# run_control_unit

File: src/rtl/run_control_unit.sv
// Run controller for a slave core: holds the core in reset after a launch, then
// gates its clock enable in free-run, run-N or single-step mode until done/abort.
module run_control_unit #(
    parameter int RST_CYCLES = 2,
    parameter int CNT_WIDTH  = 8
) (
    input  logic                 clk,
    input  logic                 reset,
    input  logic                 start,
    input  logic                 stop,
    input  logic                 halt,
    input  logic                 step,
    input  logic [1:0]           mode,
    input  logic [CNT_WIDTH-1:0] cycle_limit,
    output logic                 core_reset,
    output logic                 core_en,
    output logic                 busy,
    output logic                 done,
    output logic [CNT_WIDTH-1:0] cycle_count
);

    localparam logic [2:0] IDLE       = 3'd0;
    localparam logic [2:0] RESET_HOLD = 3'd1;
    localparam logic [2:0] RUN        = 3'd2;
    localparam logic [2:0] STEP_WAIT  = 3'd3;
    localparam logic [2:0] DONE       = 3'd4;

    localparam logic [1:0] MODE_RUNN = 2'b01;
    localparam logic [1:0] MODE_STEP = 2'b10;
    localparam logic [1:0] MODE_RSVD = 2'b11;

    localparam logic [7:0]           HOLD_LAST = 8'(RST_CYCLES - 1);
    localparam logic [CNT_WIDTH-1:0] CNT_MAX   = '1;

    logic [2:0]           state, state_nx;
    logic [7:0]           hold_cnt, hold_nx;
    logic [1:0]           mode_q, mode_nx;
    logic [CNT_WIDTH-1:0] limit_q, limit_nx;
    logic [CNT_WIDTH-1:0] count_nx, count_inc;
    logic                 core_reset_nx, core_en_nx, busy_nx, done_nx;
    logic                 step_q, step_rise, abort;

    assign step_rise = step & ~step_q;
    assign abort     = stop | halt;
    assign count_inc = (cycle_count == CNT_MAX) ? cycle_count : cycle_count + 1'b1;

    // Next-state and next-output logic; every output is registered from these.
    always_comb begin
        state_nx      = state;
        hold_nx       = hold_cnt;
        mode_nx       = mode_q;
        limit_nx      = limit_q;
        core_reset_nx = core_reset;
        core_en_nx    = 1'b0;
        count_nx      = core_en ? count_inc : cycle_count;

        case (state)
            IDLE, DONE: begin
                if (start && mode != MODE_RSVD) begin
                    state_nx      = RESET_HOLD;
                    hold_nx       = '0;
                    mode_nx       = mode;
                    limit_nx      = cycle_limit;
                    count_nx      = '0;
                    core_reset_nx = 1'b1;
                end
            end
            RESET_HOLD: begin
                if (hold_cnt == HOLD_LAST) begin
                    core_reset_nx = 1'b0;
                    if (mode_q == MODE_STEP) begin
                        state_nx = STEP_WAIT;
                    end else if (mode_q == MODE_RUNN && limit_q == '0) begin
                        state_nx = DONE;
                    end else begin
                        state_nx   = RUN;
                        core_en_nx = 1'b1;
                    end
                end else begin
                    hold_nx = hold_cnt + 8'd1;
                end
            end
            RUN: begin
                // Reaching the run-N budget wins over a simultaneous abort; both end in DONE.
                if (mode_q == MODE_RUNN && count_inc == limit_q) begin
                    state_nx = DONE;
                end else if (abort) begin
                    state_nx = DONE;
                end else begin
                    core_en_nx = 1'b1;
                end
            end
            STEP_WAIT: begin
                if (abort) begin
                    state_nx = DONE;
                end else begin
                    core_en_nx = step_rise;
                end
            end
            default: begin
                state_nx      = IDLE;
                core_reset_nx = 1'b1;
            end
        endcase

        busy_nx = (state_nx == RESET_HOLD) || (state_nx == RUN) || (state_nx == STEP_WAIT);
        done_nx = (state_nx == DONE);
    end

    always_ff @(posedge clk) begin
        if (reset) begin
            state       <= IDLE;
            hold_cnt    <= '0;
            mode_q      <= '0;
            limit_q     <= '0;
            step_q      <= 1'b0;
            core_reset  <= 1'b1;
            core_en     <= 1'b0;
            busy        <= 1'b0;
            done        <= 1'b0;
            cycle_count <= '0;
        end else begin
            state       <= state_nx;
            hold_cnt    <= hold_nx;
            mode_q      <= mode_nx;
            limit_q     <= limit_nx;
            step_q      <= step;
            core_reset  <= core_reset_nx;
            core_en     <= core_en_nx;
            busy        <= busy_nx;
            done        <= done_nx;
            cycle_count <= count_nx;
        end
    end

endmodule

File: config.mk
export PLATFORM = sky130hd
export DESIGN_NAME = run_control_unit
export DESIGN_NICKNAME = d
export VERILOG_FILES = /design/src/rtl/run_control_unit.sv
export SDC_FILE = /design/constraint.sdc
export NUM_CORES = 1
export LEC_CHECK = 0
export CAP_MARGIN = 30
export CORE_ASPECT_RATIO = 1.25
export CORE_MARGIN = 2
export CORE_UTILIZATION = 45
export CTS_CLUSTER_SIZE = 8
export DETAILED_ROUTE_END_ITERATION = 8
export PLACE_DENSITY = 0.66
export SETUP_SLACK_MARGIN = 0.1
export SYNTH_ARGS = -nofsm -noshare
export SYNTH_HDL_FRONTEND = slang
export SYNTH_SLANG_ARGS = --single-unit
File: constraint.sdc
create_clock -name clk -period 6.7 [get_ports clk]
set_input_delay 1.34 -clock clk [delete_from_list [all_inputs] [get_ports clk]]
set_output_delay 1.34 -clock clk [all_outputs]
set_load 0.01 [all_outputs]
# up_counter

[src/rtl/up_counter.sv]
// Up counter with run/stop control, synchronous load, one-shot mode, a
// terminal-count pulse and a saturating wrap counter.
module up_counter #(
    parameter int WIDTH   = 4,
    parameter int MAX_VAL = 15
) (
    input  logic             clk,
    input  logic             reset,
    input  logic             start,
    input  logic             stop,
    input  logic             oneshot,
    input  logic             load,
    input  logic [WIDTH-1:0] load_val,
    output logic [WIDTH-1:0] count,
    output logic             tc,
    output logic             busy,
    output logic             done,
    output logic [7:0]       wraps,
    output logic [1:0]       state_dbg
);

    typedef enum logic [1:0] {
        IDLE = 2'd0,
        RUN  = 2'd1,
        DONE = 2'd2
    } state_t;

    localparam logic [WIDTH-1:0] MAX_CNT = WIDTH'(MAX_VAL);

    state_t           state, state_nxt;
    logic             mode_os, mode_os_nxt;
    logic [WIDTH-1:0] count_nxt;
    logic             tc_nxt;
    logic [7:0]       wraps_nxt;
    logic [WIDTH-1:0] load_clamped;

    assign load_clamped = (load_val > MAX_CNT) ? MAX_CNT : load_val;

    // State register; count, tc and wraps ride along so every output is a flop.
    always_ff @(posedge clk) begin
        if (reset) begin
            state   <= IDLE;
            mode_os <= 1'b0;
            count   <= '0;
            tc      <= 1'b0;
            wraps   <= '0;
        end else begin
            state   <= state_nxt;
            mode_os <= mode_os_nxt;
            count   <= count_nxt;
            tc      <= tc_nxt;
            wraps   <= wraps_nxt;
        end
    end

    // Priority: load > stop > start > counting.
    always_comb begin
        state_nxt   = state;
        mode_os_nxt = mode_os;
        count_nxt   = count;
        tc_nxt      = 1'b0;
        wraps_nxt   = wraps;
        if (load) begin
            count_nxt = load_clamped;
            if (state == DONE)
                state_nxt = IDLE;
        end else if (stop) begin
            state_nxt = IDLE;
        end else if (start && state != RUN) begin
            state_nxt   = RUN;
            mode_os_nxt = oneshot;
            if (state == DONE)
                count_nxt = '0;
        end else if (state == RUN) begin
            if (count < MAX_CNT) begin
                count_nxt = count + WIDTH'(1);
            end else if (!mode_os) begin
                count_nxt = '0;
                tc_nxt    = 1'b1;
                if (wraps != 8'hFF)
                    wraps_nxt = wraps + 8'd1;
            end else begin
                state_nxt = DONE;
                tc_nxt    = 1'b1;
            end
        end
    end

    always_comb begin
        busy      = (state == RUN);
        done      = (state == DONE);
        state_dbg = state;
    end

endmodule

[config.mk]
export PLATFORM = sky130hd
export DESIGN_NAME = up_counter
export DESIGN_NICKNAME = d
export VERILOG_FILES = /design/src/rtl/up_counter.sv
export SDC_FILE = /design/constraint.sdc
export NUM_CORES = 1
export LEC_CHECK = 0
export CAP_MARGIN = 10
export CORE_ASPECT_RATIO = 1.5
export CORE_UTILIZATION = 40
export DETAILED_ROUTE_END_ITERATION = 10
export GPL_TIMING_DRIVEN = 0
export MAX_ROUTING_LAYER = met4
export PLACE_DENSITY = 0.71
export SYNTH_ARGS = -nofsm -noshare
export SYNTH_HDL_FRONTEND = slang
export SYNTH_SLANG_ARGS = --single-unit
[constraint.sdc]
create_clock -name clk -period 2.6 [get_ports clk]
set_input_delay 0.52 -clock clk [delete_from_list [all_inputs] [get_ports clk]]
set_output_delay 0.52 -clock clk [all_outputs]
set_load 0.005 [all_outputs]
# if_prefetch_unit

`src/rtl/if_prefetch_unit.sv`:
```
// Sequential instruction fetch into a DEPTH-entry prefetch FIFO; a word shows at decode one cycle after accept,
// and fetch stalls while the FIFO is full. Define IFU_MISALIGN_CHECK_EN to trap misaligned redirects.
`ifndef XLEN
`define XLEN 32
`endif
`ifndef ADDR_W
`define ADDR_W 32
`endif

module if_prefetch_unit #(
   parameter int              XLEN     = `XLEN,
   parameter int              ADDR_W   = `ADDR_W,
   parameter int              DEPTH    = 4,
   parameter logic [XLEN-1:0] RESET_PC = '0
) (
   input  logic              clk,
   input  logic              rst_n,
   input  logic              fetch_en,
   input  logic              redirect_valid,
   input  logic [XLEN-1:0]   redirect_pc,
   output logic              mem_req,
   output logic [ADDR_W-1:0] mem_addr,
   input  logic [XLEN-1:0]   mem_rdata,
   input  logic              mem_ready,
   output logic              inst_valid,
   input  logic              inst_ready,
   output logic [XLEN-1:0]   inst_out,
   output logic [XLEN-1:0]   inst_pc,
   output logic              inst_fault
);

   localparam int PW = $clog2(DEPTH);
   localparam int CW = PW + 1;

`ifdef IFU_MISALIGN_CHECK_EN
   typedef enum logic [1:0] {ST_IDLE, ST_RUN, ST_FAULT} state_t;
`else
   typedef enum logic [0:0] {ST_IDLE, ST_RUN} state_t;
`endif

   typedef struct packed {
      logic [XLEN-1:0] pc;
      logic [XLEN-1:0] inst;
   } entry_t;

   state_t          state_q, state_d;
   logic [XLEN-1:0] fetch_pc_q, fetch_pc_d;
   logic [CW-1:0]   count_q, count_d;
   logic [PW-1:0]   wr_ptr_q, wr_ptr_d;
   logic [PW-1:0]   rd_ptr_q, rd_ptr_d;
   entry_t          mem_q [DEPTH];

   logic            wr_en;
   logic [PW-1:0]   wr_idx;
   entry_t          wr_data;
   logic            push;
   logic            pop;
`ifdef IFU_MISALIGN_CHECK_EN
   logic [DEPTH-1:0] fault_q;
   logic             wr_fault;
`endif

   assign mem_req    = (state_q == ST_RUN) && (count_q < CW'(DEPTH)) && !redirect_valid;
   assign mem_addr   = ADDR_W'(fetch_pc_q);
   assign inst_valid = (count_q != '0);
   assign inst_out   = inst_valid ? mem_q[rd_ptr_q].inst : '0;
   assign inst_pc    = inst_valid ? mem_q[rd_ptr_q].pc : '0;
`ifdef IFU_MISALIGN_CHECK_EN
   assign inst_fault = inst_valid & fault_q[rd_ptr_q];
`else
   assign inst_fault = 1'b0;
`endif

   always_comb begin
      state_d    = state_q;
      fetch_pc_d = fetch_pc_q;
      count_d    = count_q;
      wr_ptr_d   = wr_ptr_q;
      rd_ptr_d   = rd_ptr_q;
      wr_en      = 1'b0;
      wr_idx     = wr_ptr_q;
      wr_data    = '{pc: fetch_pc_q, inst: mem_rdata};
`ifdef IFU_MISALIGN_CHECK_EN
      wr_fault   = 1'b0;
`endif
      push       = mem_req && mem_ready;
      pop        = inst_valid && inst_ready && !redirect_valid;

      if (redirect_valid) begin
         // Redirect overrides everything: flush, and neither push nor pop this cycle.
         count_d  = '0;
         wr_ptr_d = '0;
         rd_ptr_d = '0;
         state_d  = fetch_en ? ST_RUN : ST_IDLE;
`ifdef IFU_MISALIGN_CHECK_EN
         fetch_pc_d = redirect_pc;
         if (redirect_pc[1:0] != 2'b00) begin
            wr_en    = 1'b1;
            wr_idx   = '0;
            wr_data  = '{pc: redirect_pc, inst: XLEN'(32'h0000_0013)};
            wr_fault = 1'b1;
            count_d  = CW'(1);
            wr_ptr_d = PW'(1);
            state_d  = ST_FAULT;
         end
`else
         fetch_pc_d = redirect_pc & ~XLEN'(3);
`endif
      end else begin
         case (state_q)
            ST_IDLE: if (fetch_en)  state_d = ST_RUN;
            ST_RUN:  if (!fetch_en) state_d = ST_IDLE;
            default: state_d = state_q;
         endcase
         if (push) begin
            wr_en      = 1'b1;
            wr_ptr_d   = wr_ptr_q + PW'(1);
            fetch_pc_d = fetch_pc_q + XLEN'(4);
         end
         if (pop) begin
            rd_ptr_d = rd_ptr_q + PW'(1);
         end
         if (push && !pop) begin
            count_d = count_q + CW'(1);
         end else if (pop && !push) begin
            count_d = count_q - CW'(1);
         end
      end
   end

   always_ff @(posedge clk) begin
      if (!rst_n) begin
         state_q    <= ST_IDLE;
         fetch_pc_q <= RESET_PC;
         count_q    <= '0;
         wr_ptr_q   <= '0;
         rd_ptr_q   <= '0;
      end else begin
         state_q    <= state_d;
         fetch_pc_q <= fetch_pc_d;
         count_q    <= count_d;
         wr_ptr_q   <= wr_ptr_d;
         rd_ptr_q   <= rd_ptr_d;
      end
   end

   // Storage needs no reset: entries are only visible while count is nonzero.
   always_ff @(posedge clk) begin
      if (rst_n && wr_en) begin
         mem_q[wr_idx] <= wr_data;
      end
   end

`ifdef IFU_MISALIGN_CHECK_EN
   always_ff @(posedge clk) begin
      if (rst_n && wr_en) begin
         fault_q[wr_idx] <= wr_fault;
      end
   end
`endif

endmodule

```
`config.mk`:
```
export PLATFORM = sky130hd
export DESIGN_NAME = if_prefetch_unit
export DESIGN_NICKNAME = d
export VERILOG_FILES = /design/src/rtl/if_prefetch_unit.sv
export SDC_FILE = /design/constraint.sdc
export NUM_CORES = 1
export LEC_CHECK = 0
export CAP_MARGIN = 20
export CORE_MARGIN = 4
export CORE_UTILIZATION = 54
export DETAILED_ROUTE_END_ITERATION = 6
export GPL_ROUTABILITY_DRIVEN = 0
export PLACE_DENSITY = 0.88
export REMOVE_ABC_BUFFERS = 1
export SYNTH_ARGS = -nofsm -noshare
export SYNTH_HDL_FRONTEND = slang
export SYNTH_SLANG_ARGS = --single-unit
export TNS_END_PERCENT = 1
```
`constraint.sdc`:
```
create_clock -name clk -period 4.15 [get_ports clk]
set_input_delay 0.83 -clock clk [delete_from_list [all_inputs] [get_ports clk]]
set_output_delay 0.83 -clock clk [all_outputs]
set_load 0.02 [all_outputs]
```
### M2 wires, if_prefetch_unit

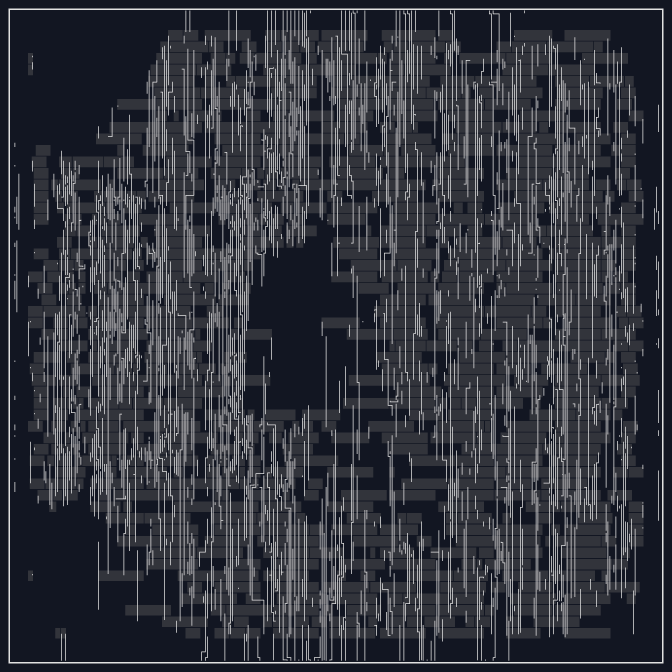
wire length on this layer: 12,900 µm
main direction: vertical
longest straight run: 65.3 µm
nets with wire on the layer: 795
share of all routed wire: 52%
DR vias: 6,529
grt met2 use: 36.1%
Post-Route WL: 25.0 mm

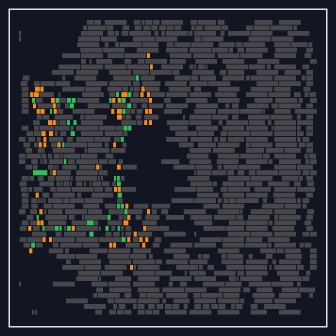
*Gate-type map, if_prefetch_unit*
legend:
  orange:
    family: inverting AOI/OAI gates
    cells: 62
    most_used: a21oi_1
  green:
    family: NAND gates
    cells: 41

==> results.txt, if_prefetch_unit <==
run metrics: CP peak stage delay 0.67 ns, post-CTS sizing 0, crit path max fanout 24, reg2reg end count_q[2], met2 WL between 10 and 15 mm, CP Launch Type flip-flop, Post-synth EDFFs roughly 250, P&R area growth vs syn 24.7%, # DRC 0, flop count 288, Nets roughly 900, R2R setup slack 1.13 ns, share of post-route cells with drive strength above 1 between 10 and 15%, top cells by count 248 x edfxtp_1, 65 x and2_1, 62 x mux4_2, 40 x dfxtp_1, 29 x a21oi_1, NetSw 1.23 mW, Worst Hold Class reg2reg, Fill cells around 1,400, data required time at the worst endpoint 3.32 ns, most frequent cells in the layout 248 x edfxtp_1, 161 x clkdlybuf4s50_1, 65 x and2_1, xor/xnor share of the synthesized area 2.20%, # placed instances 1,067, max_slew headroom 38.8%, outcome finished, final reports clean, n_diodes 0, tool warnings 31
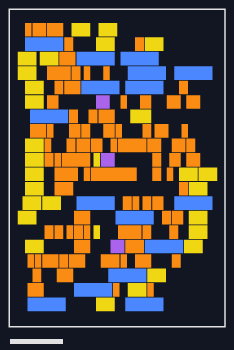
*Placed cells, one color a class, up_counter*
The bar under the picture is 10 µm long.
legend:
  yellow:
    class: other buffers and delay cells
    cells: 29
  blue:
    class: flip-flops
    cells: 16
  orange:
    class: all other logic
    cells: 83
  purple:
    class: cells driving clock nets
    cells: 3
row count: 20
final core occ: 58.0%

==> results.txt, up_counter <==
run metrics: largest net degree at the start of global routing 11, # placed instances roughly 150, fin crit period roughly 2.3 ns, CP Capture Type output pin, area leader, netlist dfxtp_1, max_slew headroom between 60% and 70%, Placed Instance Area ~1200 µm², Top non-seq family simple AND/OR/NAND/NOR gates, ao+oa area frac around 25%, Post-synth regs 16, vias per inst 5.86, outcome finished, final reports clean, most frequent cells in the layout 26 x clkdlybuf4s50_1, 16 x dfxtp_1, 11 x a21oi_1, Worst VDD drop 0.247 mV, mux share of post-synthesis cell area 2.27%, wire length per cell 14.0 µm, sw frac 24.7%, DP HPWL 1.67 mm, ranking of synthesized cells by area dfxtp_1 36%, a21oi_1 6.3%, nand3_1 5.1%, most numerous logic cell after layout clkdlybuf4s50_1, clock network power share around 28%, gr usage total between 20% and 30%
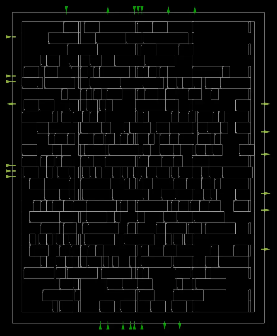
*Placement view, run_control_unit*
sequential cell area share: 30.4%
non-filler cells, final: 307
Fill cells: 394
flop count: 34

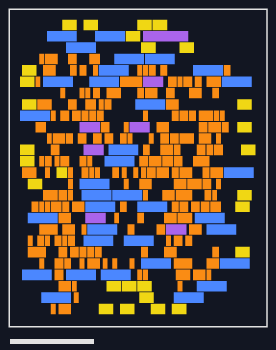
*Placed cells, one color a class, run_control_unit*
The bar under the picture is 20 µm long.
legend:
  blue:
    class: flip-flops
    cells: 34
  orange:
    class: all other logic
    cells: 182
  yellow:
    class: other buffers and delay cells
    cells: 28
  purple:
    class: clock drivers and dummy loads
    cells: 7

==> results.txt, run_control_unit <==
run metrics: outcome finished, final reports clean, top flop regs cycle_count x8, hold_cnt x8, limit_q x8, clk sink count 34, post-CTS sizing 0, Antenna Violating Nets Remaining 0, reg2reg end core_en, Post-synth ARST share 0%, die x size 61.3 µm, Post-synth seq share 36.8%, Buf+Inv Stages, Crit Path 1, Worst VDD drop 0.131 mV, logic share of the area 48.5%, vias per inst 5.40, data required time at the worst endpoint roughly 6.9 ns, final hold viol count 0, Syn Std Cell Area about 1800 µm², CP peak stage delay ~0.47 ns, CP Launch Type primary input, Primary FF master, synth dfxtp_1, worst endpoint data arrival time 3.10 ns, fin crit share 43.5%, most frequent CP cell nand2b_1, Logic inverters 3, CTS tree built, CTS Buffer Depth 2, DR vias 1,657, clock network power share 41.6%

# int_ctrl

### Gate-type map, int_ctrl

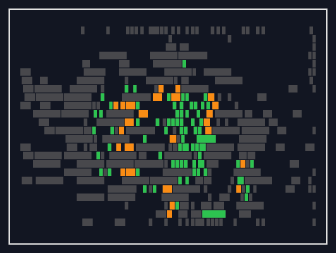

**src/rtl/int_ctrl.sv**
```systemverilog
// int_ctrl: edge-latched, maskable interrupt controller with fixed
// lowest-index priority and a Wishbone slave register port.
module int_ctrl #(
  parameter int unsigned N_SRC = 8,
  parameter logic [N_SRC-1:0] RESET_MASK = {N_SRC{1'b1}}
) (
  input  logic             clk,
  input  logic             rst,
  input  logic [N_SRC-1:0] irq,
  input  logic             STB,
  input  logic             WE,
  input  logic [31:0]      ADDR,
  input  logic [31:0]      DAT_I,
  output logic [31:0]      DAT_O,
  output logic             ACK,
  output logic             INT,
  output logic [31:0]      CAUSE
);

  typedef enum logic [1:0] {
    IDLE,
    RESP,
    HOLD
  } state_t;

  localparam logic [1:0] A_PEND  = 2'd0;
  localparam logic [1:0] A_MASK  = 2'd1;
  localparam logic [1:0] A_CLEAR = 2'd2;
  localparam logic [1:0] A_CAUSE = 2'd3;

  state_t state;

  logic [N_SRC-1:0] s1;
  logic [N_SRC-1:0] s2;
  logic [N_SRC-1:0] prev;
  logic [N_SRC-1:0] pend;
  logic [N_SRC-1:0] mask;
  logic [N_SRC-1:0] rise;
  logic [N_SRC-1:0] act;
  logic [N_SRC-1:0] clr;
  logic [4:0]       sel;
  logic [1:0]       reg_sel;
  logic             access;
  logic             wr_mask;
  logic             wr_clr;
  logic [31:0]      rdata;
  logic             unused_bits;

  assign reg_sel = ADDR[3:2];
  assign access  = (state == IDLE) && STB;
  assign wr_mask = access && WE && (reg_sel == A_MASK);
  assign wr_clr  = access && WE && (reg_sel == A_CLEAR);
  assign clr     = wr_clr ? DAT_I[N_SRC-1:0] : '0;

  assign rise = s2 & ~prev;
  assign act  = pend & mask;

  assign unused_bits = ^{ADDR[31:4], ADDR[1:0], DAT_I};

  // Scan from the top so the lowest set index is the one left in sel.
  always_comb begin
    sel = '0;
    for (int i = N_SRC - 1; i >= 0; i--) begin
      if (act[i]) sel = 5'(i);
    end
  end

  always_comb begin
    rdata = '0;
    unique case (reg_sel)
      A_PEND:  rdata[N_SRC-1:0] = pend;
      A_MASK:  rdata[N_SRC-1:0] = mask;
      A_CLEAR: rdata = '0;
      A_CAUSE: rdata = {INT, 26'd0, CAUSE[4:0]};
      default: rdata = '0;
    endcase
  end

  always_ff @(posedge clk or posedge rst) begin
    if (rst) begin
      s1   <= '0;
      s2   <= '0;
      prev <= '0;
    end else begin
      s1   <= irq;
      s2   <= s1;
      prev <= s2;
    end
  end

  // A new edge in the same cycle as a clear must not be lost.
  always_ff @(posedge clk or posedge rst) begin
    if (rst) begin
      pend <= '0;
      mask <= RESET_MASK;
    end else begin
      pend <= (pend & ~clr) | rise;
      if (wr_mask) mask <= DAT_I[N_SRC-1:0];
    end
  end

  always_ff @(posedge clk or posedge rst) begin
    if (rst) begin
      INT   <= 1'b0;
      CAUSE <= '0;
    end else begin
      INT   <= |act;
      CAUSE <= {27'd0, sel};
    end
  end

  // HOLD waits out a lingering strobe so one access commits once.
  always_ff @(posedge clk or posedge rst) begin
    if (rst) begin
      state <= IDLE;
      ACK   <= 1'b0;
      DAT_O <= '0;
    end else begin
      unique case (state)
        IDLE: begin
          ACK <= 1'b0;
          if (STB) begin
            state <= RESP;
            ACK   <= 1'b1;
            if (!WE) DAT_O <= rdata;
          end
        end
        RESP: begin
          ACK   <= 1'b0;
          state <= HOLD;
        end
        HOLD: begin
          ACK <= 1'b0;
          if (!STB) state <= IDLE;
        end
        default: begin
          ACK   <= 1'b0;
          state <= IDLE;
        end
      endcase
    end
  end

endmodule

```
**config.mk**
```make
export PLATFORM = sky130hd
export DESIGN_NAME = int_ctrl
export DESIGN_NICKNAME = d
export VERILOG_FILES = /design/src/rtl/int_ctrl.sv
export SDC_FILE = /design/constraint.sdc
export NUM_CORES = 1
export LEC_CHECK = 0
export ABC_AREA = 1
export CAP_MARGIN = 30
export CORE_AREA = 3 3 100 73
export CTS_BUF_LIST = sky130_fd_sc_hd__clkbuf_4
export DETAILED_ROUTE_END_ITERATION = 12
export DIE_AREA = 0 0 103 76
export HOLD_SLACK_MARGIN = 0.03
export PLACE_DENSITY = 0.82
export SETUP_SLACK_MARGIN = 0.3
export SLEW_MARGIN = 10
export SYNTH_ARGS = -nofsm -noshare
export SYNTH_HDL_FRONTEND = slang
export SYNTH_SLANG_ARGS = --single-unit
```
**constraint.sdc**
```tcl
create_clock -name clk -period 2 [get_ports clk]
set_clock_uncertainty 0.2 [all_clocks]
set_input_delay 0.3 -clock clk [delete_from_list [all_inputs] [get_ports clk]]
set_output_delay 0.3 -clock clk [all_outputs]
set_load 0.02 [all_outputs]
```
# fixed_point_pack

[src/rtl/fixed_point_pack.sv]
// Serial-to-parallel packer: collects NUM_OUTPUTS fixed-point elements into one registered vector.
// Optional macro FIXED_POINT_PACK_LAST_EN adds LAST_IN to close a short vector early.
module fixed_point_pack #(
    parameter int WIDTH       = 8,
    parameter int FRAC_BITS   = 3,
    parameter int NUM_OUTPUTS = 16
) (
    input  logic                                 CLK,
    input  logic                                 RSTN,
    input  logic signed [WIDTH-1:0]              VALUE_IN,
    input  logic                                 VALID_IN,
    output logic                                 READY_OUT,
    output logic signed [NUM_OUTPUTS*WIDTH-1:0]  VALUES_OUT,
    output logic                                 VALID_OUT,
`ifdef FIXED_POINT_PACK_LAST_EN
    input  logic                                 LAST_IN,
`endif
    input  logic                                 DONE_IN
);

    localparam int            CW       = (NUM_OUTPUTS > 1) ? $clog2(NUM_OUTPUTS) : 1;
    localparam logic [CW-1:0] LAST_IDX = CW'(NUM_OUTPUTS - 1);
    localparam bit            CFG_OK   = (FRAC_BITS >= 1) && (FRAC_BITS < WIDTH) && (NUM_OUTPUTS >= 2);

    generate
        if (!CFG_OK) begin : g_cfg_err
            $error("fixed_point_pack: illegal FRAC_BITS/NUM_OUTPUTS configuration");
        end
    endgenerate

    typedef enum logic [1:0] {
        FILL    = 2'd0,
        PRESENT = 2'd1,
        HOLD    = 2'd2
    } state_t;

    state_t            state_r;
    state_t            state_s;
    logic [CW-1:0]     count_r;
    logic [CW-1:0]     count_s;
    logic [WIDTH-1:0]  slot_r [NUM_OUTPUTS];
    logic              ready_r;
    logic              valid_r;
    logic              accept_s;
    logic              final_s;
    logic              clear_s;

    // Decide whether the element at the current count closes the vector.
    always_comb begin
`ifdef FIXED_POINT_PACK_LAST_EN
        final_s = (count_r == LAST_IDX) || LAST_IN;
`else
        final_s = (count_r == LAST_IDX);
`endif
    end

    // Next-state, counter and slot-control decode.
    always_comb begin
        state_s  = state_r;
        count_s  = count_r;
        accept_s = 1'b0;
        clear_s  = 1'b0;
        case (state_r)
            FILL: begin
                if (VALID_IN && ready_r) begin
                    accept_s = 1'b1;
                    if (final_s) begin
                        state_s = PRESENT;
                    end else begin
                        count_s = count_r + CW'(1);
                    end
                end else begin
                    state_s = FILL;
                end
            end
            PRESENT: begin
                state_s = HOLD;
            end
            HOLD: begin
                if (DONE_IN) begin
                    state_s = FILL;
                    count_s = '0;
                    clear_s = 1'b1;
                end else begin
                    state_s = HOLD;
                end
            end
            default: begin
                state_s = FILL;
                count_s = '0;
                clear_s = 1'b1;
            end
        endcase
    end

    // State, counter and handshake registers; ready is registered so it stays low through reset.
    always_ff @(posedge CLK) begin
        if (!RSTN) begin
            state_r <= FILL;
            count_r <= '0;
            ready_r <= 1'b0;
            valid_r <= 1'b0;
        end else begin
            state_r <= state_s;
            count_r <= count_s;
            ready_r <= (state_s == FILL);
            valid_r <= (state_s == PRESENT);
        end
    end

    generate
        for (genvar k = 0; k < NUM_OUTPUTS; k++) begin : g_slot
            // Slot k: cleared on reset or release, loaded when the fill count points at it.
            always_ff @(posedge CLK) begin
                if (!RSTN || clear_s) begin
                    slot_r[k] <= '0;
                end else if (accept_s && (count_r == CW'(k))) begin
                    slot_r[k] <= VALUE_IN;
                end else begin
                    slot_r[k] <= slot_r[k];
                end
            end

            assign VALUES_OUT[k*WIDTH +: WIDTH] = slot_r[k];
        end
    endgenerate

    assign READY_OUT = ready_r;
    assign VALID_OUT = valid_r;

endmodule

[config.mk]
export PLATFORM = sky130hd
export DESIGN_NAME = fixed_point_pack
export DESIGN_NICKNAME = d
export VERILOG_FILES = /design/src/rtl/fixed_point_pack.sv
export SDC_FILE = /design/constraint.sdc
export NUM_CORES = 1
export LEC_CHECK = 0
export CAP_MARGIN = 25
export CELL_PAD_IN_SITES_DETAIL_PLACEMENT = 0
export CELL_PAD_IN_SITES_GLOBAL_PLACEMENT = 1
export CORE_MARGIN = 5
export CORE_UTILIZATION = 40
export CTS_BUF_LIST = sky130_fd_sc_hd__clkbuf_8
export DETAILED_ROUTE_END_ITERATION = 8
export PLACE_DENSITY_LB_ADDON = 0.1
export SYNTH_ARGS = -nofsm -noshare
export SYNTH_HDL_FRONTEND = slang
export SYNTH_SLANG_ARGS = --single-unit
[constraint.sdc]
create_clock -name CLK -period 2.3 [get_ports CLK]
set_clock_uncertainty 0.15 [all_clocks]
set_input_delay 0.69 -clock CLK [delete_from_list [all_inputs] [get_ports CLK]]
set_output_delay 0.69 -clock CLK [all_outputs]
set_load 0.02 [all_outputs]
### Placement view, fixed_point_pack

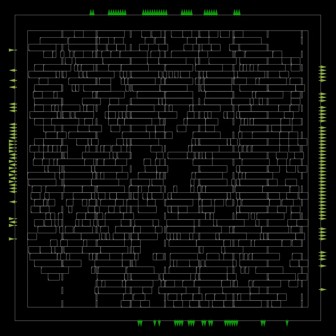
flop count: 136
sequential cell area share: 51.3%
final core occ: 61.8%
Tap Cells: 172
core area: 12,600 µm²

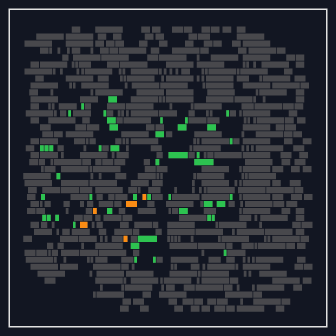
*Gate-type map, fixed_point_pack*
legend:
  green:
    family: NAND gates
    cells: 44
    most_used: nand2_1
  orange:
    family: inverting AOI/OAI gates
    cells: 5
    most_used: a21oi_1

==> results.txt, fixed_point_pack <==
run metrics: first-pass GRT wire length 20.2 mm, xor/xnor share of the synthesized area 0%, outcome finished, final reports clean, worst path cell trace clkdlybuf4s50_1, data required time at the worst endpoint about 1.5 ns, Crit path max-delay family buffers and inverters, clock network power share 38.8%, Worst Reg2Reg Path Length in Cells 4, logic share of the area 12.5%, syn avg cell area 14.4 µm², Largest cell class registers, Hold Path Depth 1, tool warnings 29, Netlist cell types 29, Top non-seq family simple AND/OR/NAND/NOR gates, Slew Limit Fails 0, CTS Buffer Depth 2, DP HPWL between 9 and 10 mm
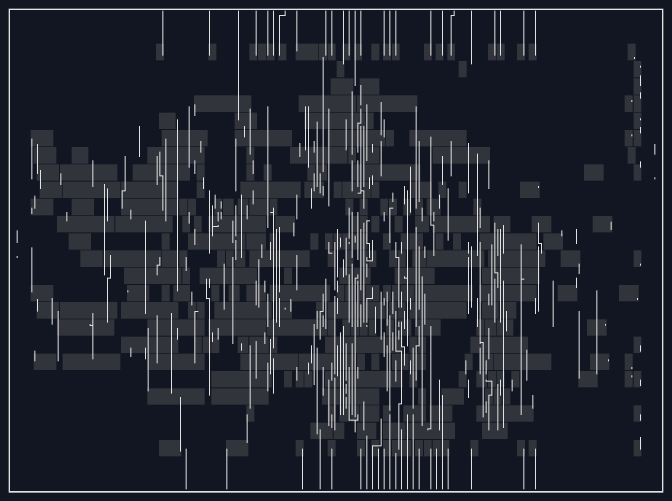
*M2 wires, int_ctrl*
longest straight run: 27.0 µm
share of all routed wire: 48%
main direction: vertical
wire length on this layer: 1,960 µm

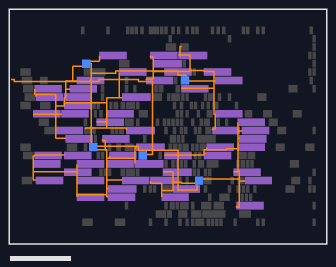
*Clock network drawn from the DEF, int_ctrl*
The bar under the picture is 20 µm long.
legend:
  blue:
    item: cells driving clock nets
    count: 5
  purple:
    item: flip-flops
    count: 56
  orange:
    item: clock wires
    length: 603 µm
routed clock nets: 6
Late-Pin Clk Latency: 0.39 ns
clock network power share: 15.3%
Clk power: 0.482 mW

## Picture notes: 'Gate-type map' of int_ctrl
legend:
  orange:
    family: inverting AOI/OAI gates
    cells: 25
    most_used: o21ai_2
    where: center
  green:
    family: NAND gates
    cells: 72
    most_used: nand2_1
    where: center

==> results.txt, int_ctrl <==
run metrics: top cells by count 66 x nand2_1, 52 x buf_4, 48 x dfrtp_1, 24 x inv_1, 11 x nor2_1, outcome finished, final reports clean, sequential power share 51.5%, crit path max fanout 2, RSZ-0062 raised after global routing no, most frequent cells in the layout 66 x nand2_1, 52 x conb_1, 48 x dfrtp_1, grt met2 use 16.4%, Slew Limit Fails 0, Tot Pwr 3.14 mW, CP Capture Type output pin, FMAX 614 MHz, initial antenna violation count 0, Worst Reg2Reg Path Length in Cells 7, Lkg Pwr 1.37 nW, area leader, netlist dfrtp_1, Largest register FFs 9, worst path cell trace dlygate4sd2_1, clock-cell share of area around 2%, Clock Tree Root clkbuf_4, Largest cell class registers, Tap Cells 78, sw frac 37.1%, Post-synth EDFFs 0, DP HPWL 3.23 mm, hold endpoint s1[5], first-pass GRT wire length 6.76 mm, largest net degree at the start of global routing between 40 and 50, CTS tree built

# ifetch_unit_flat

### Gate-type map, ifetch_unit_flat

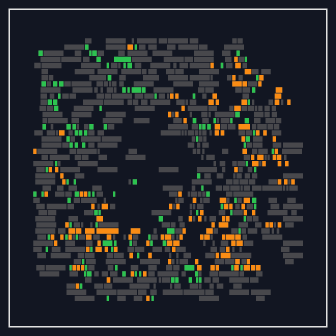

==> src/rtl/mips_pkg.sv <==
// Definitions shared by the fetch unit and the controller: FSM state encoding,
// the default reset PC, opcode/func constants and a word-alignment helper.
package mips_pkg;

  typedef logic [0:0] state_t;
  localparam state_t ST_FETCH = 1'b0;
  localparam state_t ST_EXEC  = 1'b1;

  localparam logic [31:0] RESET_PC_DEFAULT = 32'h0000_3000;

  localparam logic [5:0] OP_RTYPE = 6'h00;
  localparam logic [5:0] OP_J     = 6'h02;
  localparam logic [5:0] OP_JAL   = 6'h03;
  localparam logic [5:0] OP_BEQ   = 6'h04;
  localparam logic [5:0] OP_BNE   = 6'h05;
  localparam logic [5:0] OP_ADDI  = 6'h08;
  localparam logic [5:0] OP_LW    = 6'h23;
  localparam logic [5:0] OP_SW    = 6'h2b;
  localparam logic [5:0] FUNC_JR   = 6'h08;
  localparam logic [5:0] FUNC_JALR = 6'h09;
  localparam logic [5:0] FUNC_ADD  = 6'h20;

  function automatic logic [31:0] word_align(input logic [31:0] addr);
    return {addr[31:2], 2'b00};
  endfunction

endpackage

==> src/rtl/ifetch_unit_if.sv <==
// Instruction-memory read port: the fetch unit is the master, memory the slave.
interface ifetch_unit_if;
  logic        imem_req;
  logic [31:0] imem_addr;
  logic        imem_ack;
  logic [31:0] imem_rdata;

  modport master (output imem_req, output imem_addr, input imem_ack, input imem_rdata);
  modport slave  (input imem_req, input imem_addr, output imem_ack, output imem_rdata);
endinterface

==> src/rtl/ifetch_unit_npc.sv <==
// Next-PC selection: jr/jalr > j/jal > taken branch > sequential.
// The returned PC is word-aligned; misalign flags a target with low bits set.
module npc
  import mips_pkg::*;
(
  input  logic [31:0] pc_plus4,
  input  logic [25:0] instr_index,
  input  logic [15:0] imm16,
  input  logic [31:0] rs_data,
  input  logic        Branch,
  input  logic        Jump,
  input  logic        JumpReg,
  input  logic        zero,
  output logic [31:0] next_pc,
  output logic        misalign
);

  logic signed [31:0] br_off;
  logic        [31:0] target;

  assign br_off = signed'({{14{imm16[15]}}, imm16, 2'b00});

  always_comb begin
    target = pc_plus4;
    if (JumpReg) begin
      target = rs_data;
    end else if (Jump) begin
      target = {pc_plus4[31:28], instr_index, 2'b00};
    end else if (Branch && zero) begin
      target = pc_plus4 + unsigned'(br_off);
    end
  end

  assign next_pc  = word_align(target);
  assign misalign = |target[1:0];

endmodule

==> src/rtl/ifetch_unit.sv <==
// Two-state multi-cycle fetch unit: FETCH waits for the memory ack and loads IR,
// EXEC exposes the decoded instruction and advances the PC when PCWre is given.
module ifetch_unit
  import mips_pkg::*;
#(
  parameter logic [31:0] RESET_PC = RESET_PC_DEFAULT
) (
  input  logic         clk,
  input  logic         rst,
  ifetch_unit_if.master imem,
  output logic         instr_valid,
  output logic [5:0]   op,
  output logic [5:0]   func,
  output logic [4:0]   rs,
  output logic [4:0]   rt,
  output logic [4:0]   rd,
  output logic [4:0]   shamt,
  output logic [15:0]  imm16,
  output logic [31:0]  pc_out,
  output logic [31:0]  pc_plus4,
  input  logic         PCWre,
  input  logic         Branch,
  input  logic         Jump,
  input  logic         JumpReg,
  input  logic         zero,
  input  logic [31:0]  rs_data,
  output logic [31:0]  retire_cnt,
  output logic         pc_misalign
);

  state_t      state;
  logic [31:0] pc;
  logic [31:0] ir;
  logic [31:0] next_pc;
  logic        npc_misalign;

  npc u_npc (
    .pc_plus4    (pc_plus4),
    .instr_index (ir[25:0]),
    .imm16       (ir[15:0]),
    .rs_data     (rs_data),
    .Branch      (Branch),
    .Jump        (Jump),
    .JumpReg     (JumpReg),
    .zero        (zero),
    .next_pc     (next_pc),
    .misalign    (npc_misalign)
  );

  // The ack is only honoured in FETCH, so a stale ack after reset simply
  // becomes the RESET_PC fetch.
  always_ff @(posedge clk or posedge rst) begin
    if (rst) begin
      state       <= ST_FETCH;
      pc          <= RESET_PC;
      ir          <= '0;
      retire_cnt  <= '0;
      pc_misalign <= 1'b0;
    end else begin
      pc_misalign <= 1'b0;
      if (state == ST_FETCH) begin
        if (imem.imem_ack) begin
          ir    <= imem.imem_rdata;
          state <= ST_EXEC;
        end
      end else if (PCWre) begin
        pc          <= next_pc;
        retire_cnt  <= retire_cnt + 32'd1;
        pc_misalign <= npc_misalign;
        state       <= ST_FETCH;
      end
    end
  end

  assign imem.imem_req  = (state == ST_FETCH);
  assign imem.imem_addr = pc;
  assign instr_valid    = (state == ST_EXEC);

  assign op       = ir[31:26];
  assign rs       = ir[25:21];
  assign rt       = ir[20:16];
  assign rd       = ir[15:11];
  assign shamt    = ir[10:6];
  assign func     = ir[5:0];
  assign imm16    = ir[15:0];
  assign pc_out   = pc;
  assign pc_plus4 = pc + 32'd4;

endmodule

==> src/flat_wrapper.sv <==
// flat-port wrapper written by rule: the top's interface ports become plain ports
module ifetch_unit_flat import mips_pkg::*;
#(
  parameter logic [31:0] RESET_PC = RESET_PC_DEFAULT
)
  (clk, rst, instr_valid, op, func, rs, rt, rd, shamt, imm16, pc_out, pc_plus4, PCWre, Branch, Jump, JumpReg, zero, rs_data, retire_cnt, pc_misalign, imem_imem_req, imem_imem_addr, imem_imem_ack, imem_imem_rdata);
  ifetch_unit_if imem_i ();
  input  logic clk;
  input  logic rst;
  output logic instr_valid;
  output logic [5:0] op;
  output logic [5:0] func;
  output logic [4:0] rs;
  output logic [4:0] rt;
  output logic [4:0] rd;
  output logic [4:0] shamt;
  output logic [15:0] imm16;
  output logic [31:0] pc_out;
  output logic [31:0] pc_plus4;
  input  logic PCWre;
  input  logic Branch;
  input  logic Jump;
  input  logic JumpReg;
  input  logic zero;
  input  logic [31:0] rs_data;
  output logic [31:0] retire_cnt;
  output logic pc_misalign;
  output wire logic [$bits(imem_i.imem_req)-1:0] imem_imem_req;
  output wire logic [$bits(imem_i.imem_addr)-1:0] imem_imem_addr;
  input wire logic [$bits(imem_i.imem_ack)-1:0] imem_imem_ack;
  input wire logic [$bits(imem_i.imem_rdata)-1:0] imem_imem_rdata;
  assign imem_imem_req = imem_i.imem_req;
  assign imem_imem_addr = imem_i.imem_addr;
  assign imem_i.imem_ack = imem_imem_ack;
  assign imem_i.imem_rdata = imem_imem_rdata;
  ifetch_unit #(.RESET_PC(RESET_PC)) u_core (.clk(clk), .rst(rst), .imem(imem_i), .instr_valid(instr_valid), .op(op), .func(func), .rs(rs), .rt(rt), .rd(rd), .shamt(shamt), .imm16(imm16), .pc_out(pc_out), .pc_plus4(pc_plus4), .PCWre(PCWre), .Branch(Branch), .Jump(Jump), .JumpReg(JumpReg), .zero(zero), .rs_data(rs_data), .retire_cnt(retire_cnt), .pc_misalign(pc_misalign));
endmodule
==> config.mk <==
export PLATFORM = sky130hd
export DESIGN_NAME = ifetch_unit_flat
export DESIGN_NICKNAME = d
export VERILOG_FILES = /design/src/rtl/mips_pkg.sv /design/src/rtl/ifetch_unit_if.sv /design/src/rtl/ifetch_unit_npc.sv /design/src/rtl/ifetch_unit.sv /design/src/flat_wrapper.sv
export SDC_FILE = /design/constraint.sdc
export NUM_CORES = 1
export LEC_CHECK = 0
export CAP_MARGIN = 40
export CORE_MARGIN = 10
export CORE_UTILIZATION = 50
export DETAILED_ROUTE_END_ITERATION = 7
export DONT_BUFFER_PORTS = 1
export PLACE_DENSITY = 0.62
export SLEW_MARGIN = 15
export SYNTH_ARGS = -nofsm -noshare
export SYNTH_HDL_FRONTEND = slang
export SYNTH_HIERARCHICAL = 1
export SYNTH_SLANG_ARGS = --single-unit
==> constraint.sdc <==
create_clock -name clk -period 7.9 [get_ports clk]
set_input_delay 1.185 -clock clk [delete_from_list [all_inputs] [get_ports clk]]
set_output_delay 1.185 -clock clk [all_outputs]
set_load 0.02 [all_outputs]
# pipeline_ctrl

==> src/rtl/pipeline_ctrl.sv <==
// pipeline_ctrl
//
// Stall and multi-cycle sequencing controller for the five-stage mips
// pipeline. Merges load-use stall requests from ID and multi-cycle requests
// from EX into a single per-stage stall vector. It also sequences the EX
// iterative divider (start pulse, iteration index, completion strobe) and
// the two-cycle multiply-accumulate.
//
// Parameters
//   DIV_CYCLES        divider iterations after the start cycle (1..63)
//
// Ports
//   clock             single clock, rising edge active
//   reset             synchronous, active-high
//   id_stall_request  ID cannot issue this cycle (load-use hazard)
//   ex_multi_request  instruction in EX is multi-cycle (held while in EX)
//   ex_multi_kind     0 = multiply-accumulate, 1 = divide
//   ex_multi_cancel   divider early termination (divisor zero)
//   stall[5:0]        per-stage hold bits: pc, if/id, id, ex, mem, wb
//   div_start         one-cycle pulse: divider loads operands
//   div_index[5:0]    current divider iteration, 0 outside DIV
//   multi_done        EX result of the multi-cycle op is valid this cycle
//
// Outputs are Mealy (combinational from state, counter and inputs) so a
// stall takes effect in the same cycle it is requested.

module pipeline_ctrl #(
    parameter int DIV_CYCLES = 32
) (
    input  logic       clock,
    input  logic       reset,
    input  logic       id_stall_request,
    input  logic       ex_multi_request,
    input  logic       ex_multi_kind,
    input  logic       ex_multi_cancel,
    output logic [5:0] stall,
    output logic       div_start,
    output logic [5:0] div_index,
    output logic       multi_done
);

    localparam logic [5:0] STALL_EX   = 6'b001111;
    localparam logic [5:0] STALL_ID   = 6'b000111;
    localparam logic [5:0] STALL_NONE = 6'b000000;
    localparam logic [5:0] LAST_ITER  = 6'(DIV_CYCLES - 1);

    typedef enum logic [1:0] {
        IDLE = 2'd0,
        ACC  = 2'd1,
        DIV  = 2'd2,
        DONE = 2'd3
    } state_t;

    state_t     state_q, state_d;
    logic [5:0] cnt_q, cnt_d;

    logic [5:0] id_or_none;

    // Stall pattern used whenever EX is not holding the pipeline.
    assign id_or_none = id_stall_request ? STALL_ID : STALL_NONE;

    always_comb begin
        state_d    = state_q;
        cnt_d      = cnt_q;
        stall      = STALL_NONE;
        div_start  = 1'b0;
        div_index  = 6'd0;
        multi_done = 1'b0;

        unique case (state_q)
            IDLE: begin
                if (ex_multi_request) begin
                    // EX-origin stall wins outright over any ID request.
                    stall = STALL_EX;
                    if (!ex_multi_kind) begin
                        state_d = ACC;
                    end else if (!ex_multi_cancel) begin
                        div_start = 1'b1;
                        cnt_d     = 6'd0;
                        state_d   = DIV;
                    end else begin
                        // Divisor zero: skip the iterations entirely.
                        state_d = DONE;
                    end
                end else begin
                    stall = id_or_none;
                end
            end
            ACC: begin
                multi_done = 1'b1;
                stall      = id_or_none;
                state_d    = IDLE;
            end
            DIV: begin
                stall     = STALL_EX;
                div_index = cnt_q;
                // Counter saturates on the last iteration so it never wraps.
                if ((cnt_q == LAST_ITER) || ex_multi_cancel) begin
                    state_d = DONE;
                end else begin
                    cnt_d = cnt_q + 6'd1;
                end
            end
            DONE: begin
                multi_done = 1'b1;
                stall      = id_or_none;
                cnt_d      = 6'd0;
                state_d    = IDLE;
            end
            default: begin
                state_d = IDLE;
                cnt_d   = 6'd0;
            end
        endcase

        // Reset cycle: all outputs quiet regardless of state or inputs,
        // which also aborts an in-flight divide without a completion strobe.
        if (reset) begin
            stall      = STALL_NONE;
            div_start  = 1'b0;
            div_index  = 6'd0;
            multi_done = 1'b0;
            state_d    = IDLE;
            cnt_d      = 6'd0;
        end
    end

    always_ff @(posedge clock) begin
        if (reset) begin
            state_q <= IDLE;
            cnt_q   <= 6'd0;
        end else begin
            state_q <= state_d;
            cnt_q   <= cnt_d;
        end
    end

endmodule

==> config.mk <==
export PLATFORM = sky130hd
export DESIGN_NAME = pipeline_ctrl
export DESIGN_NICKNAME = d
export VERILOG_FILES = /design/src/rtl/pipeline_ctrl.sv
export SDC_FILE = /design/constraint.sdc
export NUM_CORES = 1
export LEC_CHECK = 0
export CAP_MARGIN = 20
export CORE_MARGIN = 2
export CORE_UTILIZATION = 38
export CTS_CLUSTER_DIAMETER = 150
export DETAILED_ROUTE_END_ITERATION = 7
export HOLD_SLACK_MARGIN = 0.15
export PLACE_DENSITY = 0.79
export SKIP_LAST_GASP = 1
export SLEW_MARGIN = 30
export SYNTH_ARGS = -nofsm -noshare
export SYNTH_HDL_FRONTEND = slang
export SYNTH_SLANG_ARGS = --single-unit
==> constraint.sdc <==
create_clock -name clock -period 1.36 [get_ports clock]
set_input_delay 0.204 -clock clock [delete_from_list [all_inputs] [get_ports clock]]
set_output_delay 0.204 -clock clock [all_outputs]
set_load 0.05 [all_outputs]
### Gate-type map, pipeline_ctrl

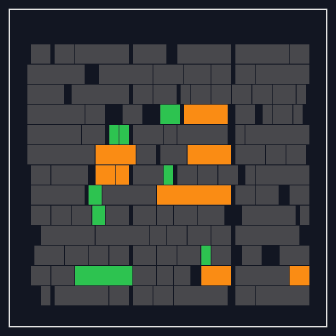
legend:
  orange:
    family: inverting AOI/OAI gates
    cells: 8
    most_used: o21ai_4
  green:
    family: NAND gates
    cells: 8
    most_used: nand2_1

==> results.txt, pipeline_ctrl <==
run metrics: outcome finished, violations left, violated checks setup timing, Lkg Pwr between 0.5 and 0.6 nW, most frequent cells in the layout 29 x buf_4, 12 x buf_12, 6 x and2_4, setup ws final -0.137 ns, most numerous logic cell after layout buf_4, share of post-route cells with drive strength above 1 about two thirds, row count 13, htree depth 1, Slew Limit Fails 0, Tot Pwr between 0.7 and 0.8 mW, Largest cell class buffers, final setup skew between 0.01 and 0.015 ns, Post-CTS Repair Setup Buffers 8, reg2reg end cnt_q[5], Final setup viols 16, Mapped Cells 66, # placed instances 119, worst endpoint data arrival time approximately 1.3 ns, height of the die 42.7 µm, RSZ-0062 raised after global routing yes
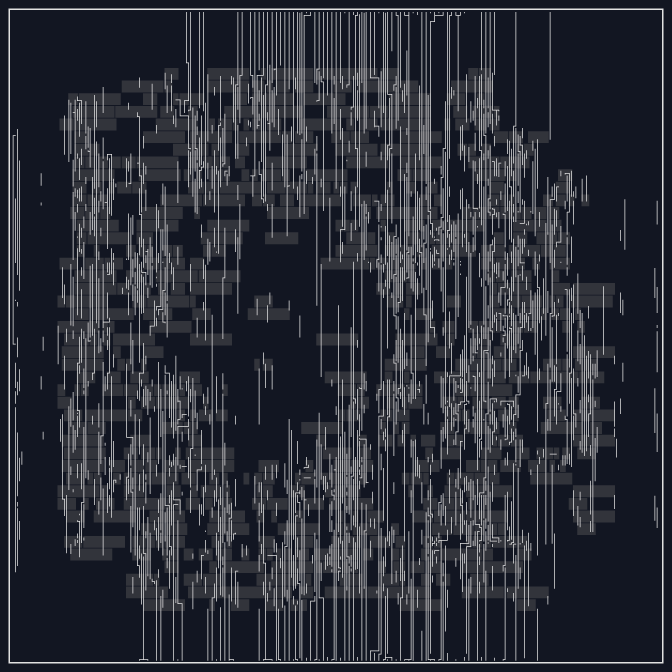
*M2 wires, ifetch_unit_flat*
share of all routed wire: 47%
main direction: vertical
longest straight run: 54.2 µm
wire length on this layer: 10,400 µm
nets with wire on the layer: 708
Post-Route WL: 21.9 mm
DR vias: 5,760

About 'Gate-type map' of ifetch_unit_flat:
legend:
  orange:
    family: inverting AOI/OAI gates
    cells: 138
    most_used: a21oi_1
  green:
    family: NAND gates
    cells: 121
    most_used: nand2_1

==> results.txt, ifetch_unit_flat <==
run metrics: CP Launch Type flip-flop, R2R setup slack 2.85 ns, sequential power share around two fifths, RSZ-0062 raised after global routing no, crit path capture u_core/imem.imem_addr[26], Tap Cells 180, core area 14,000 µm², I/O pin total around 250, Top non-seq family simple AND/OR/NAND/NOR gates, Lkg Pwr 3.11 nW, met3 WL post-DR approximately 2.2 mm, syn avg cell area 9.24 µm², nonclk buf count 7, Post-CTS Repair Setup Buffers 0, Flop+latch power approximately 1.1 mW, xor/xnor share of the synthesized area 9.45%, port buffer count 0, area leader, netlist dfrtp_1, grt total ovfl 0, mux share of post-synthesis cell area 10.2%, clock-cell share of area ~3.7%, setup slack at placement 3.03 ns, register area 2450 µm², Post-synth regs 98, n_diodes 2, post-CTS sizing 0, Die Area a little under 20,000 µm², outcome finished, final reports clean, met3 Usage GRT under 10%, P_int 1.32 mW

==> gallery <==
Clock network drawn from the DEF.
Plate I
The bar under the picture is 50 µm long.
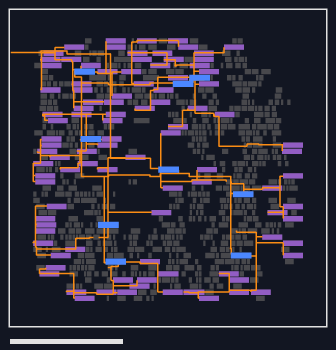
Plate II
The bar under the picture is 10 µm long.
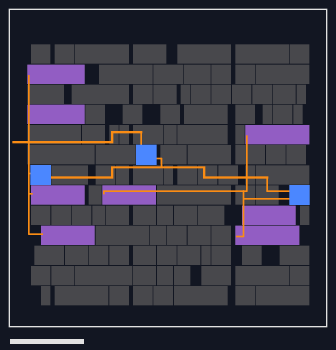
- largest die: Plate I
- most sequential cells: Plate I
- ifetch_unit_flat = Plate I
- pipeline_ctrl = Plate II

Key to Plate I:
legend:
  orange:
    item: clock wires
    length: 1,370 µm
  blue:
    item: cells driving clock nets
    count: 9
  purple:
    item: flip-flops
    count: 98
flops lie: widely spread


# branch_cond_unit

### Placed cells, one color a class, branch_cond_unit

The bar under the picture is 20 µm long.
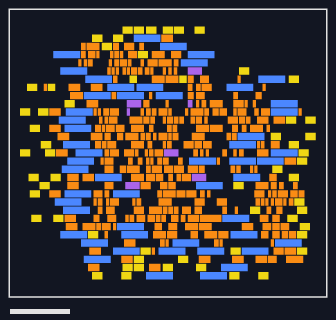

==> config.mk <==
export PLATFORM = sky130hd
export DESIGN_NAME = branch_cond_unit
export DESIGN_NICKNAME = d
export VERILOG_FILES = /design/src/rtl/branch_cond_unit.sv
export SDC_FILE = /design/constraint.sdc
export NUM_CORES = 1
export LEC_CHECK = 0
export CORE_ASPECT_RATIO = 0.9
export CORE_MARGIN = 3
export CORE_UTILIZATION = 40
export DETAILED_ROUTE_END_ITERATION = 8
export GPL_ROUTABILITY_DRIVEN = 0
export HOLD_SLACK_MARGIN = 0.15
export PLACE_DENSITY = 0.72
export SLEW_MARGIN = 10
export SYNTH_ARGS = -nofsm -noshare
export SYNTH_HDL_FRONTEND = slang
export SYNTH_SLANG_ARGS = --single-unit
==> constraint.sdc <==
create_clock -name clk -period 9.1 [get_ports clk]
set_clock_uncertainty 0.15 [all_clocks]
set_input_delay 0.91 -clock clk [delete_from_list [all_inputs] [get_ports clk]]
set_output_delay 0.91 -clock clk [all_outputs]
set_load 0.05 [all_outputs]
==> src/rtl/branch_cond_unit.sv <==
// Conditional-branch evaluator: waits out pending flag writes, evaluates the
// condition code against C/Z/V/S and returns taken/target over valid/ready.
module branch_cond_unit #(
    parameter int PC_W     = 16,
    parameter int OFF_W    = 8,
    parameter int MAX_HOLD = 4
) (
    input  logic             clk,
    input  logic             reset,
    input  logic             flag_c,
    input  logic             flag_z,
    input  logic             flag_v,
    input  logic             flag_s,
    input  logic             flag_pend,
    input  logic             req_valid,
    output logic             req_ready,
    input  logic [3:0]       req_cond,
    input  logic [PC_W-1:0]  req_pc,
    input  logic [OFF_W-1:0] req_off,
    output logic             resp_valid,
    input  logic             resp_ready,
    output logic             resp_taken,
    output logic [PC_W-1:0]  resp_target,
    output logic             resp_forced
);

    localparam int CNT_W = $clog2(MAX_HOLD + 1);

    typedef enum logic [1:0] {S_IDLE, S_HOLD, S_EVAL, S_RESP} state_t;

    state_t            state_q, state_d;
    logic [CNT_W-1:0]  cnt_q, cnt_d;
    logic [3:0]        cond_q, cond_d;
    logic [PC_W-1:0]   pc_q, pc_d;
    logic [OFF_W-1:0]  off_q, off_d;
    logic              force_q, force_d;
    logic              taken_q, taken_d;
    logic [PC_W-1:0]   target_q, target_d;
    logic              forced_q, forced_d;

    logic              cond_true;
    logic [PC_W-1:0]   off_ext;
    logic [PC_W-1:0]   pc_inc;

    always_comb begin
        cond_true = 1'b0;
        unique case (cond_q)
            4'd0:  cond_true = 1'b1;
            4'd1:  cond_true = flag_z;
            4'd2:  cond_true = !flag_z;
            4'd3:  cond_true = flag_c;
            4'd4:  cond_true = !flag_c;
            4'd5:  cond_true = flag_s;
            4'd6:  cond_true = !flag_s;
            4'd7:  cond_true = flag_v;
            4'd8:  cond_true = !flag_v;
            4'd9:  cond_true = flag_c && !flag_z;
            4'd10: cond_true = !flag_c || flag_z;
            4'd11: cond_true = (flag_s == flag_v);
            4'd12: cond_true = (flag_s != flag_v);
            4'd13: cond_true = !flag_z && (flag_s == flag_v);
            4'd14: cond_true = flag_z || (flag_s != flag_v);
            4'd15: cond_true = 1'b0;
            default: cond_true = 1'b0;
        endcase
    end

    // Sizing cast of a signed operand sign-extends; also valid when OFF_W == PC_W.
    assign off_ext = PC_W'($signed(off_q));
    assign pc_inc  = pc_q + PC_W'(1);

    always_comb begin
        state_d  = state_q;
        cnt_d    = cnt_q;
        cond_d   = cond_q;
        pc_d     = pc_q;
        off_d    = off_q;
        force_d  = force_q;
        taken_d  = taken_q;
        target_d = target_q;
        forced_d = forced_q;
        unique case (state_q)
            S_IDLE: begin
                if (req_valid) begin
                    cond_d  = req_cond;
                    pc_d    = req_pc;
                    off_d   = req_off;
                    force_d = 1'b0;
                    if (flag_pend) begin
                        cnt_d   = CNT_W'(1);
                        state_d = S_HOLD;
                    end else begin
                        state_d = S_EVAL;
                    end
                end
            end
            S_HOLD: begin
                if (!flag_pend) begin
                    state_d = S_EVAL;
                end else if (cnt_q == CNT_W'(MAX_HOLD)) begin
                    force_d = 1'b1;
                    state_d = S_EVAL;
                end else begin
                    cnt_d = cnt_q + CNT_W'(1);
                end
            end
            S_EVAL: begin
                taken_d  = cond_true;
                target_d = cond_true ? (pc_inc + off_ext) : pc_inc;
                forced_d = force_q;
                state_d  = S_RESP;
            end
            S_RESP: begin
                if (resp_ready) begin
                    cnt_d   = '0;
                    state_d = S_IDLE;
                end
            end
            default: state_d = S_IDLE;
        endcase
    end

    always_ff @(posedge clk or posedge reset) begin
        if (reset) begin
            state_q  <= S_IDLE;
            cnt_q    <= '0;
            cond_q   <= '0;
            pc_q     <= '0;
            off_q    <= '0;
            force_q  <= 1'b0;
            taken_q  <= 1'b0;
            target_q <= '0;
            forced_q <= 1'b0;
        end else begin
            state_q  <= state_d;
            cnt_q    <= cnt_d;
            cond_q   <= cond_d;
            pc_q     <= pc_d;
            off_q    <= off_d;
            force_q  <= force_d;
            taken_q  <= taken_d;
            target_q <= target_d;
            forced_q <= forced_d;
        end
    end

    assign req_ready   = (state_q == S_IDLE);
    assign resp_valid  = (state_q == S_RESP);
    assign resp_taken  = taken_q;
    assign resp_target = target_q;
    assign resp_forced = forced_q;

endmodule
# apb_cmd_master

File: config.mk
export PLATFORM = sky130hd
export DESIGN_NAME = apb_cmd_master
export DESIGN_NICKNAME = d
export VERILOG_FILES = /design/src/rtl/apb_cmd_master.sv
export SDC_FILE = /design/constraint.sdc
export NUM_CORES = 1
export LEC_CHECK = 0
export CORE_MARGIN = 5
export CORE_UTILIZATION = 41
export CTS_CLUSTER_SIZE = 20
export DETAILED_ROUTE_END_ITERATION = 12
export HOLD_SLACK_MARGIN = 0.02
export PLACE_DENSITY = 0.85
export SLEW_MARGIN = 5
export SYNTH_ARGS = -nofsm -noshare
export SYNTH_HDL_FRONTEND = slang
export SYNTH_SLANG_ARGS = --single-unit
File: constraint.sdc
create_clock -name HCLK -period 2.19 [get_ports HCLK]
set_input_delay 0.438 -clock HCLK [delete_from_list [all_inputs] [get_ports HCLK]]
set_output_delay 0.438 -clock HCLK [all_outputs]
set_load 0.01 [all_outputs]
File: src/rtl/apb_cmd_master.sv
// rtl/apb_cmd_master.sv - APB3 initiator: command stream in, one APB transfer at a time, response stream out (optional APB_MST_TIMEOUT_EN)
module apb_cmd_master #(
    parameter int ADDR_WIDTH     = 12,
    parameter int DATA_WIDTH     = 32,
    parameter int TIMEOUT_CYCLES = 255
) (
    input  logic                  HCLK,
    input  logic                  HRESET,
    input  logic                  req_valid,
    output logic                  req_ready,
    input  logic                  req_write,
    input  logic [ADDR_WIDTH-1:0] req_addr,
    input  logic [DATA_WIDTH-1:0] req_wdata,
    output logic                  rsp_valid,
    input  logic                  rsp_ready,
    output logic [DATA_WIDTH-1:0] rsp_rdata,
    output logic                  rsp_err,
    output logic                  busy,
    output logic [ADDR_WIDTH-1:0] PADDR,
    output logic [DATA_WIDTH-1:0] PWDATA,
    output logic                  PWRITE,
    output logic                  PSEL,
    output logic                  PENABLE,
    input  logic [DATA_WIDTH-1:0] PRDATA,
    input  logic                  PREADY,
    input  logic                  PSLVERR
);

    localparam logic [1:0] ST_IDLE   = 2'd0;
    localparam logic [1:0] ST_SETUP  = 2'd1;
    localparam logic [1:0] ST_ACCESS = 2'd2;
    localparam logic [1:0] ST_RESP   = 2'd3;

    // The wait counter is 16 bits wide, so the limit must fit in it and be non-zero.
    if (TIMEOUT_CYCLES < 1 || TIMEOUT_CYCLES > 65535) begin : g_bad_timeout
        $error("apb_cmd_master: TIMEOUT_CYCLES out of range 1..65535");
    end

    logic [1:0] state;

`ifdef APB_MST_TIMEOUT_EN
    localparam logic [15:0] TIMEOUT_LIM = 16'(TIMEOUT_CYCLES);
    logic [15:0] wait_cnt;
`endif

    // Main FSM; every output is a register updated alongside the state transition.
    always_ff @(posedge HCLK) begin
        if (HRESET) begin
            state     <= ST_IDLE;
            req_ready <= 1'b1;
            rsp_valid <= 1'b0;
            rsp_rdata <= '0;
            rsp_err   <= 1'b0;
            busy      <= 1'b0;
            PADDR     <= '0;
            PWDATA    <= '0;
            PWRITE    <= 1'b0;
            PSEL      <= 1'b0;
            PENABLE   <= 1'b0;
`ifdef APB_MST_TIMEOUT_EN
            wait_cnt  <= '0;
`endif
        end else begin
            case (state)
                ST_IDLE: begin
                    if (req_valid) begin
                        PADDR     <= req_addr;
                        PWDATA    <= req_wdata;
                        PWRITE    <= req_write;
                        PSEL      <= 1'b1;
                        req_ready <= 1'b0;
                        busy      <= 1'b1;
                        state     <= ST_SETUP;
                    end
                end
                ST_SETUP: begin
                    PENABLE  <= 1'b1;
                    state    <= ST_ACCESS;
`ifdef APB_MST_TIMEOUT_EN
                    wait_cnt <= '0;
`endif
                end
                ST_ACCESS: begin
                    if (PREADY) begin
                        // Read data is only meaningful for reads; writes report zero.
                        rsp_rdata <= PWRITE ? '0 : PRDATA;
                        rsp_err   <= PSLVERR;
                        rsp_valid <= 1'b1;
                        PSEL      <= 1'b0;
                        PENABLE   <= 1'b0;
                        state     <= ST_RESP;
                    end
`ifdef APB_MST_TIMEOUT_EN
                    else if (wait_cnt + 16'd1 == TIMEOUT_LIM) begin
                        // Slave never answered: abandon the transfer and flag an error.
                        rsp_rdata <= '0;
                        rsp_err   <= 1'b1;
                        rsp_valid <= 1'b1;
                        PSEL      <= 1'b0;
                        PENABLE   <= 1'b0;
                        state     <= ST_RESP;
                    end else begin
                        wait_cnt <= wait_cnt + 16'd1;
                    end
`endif
                end
                default: begin
                    if (rsp_ready) begin
                        rsp_valid <= 1'b0;
                        req_ready <= 1'b1;
                        busy      <= 1'b0;
                        state     <= ST_IDLE;
                    end
                end
            endcase
        end
    end

endmodule

# net_msg_inqueue_flat

--- src/rtl/net_msg_inqueue_if.sv ---
// Receive-word and messenger request signals of the inbound message queue.
// slave is the queue side; master is the network/messenger side.
interface net_msg_inqueue_if #(
  parameter int DEPTH = 8
);
  localparam int AW = $clog2(DEPTH);

  logic          RXSTB;
  logic          RXSOP;
  logic [31:0]   RXDAT;
  logic          RXRDY;
  logic          NETREQ;
  logic [121:0]  NETPARAM;
  logic          NETMSGRD;
  logic [AW:0]   COUNT;
  logic          OVF;
  logic          PROTERR;

  modport slave (
    input  RXSTB, RXSOP, RXDAT, NETMSGRD,
    output RXRDY, NETREQ, NETPARAM, COUNT, OVF, PROTERR
  );

  modport master (
    output RXSTB, RXSOP, RXDAT, NETMSGRD,
    input  RXRDY, NETREQ, NETPARAM, COUNT, OVF, PROTERR
  );
endinterface

--- src/rtl/net_msg_inqueue.sv ---
// Inbound network message queue: assembles 4-word messages into 122-bit
// entries, buffers them, and presents the head on NETREQ/NETPARAM.
module net_msg_inqueue #(
  parameter int DEPTH = 8
) (
  input  logic                CLK,
  input  logic                RESETn,
  net_msg_inqueue_if.slave    io_bus
);
  localparam int AW = $clog2(DEPTH);
  localparam logic [AW:0] FULL_CNT = DEPTH[AW:0];

  typedef enum logic [1:0] {IDLE, GOT0, GOT1, GOT2} state_t;

  state_t        r_state;
  state_t        w_state_next;
  logic [31:0]   r_w0, r_w1, r_w2;
  logic          w_cap0, w_cap1, w_cap2;
  logic          w_commit;
  logic          w_proterr;

  logic [121:0]  r_mem [DEPTH];
  logic [AW-1:0] r_wrptr, r_rdptr;
  logic [AW:0]   r_count;
  logic          r_ovf, r_proterr;
  logic          w_full, w_empty, w_push, w_pop;
  logic [121:0]  w_entry;

  always_ff @(posedge CLK or negedge RESETn) begin
    if (!RESETn) r_state <= IDLE;
    else         r_state <= w_state_next;
  end

  // SOP always restarts a message; a missing SOP or a SOP mid-message is a framing error.
  always_comb begin
    w_state_next = r_state;
    w_cap0       = 1'b0;
    w_cap1       = 1'b0;
    w_cap2       = 1'b0;
    w_commit     = 1'b0;
    w_proterr    = 1'b0;
    if (io_bus.RXSTB) begin
      if (io_bus.RXSOP) begin
        w_cap0       = 1'b1;
        w_proterr    = (r_state != IDLE);
        w_state_next = GOT0;
      end else begin
        case (r_state)
          IDLE: w_proterr = 1'b1;
          GOT0: begin w_cap1 = 1'b1; w_state_next = GOT1; end
          GOT1: begin w_cap2 = 1'b1; w_state_next = GOT2; end
          GOT2: begin w_commit = 1'b1; w_state_next = IDLE; end
          default: w_state_next = IDLE;
        endcase
      end
    end
  end

  always_ff @(posedge CLK) begin
    if (w_cap0) r_w0 <= io_bus.RXDAT;
    if (w_cap1) r_w1 <= io_bus.RXDAT;
    if (w_cap2) r_w2 <= io_bus.RXDAT;
  end

  assign w_entry = {io_bus.RXDAT[25:0], r_w2, r_w1, r_w0};
  assign w_full  = (r_count == FULL_CNT);
  assign w_empty = (r_count == '0);
  assign w_pop   = io_bus.NETMSGRD & ~w_empty;
  // A full queue still accepts the commit when the head is popped on the same edge.
  assign w_push  = w_commit & (~w_full | io_bus.NETMSGRD);

  always_ff @(posedge CLK) begin
    if (w_push) r_mem[r_wrptr] <= w_entry;
  end

  always_ff @(posedge CLK or negedge RESETn) begin
    if (!RESETn) begin
      r_wrptr   <= '0;
      r_rdptr   <= '0;
      r_count   <= '0;
      r_ovf     <= 1'b0;
      r_proterr <= 1'b0;
    end else begin
      if (w_push) r_wrptr <= r_wrptr + 1'b1;
      if (w_pop)  r_rdptr <= r_rdptr + 1'b1;
      case ({w_push, w_pop})
        2'b10:   r_count <= r_count + 1'b1;
        2'b01:   r_count <= r_count - 1'b1;
        default: r_count <= r_count;
      endcase
      r_ovf     <= w_commit & ~w_push;
      r_proterr <= w_proterr;
    end
  end

  // Head read is asynchronous so an entry is visible the cycle after its write.
  assign io_bus.NETPARAM = w_empty ? '0 : r_mem[r_rdptr];
  assign io_bus.NETREQ   = ~w_empty;
  assign io_bus.RXRDY    = ~w_full;
  assign io_bus.COUNT    = r_count;
  assign io_bus.OVF      = r_ovf;
  assign io_bus.PROTERR  = r_proterr;
endmodule

--- src/flat_wrapper.sv ---
// flat-port wrapper written by rule: the top's interface ports become plain ports
module net_msg_inqueue_flat 
#(
  parameter int DEPTH = 8
)
  (CLK, RESETn, io_bus_RXSTB, io_bus_RXSOP, io_bus_RXDAT, io_bus_NETMSGRD, io_bus_RXRDY, io_bus_NETREQ, io_bus_NETPARAM, io_bus_COUNT, io_bus_OVF, io_bus_PROTERR);
  net_msg_inqueue_if #(.DEPTH(DEPTH)) io_bus_i ();
  input  logic CLK;
  input  logic RESETn;
  input wire logic [$bits(io_bus_i.RXSTB)-1:0] io_bus_RXSTB;
  input wire logic [$bits(io_bus_i.RXSOP)-1:0] io_bus_RXSOP;
  input wire logic [$bits(io_bus_i.RXDAT)-1:0] io_bus_RXDAT;
  input wire logic [$bits(io_bus_i.NETMSGRD)-1:0] io_bus_NETMSGRD;
  output wire logic [$bits(io_bus_i.RXRDY)-1:0] io_bus_RXRDY;
  output wire logic [$bits(io_bus_i.NETREQ)-1:0] io_bus_NETREQ;
  output wire logic [$bits(io_bus_i.NETPARAM)-1:0] io_bus_NETPARAM;
  output wire logic [$bits(io_bus_i.COUNT)-1:0] io_bus_COUNT;
  output wire logic [$bits(io_bus_i.OVF)-1:0] io_bus_OVF;
  output wire logic [$bits(io_bus_i.PROTERR)-1:0] io_bus_PROTERR;
  assign io_bus_i.RXSTB = io_bus_RXSTB;
  assign io_bus_i.RXSOP = io_bus_RXSOP;
  assign io_bus_i.RXDAT = io_bus_RXDAT;
  assign io_bus_i.NETMSGRD = io_bus_NETMSGRD;
  assign io_bus_RXRDY = io_bus_i.RXRDY;
  assign io_bus_NETREQ = io_bus_i.NETREQ;
  assign io_bus_NETPARAM = io_bus_i.NETPARAM;
  assign io_bus_COUNT = io_bus_i.COUNT;
  assign io_bus_OVF = io_bus_i.OVF;
  assign io_bus_PROTERR = io_bus_i.PROTERR;
  net_msg_inqueue #(.DEPTH(DEPTH)) u_core (.CLK(CLK), .RESETn(RESETn), .io_bus(io_bus_i));
endmodule
--- config.mk ---
export PLATFORM = sky130hd
export DESIGN_NAME = net_msg_inqueue_flat
export DESIGN_NICKNAME = d
export VERILOG_FILES = /design/src/rtl/net_msg_inqueue_if.sv /design/src/rtl/net_msg_inqueue.sv /design/src/flat_wrapper.sv
export SDC_FILE = /design/constraint.sdc
export NUM_CORES = 1
export LEC_CHECK = 0
export CAP_MARGIN = 10
export CORE_MARGIN = 1
export CORE_UTILIZATION = 54
export DETAILED_ROUTE_END_ITERATION = 7
export PLACE_DENSITY = 0.71
export SYNTH_ARGS = -nofsm -noshare
export SYNTH_HDL_FRONTEND = slang
export SYNTH_SLANG_ARGS = --single-unit
--- constraint.sdc ---
create_clock -name CLK -period 12.3 [get_ports CLK]
set_input_delay 3.69 -clock CLK [delete_from_list [all_inputs] [get_ports CLK]]
set_output_delay 3.69 -clock CLK [all_outputs]
set_load 0.01 [all_outputs]
# note_lane_renderer

`config.mk`:
```
export PLATFORM = sky130hd
export DESIGN_NAME = note_lane_renderer
export DESIGN_NICKNAME = d
export VERILOG_FILES = /design/src/rtl/note_lane_renderer.sv
export SDC_FILE = /design/constraint.sdc
export NUM_CORES = 1
export LEC_CHECK = 0
export ABC_AREA = 1
export CAP_MARGIN = 20
export CELL_PAD_IN_SITES_DETAIL_PLACEMENT = 2
export CELL_PAD_IN_SITES_GLOBAL_PLACEMENT = 2
export CORE_UTILIZATION = 38
export DETAILED_ROUTE_END_ITERATION = 12
export MAX_ROUTING_LAYER = met4
export PLACE_DENSITY = 0.95
export RECOVER_POWER = 100
export SETUP_SLACK_MARGIN = 0.3
export SYNTH_ARGS = -nofsm -noshare
export SYNTH_HDL_FRONTEND = slang
export SYNTH_SLANG_ARGS = --single-unit
export TNS_END_PERCENT = 10
```
`constraint.sdc`:
```
create_clock -name clock -period 13.9 [get_ports clock]
set_clock_uncertainty 0.1 [all_clocks]
set_input_delay 2.78 -clock clock [delete_from_list [all_inputs] [get_ports clock]]
set_output_delay 2.78 -clock clock [all_outputs]
set_load 0.005 [all_outputs]
```
`src/rtl/note_lane_renderer.sv`:
```
// note_lane_renderer: 4-lane falling-note table with hit/miss scoring and a 1-cycle RGB render stage.
// Define MISS_FLASH_EN to tint the lane area red for 8 frames after any miss.
module note_lane_renderer #(
  parameter int V_ACTIVE = 480,
  parameter int NOTE_SLOTS = 8,
  parameter int SPEED = 2,
  parameter int LANE_X0 = 192,
  parameter int LANE_W = 64,
  parameter int NOTE_H = 16,
  parameter int STRIKE_Y = 416
) (
  input  logic       clock,
  input  logic       reset,
  input  logic       frame_tick,
  input  logic [9:0] pixel_x,
  input  logic [9:0] pixel_y,
  input  logic       video_on,
  input  logic       hsync_in,
  input  logic       vsync_in,
  input  logic       spawn_valid,
  input  logic [1:0] spawn_lane,
  output logic       spawn_ready,
  input  logic [3:0] button,
  output logic       hsync,
  output logic       vsync,
  output logic [3:0] red,
  output logic [3:0] green,
  output logic [3:0] blue,
  output logic [7:0] hit_cnt,
  output logic [7:0] miss_cnt
);
  localparam logic [10:0] VA = 11'(V_ACTIVE);
  localparam logic [10:0] SP = 11'(SPEED);
  localparam logic [10:0] NH = 11'(NOTE_H);
  localparam logic [10:0] SY = 11'(STRIKE_Y);
  localparam logic [10:0] LX_LO = 11'(LANE_X0);
  localparam logic [10:0] LX_HI = 11'(LANE_X0 + 4 * LANE_W);
  logic [NOTE_SLOTS-1:0] valid_q, valid_d, zone, hit;
  logic [1:0] lane_q [NOTE_SLOTS];
  logic [1:0] lane_d [NOTE_SLOTS];
  logic [9:0] y_q [NOTE_SLOTS];
  logic [9:0] y_d [NOTE_SLOTS];
  logic [3:0] btn_q, rise, lane_col;
  logic [2:0] hits;
  logic [4:0] misses;
  logic [8:0] hit_sum, miss_sum;
  logic [7:0] hit_q, miss_q;
  logic [11:0] rgb_q, rgb_d, note_rgb;
  logic [10:0] px, py;
  logic found, spawned, note_on, divider, in_lanes, strike, flash, hs_q, vs_q;
  assign px = {1'b0, pixel_x};
  assign py = {1'b0, pixel_y};
  assign spawn_ready = ~&valid_q;
  assign {red, green, blue} = rgb_q;
  assign hsync = hs_q;
  assign vsync = vs_q;
  assign hit_cnt = hit_q;
  assign miss_cnt = miss_q;
  // Each lane's rising edge claims at most one note: the lowest-index one overlapping the strike zone.
  always_comb begin
    rise = button & ~btn_q;
    hit = '0;
    hits = '0;
    found = 1'b0;
    for (int i = 0; i < NOTE_SLOTS; i++)
      zone[i] = ({1'b0, y_q[i]} + NH > SY) && ({1'b0, y_q[i]} < SY + NH);
    for (int l = 0; l < 4; l++) begin
      found = 1'b0;
      for (int i = 0; i < NOTE_SLOTS; i++)
        if (!found && rise[l] && valid_q[i] && lane_q[i] == 2'(l) && zone[i]) begin
          hit[i] = 1'b1;
          found = 1'b1;
        end
      hits = hits + {2'b0, found};
    end
  end
  always_comb begin
    valid_d = valid_q;
    lane_d = lane_q;
    y_d = y_q;
    misses = '0;
    spawned = 1'b0;
    for (int i = 0; i < NOTE_SLOTS; i++)
      if (hit[i]) valid_d[i] = 1'b0;
      else if (frame_tick && valid_q[i]) begin
        if ({1'b0, y_q[i]} + SP >= VA) begin
          valid_d[i] = 1'b0;
          misses = misses + 5'd1;
        end else y_d[i] = y_q[i] + SP[9:0];
      end
    // Free slots are picked from registered state, so a slot freed this cycle waits a cycle.
    for (int i = 0; i < NOTE_SLOTS; i++)
      if (spawn_valid && !spawned && !valid_q[i]) begin
        valid_d[i] = 1'b1;
        lane_d[i] = spawn_lane;
        y_d[i] = '0;
        spawned = 1'b1;
      end
    hit_sum = {1'b0, hit_q} + {6'b0, hits};
    miss_sum = {1'b0, miss_q} + {4'b0, misses};
  end
  always_comb begin
    for (int l = 0; l < 4; l++)
      lane_col[l] = px >= 11'(LANE_X0 + l * LANE_W + 4) && px < 11'(LANE_X0 + (l + 1) * LANE_W - 4);
    note_on = 1'b0;
    note_rgb = '0;
    for (int i = 0; i < NOTE_SLOTS; i++)
      if (!note_on && valid_q[i] && lane_col[lane_q[i]] && py >= {1'b0, y_q[i]} && py < {1'b0, y_q[i]} + NH) begin
        note_on = 1'b1;
        note_rgb = lane_q[i] == 2'd0 ? 12'h0F0 : lane_q[i] == 2'd1 ? 12'hF00 : lane_q[i] == 2'd2 ? 12'hFF0 : 12'h00F;
      end
    divider = 1'b0;
    for (int k = 0; k < 5; k++)
      divider = divider | (px == 11'(LANE_X0 + k * LANE_W));
    in_lanes = px >= LX_LO && px < LX_HI;
    strike = py >= SY && py < SY + 11'd2 && in_lanes;
    rgb_d = !video_on ? 12'h000 : note_on ? note_rgb : strike ? 12'hFFF : divider ? 12'h444 : flash ? 12'h300 : 12'h000;
  end
`ifdef MISS_FLASH_EN
  logic [3:0] flash_q;
  assign flash = flash_q != 4'd0 && in_lanes;
  always_ff @(posedge clock)
    if (reset) flash_q <= '0;
    else if (misses != 5'd0) flash_q <= 4'd8;
    else if (frame_tick && flash_q != 4'd0) flash_q <= flash_q - 4'd1;
`else
  assign flash = 1'b0;
`endif
  always_ff @(posedge clock) begin
    if (reset) begin
      valid_q <= '0;
      for (int i = 0; i < NOTE_SLOTS; i++) begin
        lane_q[i] <= '0;
        y_q[i] <= '0;
      end
      btn_q <= 4'hF;
      hit_q <= '0;
      miss_q <= '0;
      rgb_q <= '0;
      hs_q <= 1'b0;
      vs_q <= 1'b0;
    end else begin
      valid_q <= valid_d;
      lane_q <= lane_d;
      y_q <= y_d;
      btn_q <= button;
      hit_q <= hit_sum > 9'd255 ? 8'hFF : hit_sum[7:0];
      miss_q <= miss_sum > 9'd255 ? 8'hFF : miss_sum[7:0];
      rgb_q <= rgb_d;
      hs_q <= hsync_in;
      vs_q <= vsync_in;
    end
  end
endmodule
```
### Gate-type map, apb_cmd_master

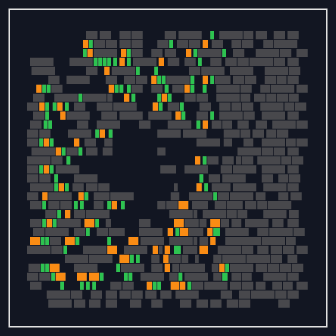
legend:
  orange:
    family: inverting AOI/OAI gates
    cells: 60
    most_used: a21oi_1
  green:
    family: NAND gates
    cells: 97
    most_used: nand2_1

==> results.txt, apb_cmd_master <==
run metrics: vias per inst just under 5, mux share of post-synthesis cell area 0%, hold endpoint PADDR[1], met3 WL post-DR 1.10 mm, final core occ 68.1%, Comb gate area 1150 µm², Basic Gates by Area 14.7%, top cells by count 94 x nand2_1, 85 x dfxtp_1, 39 x a21oi_1, 32 x a22o_1, 11 x a21oi_2, Post-synth EDFFs 0, Tap Cells 99, top flop regs PWDATA x32, rsp_rdata x32, PADDR x12, reg2reg end rsp_rdata[2], post-CTS sizing 0, GPL Wtd Cong 0.758, # DRC 0, Adder Area Share 1.24%, fin crit share 80.1%, outcome finished, final reports clean, setup slack at placement 0.396 ns, M1 WL approximately 3.6 mm, grt met2 use 30.9%, vias in the first global route 2,674, Syn Std Cell Area 3030 µm², first-pass GRT wire length 13.2 mm
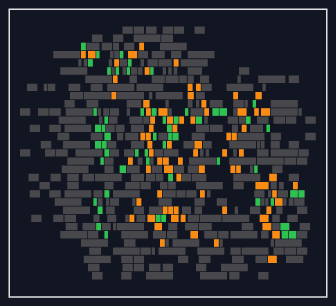
*Gate-type map, branch_cond_unit*
legend:
  orange:
    family: inverting AOI/OAI gates
    cells: 75
    most_used: a21oi_1
  green:
    family: NAND gates
    cells: 55
    most_used: nand2_1
non-filler cells, final: 537
logic share of the area: 49.2%
most numerous logic cell after layout: clkdlybuf4s50_1

About 'Placed cells, one color a class' of branch_cond_unit:
legend:
  blue:
    class: flip-flops
    cells: 52
  orange:
    class: all other logic
    cells: 304
  yellow:
    class: other buffers and delay cells
    cells: 59
  purple:
    class: clock drivers and dummy loads
    cells: 7
core area: 8300 µm²
sequential cell area share: 30.4%
final core occ: 51.5%
Design Area, Final: 4270 µm²

==> results.txt, branch_cond_unit <==
run metrics: outcome finished, final reports clean, hold slack 0.358 ns, Crit path max-delay family AND-OR/OR-AND gates, first-pass GRT wire length 13.4 mm, Levels on crit path 12, Max Cap Viol 0, Syn Std Cell Area 3530 µm², setup slack at placement 5.43 ns, Synth top cell by count dfrtp_1, vias per inst between 5 and 6, final hold viol count 0, vias in the first global route around 2,800, Largest cell class logic gates, Post-synth ARST share 100%, reg2reg end resp_target[15], combinational gate count about 290, drt initial violations 158, number of cells in Yosys stat 368, critical path startpoint pc_q[0], largest net degree at the start of global routing ~53, FMAX 282 MHz
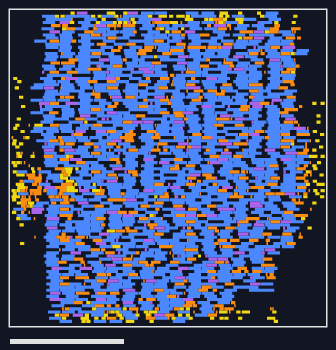
*Placed cells, one color a class, net_msg_inqueue_flat*
The bar under the picture is 100 µm long.
legend:
  orange:
    class: all other logic
    cells: 554
  yellow:
    class: other buffers and delay cells
    cells: 194
  blue:
    class: flip-flops
    cells: 1,086
  purple:
    class: clock drivers and dummy loads
    cells: 186

==> results.txt, net_msg_inqueue_flat <==
run metrics: first-pass GRT wire length 124 mm, Post-CTS Repair Setup Buffers 0, outcome finished, final reports clean, Placed Instance Area 43,400 µm², tool warnings 53, register area between 30,000 and 40,000 µm², CP Launch Type flip-flop, clock transition at the registers of the reported paths about 0.060 ns, Antenna Violating Nets Remaining 0, Design Area, Final ~47,000 µm², vias per inst 6.09, Post-synth EDFFs 1,072, Worst-Margin Slew between 1 and 1.5 ns, Logic inverters 4, flop count approximately 1,100, CTS Buffer Depth 3, CP Capture Type output pin, wire length per cell 28.1 µm, M1 WL 34.4 mm, crit path max fanout 60, Synth top cell by count edfxtp_1
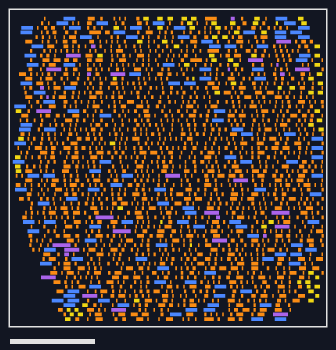
*Placed cells, one color a class, note_lane_renderer*
The bar under the picture is 50 µm long.
legend:
  orange:
    class: all other logic
    cells: 1,798
  yellow:
    class: other buffers and delay cells
    cells: 76
  blue:
    class: flip-flops
    cells: 124
  purple:
    class: clock drivers and dummy loads
    cells: 32

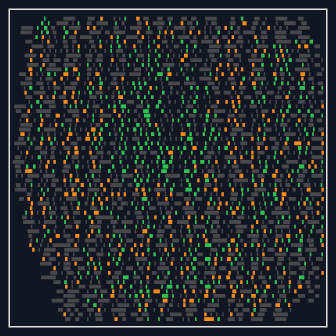
*Gate-type map, note_lane_renderer*
legend:
  orange:
    family: inverting AOI/OAI gates
    cells: 354
    most_used: a21oi_1
    where: widely spread
  green:
    family: NAND gates
    cells: 548
    most_used: nand2_1
    where: widely spread
most numerous logic cell after layout: nand2_1
non-filler cells, final: 2,474
logic share of the area: 61.2%

==> results.txt, note_lane_renderer <==
run metrics: outcome finished, violations left, violated checks capacitance limit, slew limit, total negative slack 0 ns, Slew Limit Fails 28, data required time at the worst endpoint 14.22 ns, fraction of area in non-clock buffers 4.91%, share of post-route cells with drive strength above 1 5.71%, total CTS buffers 17, Synthesized Nets 2,188, # placed instances 2,439, Post-synth ARST share 0%, grt total ovfl 0, Worst Hold Class reg2reg, Logic inverters 334, Max Cap Viol 1, Late-Pin Clk Latency 0.51 ns, FMAX 85.5 MHz, CTS Buffer Depth 2, # DRC 0, final hold viol count 0, Mapped Cells just under 2,000, FF-to-FF Start y_q[62], R2R setup slack 4.26 ns, top flop regs y_q x72, lane_q x16

==> screenshots <==
M2 wires.
panel A
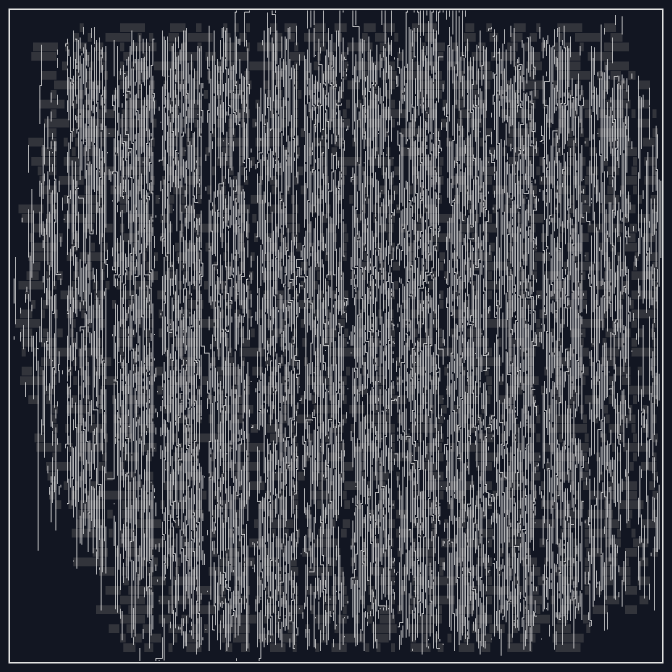
panel B
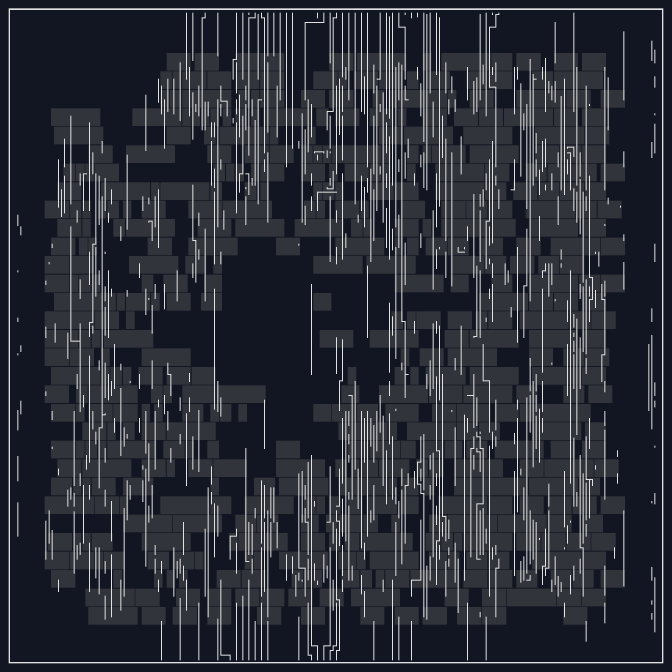
panel C
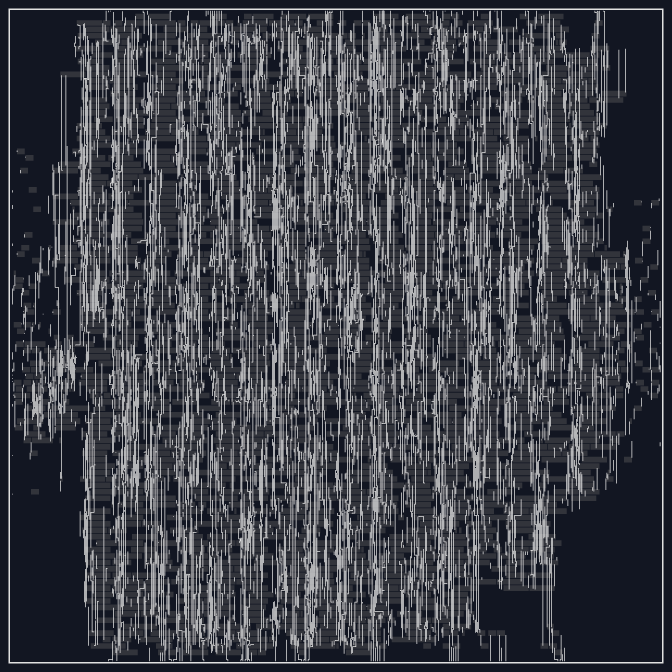
panel D
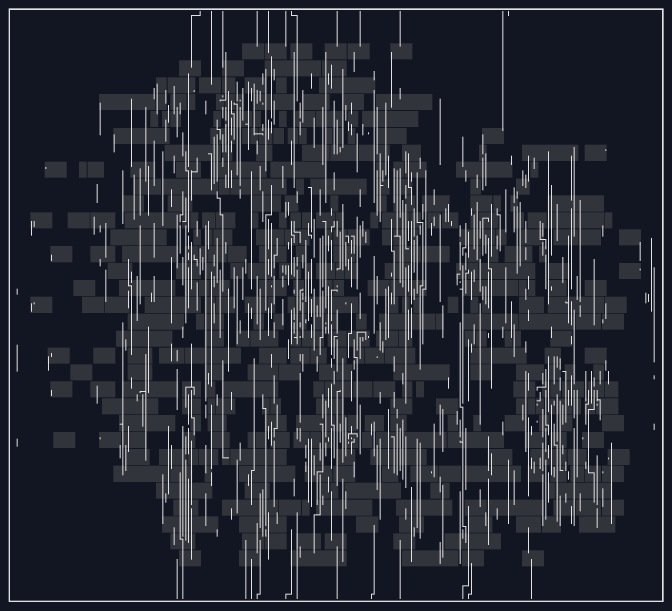
net_msg_inqueue_flat is panel C.
branch_cond_unit is panel D.
note_lane_renderer is panel A.
apb_cmd_master is panel B.

Key to panel A:
wire length on this layer: 36.3 mm
share of all routed wire: 48%
main direction: vertical
nets with wire on the layer: 2,126


# led_pwm_ctrl_flat

### M2 wires, led_pwm_ctrl_flat

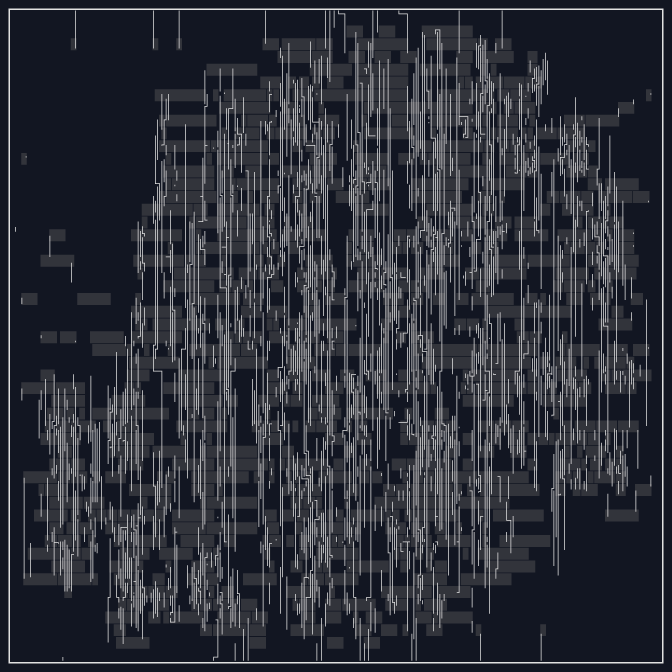

[src/rtl/led_pwm_ctrl_if.sv]
// d16 peripheral register bus: select/write strobes, address, write data and
// registered read data.
interface led_pwm_ctrl_if #(
  parameter int ADDR_W = 4
);
  logic              en;
  logic              wr_en;
  logic [ADDR_W-1:0] addr;
  logic [15:0]       data;
  logic [15:0]       data_out;

  modport master (
    output en,
    output wr_en,
    output addr,
    output data,
    input  data_out
  );

  modport slave (
    input  en,
    input  wr_en,
    input  addr,
    input  data,
    output data_out
  );
endinterface

[src/rtl/led_pwm_ctrl.sv]
// LED output peripheral on the d16 bus: per-LED enable mask, PWM duty and
// blink select, with registered read-back and registered LED drive.
module led_pwm_ctrl #(
  parameter int NUM_LEDS  = 8,
  parameter int PWM_BITS  = 8,
  parameter int BLINK_DIV = 24,
  parameter int ADDR_W    = 4
) (
  input  logic                clk,
  input  logic                rst,
  led_pwm_ctrl_if.slave       bus,
  output logic [NUM_LEDS-1:0] led_out
);

  localparam logic [ADDR_W-1:0] ADDR_MASK  = ADDR_W'(0);
  localparam logic [ADDR_W-1:0] ADDR_BLINK = ADDR_W'(1);

  logic [NUM_LEDS-1:0]  mask_q;
  logic [NUM_LEDS-1:0]  blink_q;
  logic [PWM_BITS-1:0]  duty_q [NUM_LEDS];
  logic [PWM_BITS-1:0]  pwm_cnt;
  logic [BLINK_DIV-1:0] presc;
  logic                 phase;

  logic                 wr_stb;
  logic                 rd_stb;
  logic                 wr_mask;
  logic                 wr_blink;
  logic [NUM_LEDS-1:0]  wr_duty;
  logic [NUM_LEDS-1:0]  pwm_on;
  logic [15:0]          rd_val;
  logic                 unused_data;

  assign wr_stb   = bus.en & bus.wr_en;
  assign rd_stb   = bus.en & ~bus.wr_en;
  assign wr_mask  = wr_stb & (bus.addr == ADDR_MASK);
  assign wr_blink = wr_stb & (bus.addr == ADDR_BLINK);

  // Upper write-data bits beyond the register widths are intentionally dropped.
  assign unused_data = ^bus.data;

  always_comb begin
    wr_duty = '0;
    rd_val  = '0;
    if (bus.addr == ADDR_MASK) begin
      rd_val = 16'(mask_q);
    end
    if (bus.addr == ADDR_BLINK) begin
      rd_val = 16'(blink_q);
    end
    for (int i = 0; i < NUM_LEDS; i++) begin
      if (bus.addr == ADDR_W'(i + 2)) begin
        wr_duty[i] = wr_stb;
        rd_val     = 16'(duty_q[i]);
      end
    end
  end

  // All-ones duty means constant on, so full brightness needs no counter compare.
  always_comb begin
    pwm_on = '0;
    for (int i = 0; i < NUM_LEDS; i++) begin
      pwm_on[i] = (duty_q[i] == '1) ? 1'b1 : (pwm_cnt < duty_q[i]);
    end
  end

  always_ff @(posedge clk) begin
    if (rst) begin
      mask_q  <= '0;
      blink_q <= '0;
      for (int i = 0; i < NUM_LEDS; i++) begin
        duty_q[i] <= '1;
      end
    end else begin
      if (wr_mask) begin
        mask_q <= bus.data[NUM_LEDS-1:0];
      end
      if (wr_blink) begin
        blink_q <= bus.data[NUM_LEDS-1:0];
      end
      for (int i = 0; i < NUM_LEDS; i++) begin
        if (wr_duty[i]) begin
          duty_q[i] <= bus.data[PWM_BITS-1:0];
        end
      end
    end
  end

  always_ff @(posedge clk) begin
    if (rst) begin
      pwm_cnt <= '0;
    end else begin
      pwm_cnt <= pwm_cnt + PWM_BITS'(1);
    end
  end

  // A BLINK write restarts the blink period lit, and wins over a coincident wrap.
  always_ff @(posedge clk) begin
    if (rst) begin
      presc <= '0;
      phase <= 1'b1;
    end else if (wr_blink) begin
      presc <= '0;
      phase <= 1'b1;
    end else begin
      presc <= presc + BLINK_DIV'(1);
      if (presc == '1) begin
        phase <= ~phase;
      end
    end
  end

  always_ff @(posedge clk) begin
    if (rst) begin
      led_out <= '0;
    end else begin
      led_out <= mask_q & pwm_on & (~blink_q | {NUM_LEDS{phase}});
    end
  end

  always_ff @(posedge clk) begin
    if (rst) begin
      bus.data_out <= '0;
    end else if (rd_stb) begin
      bus.data_out <= rd_val;
    end
  end

endmodule
[src/flat_wrapper.sv]
// flat-port wrapper written by rule: the top's interface ports become plain ports
module led_pwm_ctrl_flat 
#(
  parameter int NUM_LEDS  = 8,
  parameter int PWM_BITS  = 8,
  parameter int BLINK_DIV = 24,
  parameter int ADDR_W    = 4
)
  (clk, rst, led_out, bus_en, bus_wr_en, bus_addr, bus_data, bus_data_out);
  led_pwm_ctrl_if #(.ADDR_W(ADDR_W)) bus_i ();
  input  logic clk;
  input  logic rst;
  output logic [NUM_LEDS-1:0] led_out;
  input wire logic [$bits(bus_i.en)-1:0] bus_en;
  input wire logic [$bits(bus_i.wr_en)-1:0] bus_wr_en;
  input wire logic [$bits(bus_i.addr)-1:0] bus_addr;
  input wire logic [$bits(bus_i.data)-1:0] bus_data;
  output wire logic [$bits(bus_i.data_out)-1:0] bus_data_out;
  assign bus_i.en = bus_en;
  assign bus_i.wr_en = bus_wr_en;
  assign bus_i.addr = bus_addr;
  assign bus_i.data = bus_data;
  assign bus_data_out = bus_i.data_out;
  led_pwm_ctrl #(.NUM_LEDS(NUM_LEDS), .PWM_BITS(PWM_BITS), .BLINK_DIV(BLINK_DIV), .ADDR_W(ADDR_W)) u_core (.clk(clk), .rst(rst), .bus(bus_i), .led_out(led_out));
endmodule
[config.mk]
export PLATFORM = sky130hd
export DESIGN_NAME = led_pwm_ctrl_flat
export DESIGN_NICKNAME = d
export VERILOG_FILES = /design/src/rtl/led_pwm_ctrl_if.sv /design/src/rtl/led_pwm_ctrl.sv /design/src/flat_wrapper.sv
export SDC_FILE = /design/constraint.sdc
export NUM_CORES = 1
export LEC_CHECK = 0
export CORE_MARGIN = 2
export CORE_UTILIZATION = 40
export DETAILED_ROUTE_END_ITERATION = 10
export PLACE_DENSITY = 0.59
export SYNTH_ARGS = -nofsm -noshare
export SYNTH_HDL_FRONTEND = slang
export SYNTH_SLANG_ARGS = --single-unit
[constraint.sdc]
create_clock -name clk -period 2.6 [get_ports clk]
set_clock_uncertainty 0.2 [all_clocks]
set_input_delay 0.39 -clock clk [delete_from_list [all_inputs] [get_ports clk]]
set_output_delay 0.39 -clock clk [all_outputs]
set_load 0.05 [all_outputs]
# butterfly_stage_param

[src/rtl/fft_pkg.sv]
// Shared FFT datapath helpers: default widths, rounding shift and saturation.
package fft_pkg;

    localparam int FFT_N    = 16;
    localparam int BF_IN_W  = 15;
    localparam int BF_OUT_W = 16;

    // Wide signed carrier used by the helpers so that any stage width fits.
    typedef logic signed [63:0] wide_t;

    // Halve with round-half-toward-+inf: (x + 1) >>> 1.
    function automatic wide_t rnd_shr1(input wide_t x);
        return (x + 64'sd1) >>> 1;
    endfunction

    function automatic wide_t sat_hi(input int w);
        return (64'sd1 <<< (w - 1)) - 64'sd1;
    endfunction

    function automatic wide_t sat_lo(input int w);
        return -(64'sd1 <<< (w - 1));
    endfunction

    // Clamp x into the signed range of a w-bit value.
    function automatic wide_t sat(input wide_t x, input int w);
        wide_t r;
        if (x > sat_hi(w)) begin
            r = sat_hi(w);
        end else if (x < sat_lo(w)) begin
            r = sat_lo(w);
        end else begin
            r = x;
        end
        return r;
    endfunction

    // True when sat() would have to clamp x.
    function automatic logic sat_hit(input wide_t x, input int w);
        return (x > sat_hi(w)) || (x < sat_lo(w));
    endfunction

endpackage

[src/rtl/bfly_pair_calc.sv]
// One butterfly pair, one component: full-precision add/sub feeding S1, and
// the post-S1 scale/round/saturate path feeding the output register.
module bfly_pair_calc
    import fft_pkg::*;
#(
    parameter int IN_W  = BF_IN_W,
    parameter int OUT_W = BF_OUT_W
) (
    input  logic [IN_W-1:0]         a_i,
    input  logic [IN_W-1:0]         b_i,
    output logic [IN_W:0]           sum_o,
    output logic [IN_W:0]           dif_o,
    input  logic signed [IN_W:0]    s_sum_i,
    input  logic signed [IN_W:0]    s_dif_i,
    input  logic                    scale_i,
    output logic [OUT_W-1:0]        r_sum_o,
    output logic [OUT_W-1:0]        r_dif_o,
    output logic                    ovf_o
);

    wide_t x_sum, x_dif;

    // One extra bit is enough to hold any sum or difference exactly.
    assign sum_o = {a_i[IN_W-1], a_i} + {b_i[IN_W-1], b_i};
    assign dif_o = {a_i[IN_W-1], a_i} - {b_i[IN_W-1], b_i};

    // Optional rounded halving, then clamp to the output width.
    always_comb begin
        x_sum = {{(63-IN_W){s_sum_i[IN_W]}}, s_sum_i};
        x_dif = {{(63-IN_W){s_dif_i[IN_W]}}, s_dif_i};
        if (scale_i) begin
            x_sum = rnd_shr1(x_sum);
            x_dif = rnd_shr1(x_dif);
        end
        r_sum_o = OUT_W'(sat(x_sum, OUT_W));
        r_dif_o = OUT_W'(sat(x_dif, OUT_W));
        ovf_o   = sat_hit(x_sum, OUT_W) | sat_hit(x_dif, OUT_W);
    end

endmodule

[src/rtl/butterfly_stage_param.sv]
// Parametrised radix-2 butterfly stage with a two-deep elastic pipeline:
// S1 holds full-precision sums/differences, S2 holds scaled, saturated results.
module butterfly_stage_param
    import fft_pkg::*;
#(
    parameter int N     = FFT_N,
    parameter int DIST  = 8,
    parameter int IN_W  = BF_IN_W,
    parameter int OUT_W = BF_OUT_W,
    parameter int CNT_W = 16
) (
    input  logic                       clk,
    input  logic                       rst,
    input  logic                       in_valid,
    output logic                       in_ready,
    input  logic                       in_scale,
    input  logic [N-1:0][IN_W-1:0]     in_re,
    input  logic [N-1:0][IN_W-1:0]     in_im,
    output logic                       out_valid,
    input  logic                       out_ready,
    output logic [N-1:0][OUT_W-1:0]    out_re,
    output logic [N-1:0][OUT_W-1:0]    out_im,
    input  logic                       ovf_clr,
    output logic                       ovf_sticky,
    output logic [CNT_W-1:0]           blk_cnt
);

    logic [N-1:0][IN_W:0]    add_re, add_im;
    logic [N-1:0][IN_W:0]    s1_re_q, s1_im_q;
    logic [N-1:0][OUT_W-1:0] r_re, r_im;
    logic [N-1:0][OUT_W-1:0] out_re_q, out_im_q;
    logic [N/2-1:0]          ovf_re, ovf_im;

    logic             s1_valid_q, s1_valid_d;
    logic             s1_scale_q;
    logic             out_valid_q, out_valid_d;
    logic             ovf_q, ovf_d;
    logic [CNT_W-1:0] blk_cnt_q, blk_cnt_d;
    logic             s2_load, in_fire, out_fire;

    // Pair p maps to lanes i and i+DIST, skipping the upper half of each 2*DIST block.
    for (genvar p = 0; p < N/2; p++) begin : g_pair
        localparam int I = (p / DIST) * 2 * DIST + (p % DIST);
        localparam int J = I + DIST;

        bfly_pair_calc #(.IN_W(IN_W), .OUT_W(OUT_W)) u_re (
            .a_i     (in_re[I]),
            .b_i     (in_re[J]),
            .sum_o   (add_re[I]),
            .dif_o   (add_re[J]),
            .s_sum_i (s1_re_q[I]),
            .s_dif_i (s1_re_q[J]),
            .scale_i (s1_scale_q),
            .r_sum_o (r_re[I]),
            .r_dif_o (r_re[J]),
            .ovf_o   (ovf_re[p])
        );

        bfly_pair_calc #(.IN_W(IN_W), .OUT_W(OUT_W)) u_im (
            .a_i     (in_im[I]),
            .b_i     (in_im[J]),
            .sum_o   (add_im[I]),
            .dif_o   (add_im[J]),
            .s_sum_i (s1_im_q[I]),
            .s_dif_i (s1_im_q[J]),
            .scale_i (s1_scale_q),
            .r_sum_o (r_im[I]),
            .r_dif_o (r_im[J]),
            .ovf_o   (ovf_im[p])
        );
    end

    // Handshake decode and next-state for the control registers.
    always_comb begin
        s2_load     = s1_valid_q && (!out_valid_q || out_ready);
        in_ready    = !s1_valid_q || s2_load;
        in_fire     = in_valid && in_ready;
        out_fire    = out_valid_q && out_ready;

        s1_valid_d  = s1_valid_q;
        if (in_fire)      s1_valid_d = 1'b1;
        else if (s2_load) s1_valid_d = 1'b0;

        out_valid_d = out_valid_q;
        if (s2_load)       out_valid_d = 1'b1;
        else if (out_fire) out_valid_d = 1'b0;

        // A new clamp beats a clear arriving in the same cycle.
        ovf_d = ovf_q;
        if (s2_load && (|ovf_re || |ovf_im)) ovf_d = 1'b1;
        else if (ovf_clr)                    ovf_d = 1'b0;

        blk_cnt_d = out_fire ? blk_cnt_q + CNT_W'(1) : blk_cnt_q;
    end

    // Control state: valids, sticky overflow, block counter.
    always_ff @(posedge clk) begin
        if (rst) begin
            s1_valid_q  <= 1'b0;
            out_valid_q <= 1'b0;
            ovf_q       <= 1'b0;
            blk_cnt_q   <= '0;
        end else begin
            s1_valid_q  <= s1_valid_d;
            out_valid_q <= out_valid_d;
            ovf_q       <= ovf_d;
            blk_cnt_q   <= blk_cnt_d;
        end
    end

    // S1 capture of full-precision results and the per-transaction scale flag.
    always_ff @(posedge clk) begin
        if (rst) begin
            s1_re_q    <= '0;
            s1_im_q    <= '0;
            s1_scale_q <= 1'b0;
        end else if (in_fire) begin
            s1_re_q    <= add_re;
            s1_im_q    <= add_im;
            s1_scale_q <= in_scale;
        end
    end

    // Output register; holds while the downstream stalls.
    always_ff @(posedge clk) begin
        if (rst) begin
            out_re_q <= '0;
            out_im_q <= '0;
        end else if (s2_load) begin
            out_re_q <= r_re;
            out_im_q <= r_im;
        end
    end

    assign out_valid  = out_valid_q;
    assign out_re     = out_re_q;
    assign out_im     = out_im_q;
    assign ovf_sticky = ovf_q;
    assign blk_cnt    = blk_cnt_q;

endmodule

[config.mk]
export PLATFORM = sky130hd
export DESIGN_NAME = butterfly_stage_param
export DESIGN_NICKNAME = d
export VERILOG_FILES = /design/src/rtl/fft_pkg.sv /design/src/rtl/bfly_pair_calc.sv /design/src/rtl/butterfly_stage_param.sv
export SDC_FILE = /design/constraint.sdc
export NUM_CORES = 2
export LEC_CHECK = 0
export ABC_CLOCK_PERIOD_IN_PS = 3500
export CORE_AREA = 10 10 393 395
export DETAILED_ROUTE_END_ITERATION = 10
export DIE_AREA = 0 0 403 405
export PLACE_DENSITY_LB_ADDON = 0.15
export SKIP_CTS_REPAIR_TIMING = 1
export SYNTH_ARGS = -nofsm -noshare
export SYNTH_HDL_FRONTEND = slang
export SYNTH_SLANG_ARGS = --single-unit
[constraint.sdc]
create_clock -name clk -period 3.5 [get_ports clk]
set_input_delay 0.7 -clock clk [delete_from_list [all_inputs] [get_ports clk]]
set_output_delay 0.7 -clock clk [all_outputs]
set_load 0.02 [all_outputs]

==> screenshots <==
Placement view.
(a)
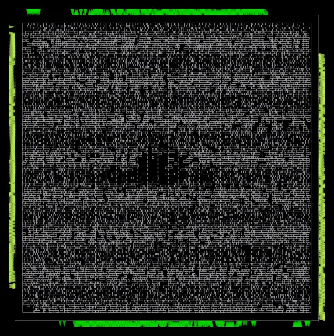
(b)
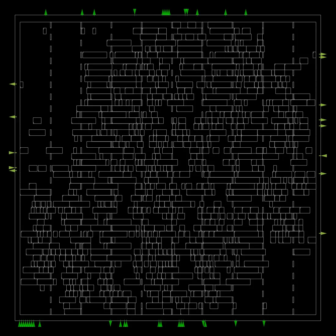
led_pwm_ctrl_flat: (b)
butterfly_stage_param: (a)

### Clock network drawn from the DEF, butterfly_stage_param

The bar under the picture is 100 µm long.
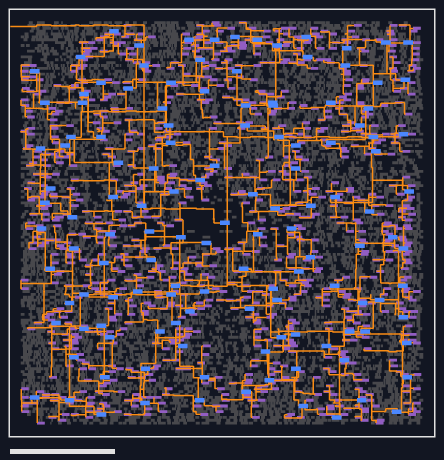
legend:
  purple:
    item: flip-flops
    count: 1,028
  orange:
    item: clock wires
    length: 15,400 µm
  blue:
    item: cells driving clock nets
    count: 130
routed clock nets: 131
flops lie: widely spread

==> results.txt, butterfly_stage_param <==
run metrics: Die Area roughly 160,000 µm², final setup skew about 0.022 ns, M1 WL 111 mm, CP Capture Type output pin, Post-synth EDFFs 0, Adder Area Share between 10% and 20%, sequential power share 37.3%, Hold Path Depth 2, htree depth 4, Mapped Cells 9,141, met3 WL post-DR ~24 mm, P_int 25.0 mW, Comb pwr share 24.6%, HP Start rst, Max Cap Viol 0, Worst Hold Class in2reg, Post-synth regs 1,028, I/O pin total ~1,000, Logic inverters 473, Synth top cell by count a21oi_1, outcome finished, final reports clean
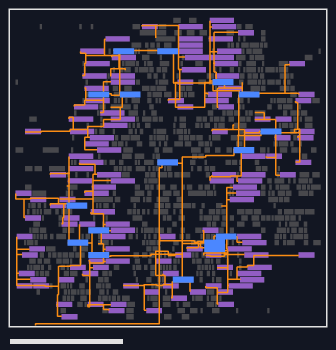
*Clock network drawn from the DEF, led_pwm_ctrl_flat*
The bar under the picture is 50 µm long.
legend:
  blue:
    item: cells driving clock nets
    count: 17
  orange:
    item: clock wires
    length: 1,710 µm
  purple:
    item: flip-flops
    count: 129
routed clock nets: 18

## Picture notes: 'M2 wires' of led_pwm_ctrl_flat
nets with wire on the layer: 750
longest straight run: 81.9 µm
main direction: vertical
wire length on this layer: 10,200 µm
share of all routed wire: 49%

==> results.txt, led_pwm_ctrl_flat <==
run metrics: core area 18,000 µm², combinational gate count 540, hold slack 0.282 ns, final core occ 48.4%, non-filler cells, final roughly 1,100, # DRC 0, Post-CTS Repair Setup Buffers 0, top sig layer met4, port buffer count 31, total CTS buffers 17, Fill cells 1,670, reg2reg end u_core.presc[18], GPL Wtd Cong ~0.91, data required time at the worst endpoint ~2 ns, outcome finished, final reports clean, worst endpoint data arrival time 1.64 ns, Antenna Violating Nets Remaining 0

# rs_branch

**src/rtl/rs_branch.sv**
```systemverilog
// Branch reservation station: buffers JALR/BNE uops until operands are ready, issues oldest-ready.
// Latency: dispatch with ready operands issues one edge later; a wakeup broadcast issues two edges later.
// Backpressure: rs_full (registered) drops dispatch; fu_b_ready low holds issue only.
package rs_branch_pkg;
  localparam int RS_PREG_W = 7;
  localparam int RS_ROB_W  = 5;
  localparam logic [6:0] OP_JALR = 7'b1100111;
  localparam logic [6:0] OP_BNE  = 7'b1100011;

  typedef struct packed {
    logic [6:0]           opcode;
    logic [2:0]           func3;
    logic [31:0]          pc;
    logic [31:0]          imm;
    logic [RS_PREG_W-1:0] pd;
    logic [RS_PREG_W-1:0] ps1;
    logic [RS_PREG_W-1:0] ps2;
    logic [RS_ROB_W-1:0]  rob_index;
  } rs_data_t;
endpackage

module rs_branch
  import rs_branch_pkg::*;
#(
  parameter int DEPTH  = 4,
  parameter int PREG_W = RS_PREG_W,
  parameter int NUM_WB = 3
) (
  input  logic                          clk,
  input  logic                          reset,
  input  logic                          dispatch_valid,
  input  rs_data_t                      dispatch_data,
  input  logic                          dispatch_ps1_rdy,
  input  logic                          dispatch_ps2_rdy,
  output logic                          rs_full,
  input  logic [NUM_WB-1:0]             wb_valid,
  input  logic [NUM_WB-1:0][PREG_W-1:0] wb_tag,
  input  logic                          fu_b_ready,
  input  logic [RS_ROB_W-1:0]           curr_rob_tag,
  input  logic                          mispredict,
  input  logic [RS_ROB_W-1:0]           mispredict_tag,
  output rs_data_t                      data_out,
  output logic                          issued
);
  localparam int AW = $clog2(DEPTH);
  localparam logic [AW-1:0] AGE_MAX = AW'(DEPTH - 1);

  logic [DEPTH-1:0] valid_q, rdy1_q, rdy2_q;
  rs_data_t         payload_q [DEPTH];
  logic [AW-1:0]    age_q     [DEPTH];

  logic [DEPTH-1:0] hit1, hit2, squash, eligible, valid_n;
  logic             disp_hit1, disp_hit2;
  logic [AW-1:0]    sel_idx, alloc_idx;
  logic             sel_found, has_free, do_issue, do_disp;

  // Squash window is (lo, hi) exclusive over a 16-entry circular tag space.
  function automatic logic in_squash(input logic [RS_ROB_W-1:0] rob,
                                     input logic [RS_ROB_W-1:0] lo,
                                     input logic [RS_ROB_W-1:0] hi);
    logic [3:0] off, span;
    off  = rob[3:0] - lo[3:0];
    span = hi[3:0] - lo[3:0];
    return (off != 4'd0) && (off < span);
  endfunction

  always_comb begin
    hit1      = '0;
    hit2      = '0;
    disp_hit1 = 1'b0;
    disp_hit2 = 1'b0;
    for (int k = 0; k < NUM_WB; k++) begin
      if (wb_valid[k] && wb_tag[k] != '0) begin
        for (int i = 0; i < DEPTH; i++) begin
          if (payload_q[i].ps1 == wb_tag[k]) hit1[i] = 1'b1;
          if (payload_q[i].ps2 == wb_tag[k]) hit2[i] = 1'b1;
        end
        if (dispatch_data.ps1 == wb_tag[k]) disp_hit1 = 1'b1;
        if (dispatch_data.ps2 == wb_tag[k]) disp_hit2 = 1'b1;
      end
    end

    eligible  = valid_q & rdy1_q & rdy2_q;
    sel_found = 1'b0;
    sel_idx   = '0;
    has_free  = 1'b0;
    alloc_idx = '0;
    squash    = '0;
    for (int i = 0; i < DEPTH; i++) begin
      if (eligible[i] && (!sel_found || age_q[i] > age_q[sel_idx])) begin
        sel_found = 1'b1;
        sel_idx   = AW'(i);
      end
      if (!valid_q[i] && !has_free) begin
        has_free  = 1'b1;
        alloc_idx = AW'(i);
      end
      squash[i] = mispredict && in_squash(payload_q[i].rob_index, mispredict_tag, curr_rob_tag);
    end

    do_issue = fu_b_ready && !mispredict && sel_found;
    do_disp  = dispatch_valid && !rs_full && has_free &&
               !(mispredict && in_squash(dispatch_data.rob_index, mispredict_tag, curr_rob_tag));

    valid_n = valid_q & ~squash;
    if (do_issue) valid_n[sel_idx] = 1'b0;
    if (do_disp)  valid_n[alloc_idx] = 1'b1;
  end

  always_ff @(posedge clk or posedge reset) begin
    if (reset) begin
      valid_q  <= '0;
      rdy1_q   <= '0;
      rdy2_q   <= '0;
      rs_full  <= 1'b0;
      issued   <= 1'b0;
      data_out <= '0;
      for (int i = 0; i < DEPTH; i++) begin
        payload_q[i] <= '0;
        age_q[i]     <= '0;
      end
    end else begin
      for (int i = 0; i < DEPTH; i++) begin
        if (valid_q[i]) begin
          rdy1_q[i] <= rdy1_q[i] | hit1[i];
          rdy2_q[i] <= rdy2_q[i] | hit2[i];
          if (do_disp && age_q[i] != AGE_MAX) age_q[i] <= age_q[i] + 1'b1;
        end
      end
      if (do_disp) begin
        payload_q[alloc_idx] <= dispatch_data;
        rdy1_q[alloc_idx]    <= dispatch_ps1_rdy | disp_hit1;
        // JALR has no second source operand.
        rdy2_q[alloc_idx]    <= (dispatch_data.opcode == OP_JALR) | dispatch_ps2_rdy | disp_hit2;
        age_q[alloc_idx]     <= '0;
      end
      valid_q <= valid_n;
      rs_full <= &valid_n;
      issued  <= do_issue;
      if (do_issue) data_out <= payload_q[sel_idx];
    end
  end
endmodule

```
**config.mk**
```make
export PLATFORM = sky130hd
export DESIGN_NAME = rs_branch
export DESIGN_NICKNAME = d
export VERILOG_FILES = /design/src/rtl/rs_branch.sv
export SDC_FILE = /design/constraint.sdc
export NUM_CORES = 1
export LEC_CHECK = 0
export CORE_MARGIN = 3
export CORE_UTILIZATION = 60
export DETAILED_ROUTE_END_ITERATION = 10
export MAX_ROUTING_LAYER = met4
export PLACE_DENSITY_LB_ADDON = 0.2
export SKIP_CTS_REPAIR_TIMING = 1
export SYNTH_ARGS = -nofsm -noshare
export SYNTH_HDL_FRONTEND = slang
export SYNTH_SLANG_ARGS = --single-unit
```
**constraint.sdc**
```tcl
create_clock -name clk -period 25.2 [get_ports clk]
set_input_delay 3.78 -clock clk [delete_from_list [all_inputs] [get_ports clk]]
set_output_delay 3.78 -clock clk [all_outputs]
set_load 0.01 [all_outputs]
```
# packet_transfer_scheduler

[src/rtl/packet_transfer_scheduler_pkg.sv]
// Shared types for the packet transfer scheduler: scheduler state encoding and slot index type.
// Latency: n/a (types only).
// Backpressure: n/a (types only).
package packet_transfer_scheduler_pkg;

   localparam int NUM_SLOTS_DEF      = 8;
   localparam int CPU_MAX_WAIT_DEF   = 4;
   localparam int TIMEOUT_CYCLES_DEF = 1024;
   localparam int SLOT_W_DEF         = $clog2(NUM_SLOTS_DEF);

   typedef logic [SLOT_W_DEF-1:0] slot_index_t;

   typedef enum logic [1:0] {
      ST_ARB        = 2'd0,
      ST_GRANT_SLOT = 2'd1,
      ST_GRANT_CPU  = 2'd2,
      ST_RELEASE    = 2'd3
   } sched_state_t;

endpackage

[src/rtl/packet_rr_arbiter.sv]
// Round-robin pick among slot requests: first set bit strictly after ptr, wrapping (ptr itself last).
// Latency: combinational.
// Backpressure: none; caller decides when to consume the pick.
module packet_rr_arbiter
   import packet_transfer_scheduler_pkg::*;
#(
   parameter int NUM_SLOTS = 8,
   localparam int SLOT_W   = $clog2(NUM_SLOTS)
) (
   input  logic [NUM_SLOTS-1:0] req,
   input  logic [SLOT_W-1:0]    ptr,
   output logic                 grant_valid,
   output logic [SLOT_W-1:0]    grant_index
);

   // Scan from farthest to nearest so the nearest requester after ptr is the last (winning) assignment.
   always_comb begin
      logic [SLOT_W-1:0] idx;
      grant_valid = 1'b0;
      grant_index = '0;
      idx         = '0;
      for (int i = NUM_SLOTS; i >= 1; i--) begin
         idx = ptr + SLOT_W'(i);
         if (req[idx]) begin
            grant_valid = 1'b1;
            grant_index = idx;
         end
      end
   end

endmodule

[src/rtl/packet_transfer_scheduler.sv]
// Shares one transfer buffer among completed-packet slots (round-robin) and the CPU (starvation-bounded).
// Latency: request seen in ARB -> valid next cycle; grant + 1 RELEASE cycle + 1 ARB cycle per packet.
// Backpressure: grant held until the buffer's completion pulse; watchdog flags but never aborts.
module packet_transfer_scheduler
   import packet_transfer_scheduler_pkg::*;
#(
   parameter int NUM_SLOTS      = NUM_SLOTS_DEF,
   parameter int CPU_MAX_WAIT   = CPU_MAX_WAIT_DEF,
   parameter int TIMEOUT_CYCLES = TIMEOUT_CYCLES_DEF,
   localparam int SLOT_W        = $clog2(NUM_SLOTS)
) (
   input  logic                 nocclk,
   input  logic                 rst_n,
   input  logic [NUM_SLOTS-1:0] slot_ready,
   output logic [SLOT_W-1:0]    sel_slot,
   output logic                 transfered_packet_valid,
   input  logic                 transfered_packet_completed,
   input  logic                 cpu_packet_pending,
   output logic                 cpu_transfered_packet_valid,
   input  logic                 cpu_transfered_packet_completed,
   output logic                 slot_free_valid,
   output logic [SLOT_W-1:0]    slot_free_index,
   output logic                 cpu_done,
   output logic                 timeout_error,
   input  logic                 clear_error
);

   localparam int WAIT_W = $clog2(CPU_MAX_WAIT + 1);
   localparam int WD_W   = $clog2(TIMEOUT_CYCLES);
   localparam logic [WAIT_W-1:0] WAIT_MAX = WAIT_W'(CPU_MAX_WAIT);
   localparam logic [WD_W-1:0]   WD_LAST  = WD_W'(TIMEOUT_CYCLES - 1);
   localparam logic [WD_W-1:0]   WD_ARM   = WD_W'(TIMEOUT_CYCLES - 2);

   sched_state_t      state, state_nxt;
   logic [SLOT_W-1:0] rr_ptr, rr_ptr_nxt;
   logic [WAIT_W-1:0] cpu_wait_cnt, cpu_wait_cnt_nxt;
   logic [WD_W-1:0]   wd_cnt, wd_cnt_nxt;
   logic [SLOT_W-1:0] sel_slot_nxt, slot_free_index_nxt;
   logic              slot_valid_nxt, cpu_valid_nxt, slot_free_valid_nxt, cpu_done_nxt;
   logic              err_set;
   logic              arb_valid;
   logic [SLOT_W-1:0] arb_index;
   logic              force_cpu;

   packet_rr_arbiter #(.NUM_SLOTS(NUM_SLOTS)) u_arb (
      .req         (slot_ready),
      .ptr         (rr_ptr),
      .grant_valid (arb_valid),
      .grant_index (arb_index)
   );

   assign force_cpu = cpu_packet_pending && (cpu_wait_cnt == WAIT_MAX);

   // FSM state register; reset drops any open grant immediately.
   always_ff @(posedge nocclk or negedge rst_n) begin
      if (!rst_n) state <= ST_ARB;
      else        state <= state_nxt;
   end

   // Next state plus next values of every registered output and counter.
   always_comb begin
      state_nxt           = state;
      rr_ptr_nxt          = rr_ptr;
      cpu_wait_cnt_nxt    = cpu_wait_cnt;
      wd_cnt_nxt          = wd_cnt;
      sel_slot_nxt        = sel_slot;
      slot_free_index_nxt = slot_free_index;
      slot_valid_nxt      = 1'b0;
      cpu_valid_nxt       = 1'b0;
      slot_free_valid_nxt = 1'b0;
      cpu_done_nxt        = 1'b0;
      err_set             = 1'b0;
      case (state)
         ST_ARB: begin
            if (force_cpu || (!arb_valid && cpu_packet_pending)) begin
               state_nxt        = ST_GRANT_CPU;
               cpu_valid_nxt    = 1'b1;
               cpu_wait_cnt_nxt = '0;
               wd_cnt_nxt       = '0;
            end else if (arb_valid) begin
               state_nxt      = ST_GRANT_SLOT;
               slot_valid_nxt = 1'b1;
               sel_slot_nxt   = arb_index;
               rr_ptr_nxt     = arb_index;
               wd_cnt_nxt     = '0;
               if (cpu_packet_pending && cpu_wait_cnt != WAIT_MAX)
                  cpu_wait_cnt_nxt = cpu_wait_cnt + 1'b1;
            end
         end
         ST_GRANT_SLOT: begin
            if (transfered_packet_completed) begin
               state_nxt           = ST_RELEASE;
               slot_free_valid_nxt = 1'b1;
               slot_free_index_nxt = sel_slot;
            end else begin
               slot_valid_nxt = 1'b1;
               err_set        = (wd_cnt == WD_ARM);
               if (wd_cnt != WD_LAST) wd_cnt_nxt = wd_cnt + 1'b1;
            end
         end
         ST_GRANT_CPU: begin
            if (cpu_transfered_packet_completed) begin
               state_nxt    = ST_RELEASE;
               cpu_done_nxt = 1'b1;
            end else begin
               cpu_valid_nxt = 1'b1;
               err_set       = (wd_cnt == WD_ARM);
               if (wd_cnt != WD_LAST) wd_cnt_nxt = wd_cnt + 1'b1;
            end
         end
         default: state_nxt = ST_ARB;
      endcase
   end

   // Output registers and arbitration/watchdog bookkeeping; set beats clear on the error flag.
   always_ff @(posedge nocclk or negedge rst_n) begin
      if (!rst_n) begin
         rr_ptr                      <= SLOT_W'(NUM_SLOTS - 1);
         cpu_wait_cnt                <= '0;
         wd_cnt                      <= '0;
         sel_slot                    <= '0;
         transfered_packet_valid     <= 1'b0;
         cpu_transfered_packet_valid <= 1'b0;
         slot_free_valid             <= 1'b0;
         slot_free_index             <= '0;
         cpu_done                    <= 1'b0;
         timeout_error               <= 1'b0;
      end else begin
         rr_ptr                      <= rr_ptr_nxt;
         cpu_wait_cnt                <= cpu_wait_cnt_nxt;
         wd_cnt                      <= wd_cnt_nxt;
         sel_slot                    <= sel_slot_nxt;
         transfered_packet_valid     <= slot_valid_nxt;
         cpu_transfered_packet_valid <= cpu_valid_nxt;
         slot_free_valid             <= slot_free_valid_nxt;
         slot_free_index             <= slot_free_index_nxt;
         cpu_done                    <= cpu_done_nxt;
         if (err_set)          timeout_error <= 1'b1;
         else if (clear_error) timeout_error <= 1'b0;
      end
   end

endmodule

[config.mk]
export PLATFORM = sky130hd
export DESIGN_NAME = packet_transfer_scheduler
export DESIGN_NICKNAME = d
export VERILOG_FILES = /design/src/rtl/packet_transfer_scheduler_pkg.sv /design/src/rtl/packet_rr_arbiter.sv /design/src/rtl/packet_transfer_scheduler.sv
export SDC_FILE = /design/constraint.sdc
export NUM_CORES = 1
export LEC_CHECK = 0
export CORE_MARGIN = 5
export CORE_UTILIZATION = 50
export DETAILED_ROUTE_END_ITERATION = 8
export PLACE_DENSITY = 0.71
export SLEW_MARGIN = 25
export SYNTH_ARGS = -nofsm -noshare
export SYNTH_HDL_FRONTEND = slang
export SYNTH_SLANG_ARGS = --single-unit
[constraint.sdc]
create_clock -name nocclk -period 6.4 [get_ports nocclk]
set_input_delay 1.92 -clock nocclk [delete_from_list [all_inputs] [get_ports nocclk]]
set_output_delay 1.92 -clock nocclk [all_outputs]
set_load 0.005 [all_outputs]
# simplecpu_loader_flat

--- config.mk ---
export PLATFORM = sky130hd
export DESIGN_NAME = simplecpu_loader_flat
export DESIGN_NICKNAME = d
export VERILOG_FILES = /design/src/rtl/simplecpu_loader_pkg.sv /design/src/rtl/simplecpu_loader_if.sv /design/src/rtl/simplecpu_loader_fifo.sv /design/src/rtl/simplecpu_loader.sv /design/src/flat_wrapper.sv
export SDC_FILE = /design/constraint.sdc
export NUM_CORES = 1
export LEC_CHECK = 0
export CAP_MARGIN = 20
export CELL_PAD_IN_SITES_DETAIL_PLACEMENT = 1
export CELL_PAD_IN_SITES_GLOBAL_PLACEMENT = 2
export CORE_UTILIZATION = 31
export CTS_CLUSTER_DIAMETER = 120
export DETAILED_ROUTE_END_ITERATION = 16
export PLACE_DENSITY = 0.92
export SKIP_LAST_GASP = 1
export SLEW_MARGIN = 20
export SYNTH_ARGS = -nofsm -noshare
export SYNTH_HDL_FRONTEND = slang
export SYNTH_SLANG_ARGS = --single-unit
--- constraint.sdc ---
create_clock -name wb_clk_i -period 5.6 [get_ports wb_clk_i]
set_clock_uncertainty 0.05 [all_clocks]
set_input_delay 1.12 -clock wb_clk_i [delete_from_list [all_inputs] [get_ports wb_clk_i]]
set_output_delay 1.12 -clock wb_clk_i [all_outputs]
set_load 0.1 [all_outputs]
--- src/rtl/simplecpu_loader_pkg.sv ---
// Shared constants for the simplecpu program loader: register map, bit positions, sequencer states.
package simplecpu_loader_pkg;
  localparam logic [7:0] OFF_CTRL   = 8'h00;
  localparam logic [7:0] OFF_STATUS = 8'h04;
  localparam logic [7:0] OFF_DATA   = 8'h08;
  localparam logic [7:0] OFF_SHADOW = 8'h40;

  localparam int CTRL_RUN   = 0;
  localparam int CTRL_FLUSH = 1;
  localparam int ST_BUSY    = 0;
  localparam int ST_OVF     = 1;
  localparam int ST_RUN     = 2;
  localparam int ST_CNT     = 8;

  localparam int ENT_W = 12;

  typedef enum logic [1:0] {S_IDLE = 2'd0, S_LOAD = 2'd1, S_GAP = 2'd2} state_t;
endpackage

--- src/rtl/simplecpu_loader_if.sv ---
// Wishbone classic slave bus seen by the loader; the master side belongs to the management SoC.
interface simplecpu_loader_if;
  logic        wbs_stb_i;
  logic        wbs_cyc_i;
  logic        wbs_we_i;
  logic [3:0]  wbs_sel_i;
  logic [31:0] wbs_adr_i;
  logic [31:0] wbs_dat_i;
  logic        wbs_ack_o;
  logic [31:0] wbs_dat_o;

  modport slave  (input wbs_stb_i, wbs_cyc_i, wbs_we_i, wbs_sel_i, wbs_adr_i, wbs_dat_i,
                  output wbs_ack_o, wbs_dat_o);
  modport master (output wbs_stb_i, wbs_cyc_i, wbs_we_i, wbs_sel_i, wbs_adr_i, wbs_dat_i,
                  input wbs_ack_o, wbs_dat_o);
endinterface

--- src/rtl/simplecpu_loader_fifo.sv ---
// Show-ahead synchronous FIFO holding (addr,data) load entries; a pop while full frees room for a push.
module loader_fifo #(
  parameter int W     = 12,
  parameter int DEPTH = 4,
  localparam int AW   = $clog2(DEPTH)
) (
  input  logic         clk,
  input  logic         rst,
  input  logic         flush,
  input  logic         push,
  input  logic         pop,
  input  logic [W-1:0] wdata,
  output logic [W-1:0] rdata,
  output logic         full,
  output logic         empty,
  output logic [AW:0]  count
);
  logic [W-1:0]  mem [DEPTH];
  logic [AW-1:0] wr_ptr, rd_ptr;
  logic          push_ok, pop_ok;

  assign full    = count == (AW+1)'(DEPTH);
  assign empty   = count == '0;
  assign pop_ok  = pop & ~empty & ~flush;
  assign push_ok = push & (~full | pop_ok) & ~flush;
  assign rdata   = mem[rd_ptr];

  always_ff @(posedge clk) begin
    if (push_ok) mem[wr_ptr] <= wdata;
  end

  always_ff @(posedge clk) begin
    if (rst || flush) begin
      wr_ptr <= '0;
      rd_ptr <= '0;
      count  <= '0;
    end else begin
      if (push_ok) wr_ptr <= wr_ptr + 1'b1;
      if (pop_ok)  rd_ptr <= rd_ptr + 1'b1;
      case ({push_ok, pop_ok})
        2'b10:   count <= count + 1'b1;
        2'b01:   count <= count - 1'b1;
        default: ;
      endcase
    end
  end
endmodule

--- src/rtl/simplecpu_loader.sv ---
// Wishbone program loader for simplecpu: FIFO of (addr,data) drained into the CPU RAM load port.
// Define LOADER_READBACK_EN to build a 16x8 shadow of loaded bytes readable at 0x40 + 4*i.
module simplecpu_loader
  import simplecpu_loader_pkg::*;
#(
  parameter logic [31:0] BASE_ADDR   = 32'h3000_0000,
  parameter int          FIFO_DEPTH  = 4,
  parameter int          HOLD_CYCLES = 1
) (
  input  logic                wb_clk_i,
  input  logic                wb_rst_i,
  simplecpu_loader_if.slave   wb,
  output logic                load_ram_o,
  output logic [3:0]          load_addr_o,
  output logic [7:0]          load_data_o,
  output logic                cpu_run_o,
  output logic                irq_o
);
  localparam int AW = $clog2(FIFO_DEPTH);
  localparam int CW = (HOLD_CYCLES > 1) ? $clog2(HOLD_CYCLES) : 1;

  logic             req, hit, wr_ctrl, flush, push, pop, full, empty, run, ovf, ram_nx;
  logic [7:0]       off;
  logic [ENT_W-1:0] head;
  logic [AW:0]      count;
  logic [31:0]      rdata;
  logic [CW-1:0]    cnt, cnt_nx;
  state_t           state, state_nx;
  logic             unused;

  // A held strobe during the ack cycle is not a new access.
  assign req     = wb.wbs_stb_i & wb.wbs_cyc_i & ~wb.wbs_ack_o;
  assign hit     = wb.wbs_adr_i[31:8] == BASE_ADDR[31:8];
  assign off     = wb.wbs_adr_i[7:0];
  assign wr_ctrl = req & wb.wbs_we_i & hit & (off == OFF_CTRL);
  assign flush   = wr_ctrl & wb.wbs_dat_i[CTRL_FLUSH];
  assign push    = req & wb.wbs_we_i & hit & (off == OFF_DATA);
  assign unused  = ^{wb.wbs_sel_i, wb.wbs_dat_i[31:12]};

  loader_fifo #(.W(ENT_W), .DEPTH(FIFO_DEPTH)) u_fifo (
    .clk(wb_clk_i), .rst(wb_rst_i), .flush(flush), .push(push), .pop(pop),
    .wdata(wb.wbs_dat_i[ENT_W-1:0]), .rdata(head), .full(full), .empty(empty), .count(count)
  );

`ifdef LOADER_READBACK_EN
  logic [7:0] shadow [16];
  always_ff @(posedge wb_clk_i) begin
    if (wb_rst_i) begin
      for (int i = 0; i < 16; i++) shadow[i] <= '0;
    end else if (pop && !flush) begin
      shadow[head[11:8]] <= head[7:0];
    end
  end
`endif

  always_comb begin
    rdata = '0;
    if (hit) begin
      case (off)
        OFF_CTRL:   rdata[CTRL_RUN] = run;
        OFF_STATUS: begin
          rdata[ST_BUSY]         = (state != S_IDLE) | ~empty;
          rdata[ST_OVF]          = ovf;
          rdata[ST_RUN]          = cpu_run_o;
          rdata[ST_CNT +: AW+1]  = count;
        end
        default: ;
      endcase
`ifdef LOADER_READBACK_EN
      if (off[7:6] == OFF_SHADOW[7:6] && off[1:0] == 2'b00) rdata[7:0] = shadow[off[5:2]];
`endif
    end
  end

  always_ff @(posedge wb_clk_i) begin
    if (wb_rst_i) begin
      wb.wbs_ack_o <= 1'b0;
      wb.wbs_dat_o <= '0;
      run          <= 1'b0;
      ovf          <= 1'b0;
      cpu_run_o    <= 1'b0;
    end else begin
      wb.wbs_ack_o <= req;
      wb.wbs_dat_o <= (req && !wb.wbs_we_i) ? rdata : '0;
      if (wr_ctrl) run <= wb.wbs_dat_i[CTRL_RUN];
      if (flush)                     ovf <= 1'b0;
      else if (push && full && !pop) ovf <= 1'b1;
      cpu_run_o <= run & empty & (state == S_IDLE);
    end
  end

  // Sequencer: state register.
  always_ff @(posedge wb_clk_i) begin
    if (wb_rst_i || flush) begin
      state      <= S_IDLE;
      cnt        <= '0;
      load_ram_o <= 1'b0;
    end else begin
      state      <= state_nx;
      cnt        <= cnt_nx;
      load_ram_o <= ram_nx;
    end
    if (wb_rst_i) begin
      load_addr_o <= '0;
      load_data_o <= '0;
    end else if (pop && !flush) begin
      load_addr_o <= head[11:8];
      load_data_o <= head[7:0];
    end
  end

  // Sequencer: next state.
  always_comb begin
    state_nx = state;
    cnt_nx   = cnt;
    case (state)
      S_IDLE, S_GAP: begin
        if (!empty) begin
          state_nx = S_LOAD;
          cnt_nx   = CW'(HOLD_CYCLES - 1);
        end else begin
          state_nx = S_IDLE;
        end
      end
      S_LOAD: begin
        if (cnt == '0) state_nx = S_GAP;
        else           cnt_nx   = cnt - 1'b1;
      end
      default: state_nx = S_IDLE;
    endcase
  end

  // Sequencer: outputs.
  always_comb begin
    pop    = 1'b0;
    ram_nx = 1'b0;
    irq_o  = 1'b0;
    case (state)
      S_IDLE: begin
        pop    = ~empty;
        ram_nx = ~empty;
      end
      S_LOAD: ram_nx = cnt != '0;
      S_GAP: begin
        pop    = ~empty;
        ram_nx = ~empty;
        irq_o  = empty;
      end
      default: ;
    endcase
  end
endmodule

--- src/flat_wrapper.sv ---
// flat-port wrapper written by rule: the top's interface ports become plain ports
module simplecpu_loader_flat import simplecpu_loader_pkg::*;
#(
  parameter logic [31:0] BASE_ADDR   = 32'h3000_0000,
  parameter int          FIFO_DEPTH  = 4,
  parameter int          HOLD_CYCLES = 1
)
  (wb_clk_i, wb_rst_i, load_ram_o, load_addr_o, load_data_o, cpu_run_o, irq_o, wb_wbs_stb_i, wb_wbs_cyc_i, wb_wbs_we_i, wb_wbs_sel_i, wb_wbs_adr_i, wb_wbs_dat_i, wb_wbs_ack_o, wb_wbs_dat_o);
  simplecpu_loader_if wb_i ();
  input  logic wb_clk_i;
  input  logic wb_rst_i;
  output logic load_ram_o;
  output logic [3:0] load_addr_o;
  output logic [7:0] load_data_o;
  output logic cpu_run_o;
  output logic irq_o;
  input wire logic [$bits(wb_i.wbs_stb_i)-1:0] wb_wbs_stb_i;
  input wire logic [$bits(wb_i.wbs_cyc_i)-1:0] wb_wbs_cyc_i;
  input wire logic [$bits(wb_i.wbs_we_i)-1:0] wb_wbs_we_i;
  input wire logic [$bits(wb_i.wbs_sel_i)-1:0] wb_wbs_sel_i;
  input wire logic [$bits(wb_i.wbs_adr_i)-1:0] wb_wbs_adr_i;
  input wire logic [$bits(wb_i.wbs_dat_i)-1:0] wb_wbs_dat_i;
  output wire logic [$bits(wb_i.wbs_ack_o)-1:0] wb_wbs_ack_o;
  output wire logic [$bits(wb_i.wbs_dat_o)-1:0] wb_wbs_dat_o;
  assign wb_i.wbs_stb_i = wb_wbs_stb_i;
  assign wb_i.wbs_cyc_i = wb_wbs_cyc_i;
  assign wb_i.wbs_we_i = wb_wbs_we_i;
  assign wb_i.wbs_sel_i = wb_wbs_sel_i;
  assign wb_i.wbs_adr_i = wb_wbs_adr_i;
  assign wb_i.wbs_dat_i = wb_wbs_dat_i;
  assign wb_wbs_ack_o = wb_i.wbs_ack_o;
  assign wb_wbs_dat_o = wb_i.wbs_dat_o;
  simplecpu_loader #(.BASE_ADDR(BASE_ADDR), .FIFO_DEPTH(FIFO_DEPTH), .HOLD_CYCLES(HOLD_CYCLES)) u_core (.wb_clk_i(wb_clk_i), .wb_rst_i(wb_rst_i), .wb(wb_i), .load_ram_o(load_ram_o), .load_addr_o(load_addr_o), .load_data_o(load_data_o), .cpu_run_o(cpu_run_o), .irq_o(irq_o));
endmodule
# radius_band_calc

--- src/rtl/radius_band_calc.sv ---
// Distance-to-band engine: folds pixel coordinates about the screen centre, computes a
// Euclidean (bit-serial isqrt), Manhattan or Chebyshev distance, and emits a phased band index.
module radius_band_calc #(
  parameter int COORD_W    = 10,
  parameter int DROP_BITS  = 2,
  parameter int BAND_W     = 4,
  parameter int BAND_SHIFT = 0
) (
  input  logic               clk,
  input  logic               rst_n,
  input  logic               in_valid,
  output logic               in_ready,
  input  logic [COORD_W-1:0] x_pos,
  input  logic [COORD_W-1:0] y_pos,
  input  logic [1:0]         mode,
  input  logic [BAND_W-1:0]  band_offset,
  output logic               out_valid,
  input  logic               out_ready,
  output logic [COORD_W-1-DROP_BITS:0] out_dist,
  output logic [BAND_W-1:0]  out_band
);
  localparam int N      = COORD_W - 1 - DROP_BITS;
  localparam int DIST_W = N + 1;
  localparam int SUM_W  = 2 * DIST_W;
  localparam int RW     = DIST_W + 3;
  localparam int CW     = $clog2(DIST_W + 1);

  typedef enum logic [2:0] {IDLE, SQX, SQY, SQRT, DIST, DONE} state_t;

  state_t              state, state_nx;
  logic [N-1:0]        nx, ny;
  logic [1:0]          mode_r;
  logic [BAND_W-1:0]   off_r;
  logic [SUM_W-1:0]    acc;
  logic [RW-1:0]       rem;
  logic [DIST_W-1:0]   root;
  logic [CW-1:0]       cnt;

  function automatic logic [N-1:0] fold(input logic [COORD_W-1:0] p);
    return p[COORD_W-1] ? ~p[COORD_W-2:DROP_BITS] : p[COORD_W-2:DROP_BITS];
  endfunction

  function automatic logic [BAND_W-1:0] band_of(input logic [DIST_W-1:0] d,
                                                 input logic [BAND_W-1:0] off);
    logic [DIST_W+BAND_W-1:0] e;
    e = {{BAND_W{1'b0}}, d} >> BAND_SHIFT;
    return e[BAND_W-1:0] + off;
  endfunction

  // One shared squarer: nx in SQX, ny in SQY.
  logic [N-1:0]   mul_a;
  logic [2*N-1:0] prod;
  assign mul_a = (state == SQX) ? nx : ny;
  assign prod  = {{N{1'b0}}, mul_a} * {{N{1'b0}}, mul_a};

  // Restoring square-root step, consuming the top two bits of acc each cycle.
  logic [RW-1:0]     rem_sh, trial, rem_nx;
  logic [DIST_W-1:0] root_nx;
  logic              ge;
  assign rem_sh  = {rem[RW-3:0], acc[SUM_W-1 -: 2]};
  assign trial   = {{(RW-DIST_W-2){1'b0}}, root, 2'b01};
  assign ge      = rem_sh >= trial;
  assign rem_nx  = ge ? rem_sh - trial : rem_sh;
  assign root_nx = {root[DIST_W-2:0], ge};

  logic [DIST_W-1:0] man_d, cheb_d, alt_d;
  assign man_d  = {1'b0, nx} + {1'b0, ny};
  assign cheb_d = {1'b0, (nx > ny) ? nx : ny};
  assign alt_d  = (mode_r == 2'd1) ? man_d : cheb_d;

  logic last_step;
  assign last_step = (cnt == CW'(DIST_W - 1));

  always_ff @(posedge clk or negedge rst_n) begin
    if (!rst_n) state <= IDLE;
    else        state <= state_nx;
  end

  always_comb begin
    state_nx = state;
    case (state)
      IDLE: if (in_valid) state_nx = (mode == 2'd1 || mode == 2'd2) ? DIST : SQX;
      SQX:  state_nx = SQY;
      SQY:  state_nx = SQRT;
      SQRT: if (last_step) state_nx = DONE;
      DIST: state_nx = DONE;
      DONE: if (out_ready) state_nx = IDLE;
      default: state_nx = IDLE;
    endcase
  end

  assign in_ready  = (state == IDLE);
  assign out_valid = (state == DONE);

  always_ff @(posedge clk or negedge rst_n) begin
    if (!rst_n) begin
      nx <= '0; ny <= '0; mode_r <= '0; off_r <= '0;
      acc <= '0; rem <= '0; root <= '0; cnt <= '0;
      out_dist <= '0; out_band <= '0;
    end else begin
      case (state)
        IDLE: if (in_valid) begin
          nx     <= fold(x_pos);
          ny     <= fold(y_pos);
          mode_r <= mode;
          off_r  <= band_offset;
          rem    <= '0;
          root   <= '0;
          cnt    <= '0;
        end
        SQX: acc <= {{(SUM_W-2*N){1'b0}}, prod};
        SQY: acc <= acc + {{(SUM_W-2*N){1'b0}}, prod};
        SQRT: begin
          acc  <= acc << 2;
          rem  <= rem_nx;
          root <= root_nx;
          cnt  <= cnt + 1'b1;
          if (last_step) begin
            out_dist <= root_nx;
            out_band <= band_of(root_nx, off_r);
          end
        end
        DIST: begin
          out_dist <= alt_d;
          out_band <= band_of(alt_d, off_r);
        end
        default: ;
      endcase
    end
  end
endmodule

--- config.mk ---
export PLATFORM = sky130hd
export DESIGN_NAME = radius_band_calc
export DESIGN_NICKNAME = d
export VERILOG_FILES = /design/src/rtl/radius_band_calc.sv
export SDC_FILE = /design/constraint.sdc
export NUM_CORES = 1
export LEC_CHECK = 0
export CORE_ASPECT_RATIO = 1.2
export CORE_UTILIZATION = 43
export CTS_BUF_LIST = sky130_fd_sc_hd__clkbuf_4 sky130_fd_sc_hd__clkbuf_8
export DETAILED_ROUTE_END_ITERATION = 7
export PLACE_DENSITY = 0.64
export SLEW_MARGIN = 0
export SYNTH_ARGS = -nofsm -noshare
export SYNTH_HDL_FRONTEND = slang
export SYNTH_SLANG_ARGS = --single-unit
--- constraint.sdc ---
create_clock -name clk -period 8.4 [get_ports clk]
set_input_delay 1.68 -clock clk [delete_from_list [all_inputs] [get_ports clk]]
set_output_delay 1.68 -clock clk [all_outputs]
set_load 0.05 [all_outputs]

==> screenshots <==
Clock network drawn from the DEF.
shot_01.png
The bar under the picture is 20 µm long.
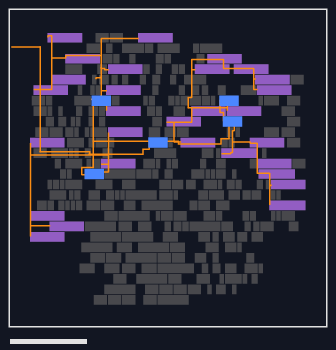
shot_02.png
The bar under the picture is 20 µm long.
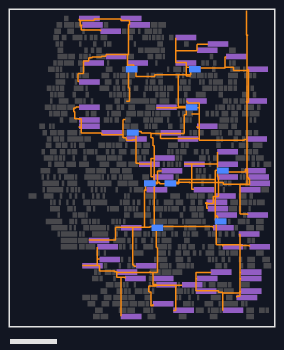
shot_03.png
The bar under the picture is 50 µm long.
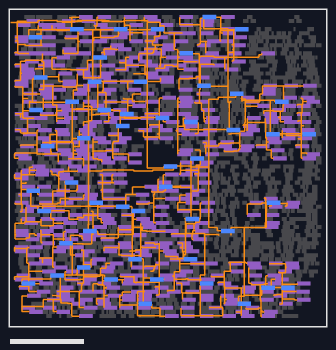
shot_04.png
The bar under the picture is 20 µm long.
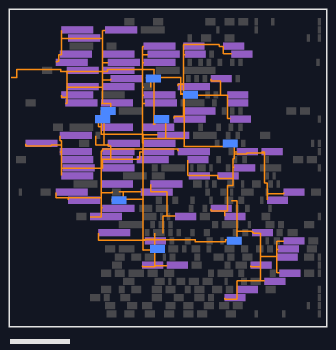
- smallest die: shot_01.png
- largest die: shot_03.png
packet_transfer_scheduler is shot_01.png.
simplecpu_loader_flat is shot_04.png.
radius_band_calc is shot_02.png.
rs_branch is shot_03.png.

### Placed cells, one color a class, packet_transfer_scheduler

The bar under the picture is 20 µm long.
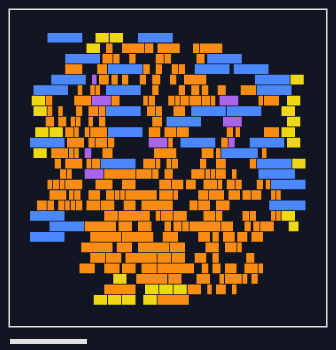
legend:
  blue:
    class: flip-flops
    cells: 29
  yellow:
    class: other buffers and delay cells
    cells: 25
  purple:
    class: clock drivers and dummy loads
    cells: 8
  orange:
    class: all other logic
    cells: 221

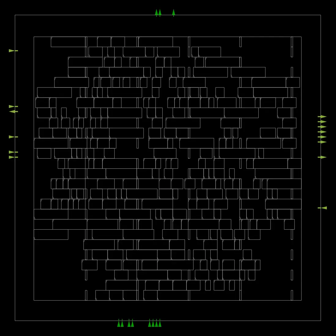
*Placement view, packet_transfer_scheduler*
row count: 26
Tap Cells: 70
sequential cell area share: 25.0%
flop count: 29
core area: 5070 µm²

==> results.txt, packet_transfer_scheduler <==
run metrics: Comb gate area between 1500 and 2000 µm², clock-cell share of area 2.83%, Crit path max-delay family simple AND/OR/NAND/NOR gates, CTS tree built, hold endpoint slot_free_index[2], hold slack 0.505 ns, Nets 306, outcome finished, final reports clean, critical path startpoint slot_ready[4], Die Area 6720 µm², total CTS buffers 5, Post-synth seq share 28.1%, met3 Usage GRT between 3 and 4%, Netlist cell types 53, grt met2 use 29.5%, mux share of post-synthesis cell area 24.2%, vias in the first global route 2,120, worst endpoint data arrival time just under 5 ns, largest net degree at the start of global routing 33, top sig layer met4, Adder Area Share 4.83%, Top non-seq family multiplexers, worst path cell trace clkdlybuf4s50_1, mux4_1, or4_1, nor3_2, and4bb_4, or2_1, o311ai_2, met2 WL roughly 2.7 mm, Max Cap Viol 0, wire length per cell 17.4 µm
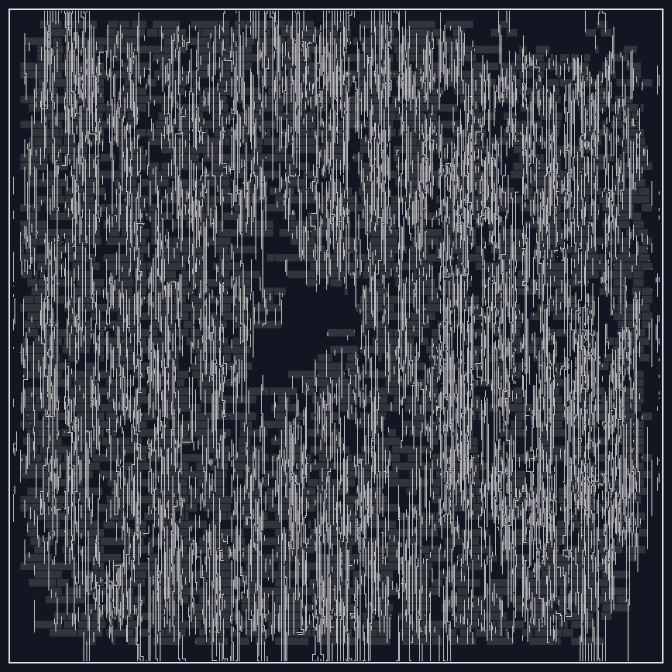
*M2 wires, rs_branch*
nets with wire on the layer: 2,185
longest straight run: 94.2 µm
main direction: vertical
wire length on this layer: 32.6 mm
share of all routed wire: 49%
DR vias: 17,720
grt met2 use: 49.8%
Post-Route WL: 66.9 mm

==> results.txt, rs_branch <==
run metrics: setup ws final 16.05 ns, number of clock buffers in the layout 79, vias in the first global route 18,789, number of cells in Yosys stat 2,060, crit path capture payload_q[275], fin crit period 9.15 ns, Synthesized Nets 2,250, Adder Area Share 2.56%, Pre-Place Util between 60% and 70%, Antenna Violating Nets Remaining 0, clock transition at the registers of the reported paths 0.06 ns, drt initial violations 1,817, initial antenna violation count 7, ao+oa area frac 8.51%, Top non-seq family multiplexers, Hold Path Depth 1, FMAX approximately 110 MHz, RSZ-0062 raised after global routing no, grt total ovfl 0, outcome finished, final reports clean, most numerous logic cell after layout dfrtp_1, top cells by count 522 x dfrtp_1, 486 x mux2_2, 206 x xnor2_1, 121 x a21oi_1, 109 x nor2_1, hold endpoint payload_q[20], fin crit share 36.3%
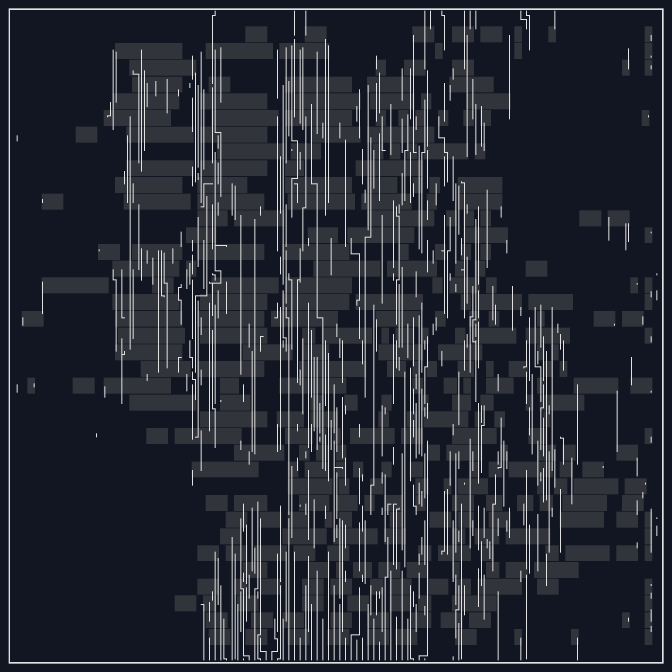
*M2 wires, simplecpu_loader_flat*
nets with wire on the layer: 328
main direction: vertical
longest straight run: 38.1 µm
share of all routed wire: 53%
wire length on this layer: 3,800 µm
Post-Route WL: 7.19 mm
DR vias: 2,107
grt met2 use: 24.5%

==> results.txt, simplecpu_loader_flat <==
run metrics: outcome finished, final reports clean, Worst Reg2Reg Path Length in Cells 12, CP Launch Type flip-flop, die x size 106 µm, number of cells in Yosys stat 250, register area 2060 µm², Post-CTS Repair Setup Buffers 0, setup slack at placement approximately 1.7 ns, syn avg cell area 13.4 µm², Mapped Cells 250, ao+oa area frac about 5.8%, Post-synth regs 79, reg2reg end u_core.u_fifo.count[2], M1 WL 3.00 mm, Basic Gates by Area between 10% and 20%, CTS tree built, height of the die around 110 µm, RSZ-0062 raised after global routing no, drt initial violations about 90, Die Area 11,200 µm², CTS Buffer Depth 2
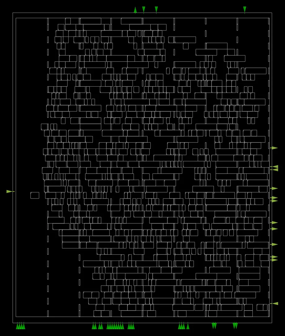
*Placement view, radius_band_calc*
flop count: 72
sequential cell area share: 25.1%
Tap Cells: 200
Fill cells: 1,403

==> results.txt, radius_band_calc <==
run metrics: top cells by count 86 x nand2_1, 72 x dfrtp_1, 70 x o21ai_0, 69 x ha_1, 59 x nor2_1, Logic inverters 57, DR vias 5,463, top flop regs acc x16, rem x9, Nets around 900, xor/xnor share of the synthesized area 7.26%, max_slew headroom about a quarter, Buf+Inv Stages, Crit Path 4, clock transition at the registers of the reported paths 0.08 ns, outcome finished, final reports clean, Post-Route WL 15.8 mm, post-CTS sizing 0, CP max stage cell nor3b_4, Syn Std Cell Area around 6400 µm², final core occ approximately half, Max Cap Viol 0, Largest cell class logic gates, Antenna Violating Nets Remaining 0, GRT met1 Usage 25.8%, grt met2 use 39.9%


==> screenshots <==
Placed cells, one color a class.
image #1
The bar under the picture is 20 µm long.
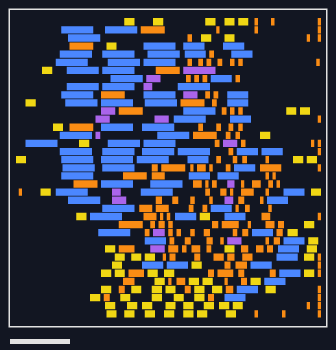
image #2
The bar under the picture is 20 µm long.
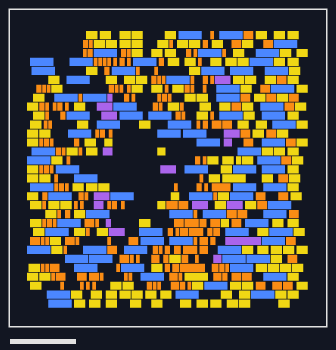
image #3
The bar under the picture is 50 µm long.
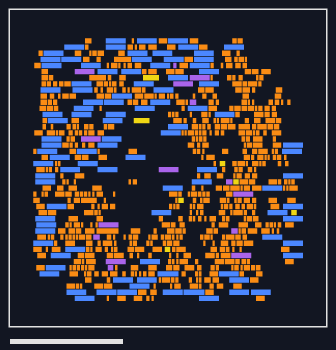
image #4
The bar under the picture is 50 µm long.
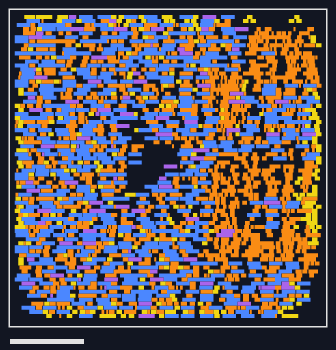
image #5
The bar under the picture is 50 µm long.
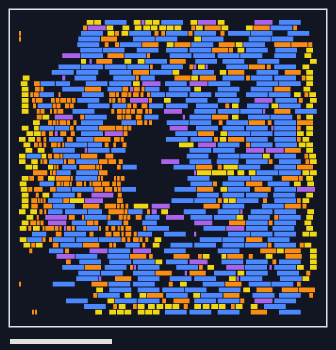
image #6
The bar under the picture is 20 µm long.
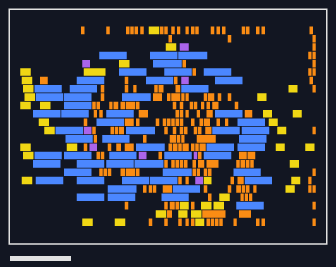
- most cells: image #4
- fewest cells: image #6
For rs_branch, see image #4.
For ifetch_unit_flat, see image #3.
For simplecpu_loader_flat, see image #1.
For apb_cmd_master, see image #2.
For int_ctrl, see image #6.
For if_prefetch_unit, see image #5.


## Gallery

Placement view.
picture 1
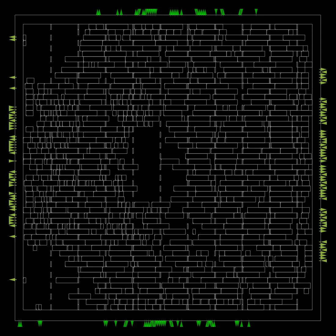
picture 2
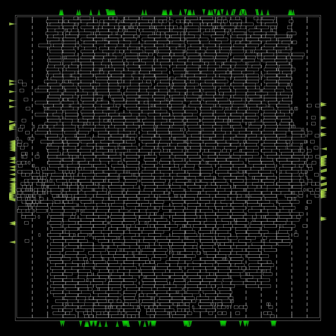
picture 3
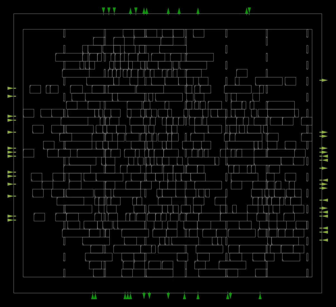
picture 4
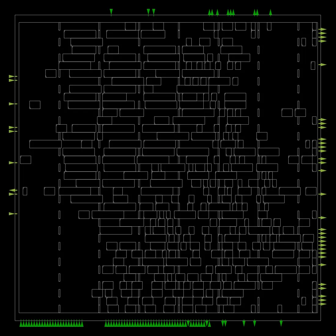
picture 5
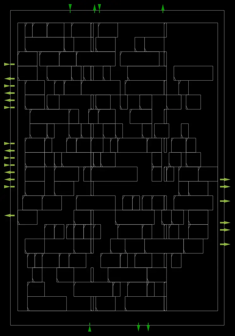
picture 6
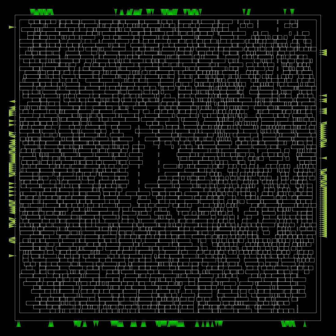
picture 5: up_counter
picture 4: simplecpu_loader_flat
picture 3: branch_cond_unit
picture 6: rs_branch
picture 2: net_msg_inqueue_flat
picture 1: if_prefetch_unit
Of these, lowest utilization: picture 4
Of these, fewest sequential cells: picture 5

Power is estimated from default activity; no workload was simulated.
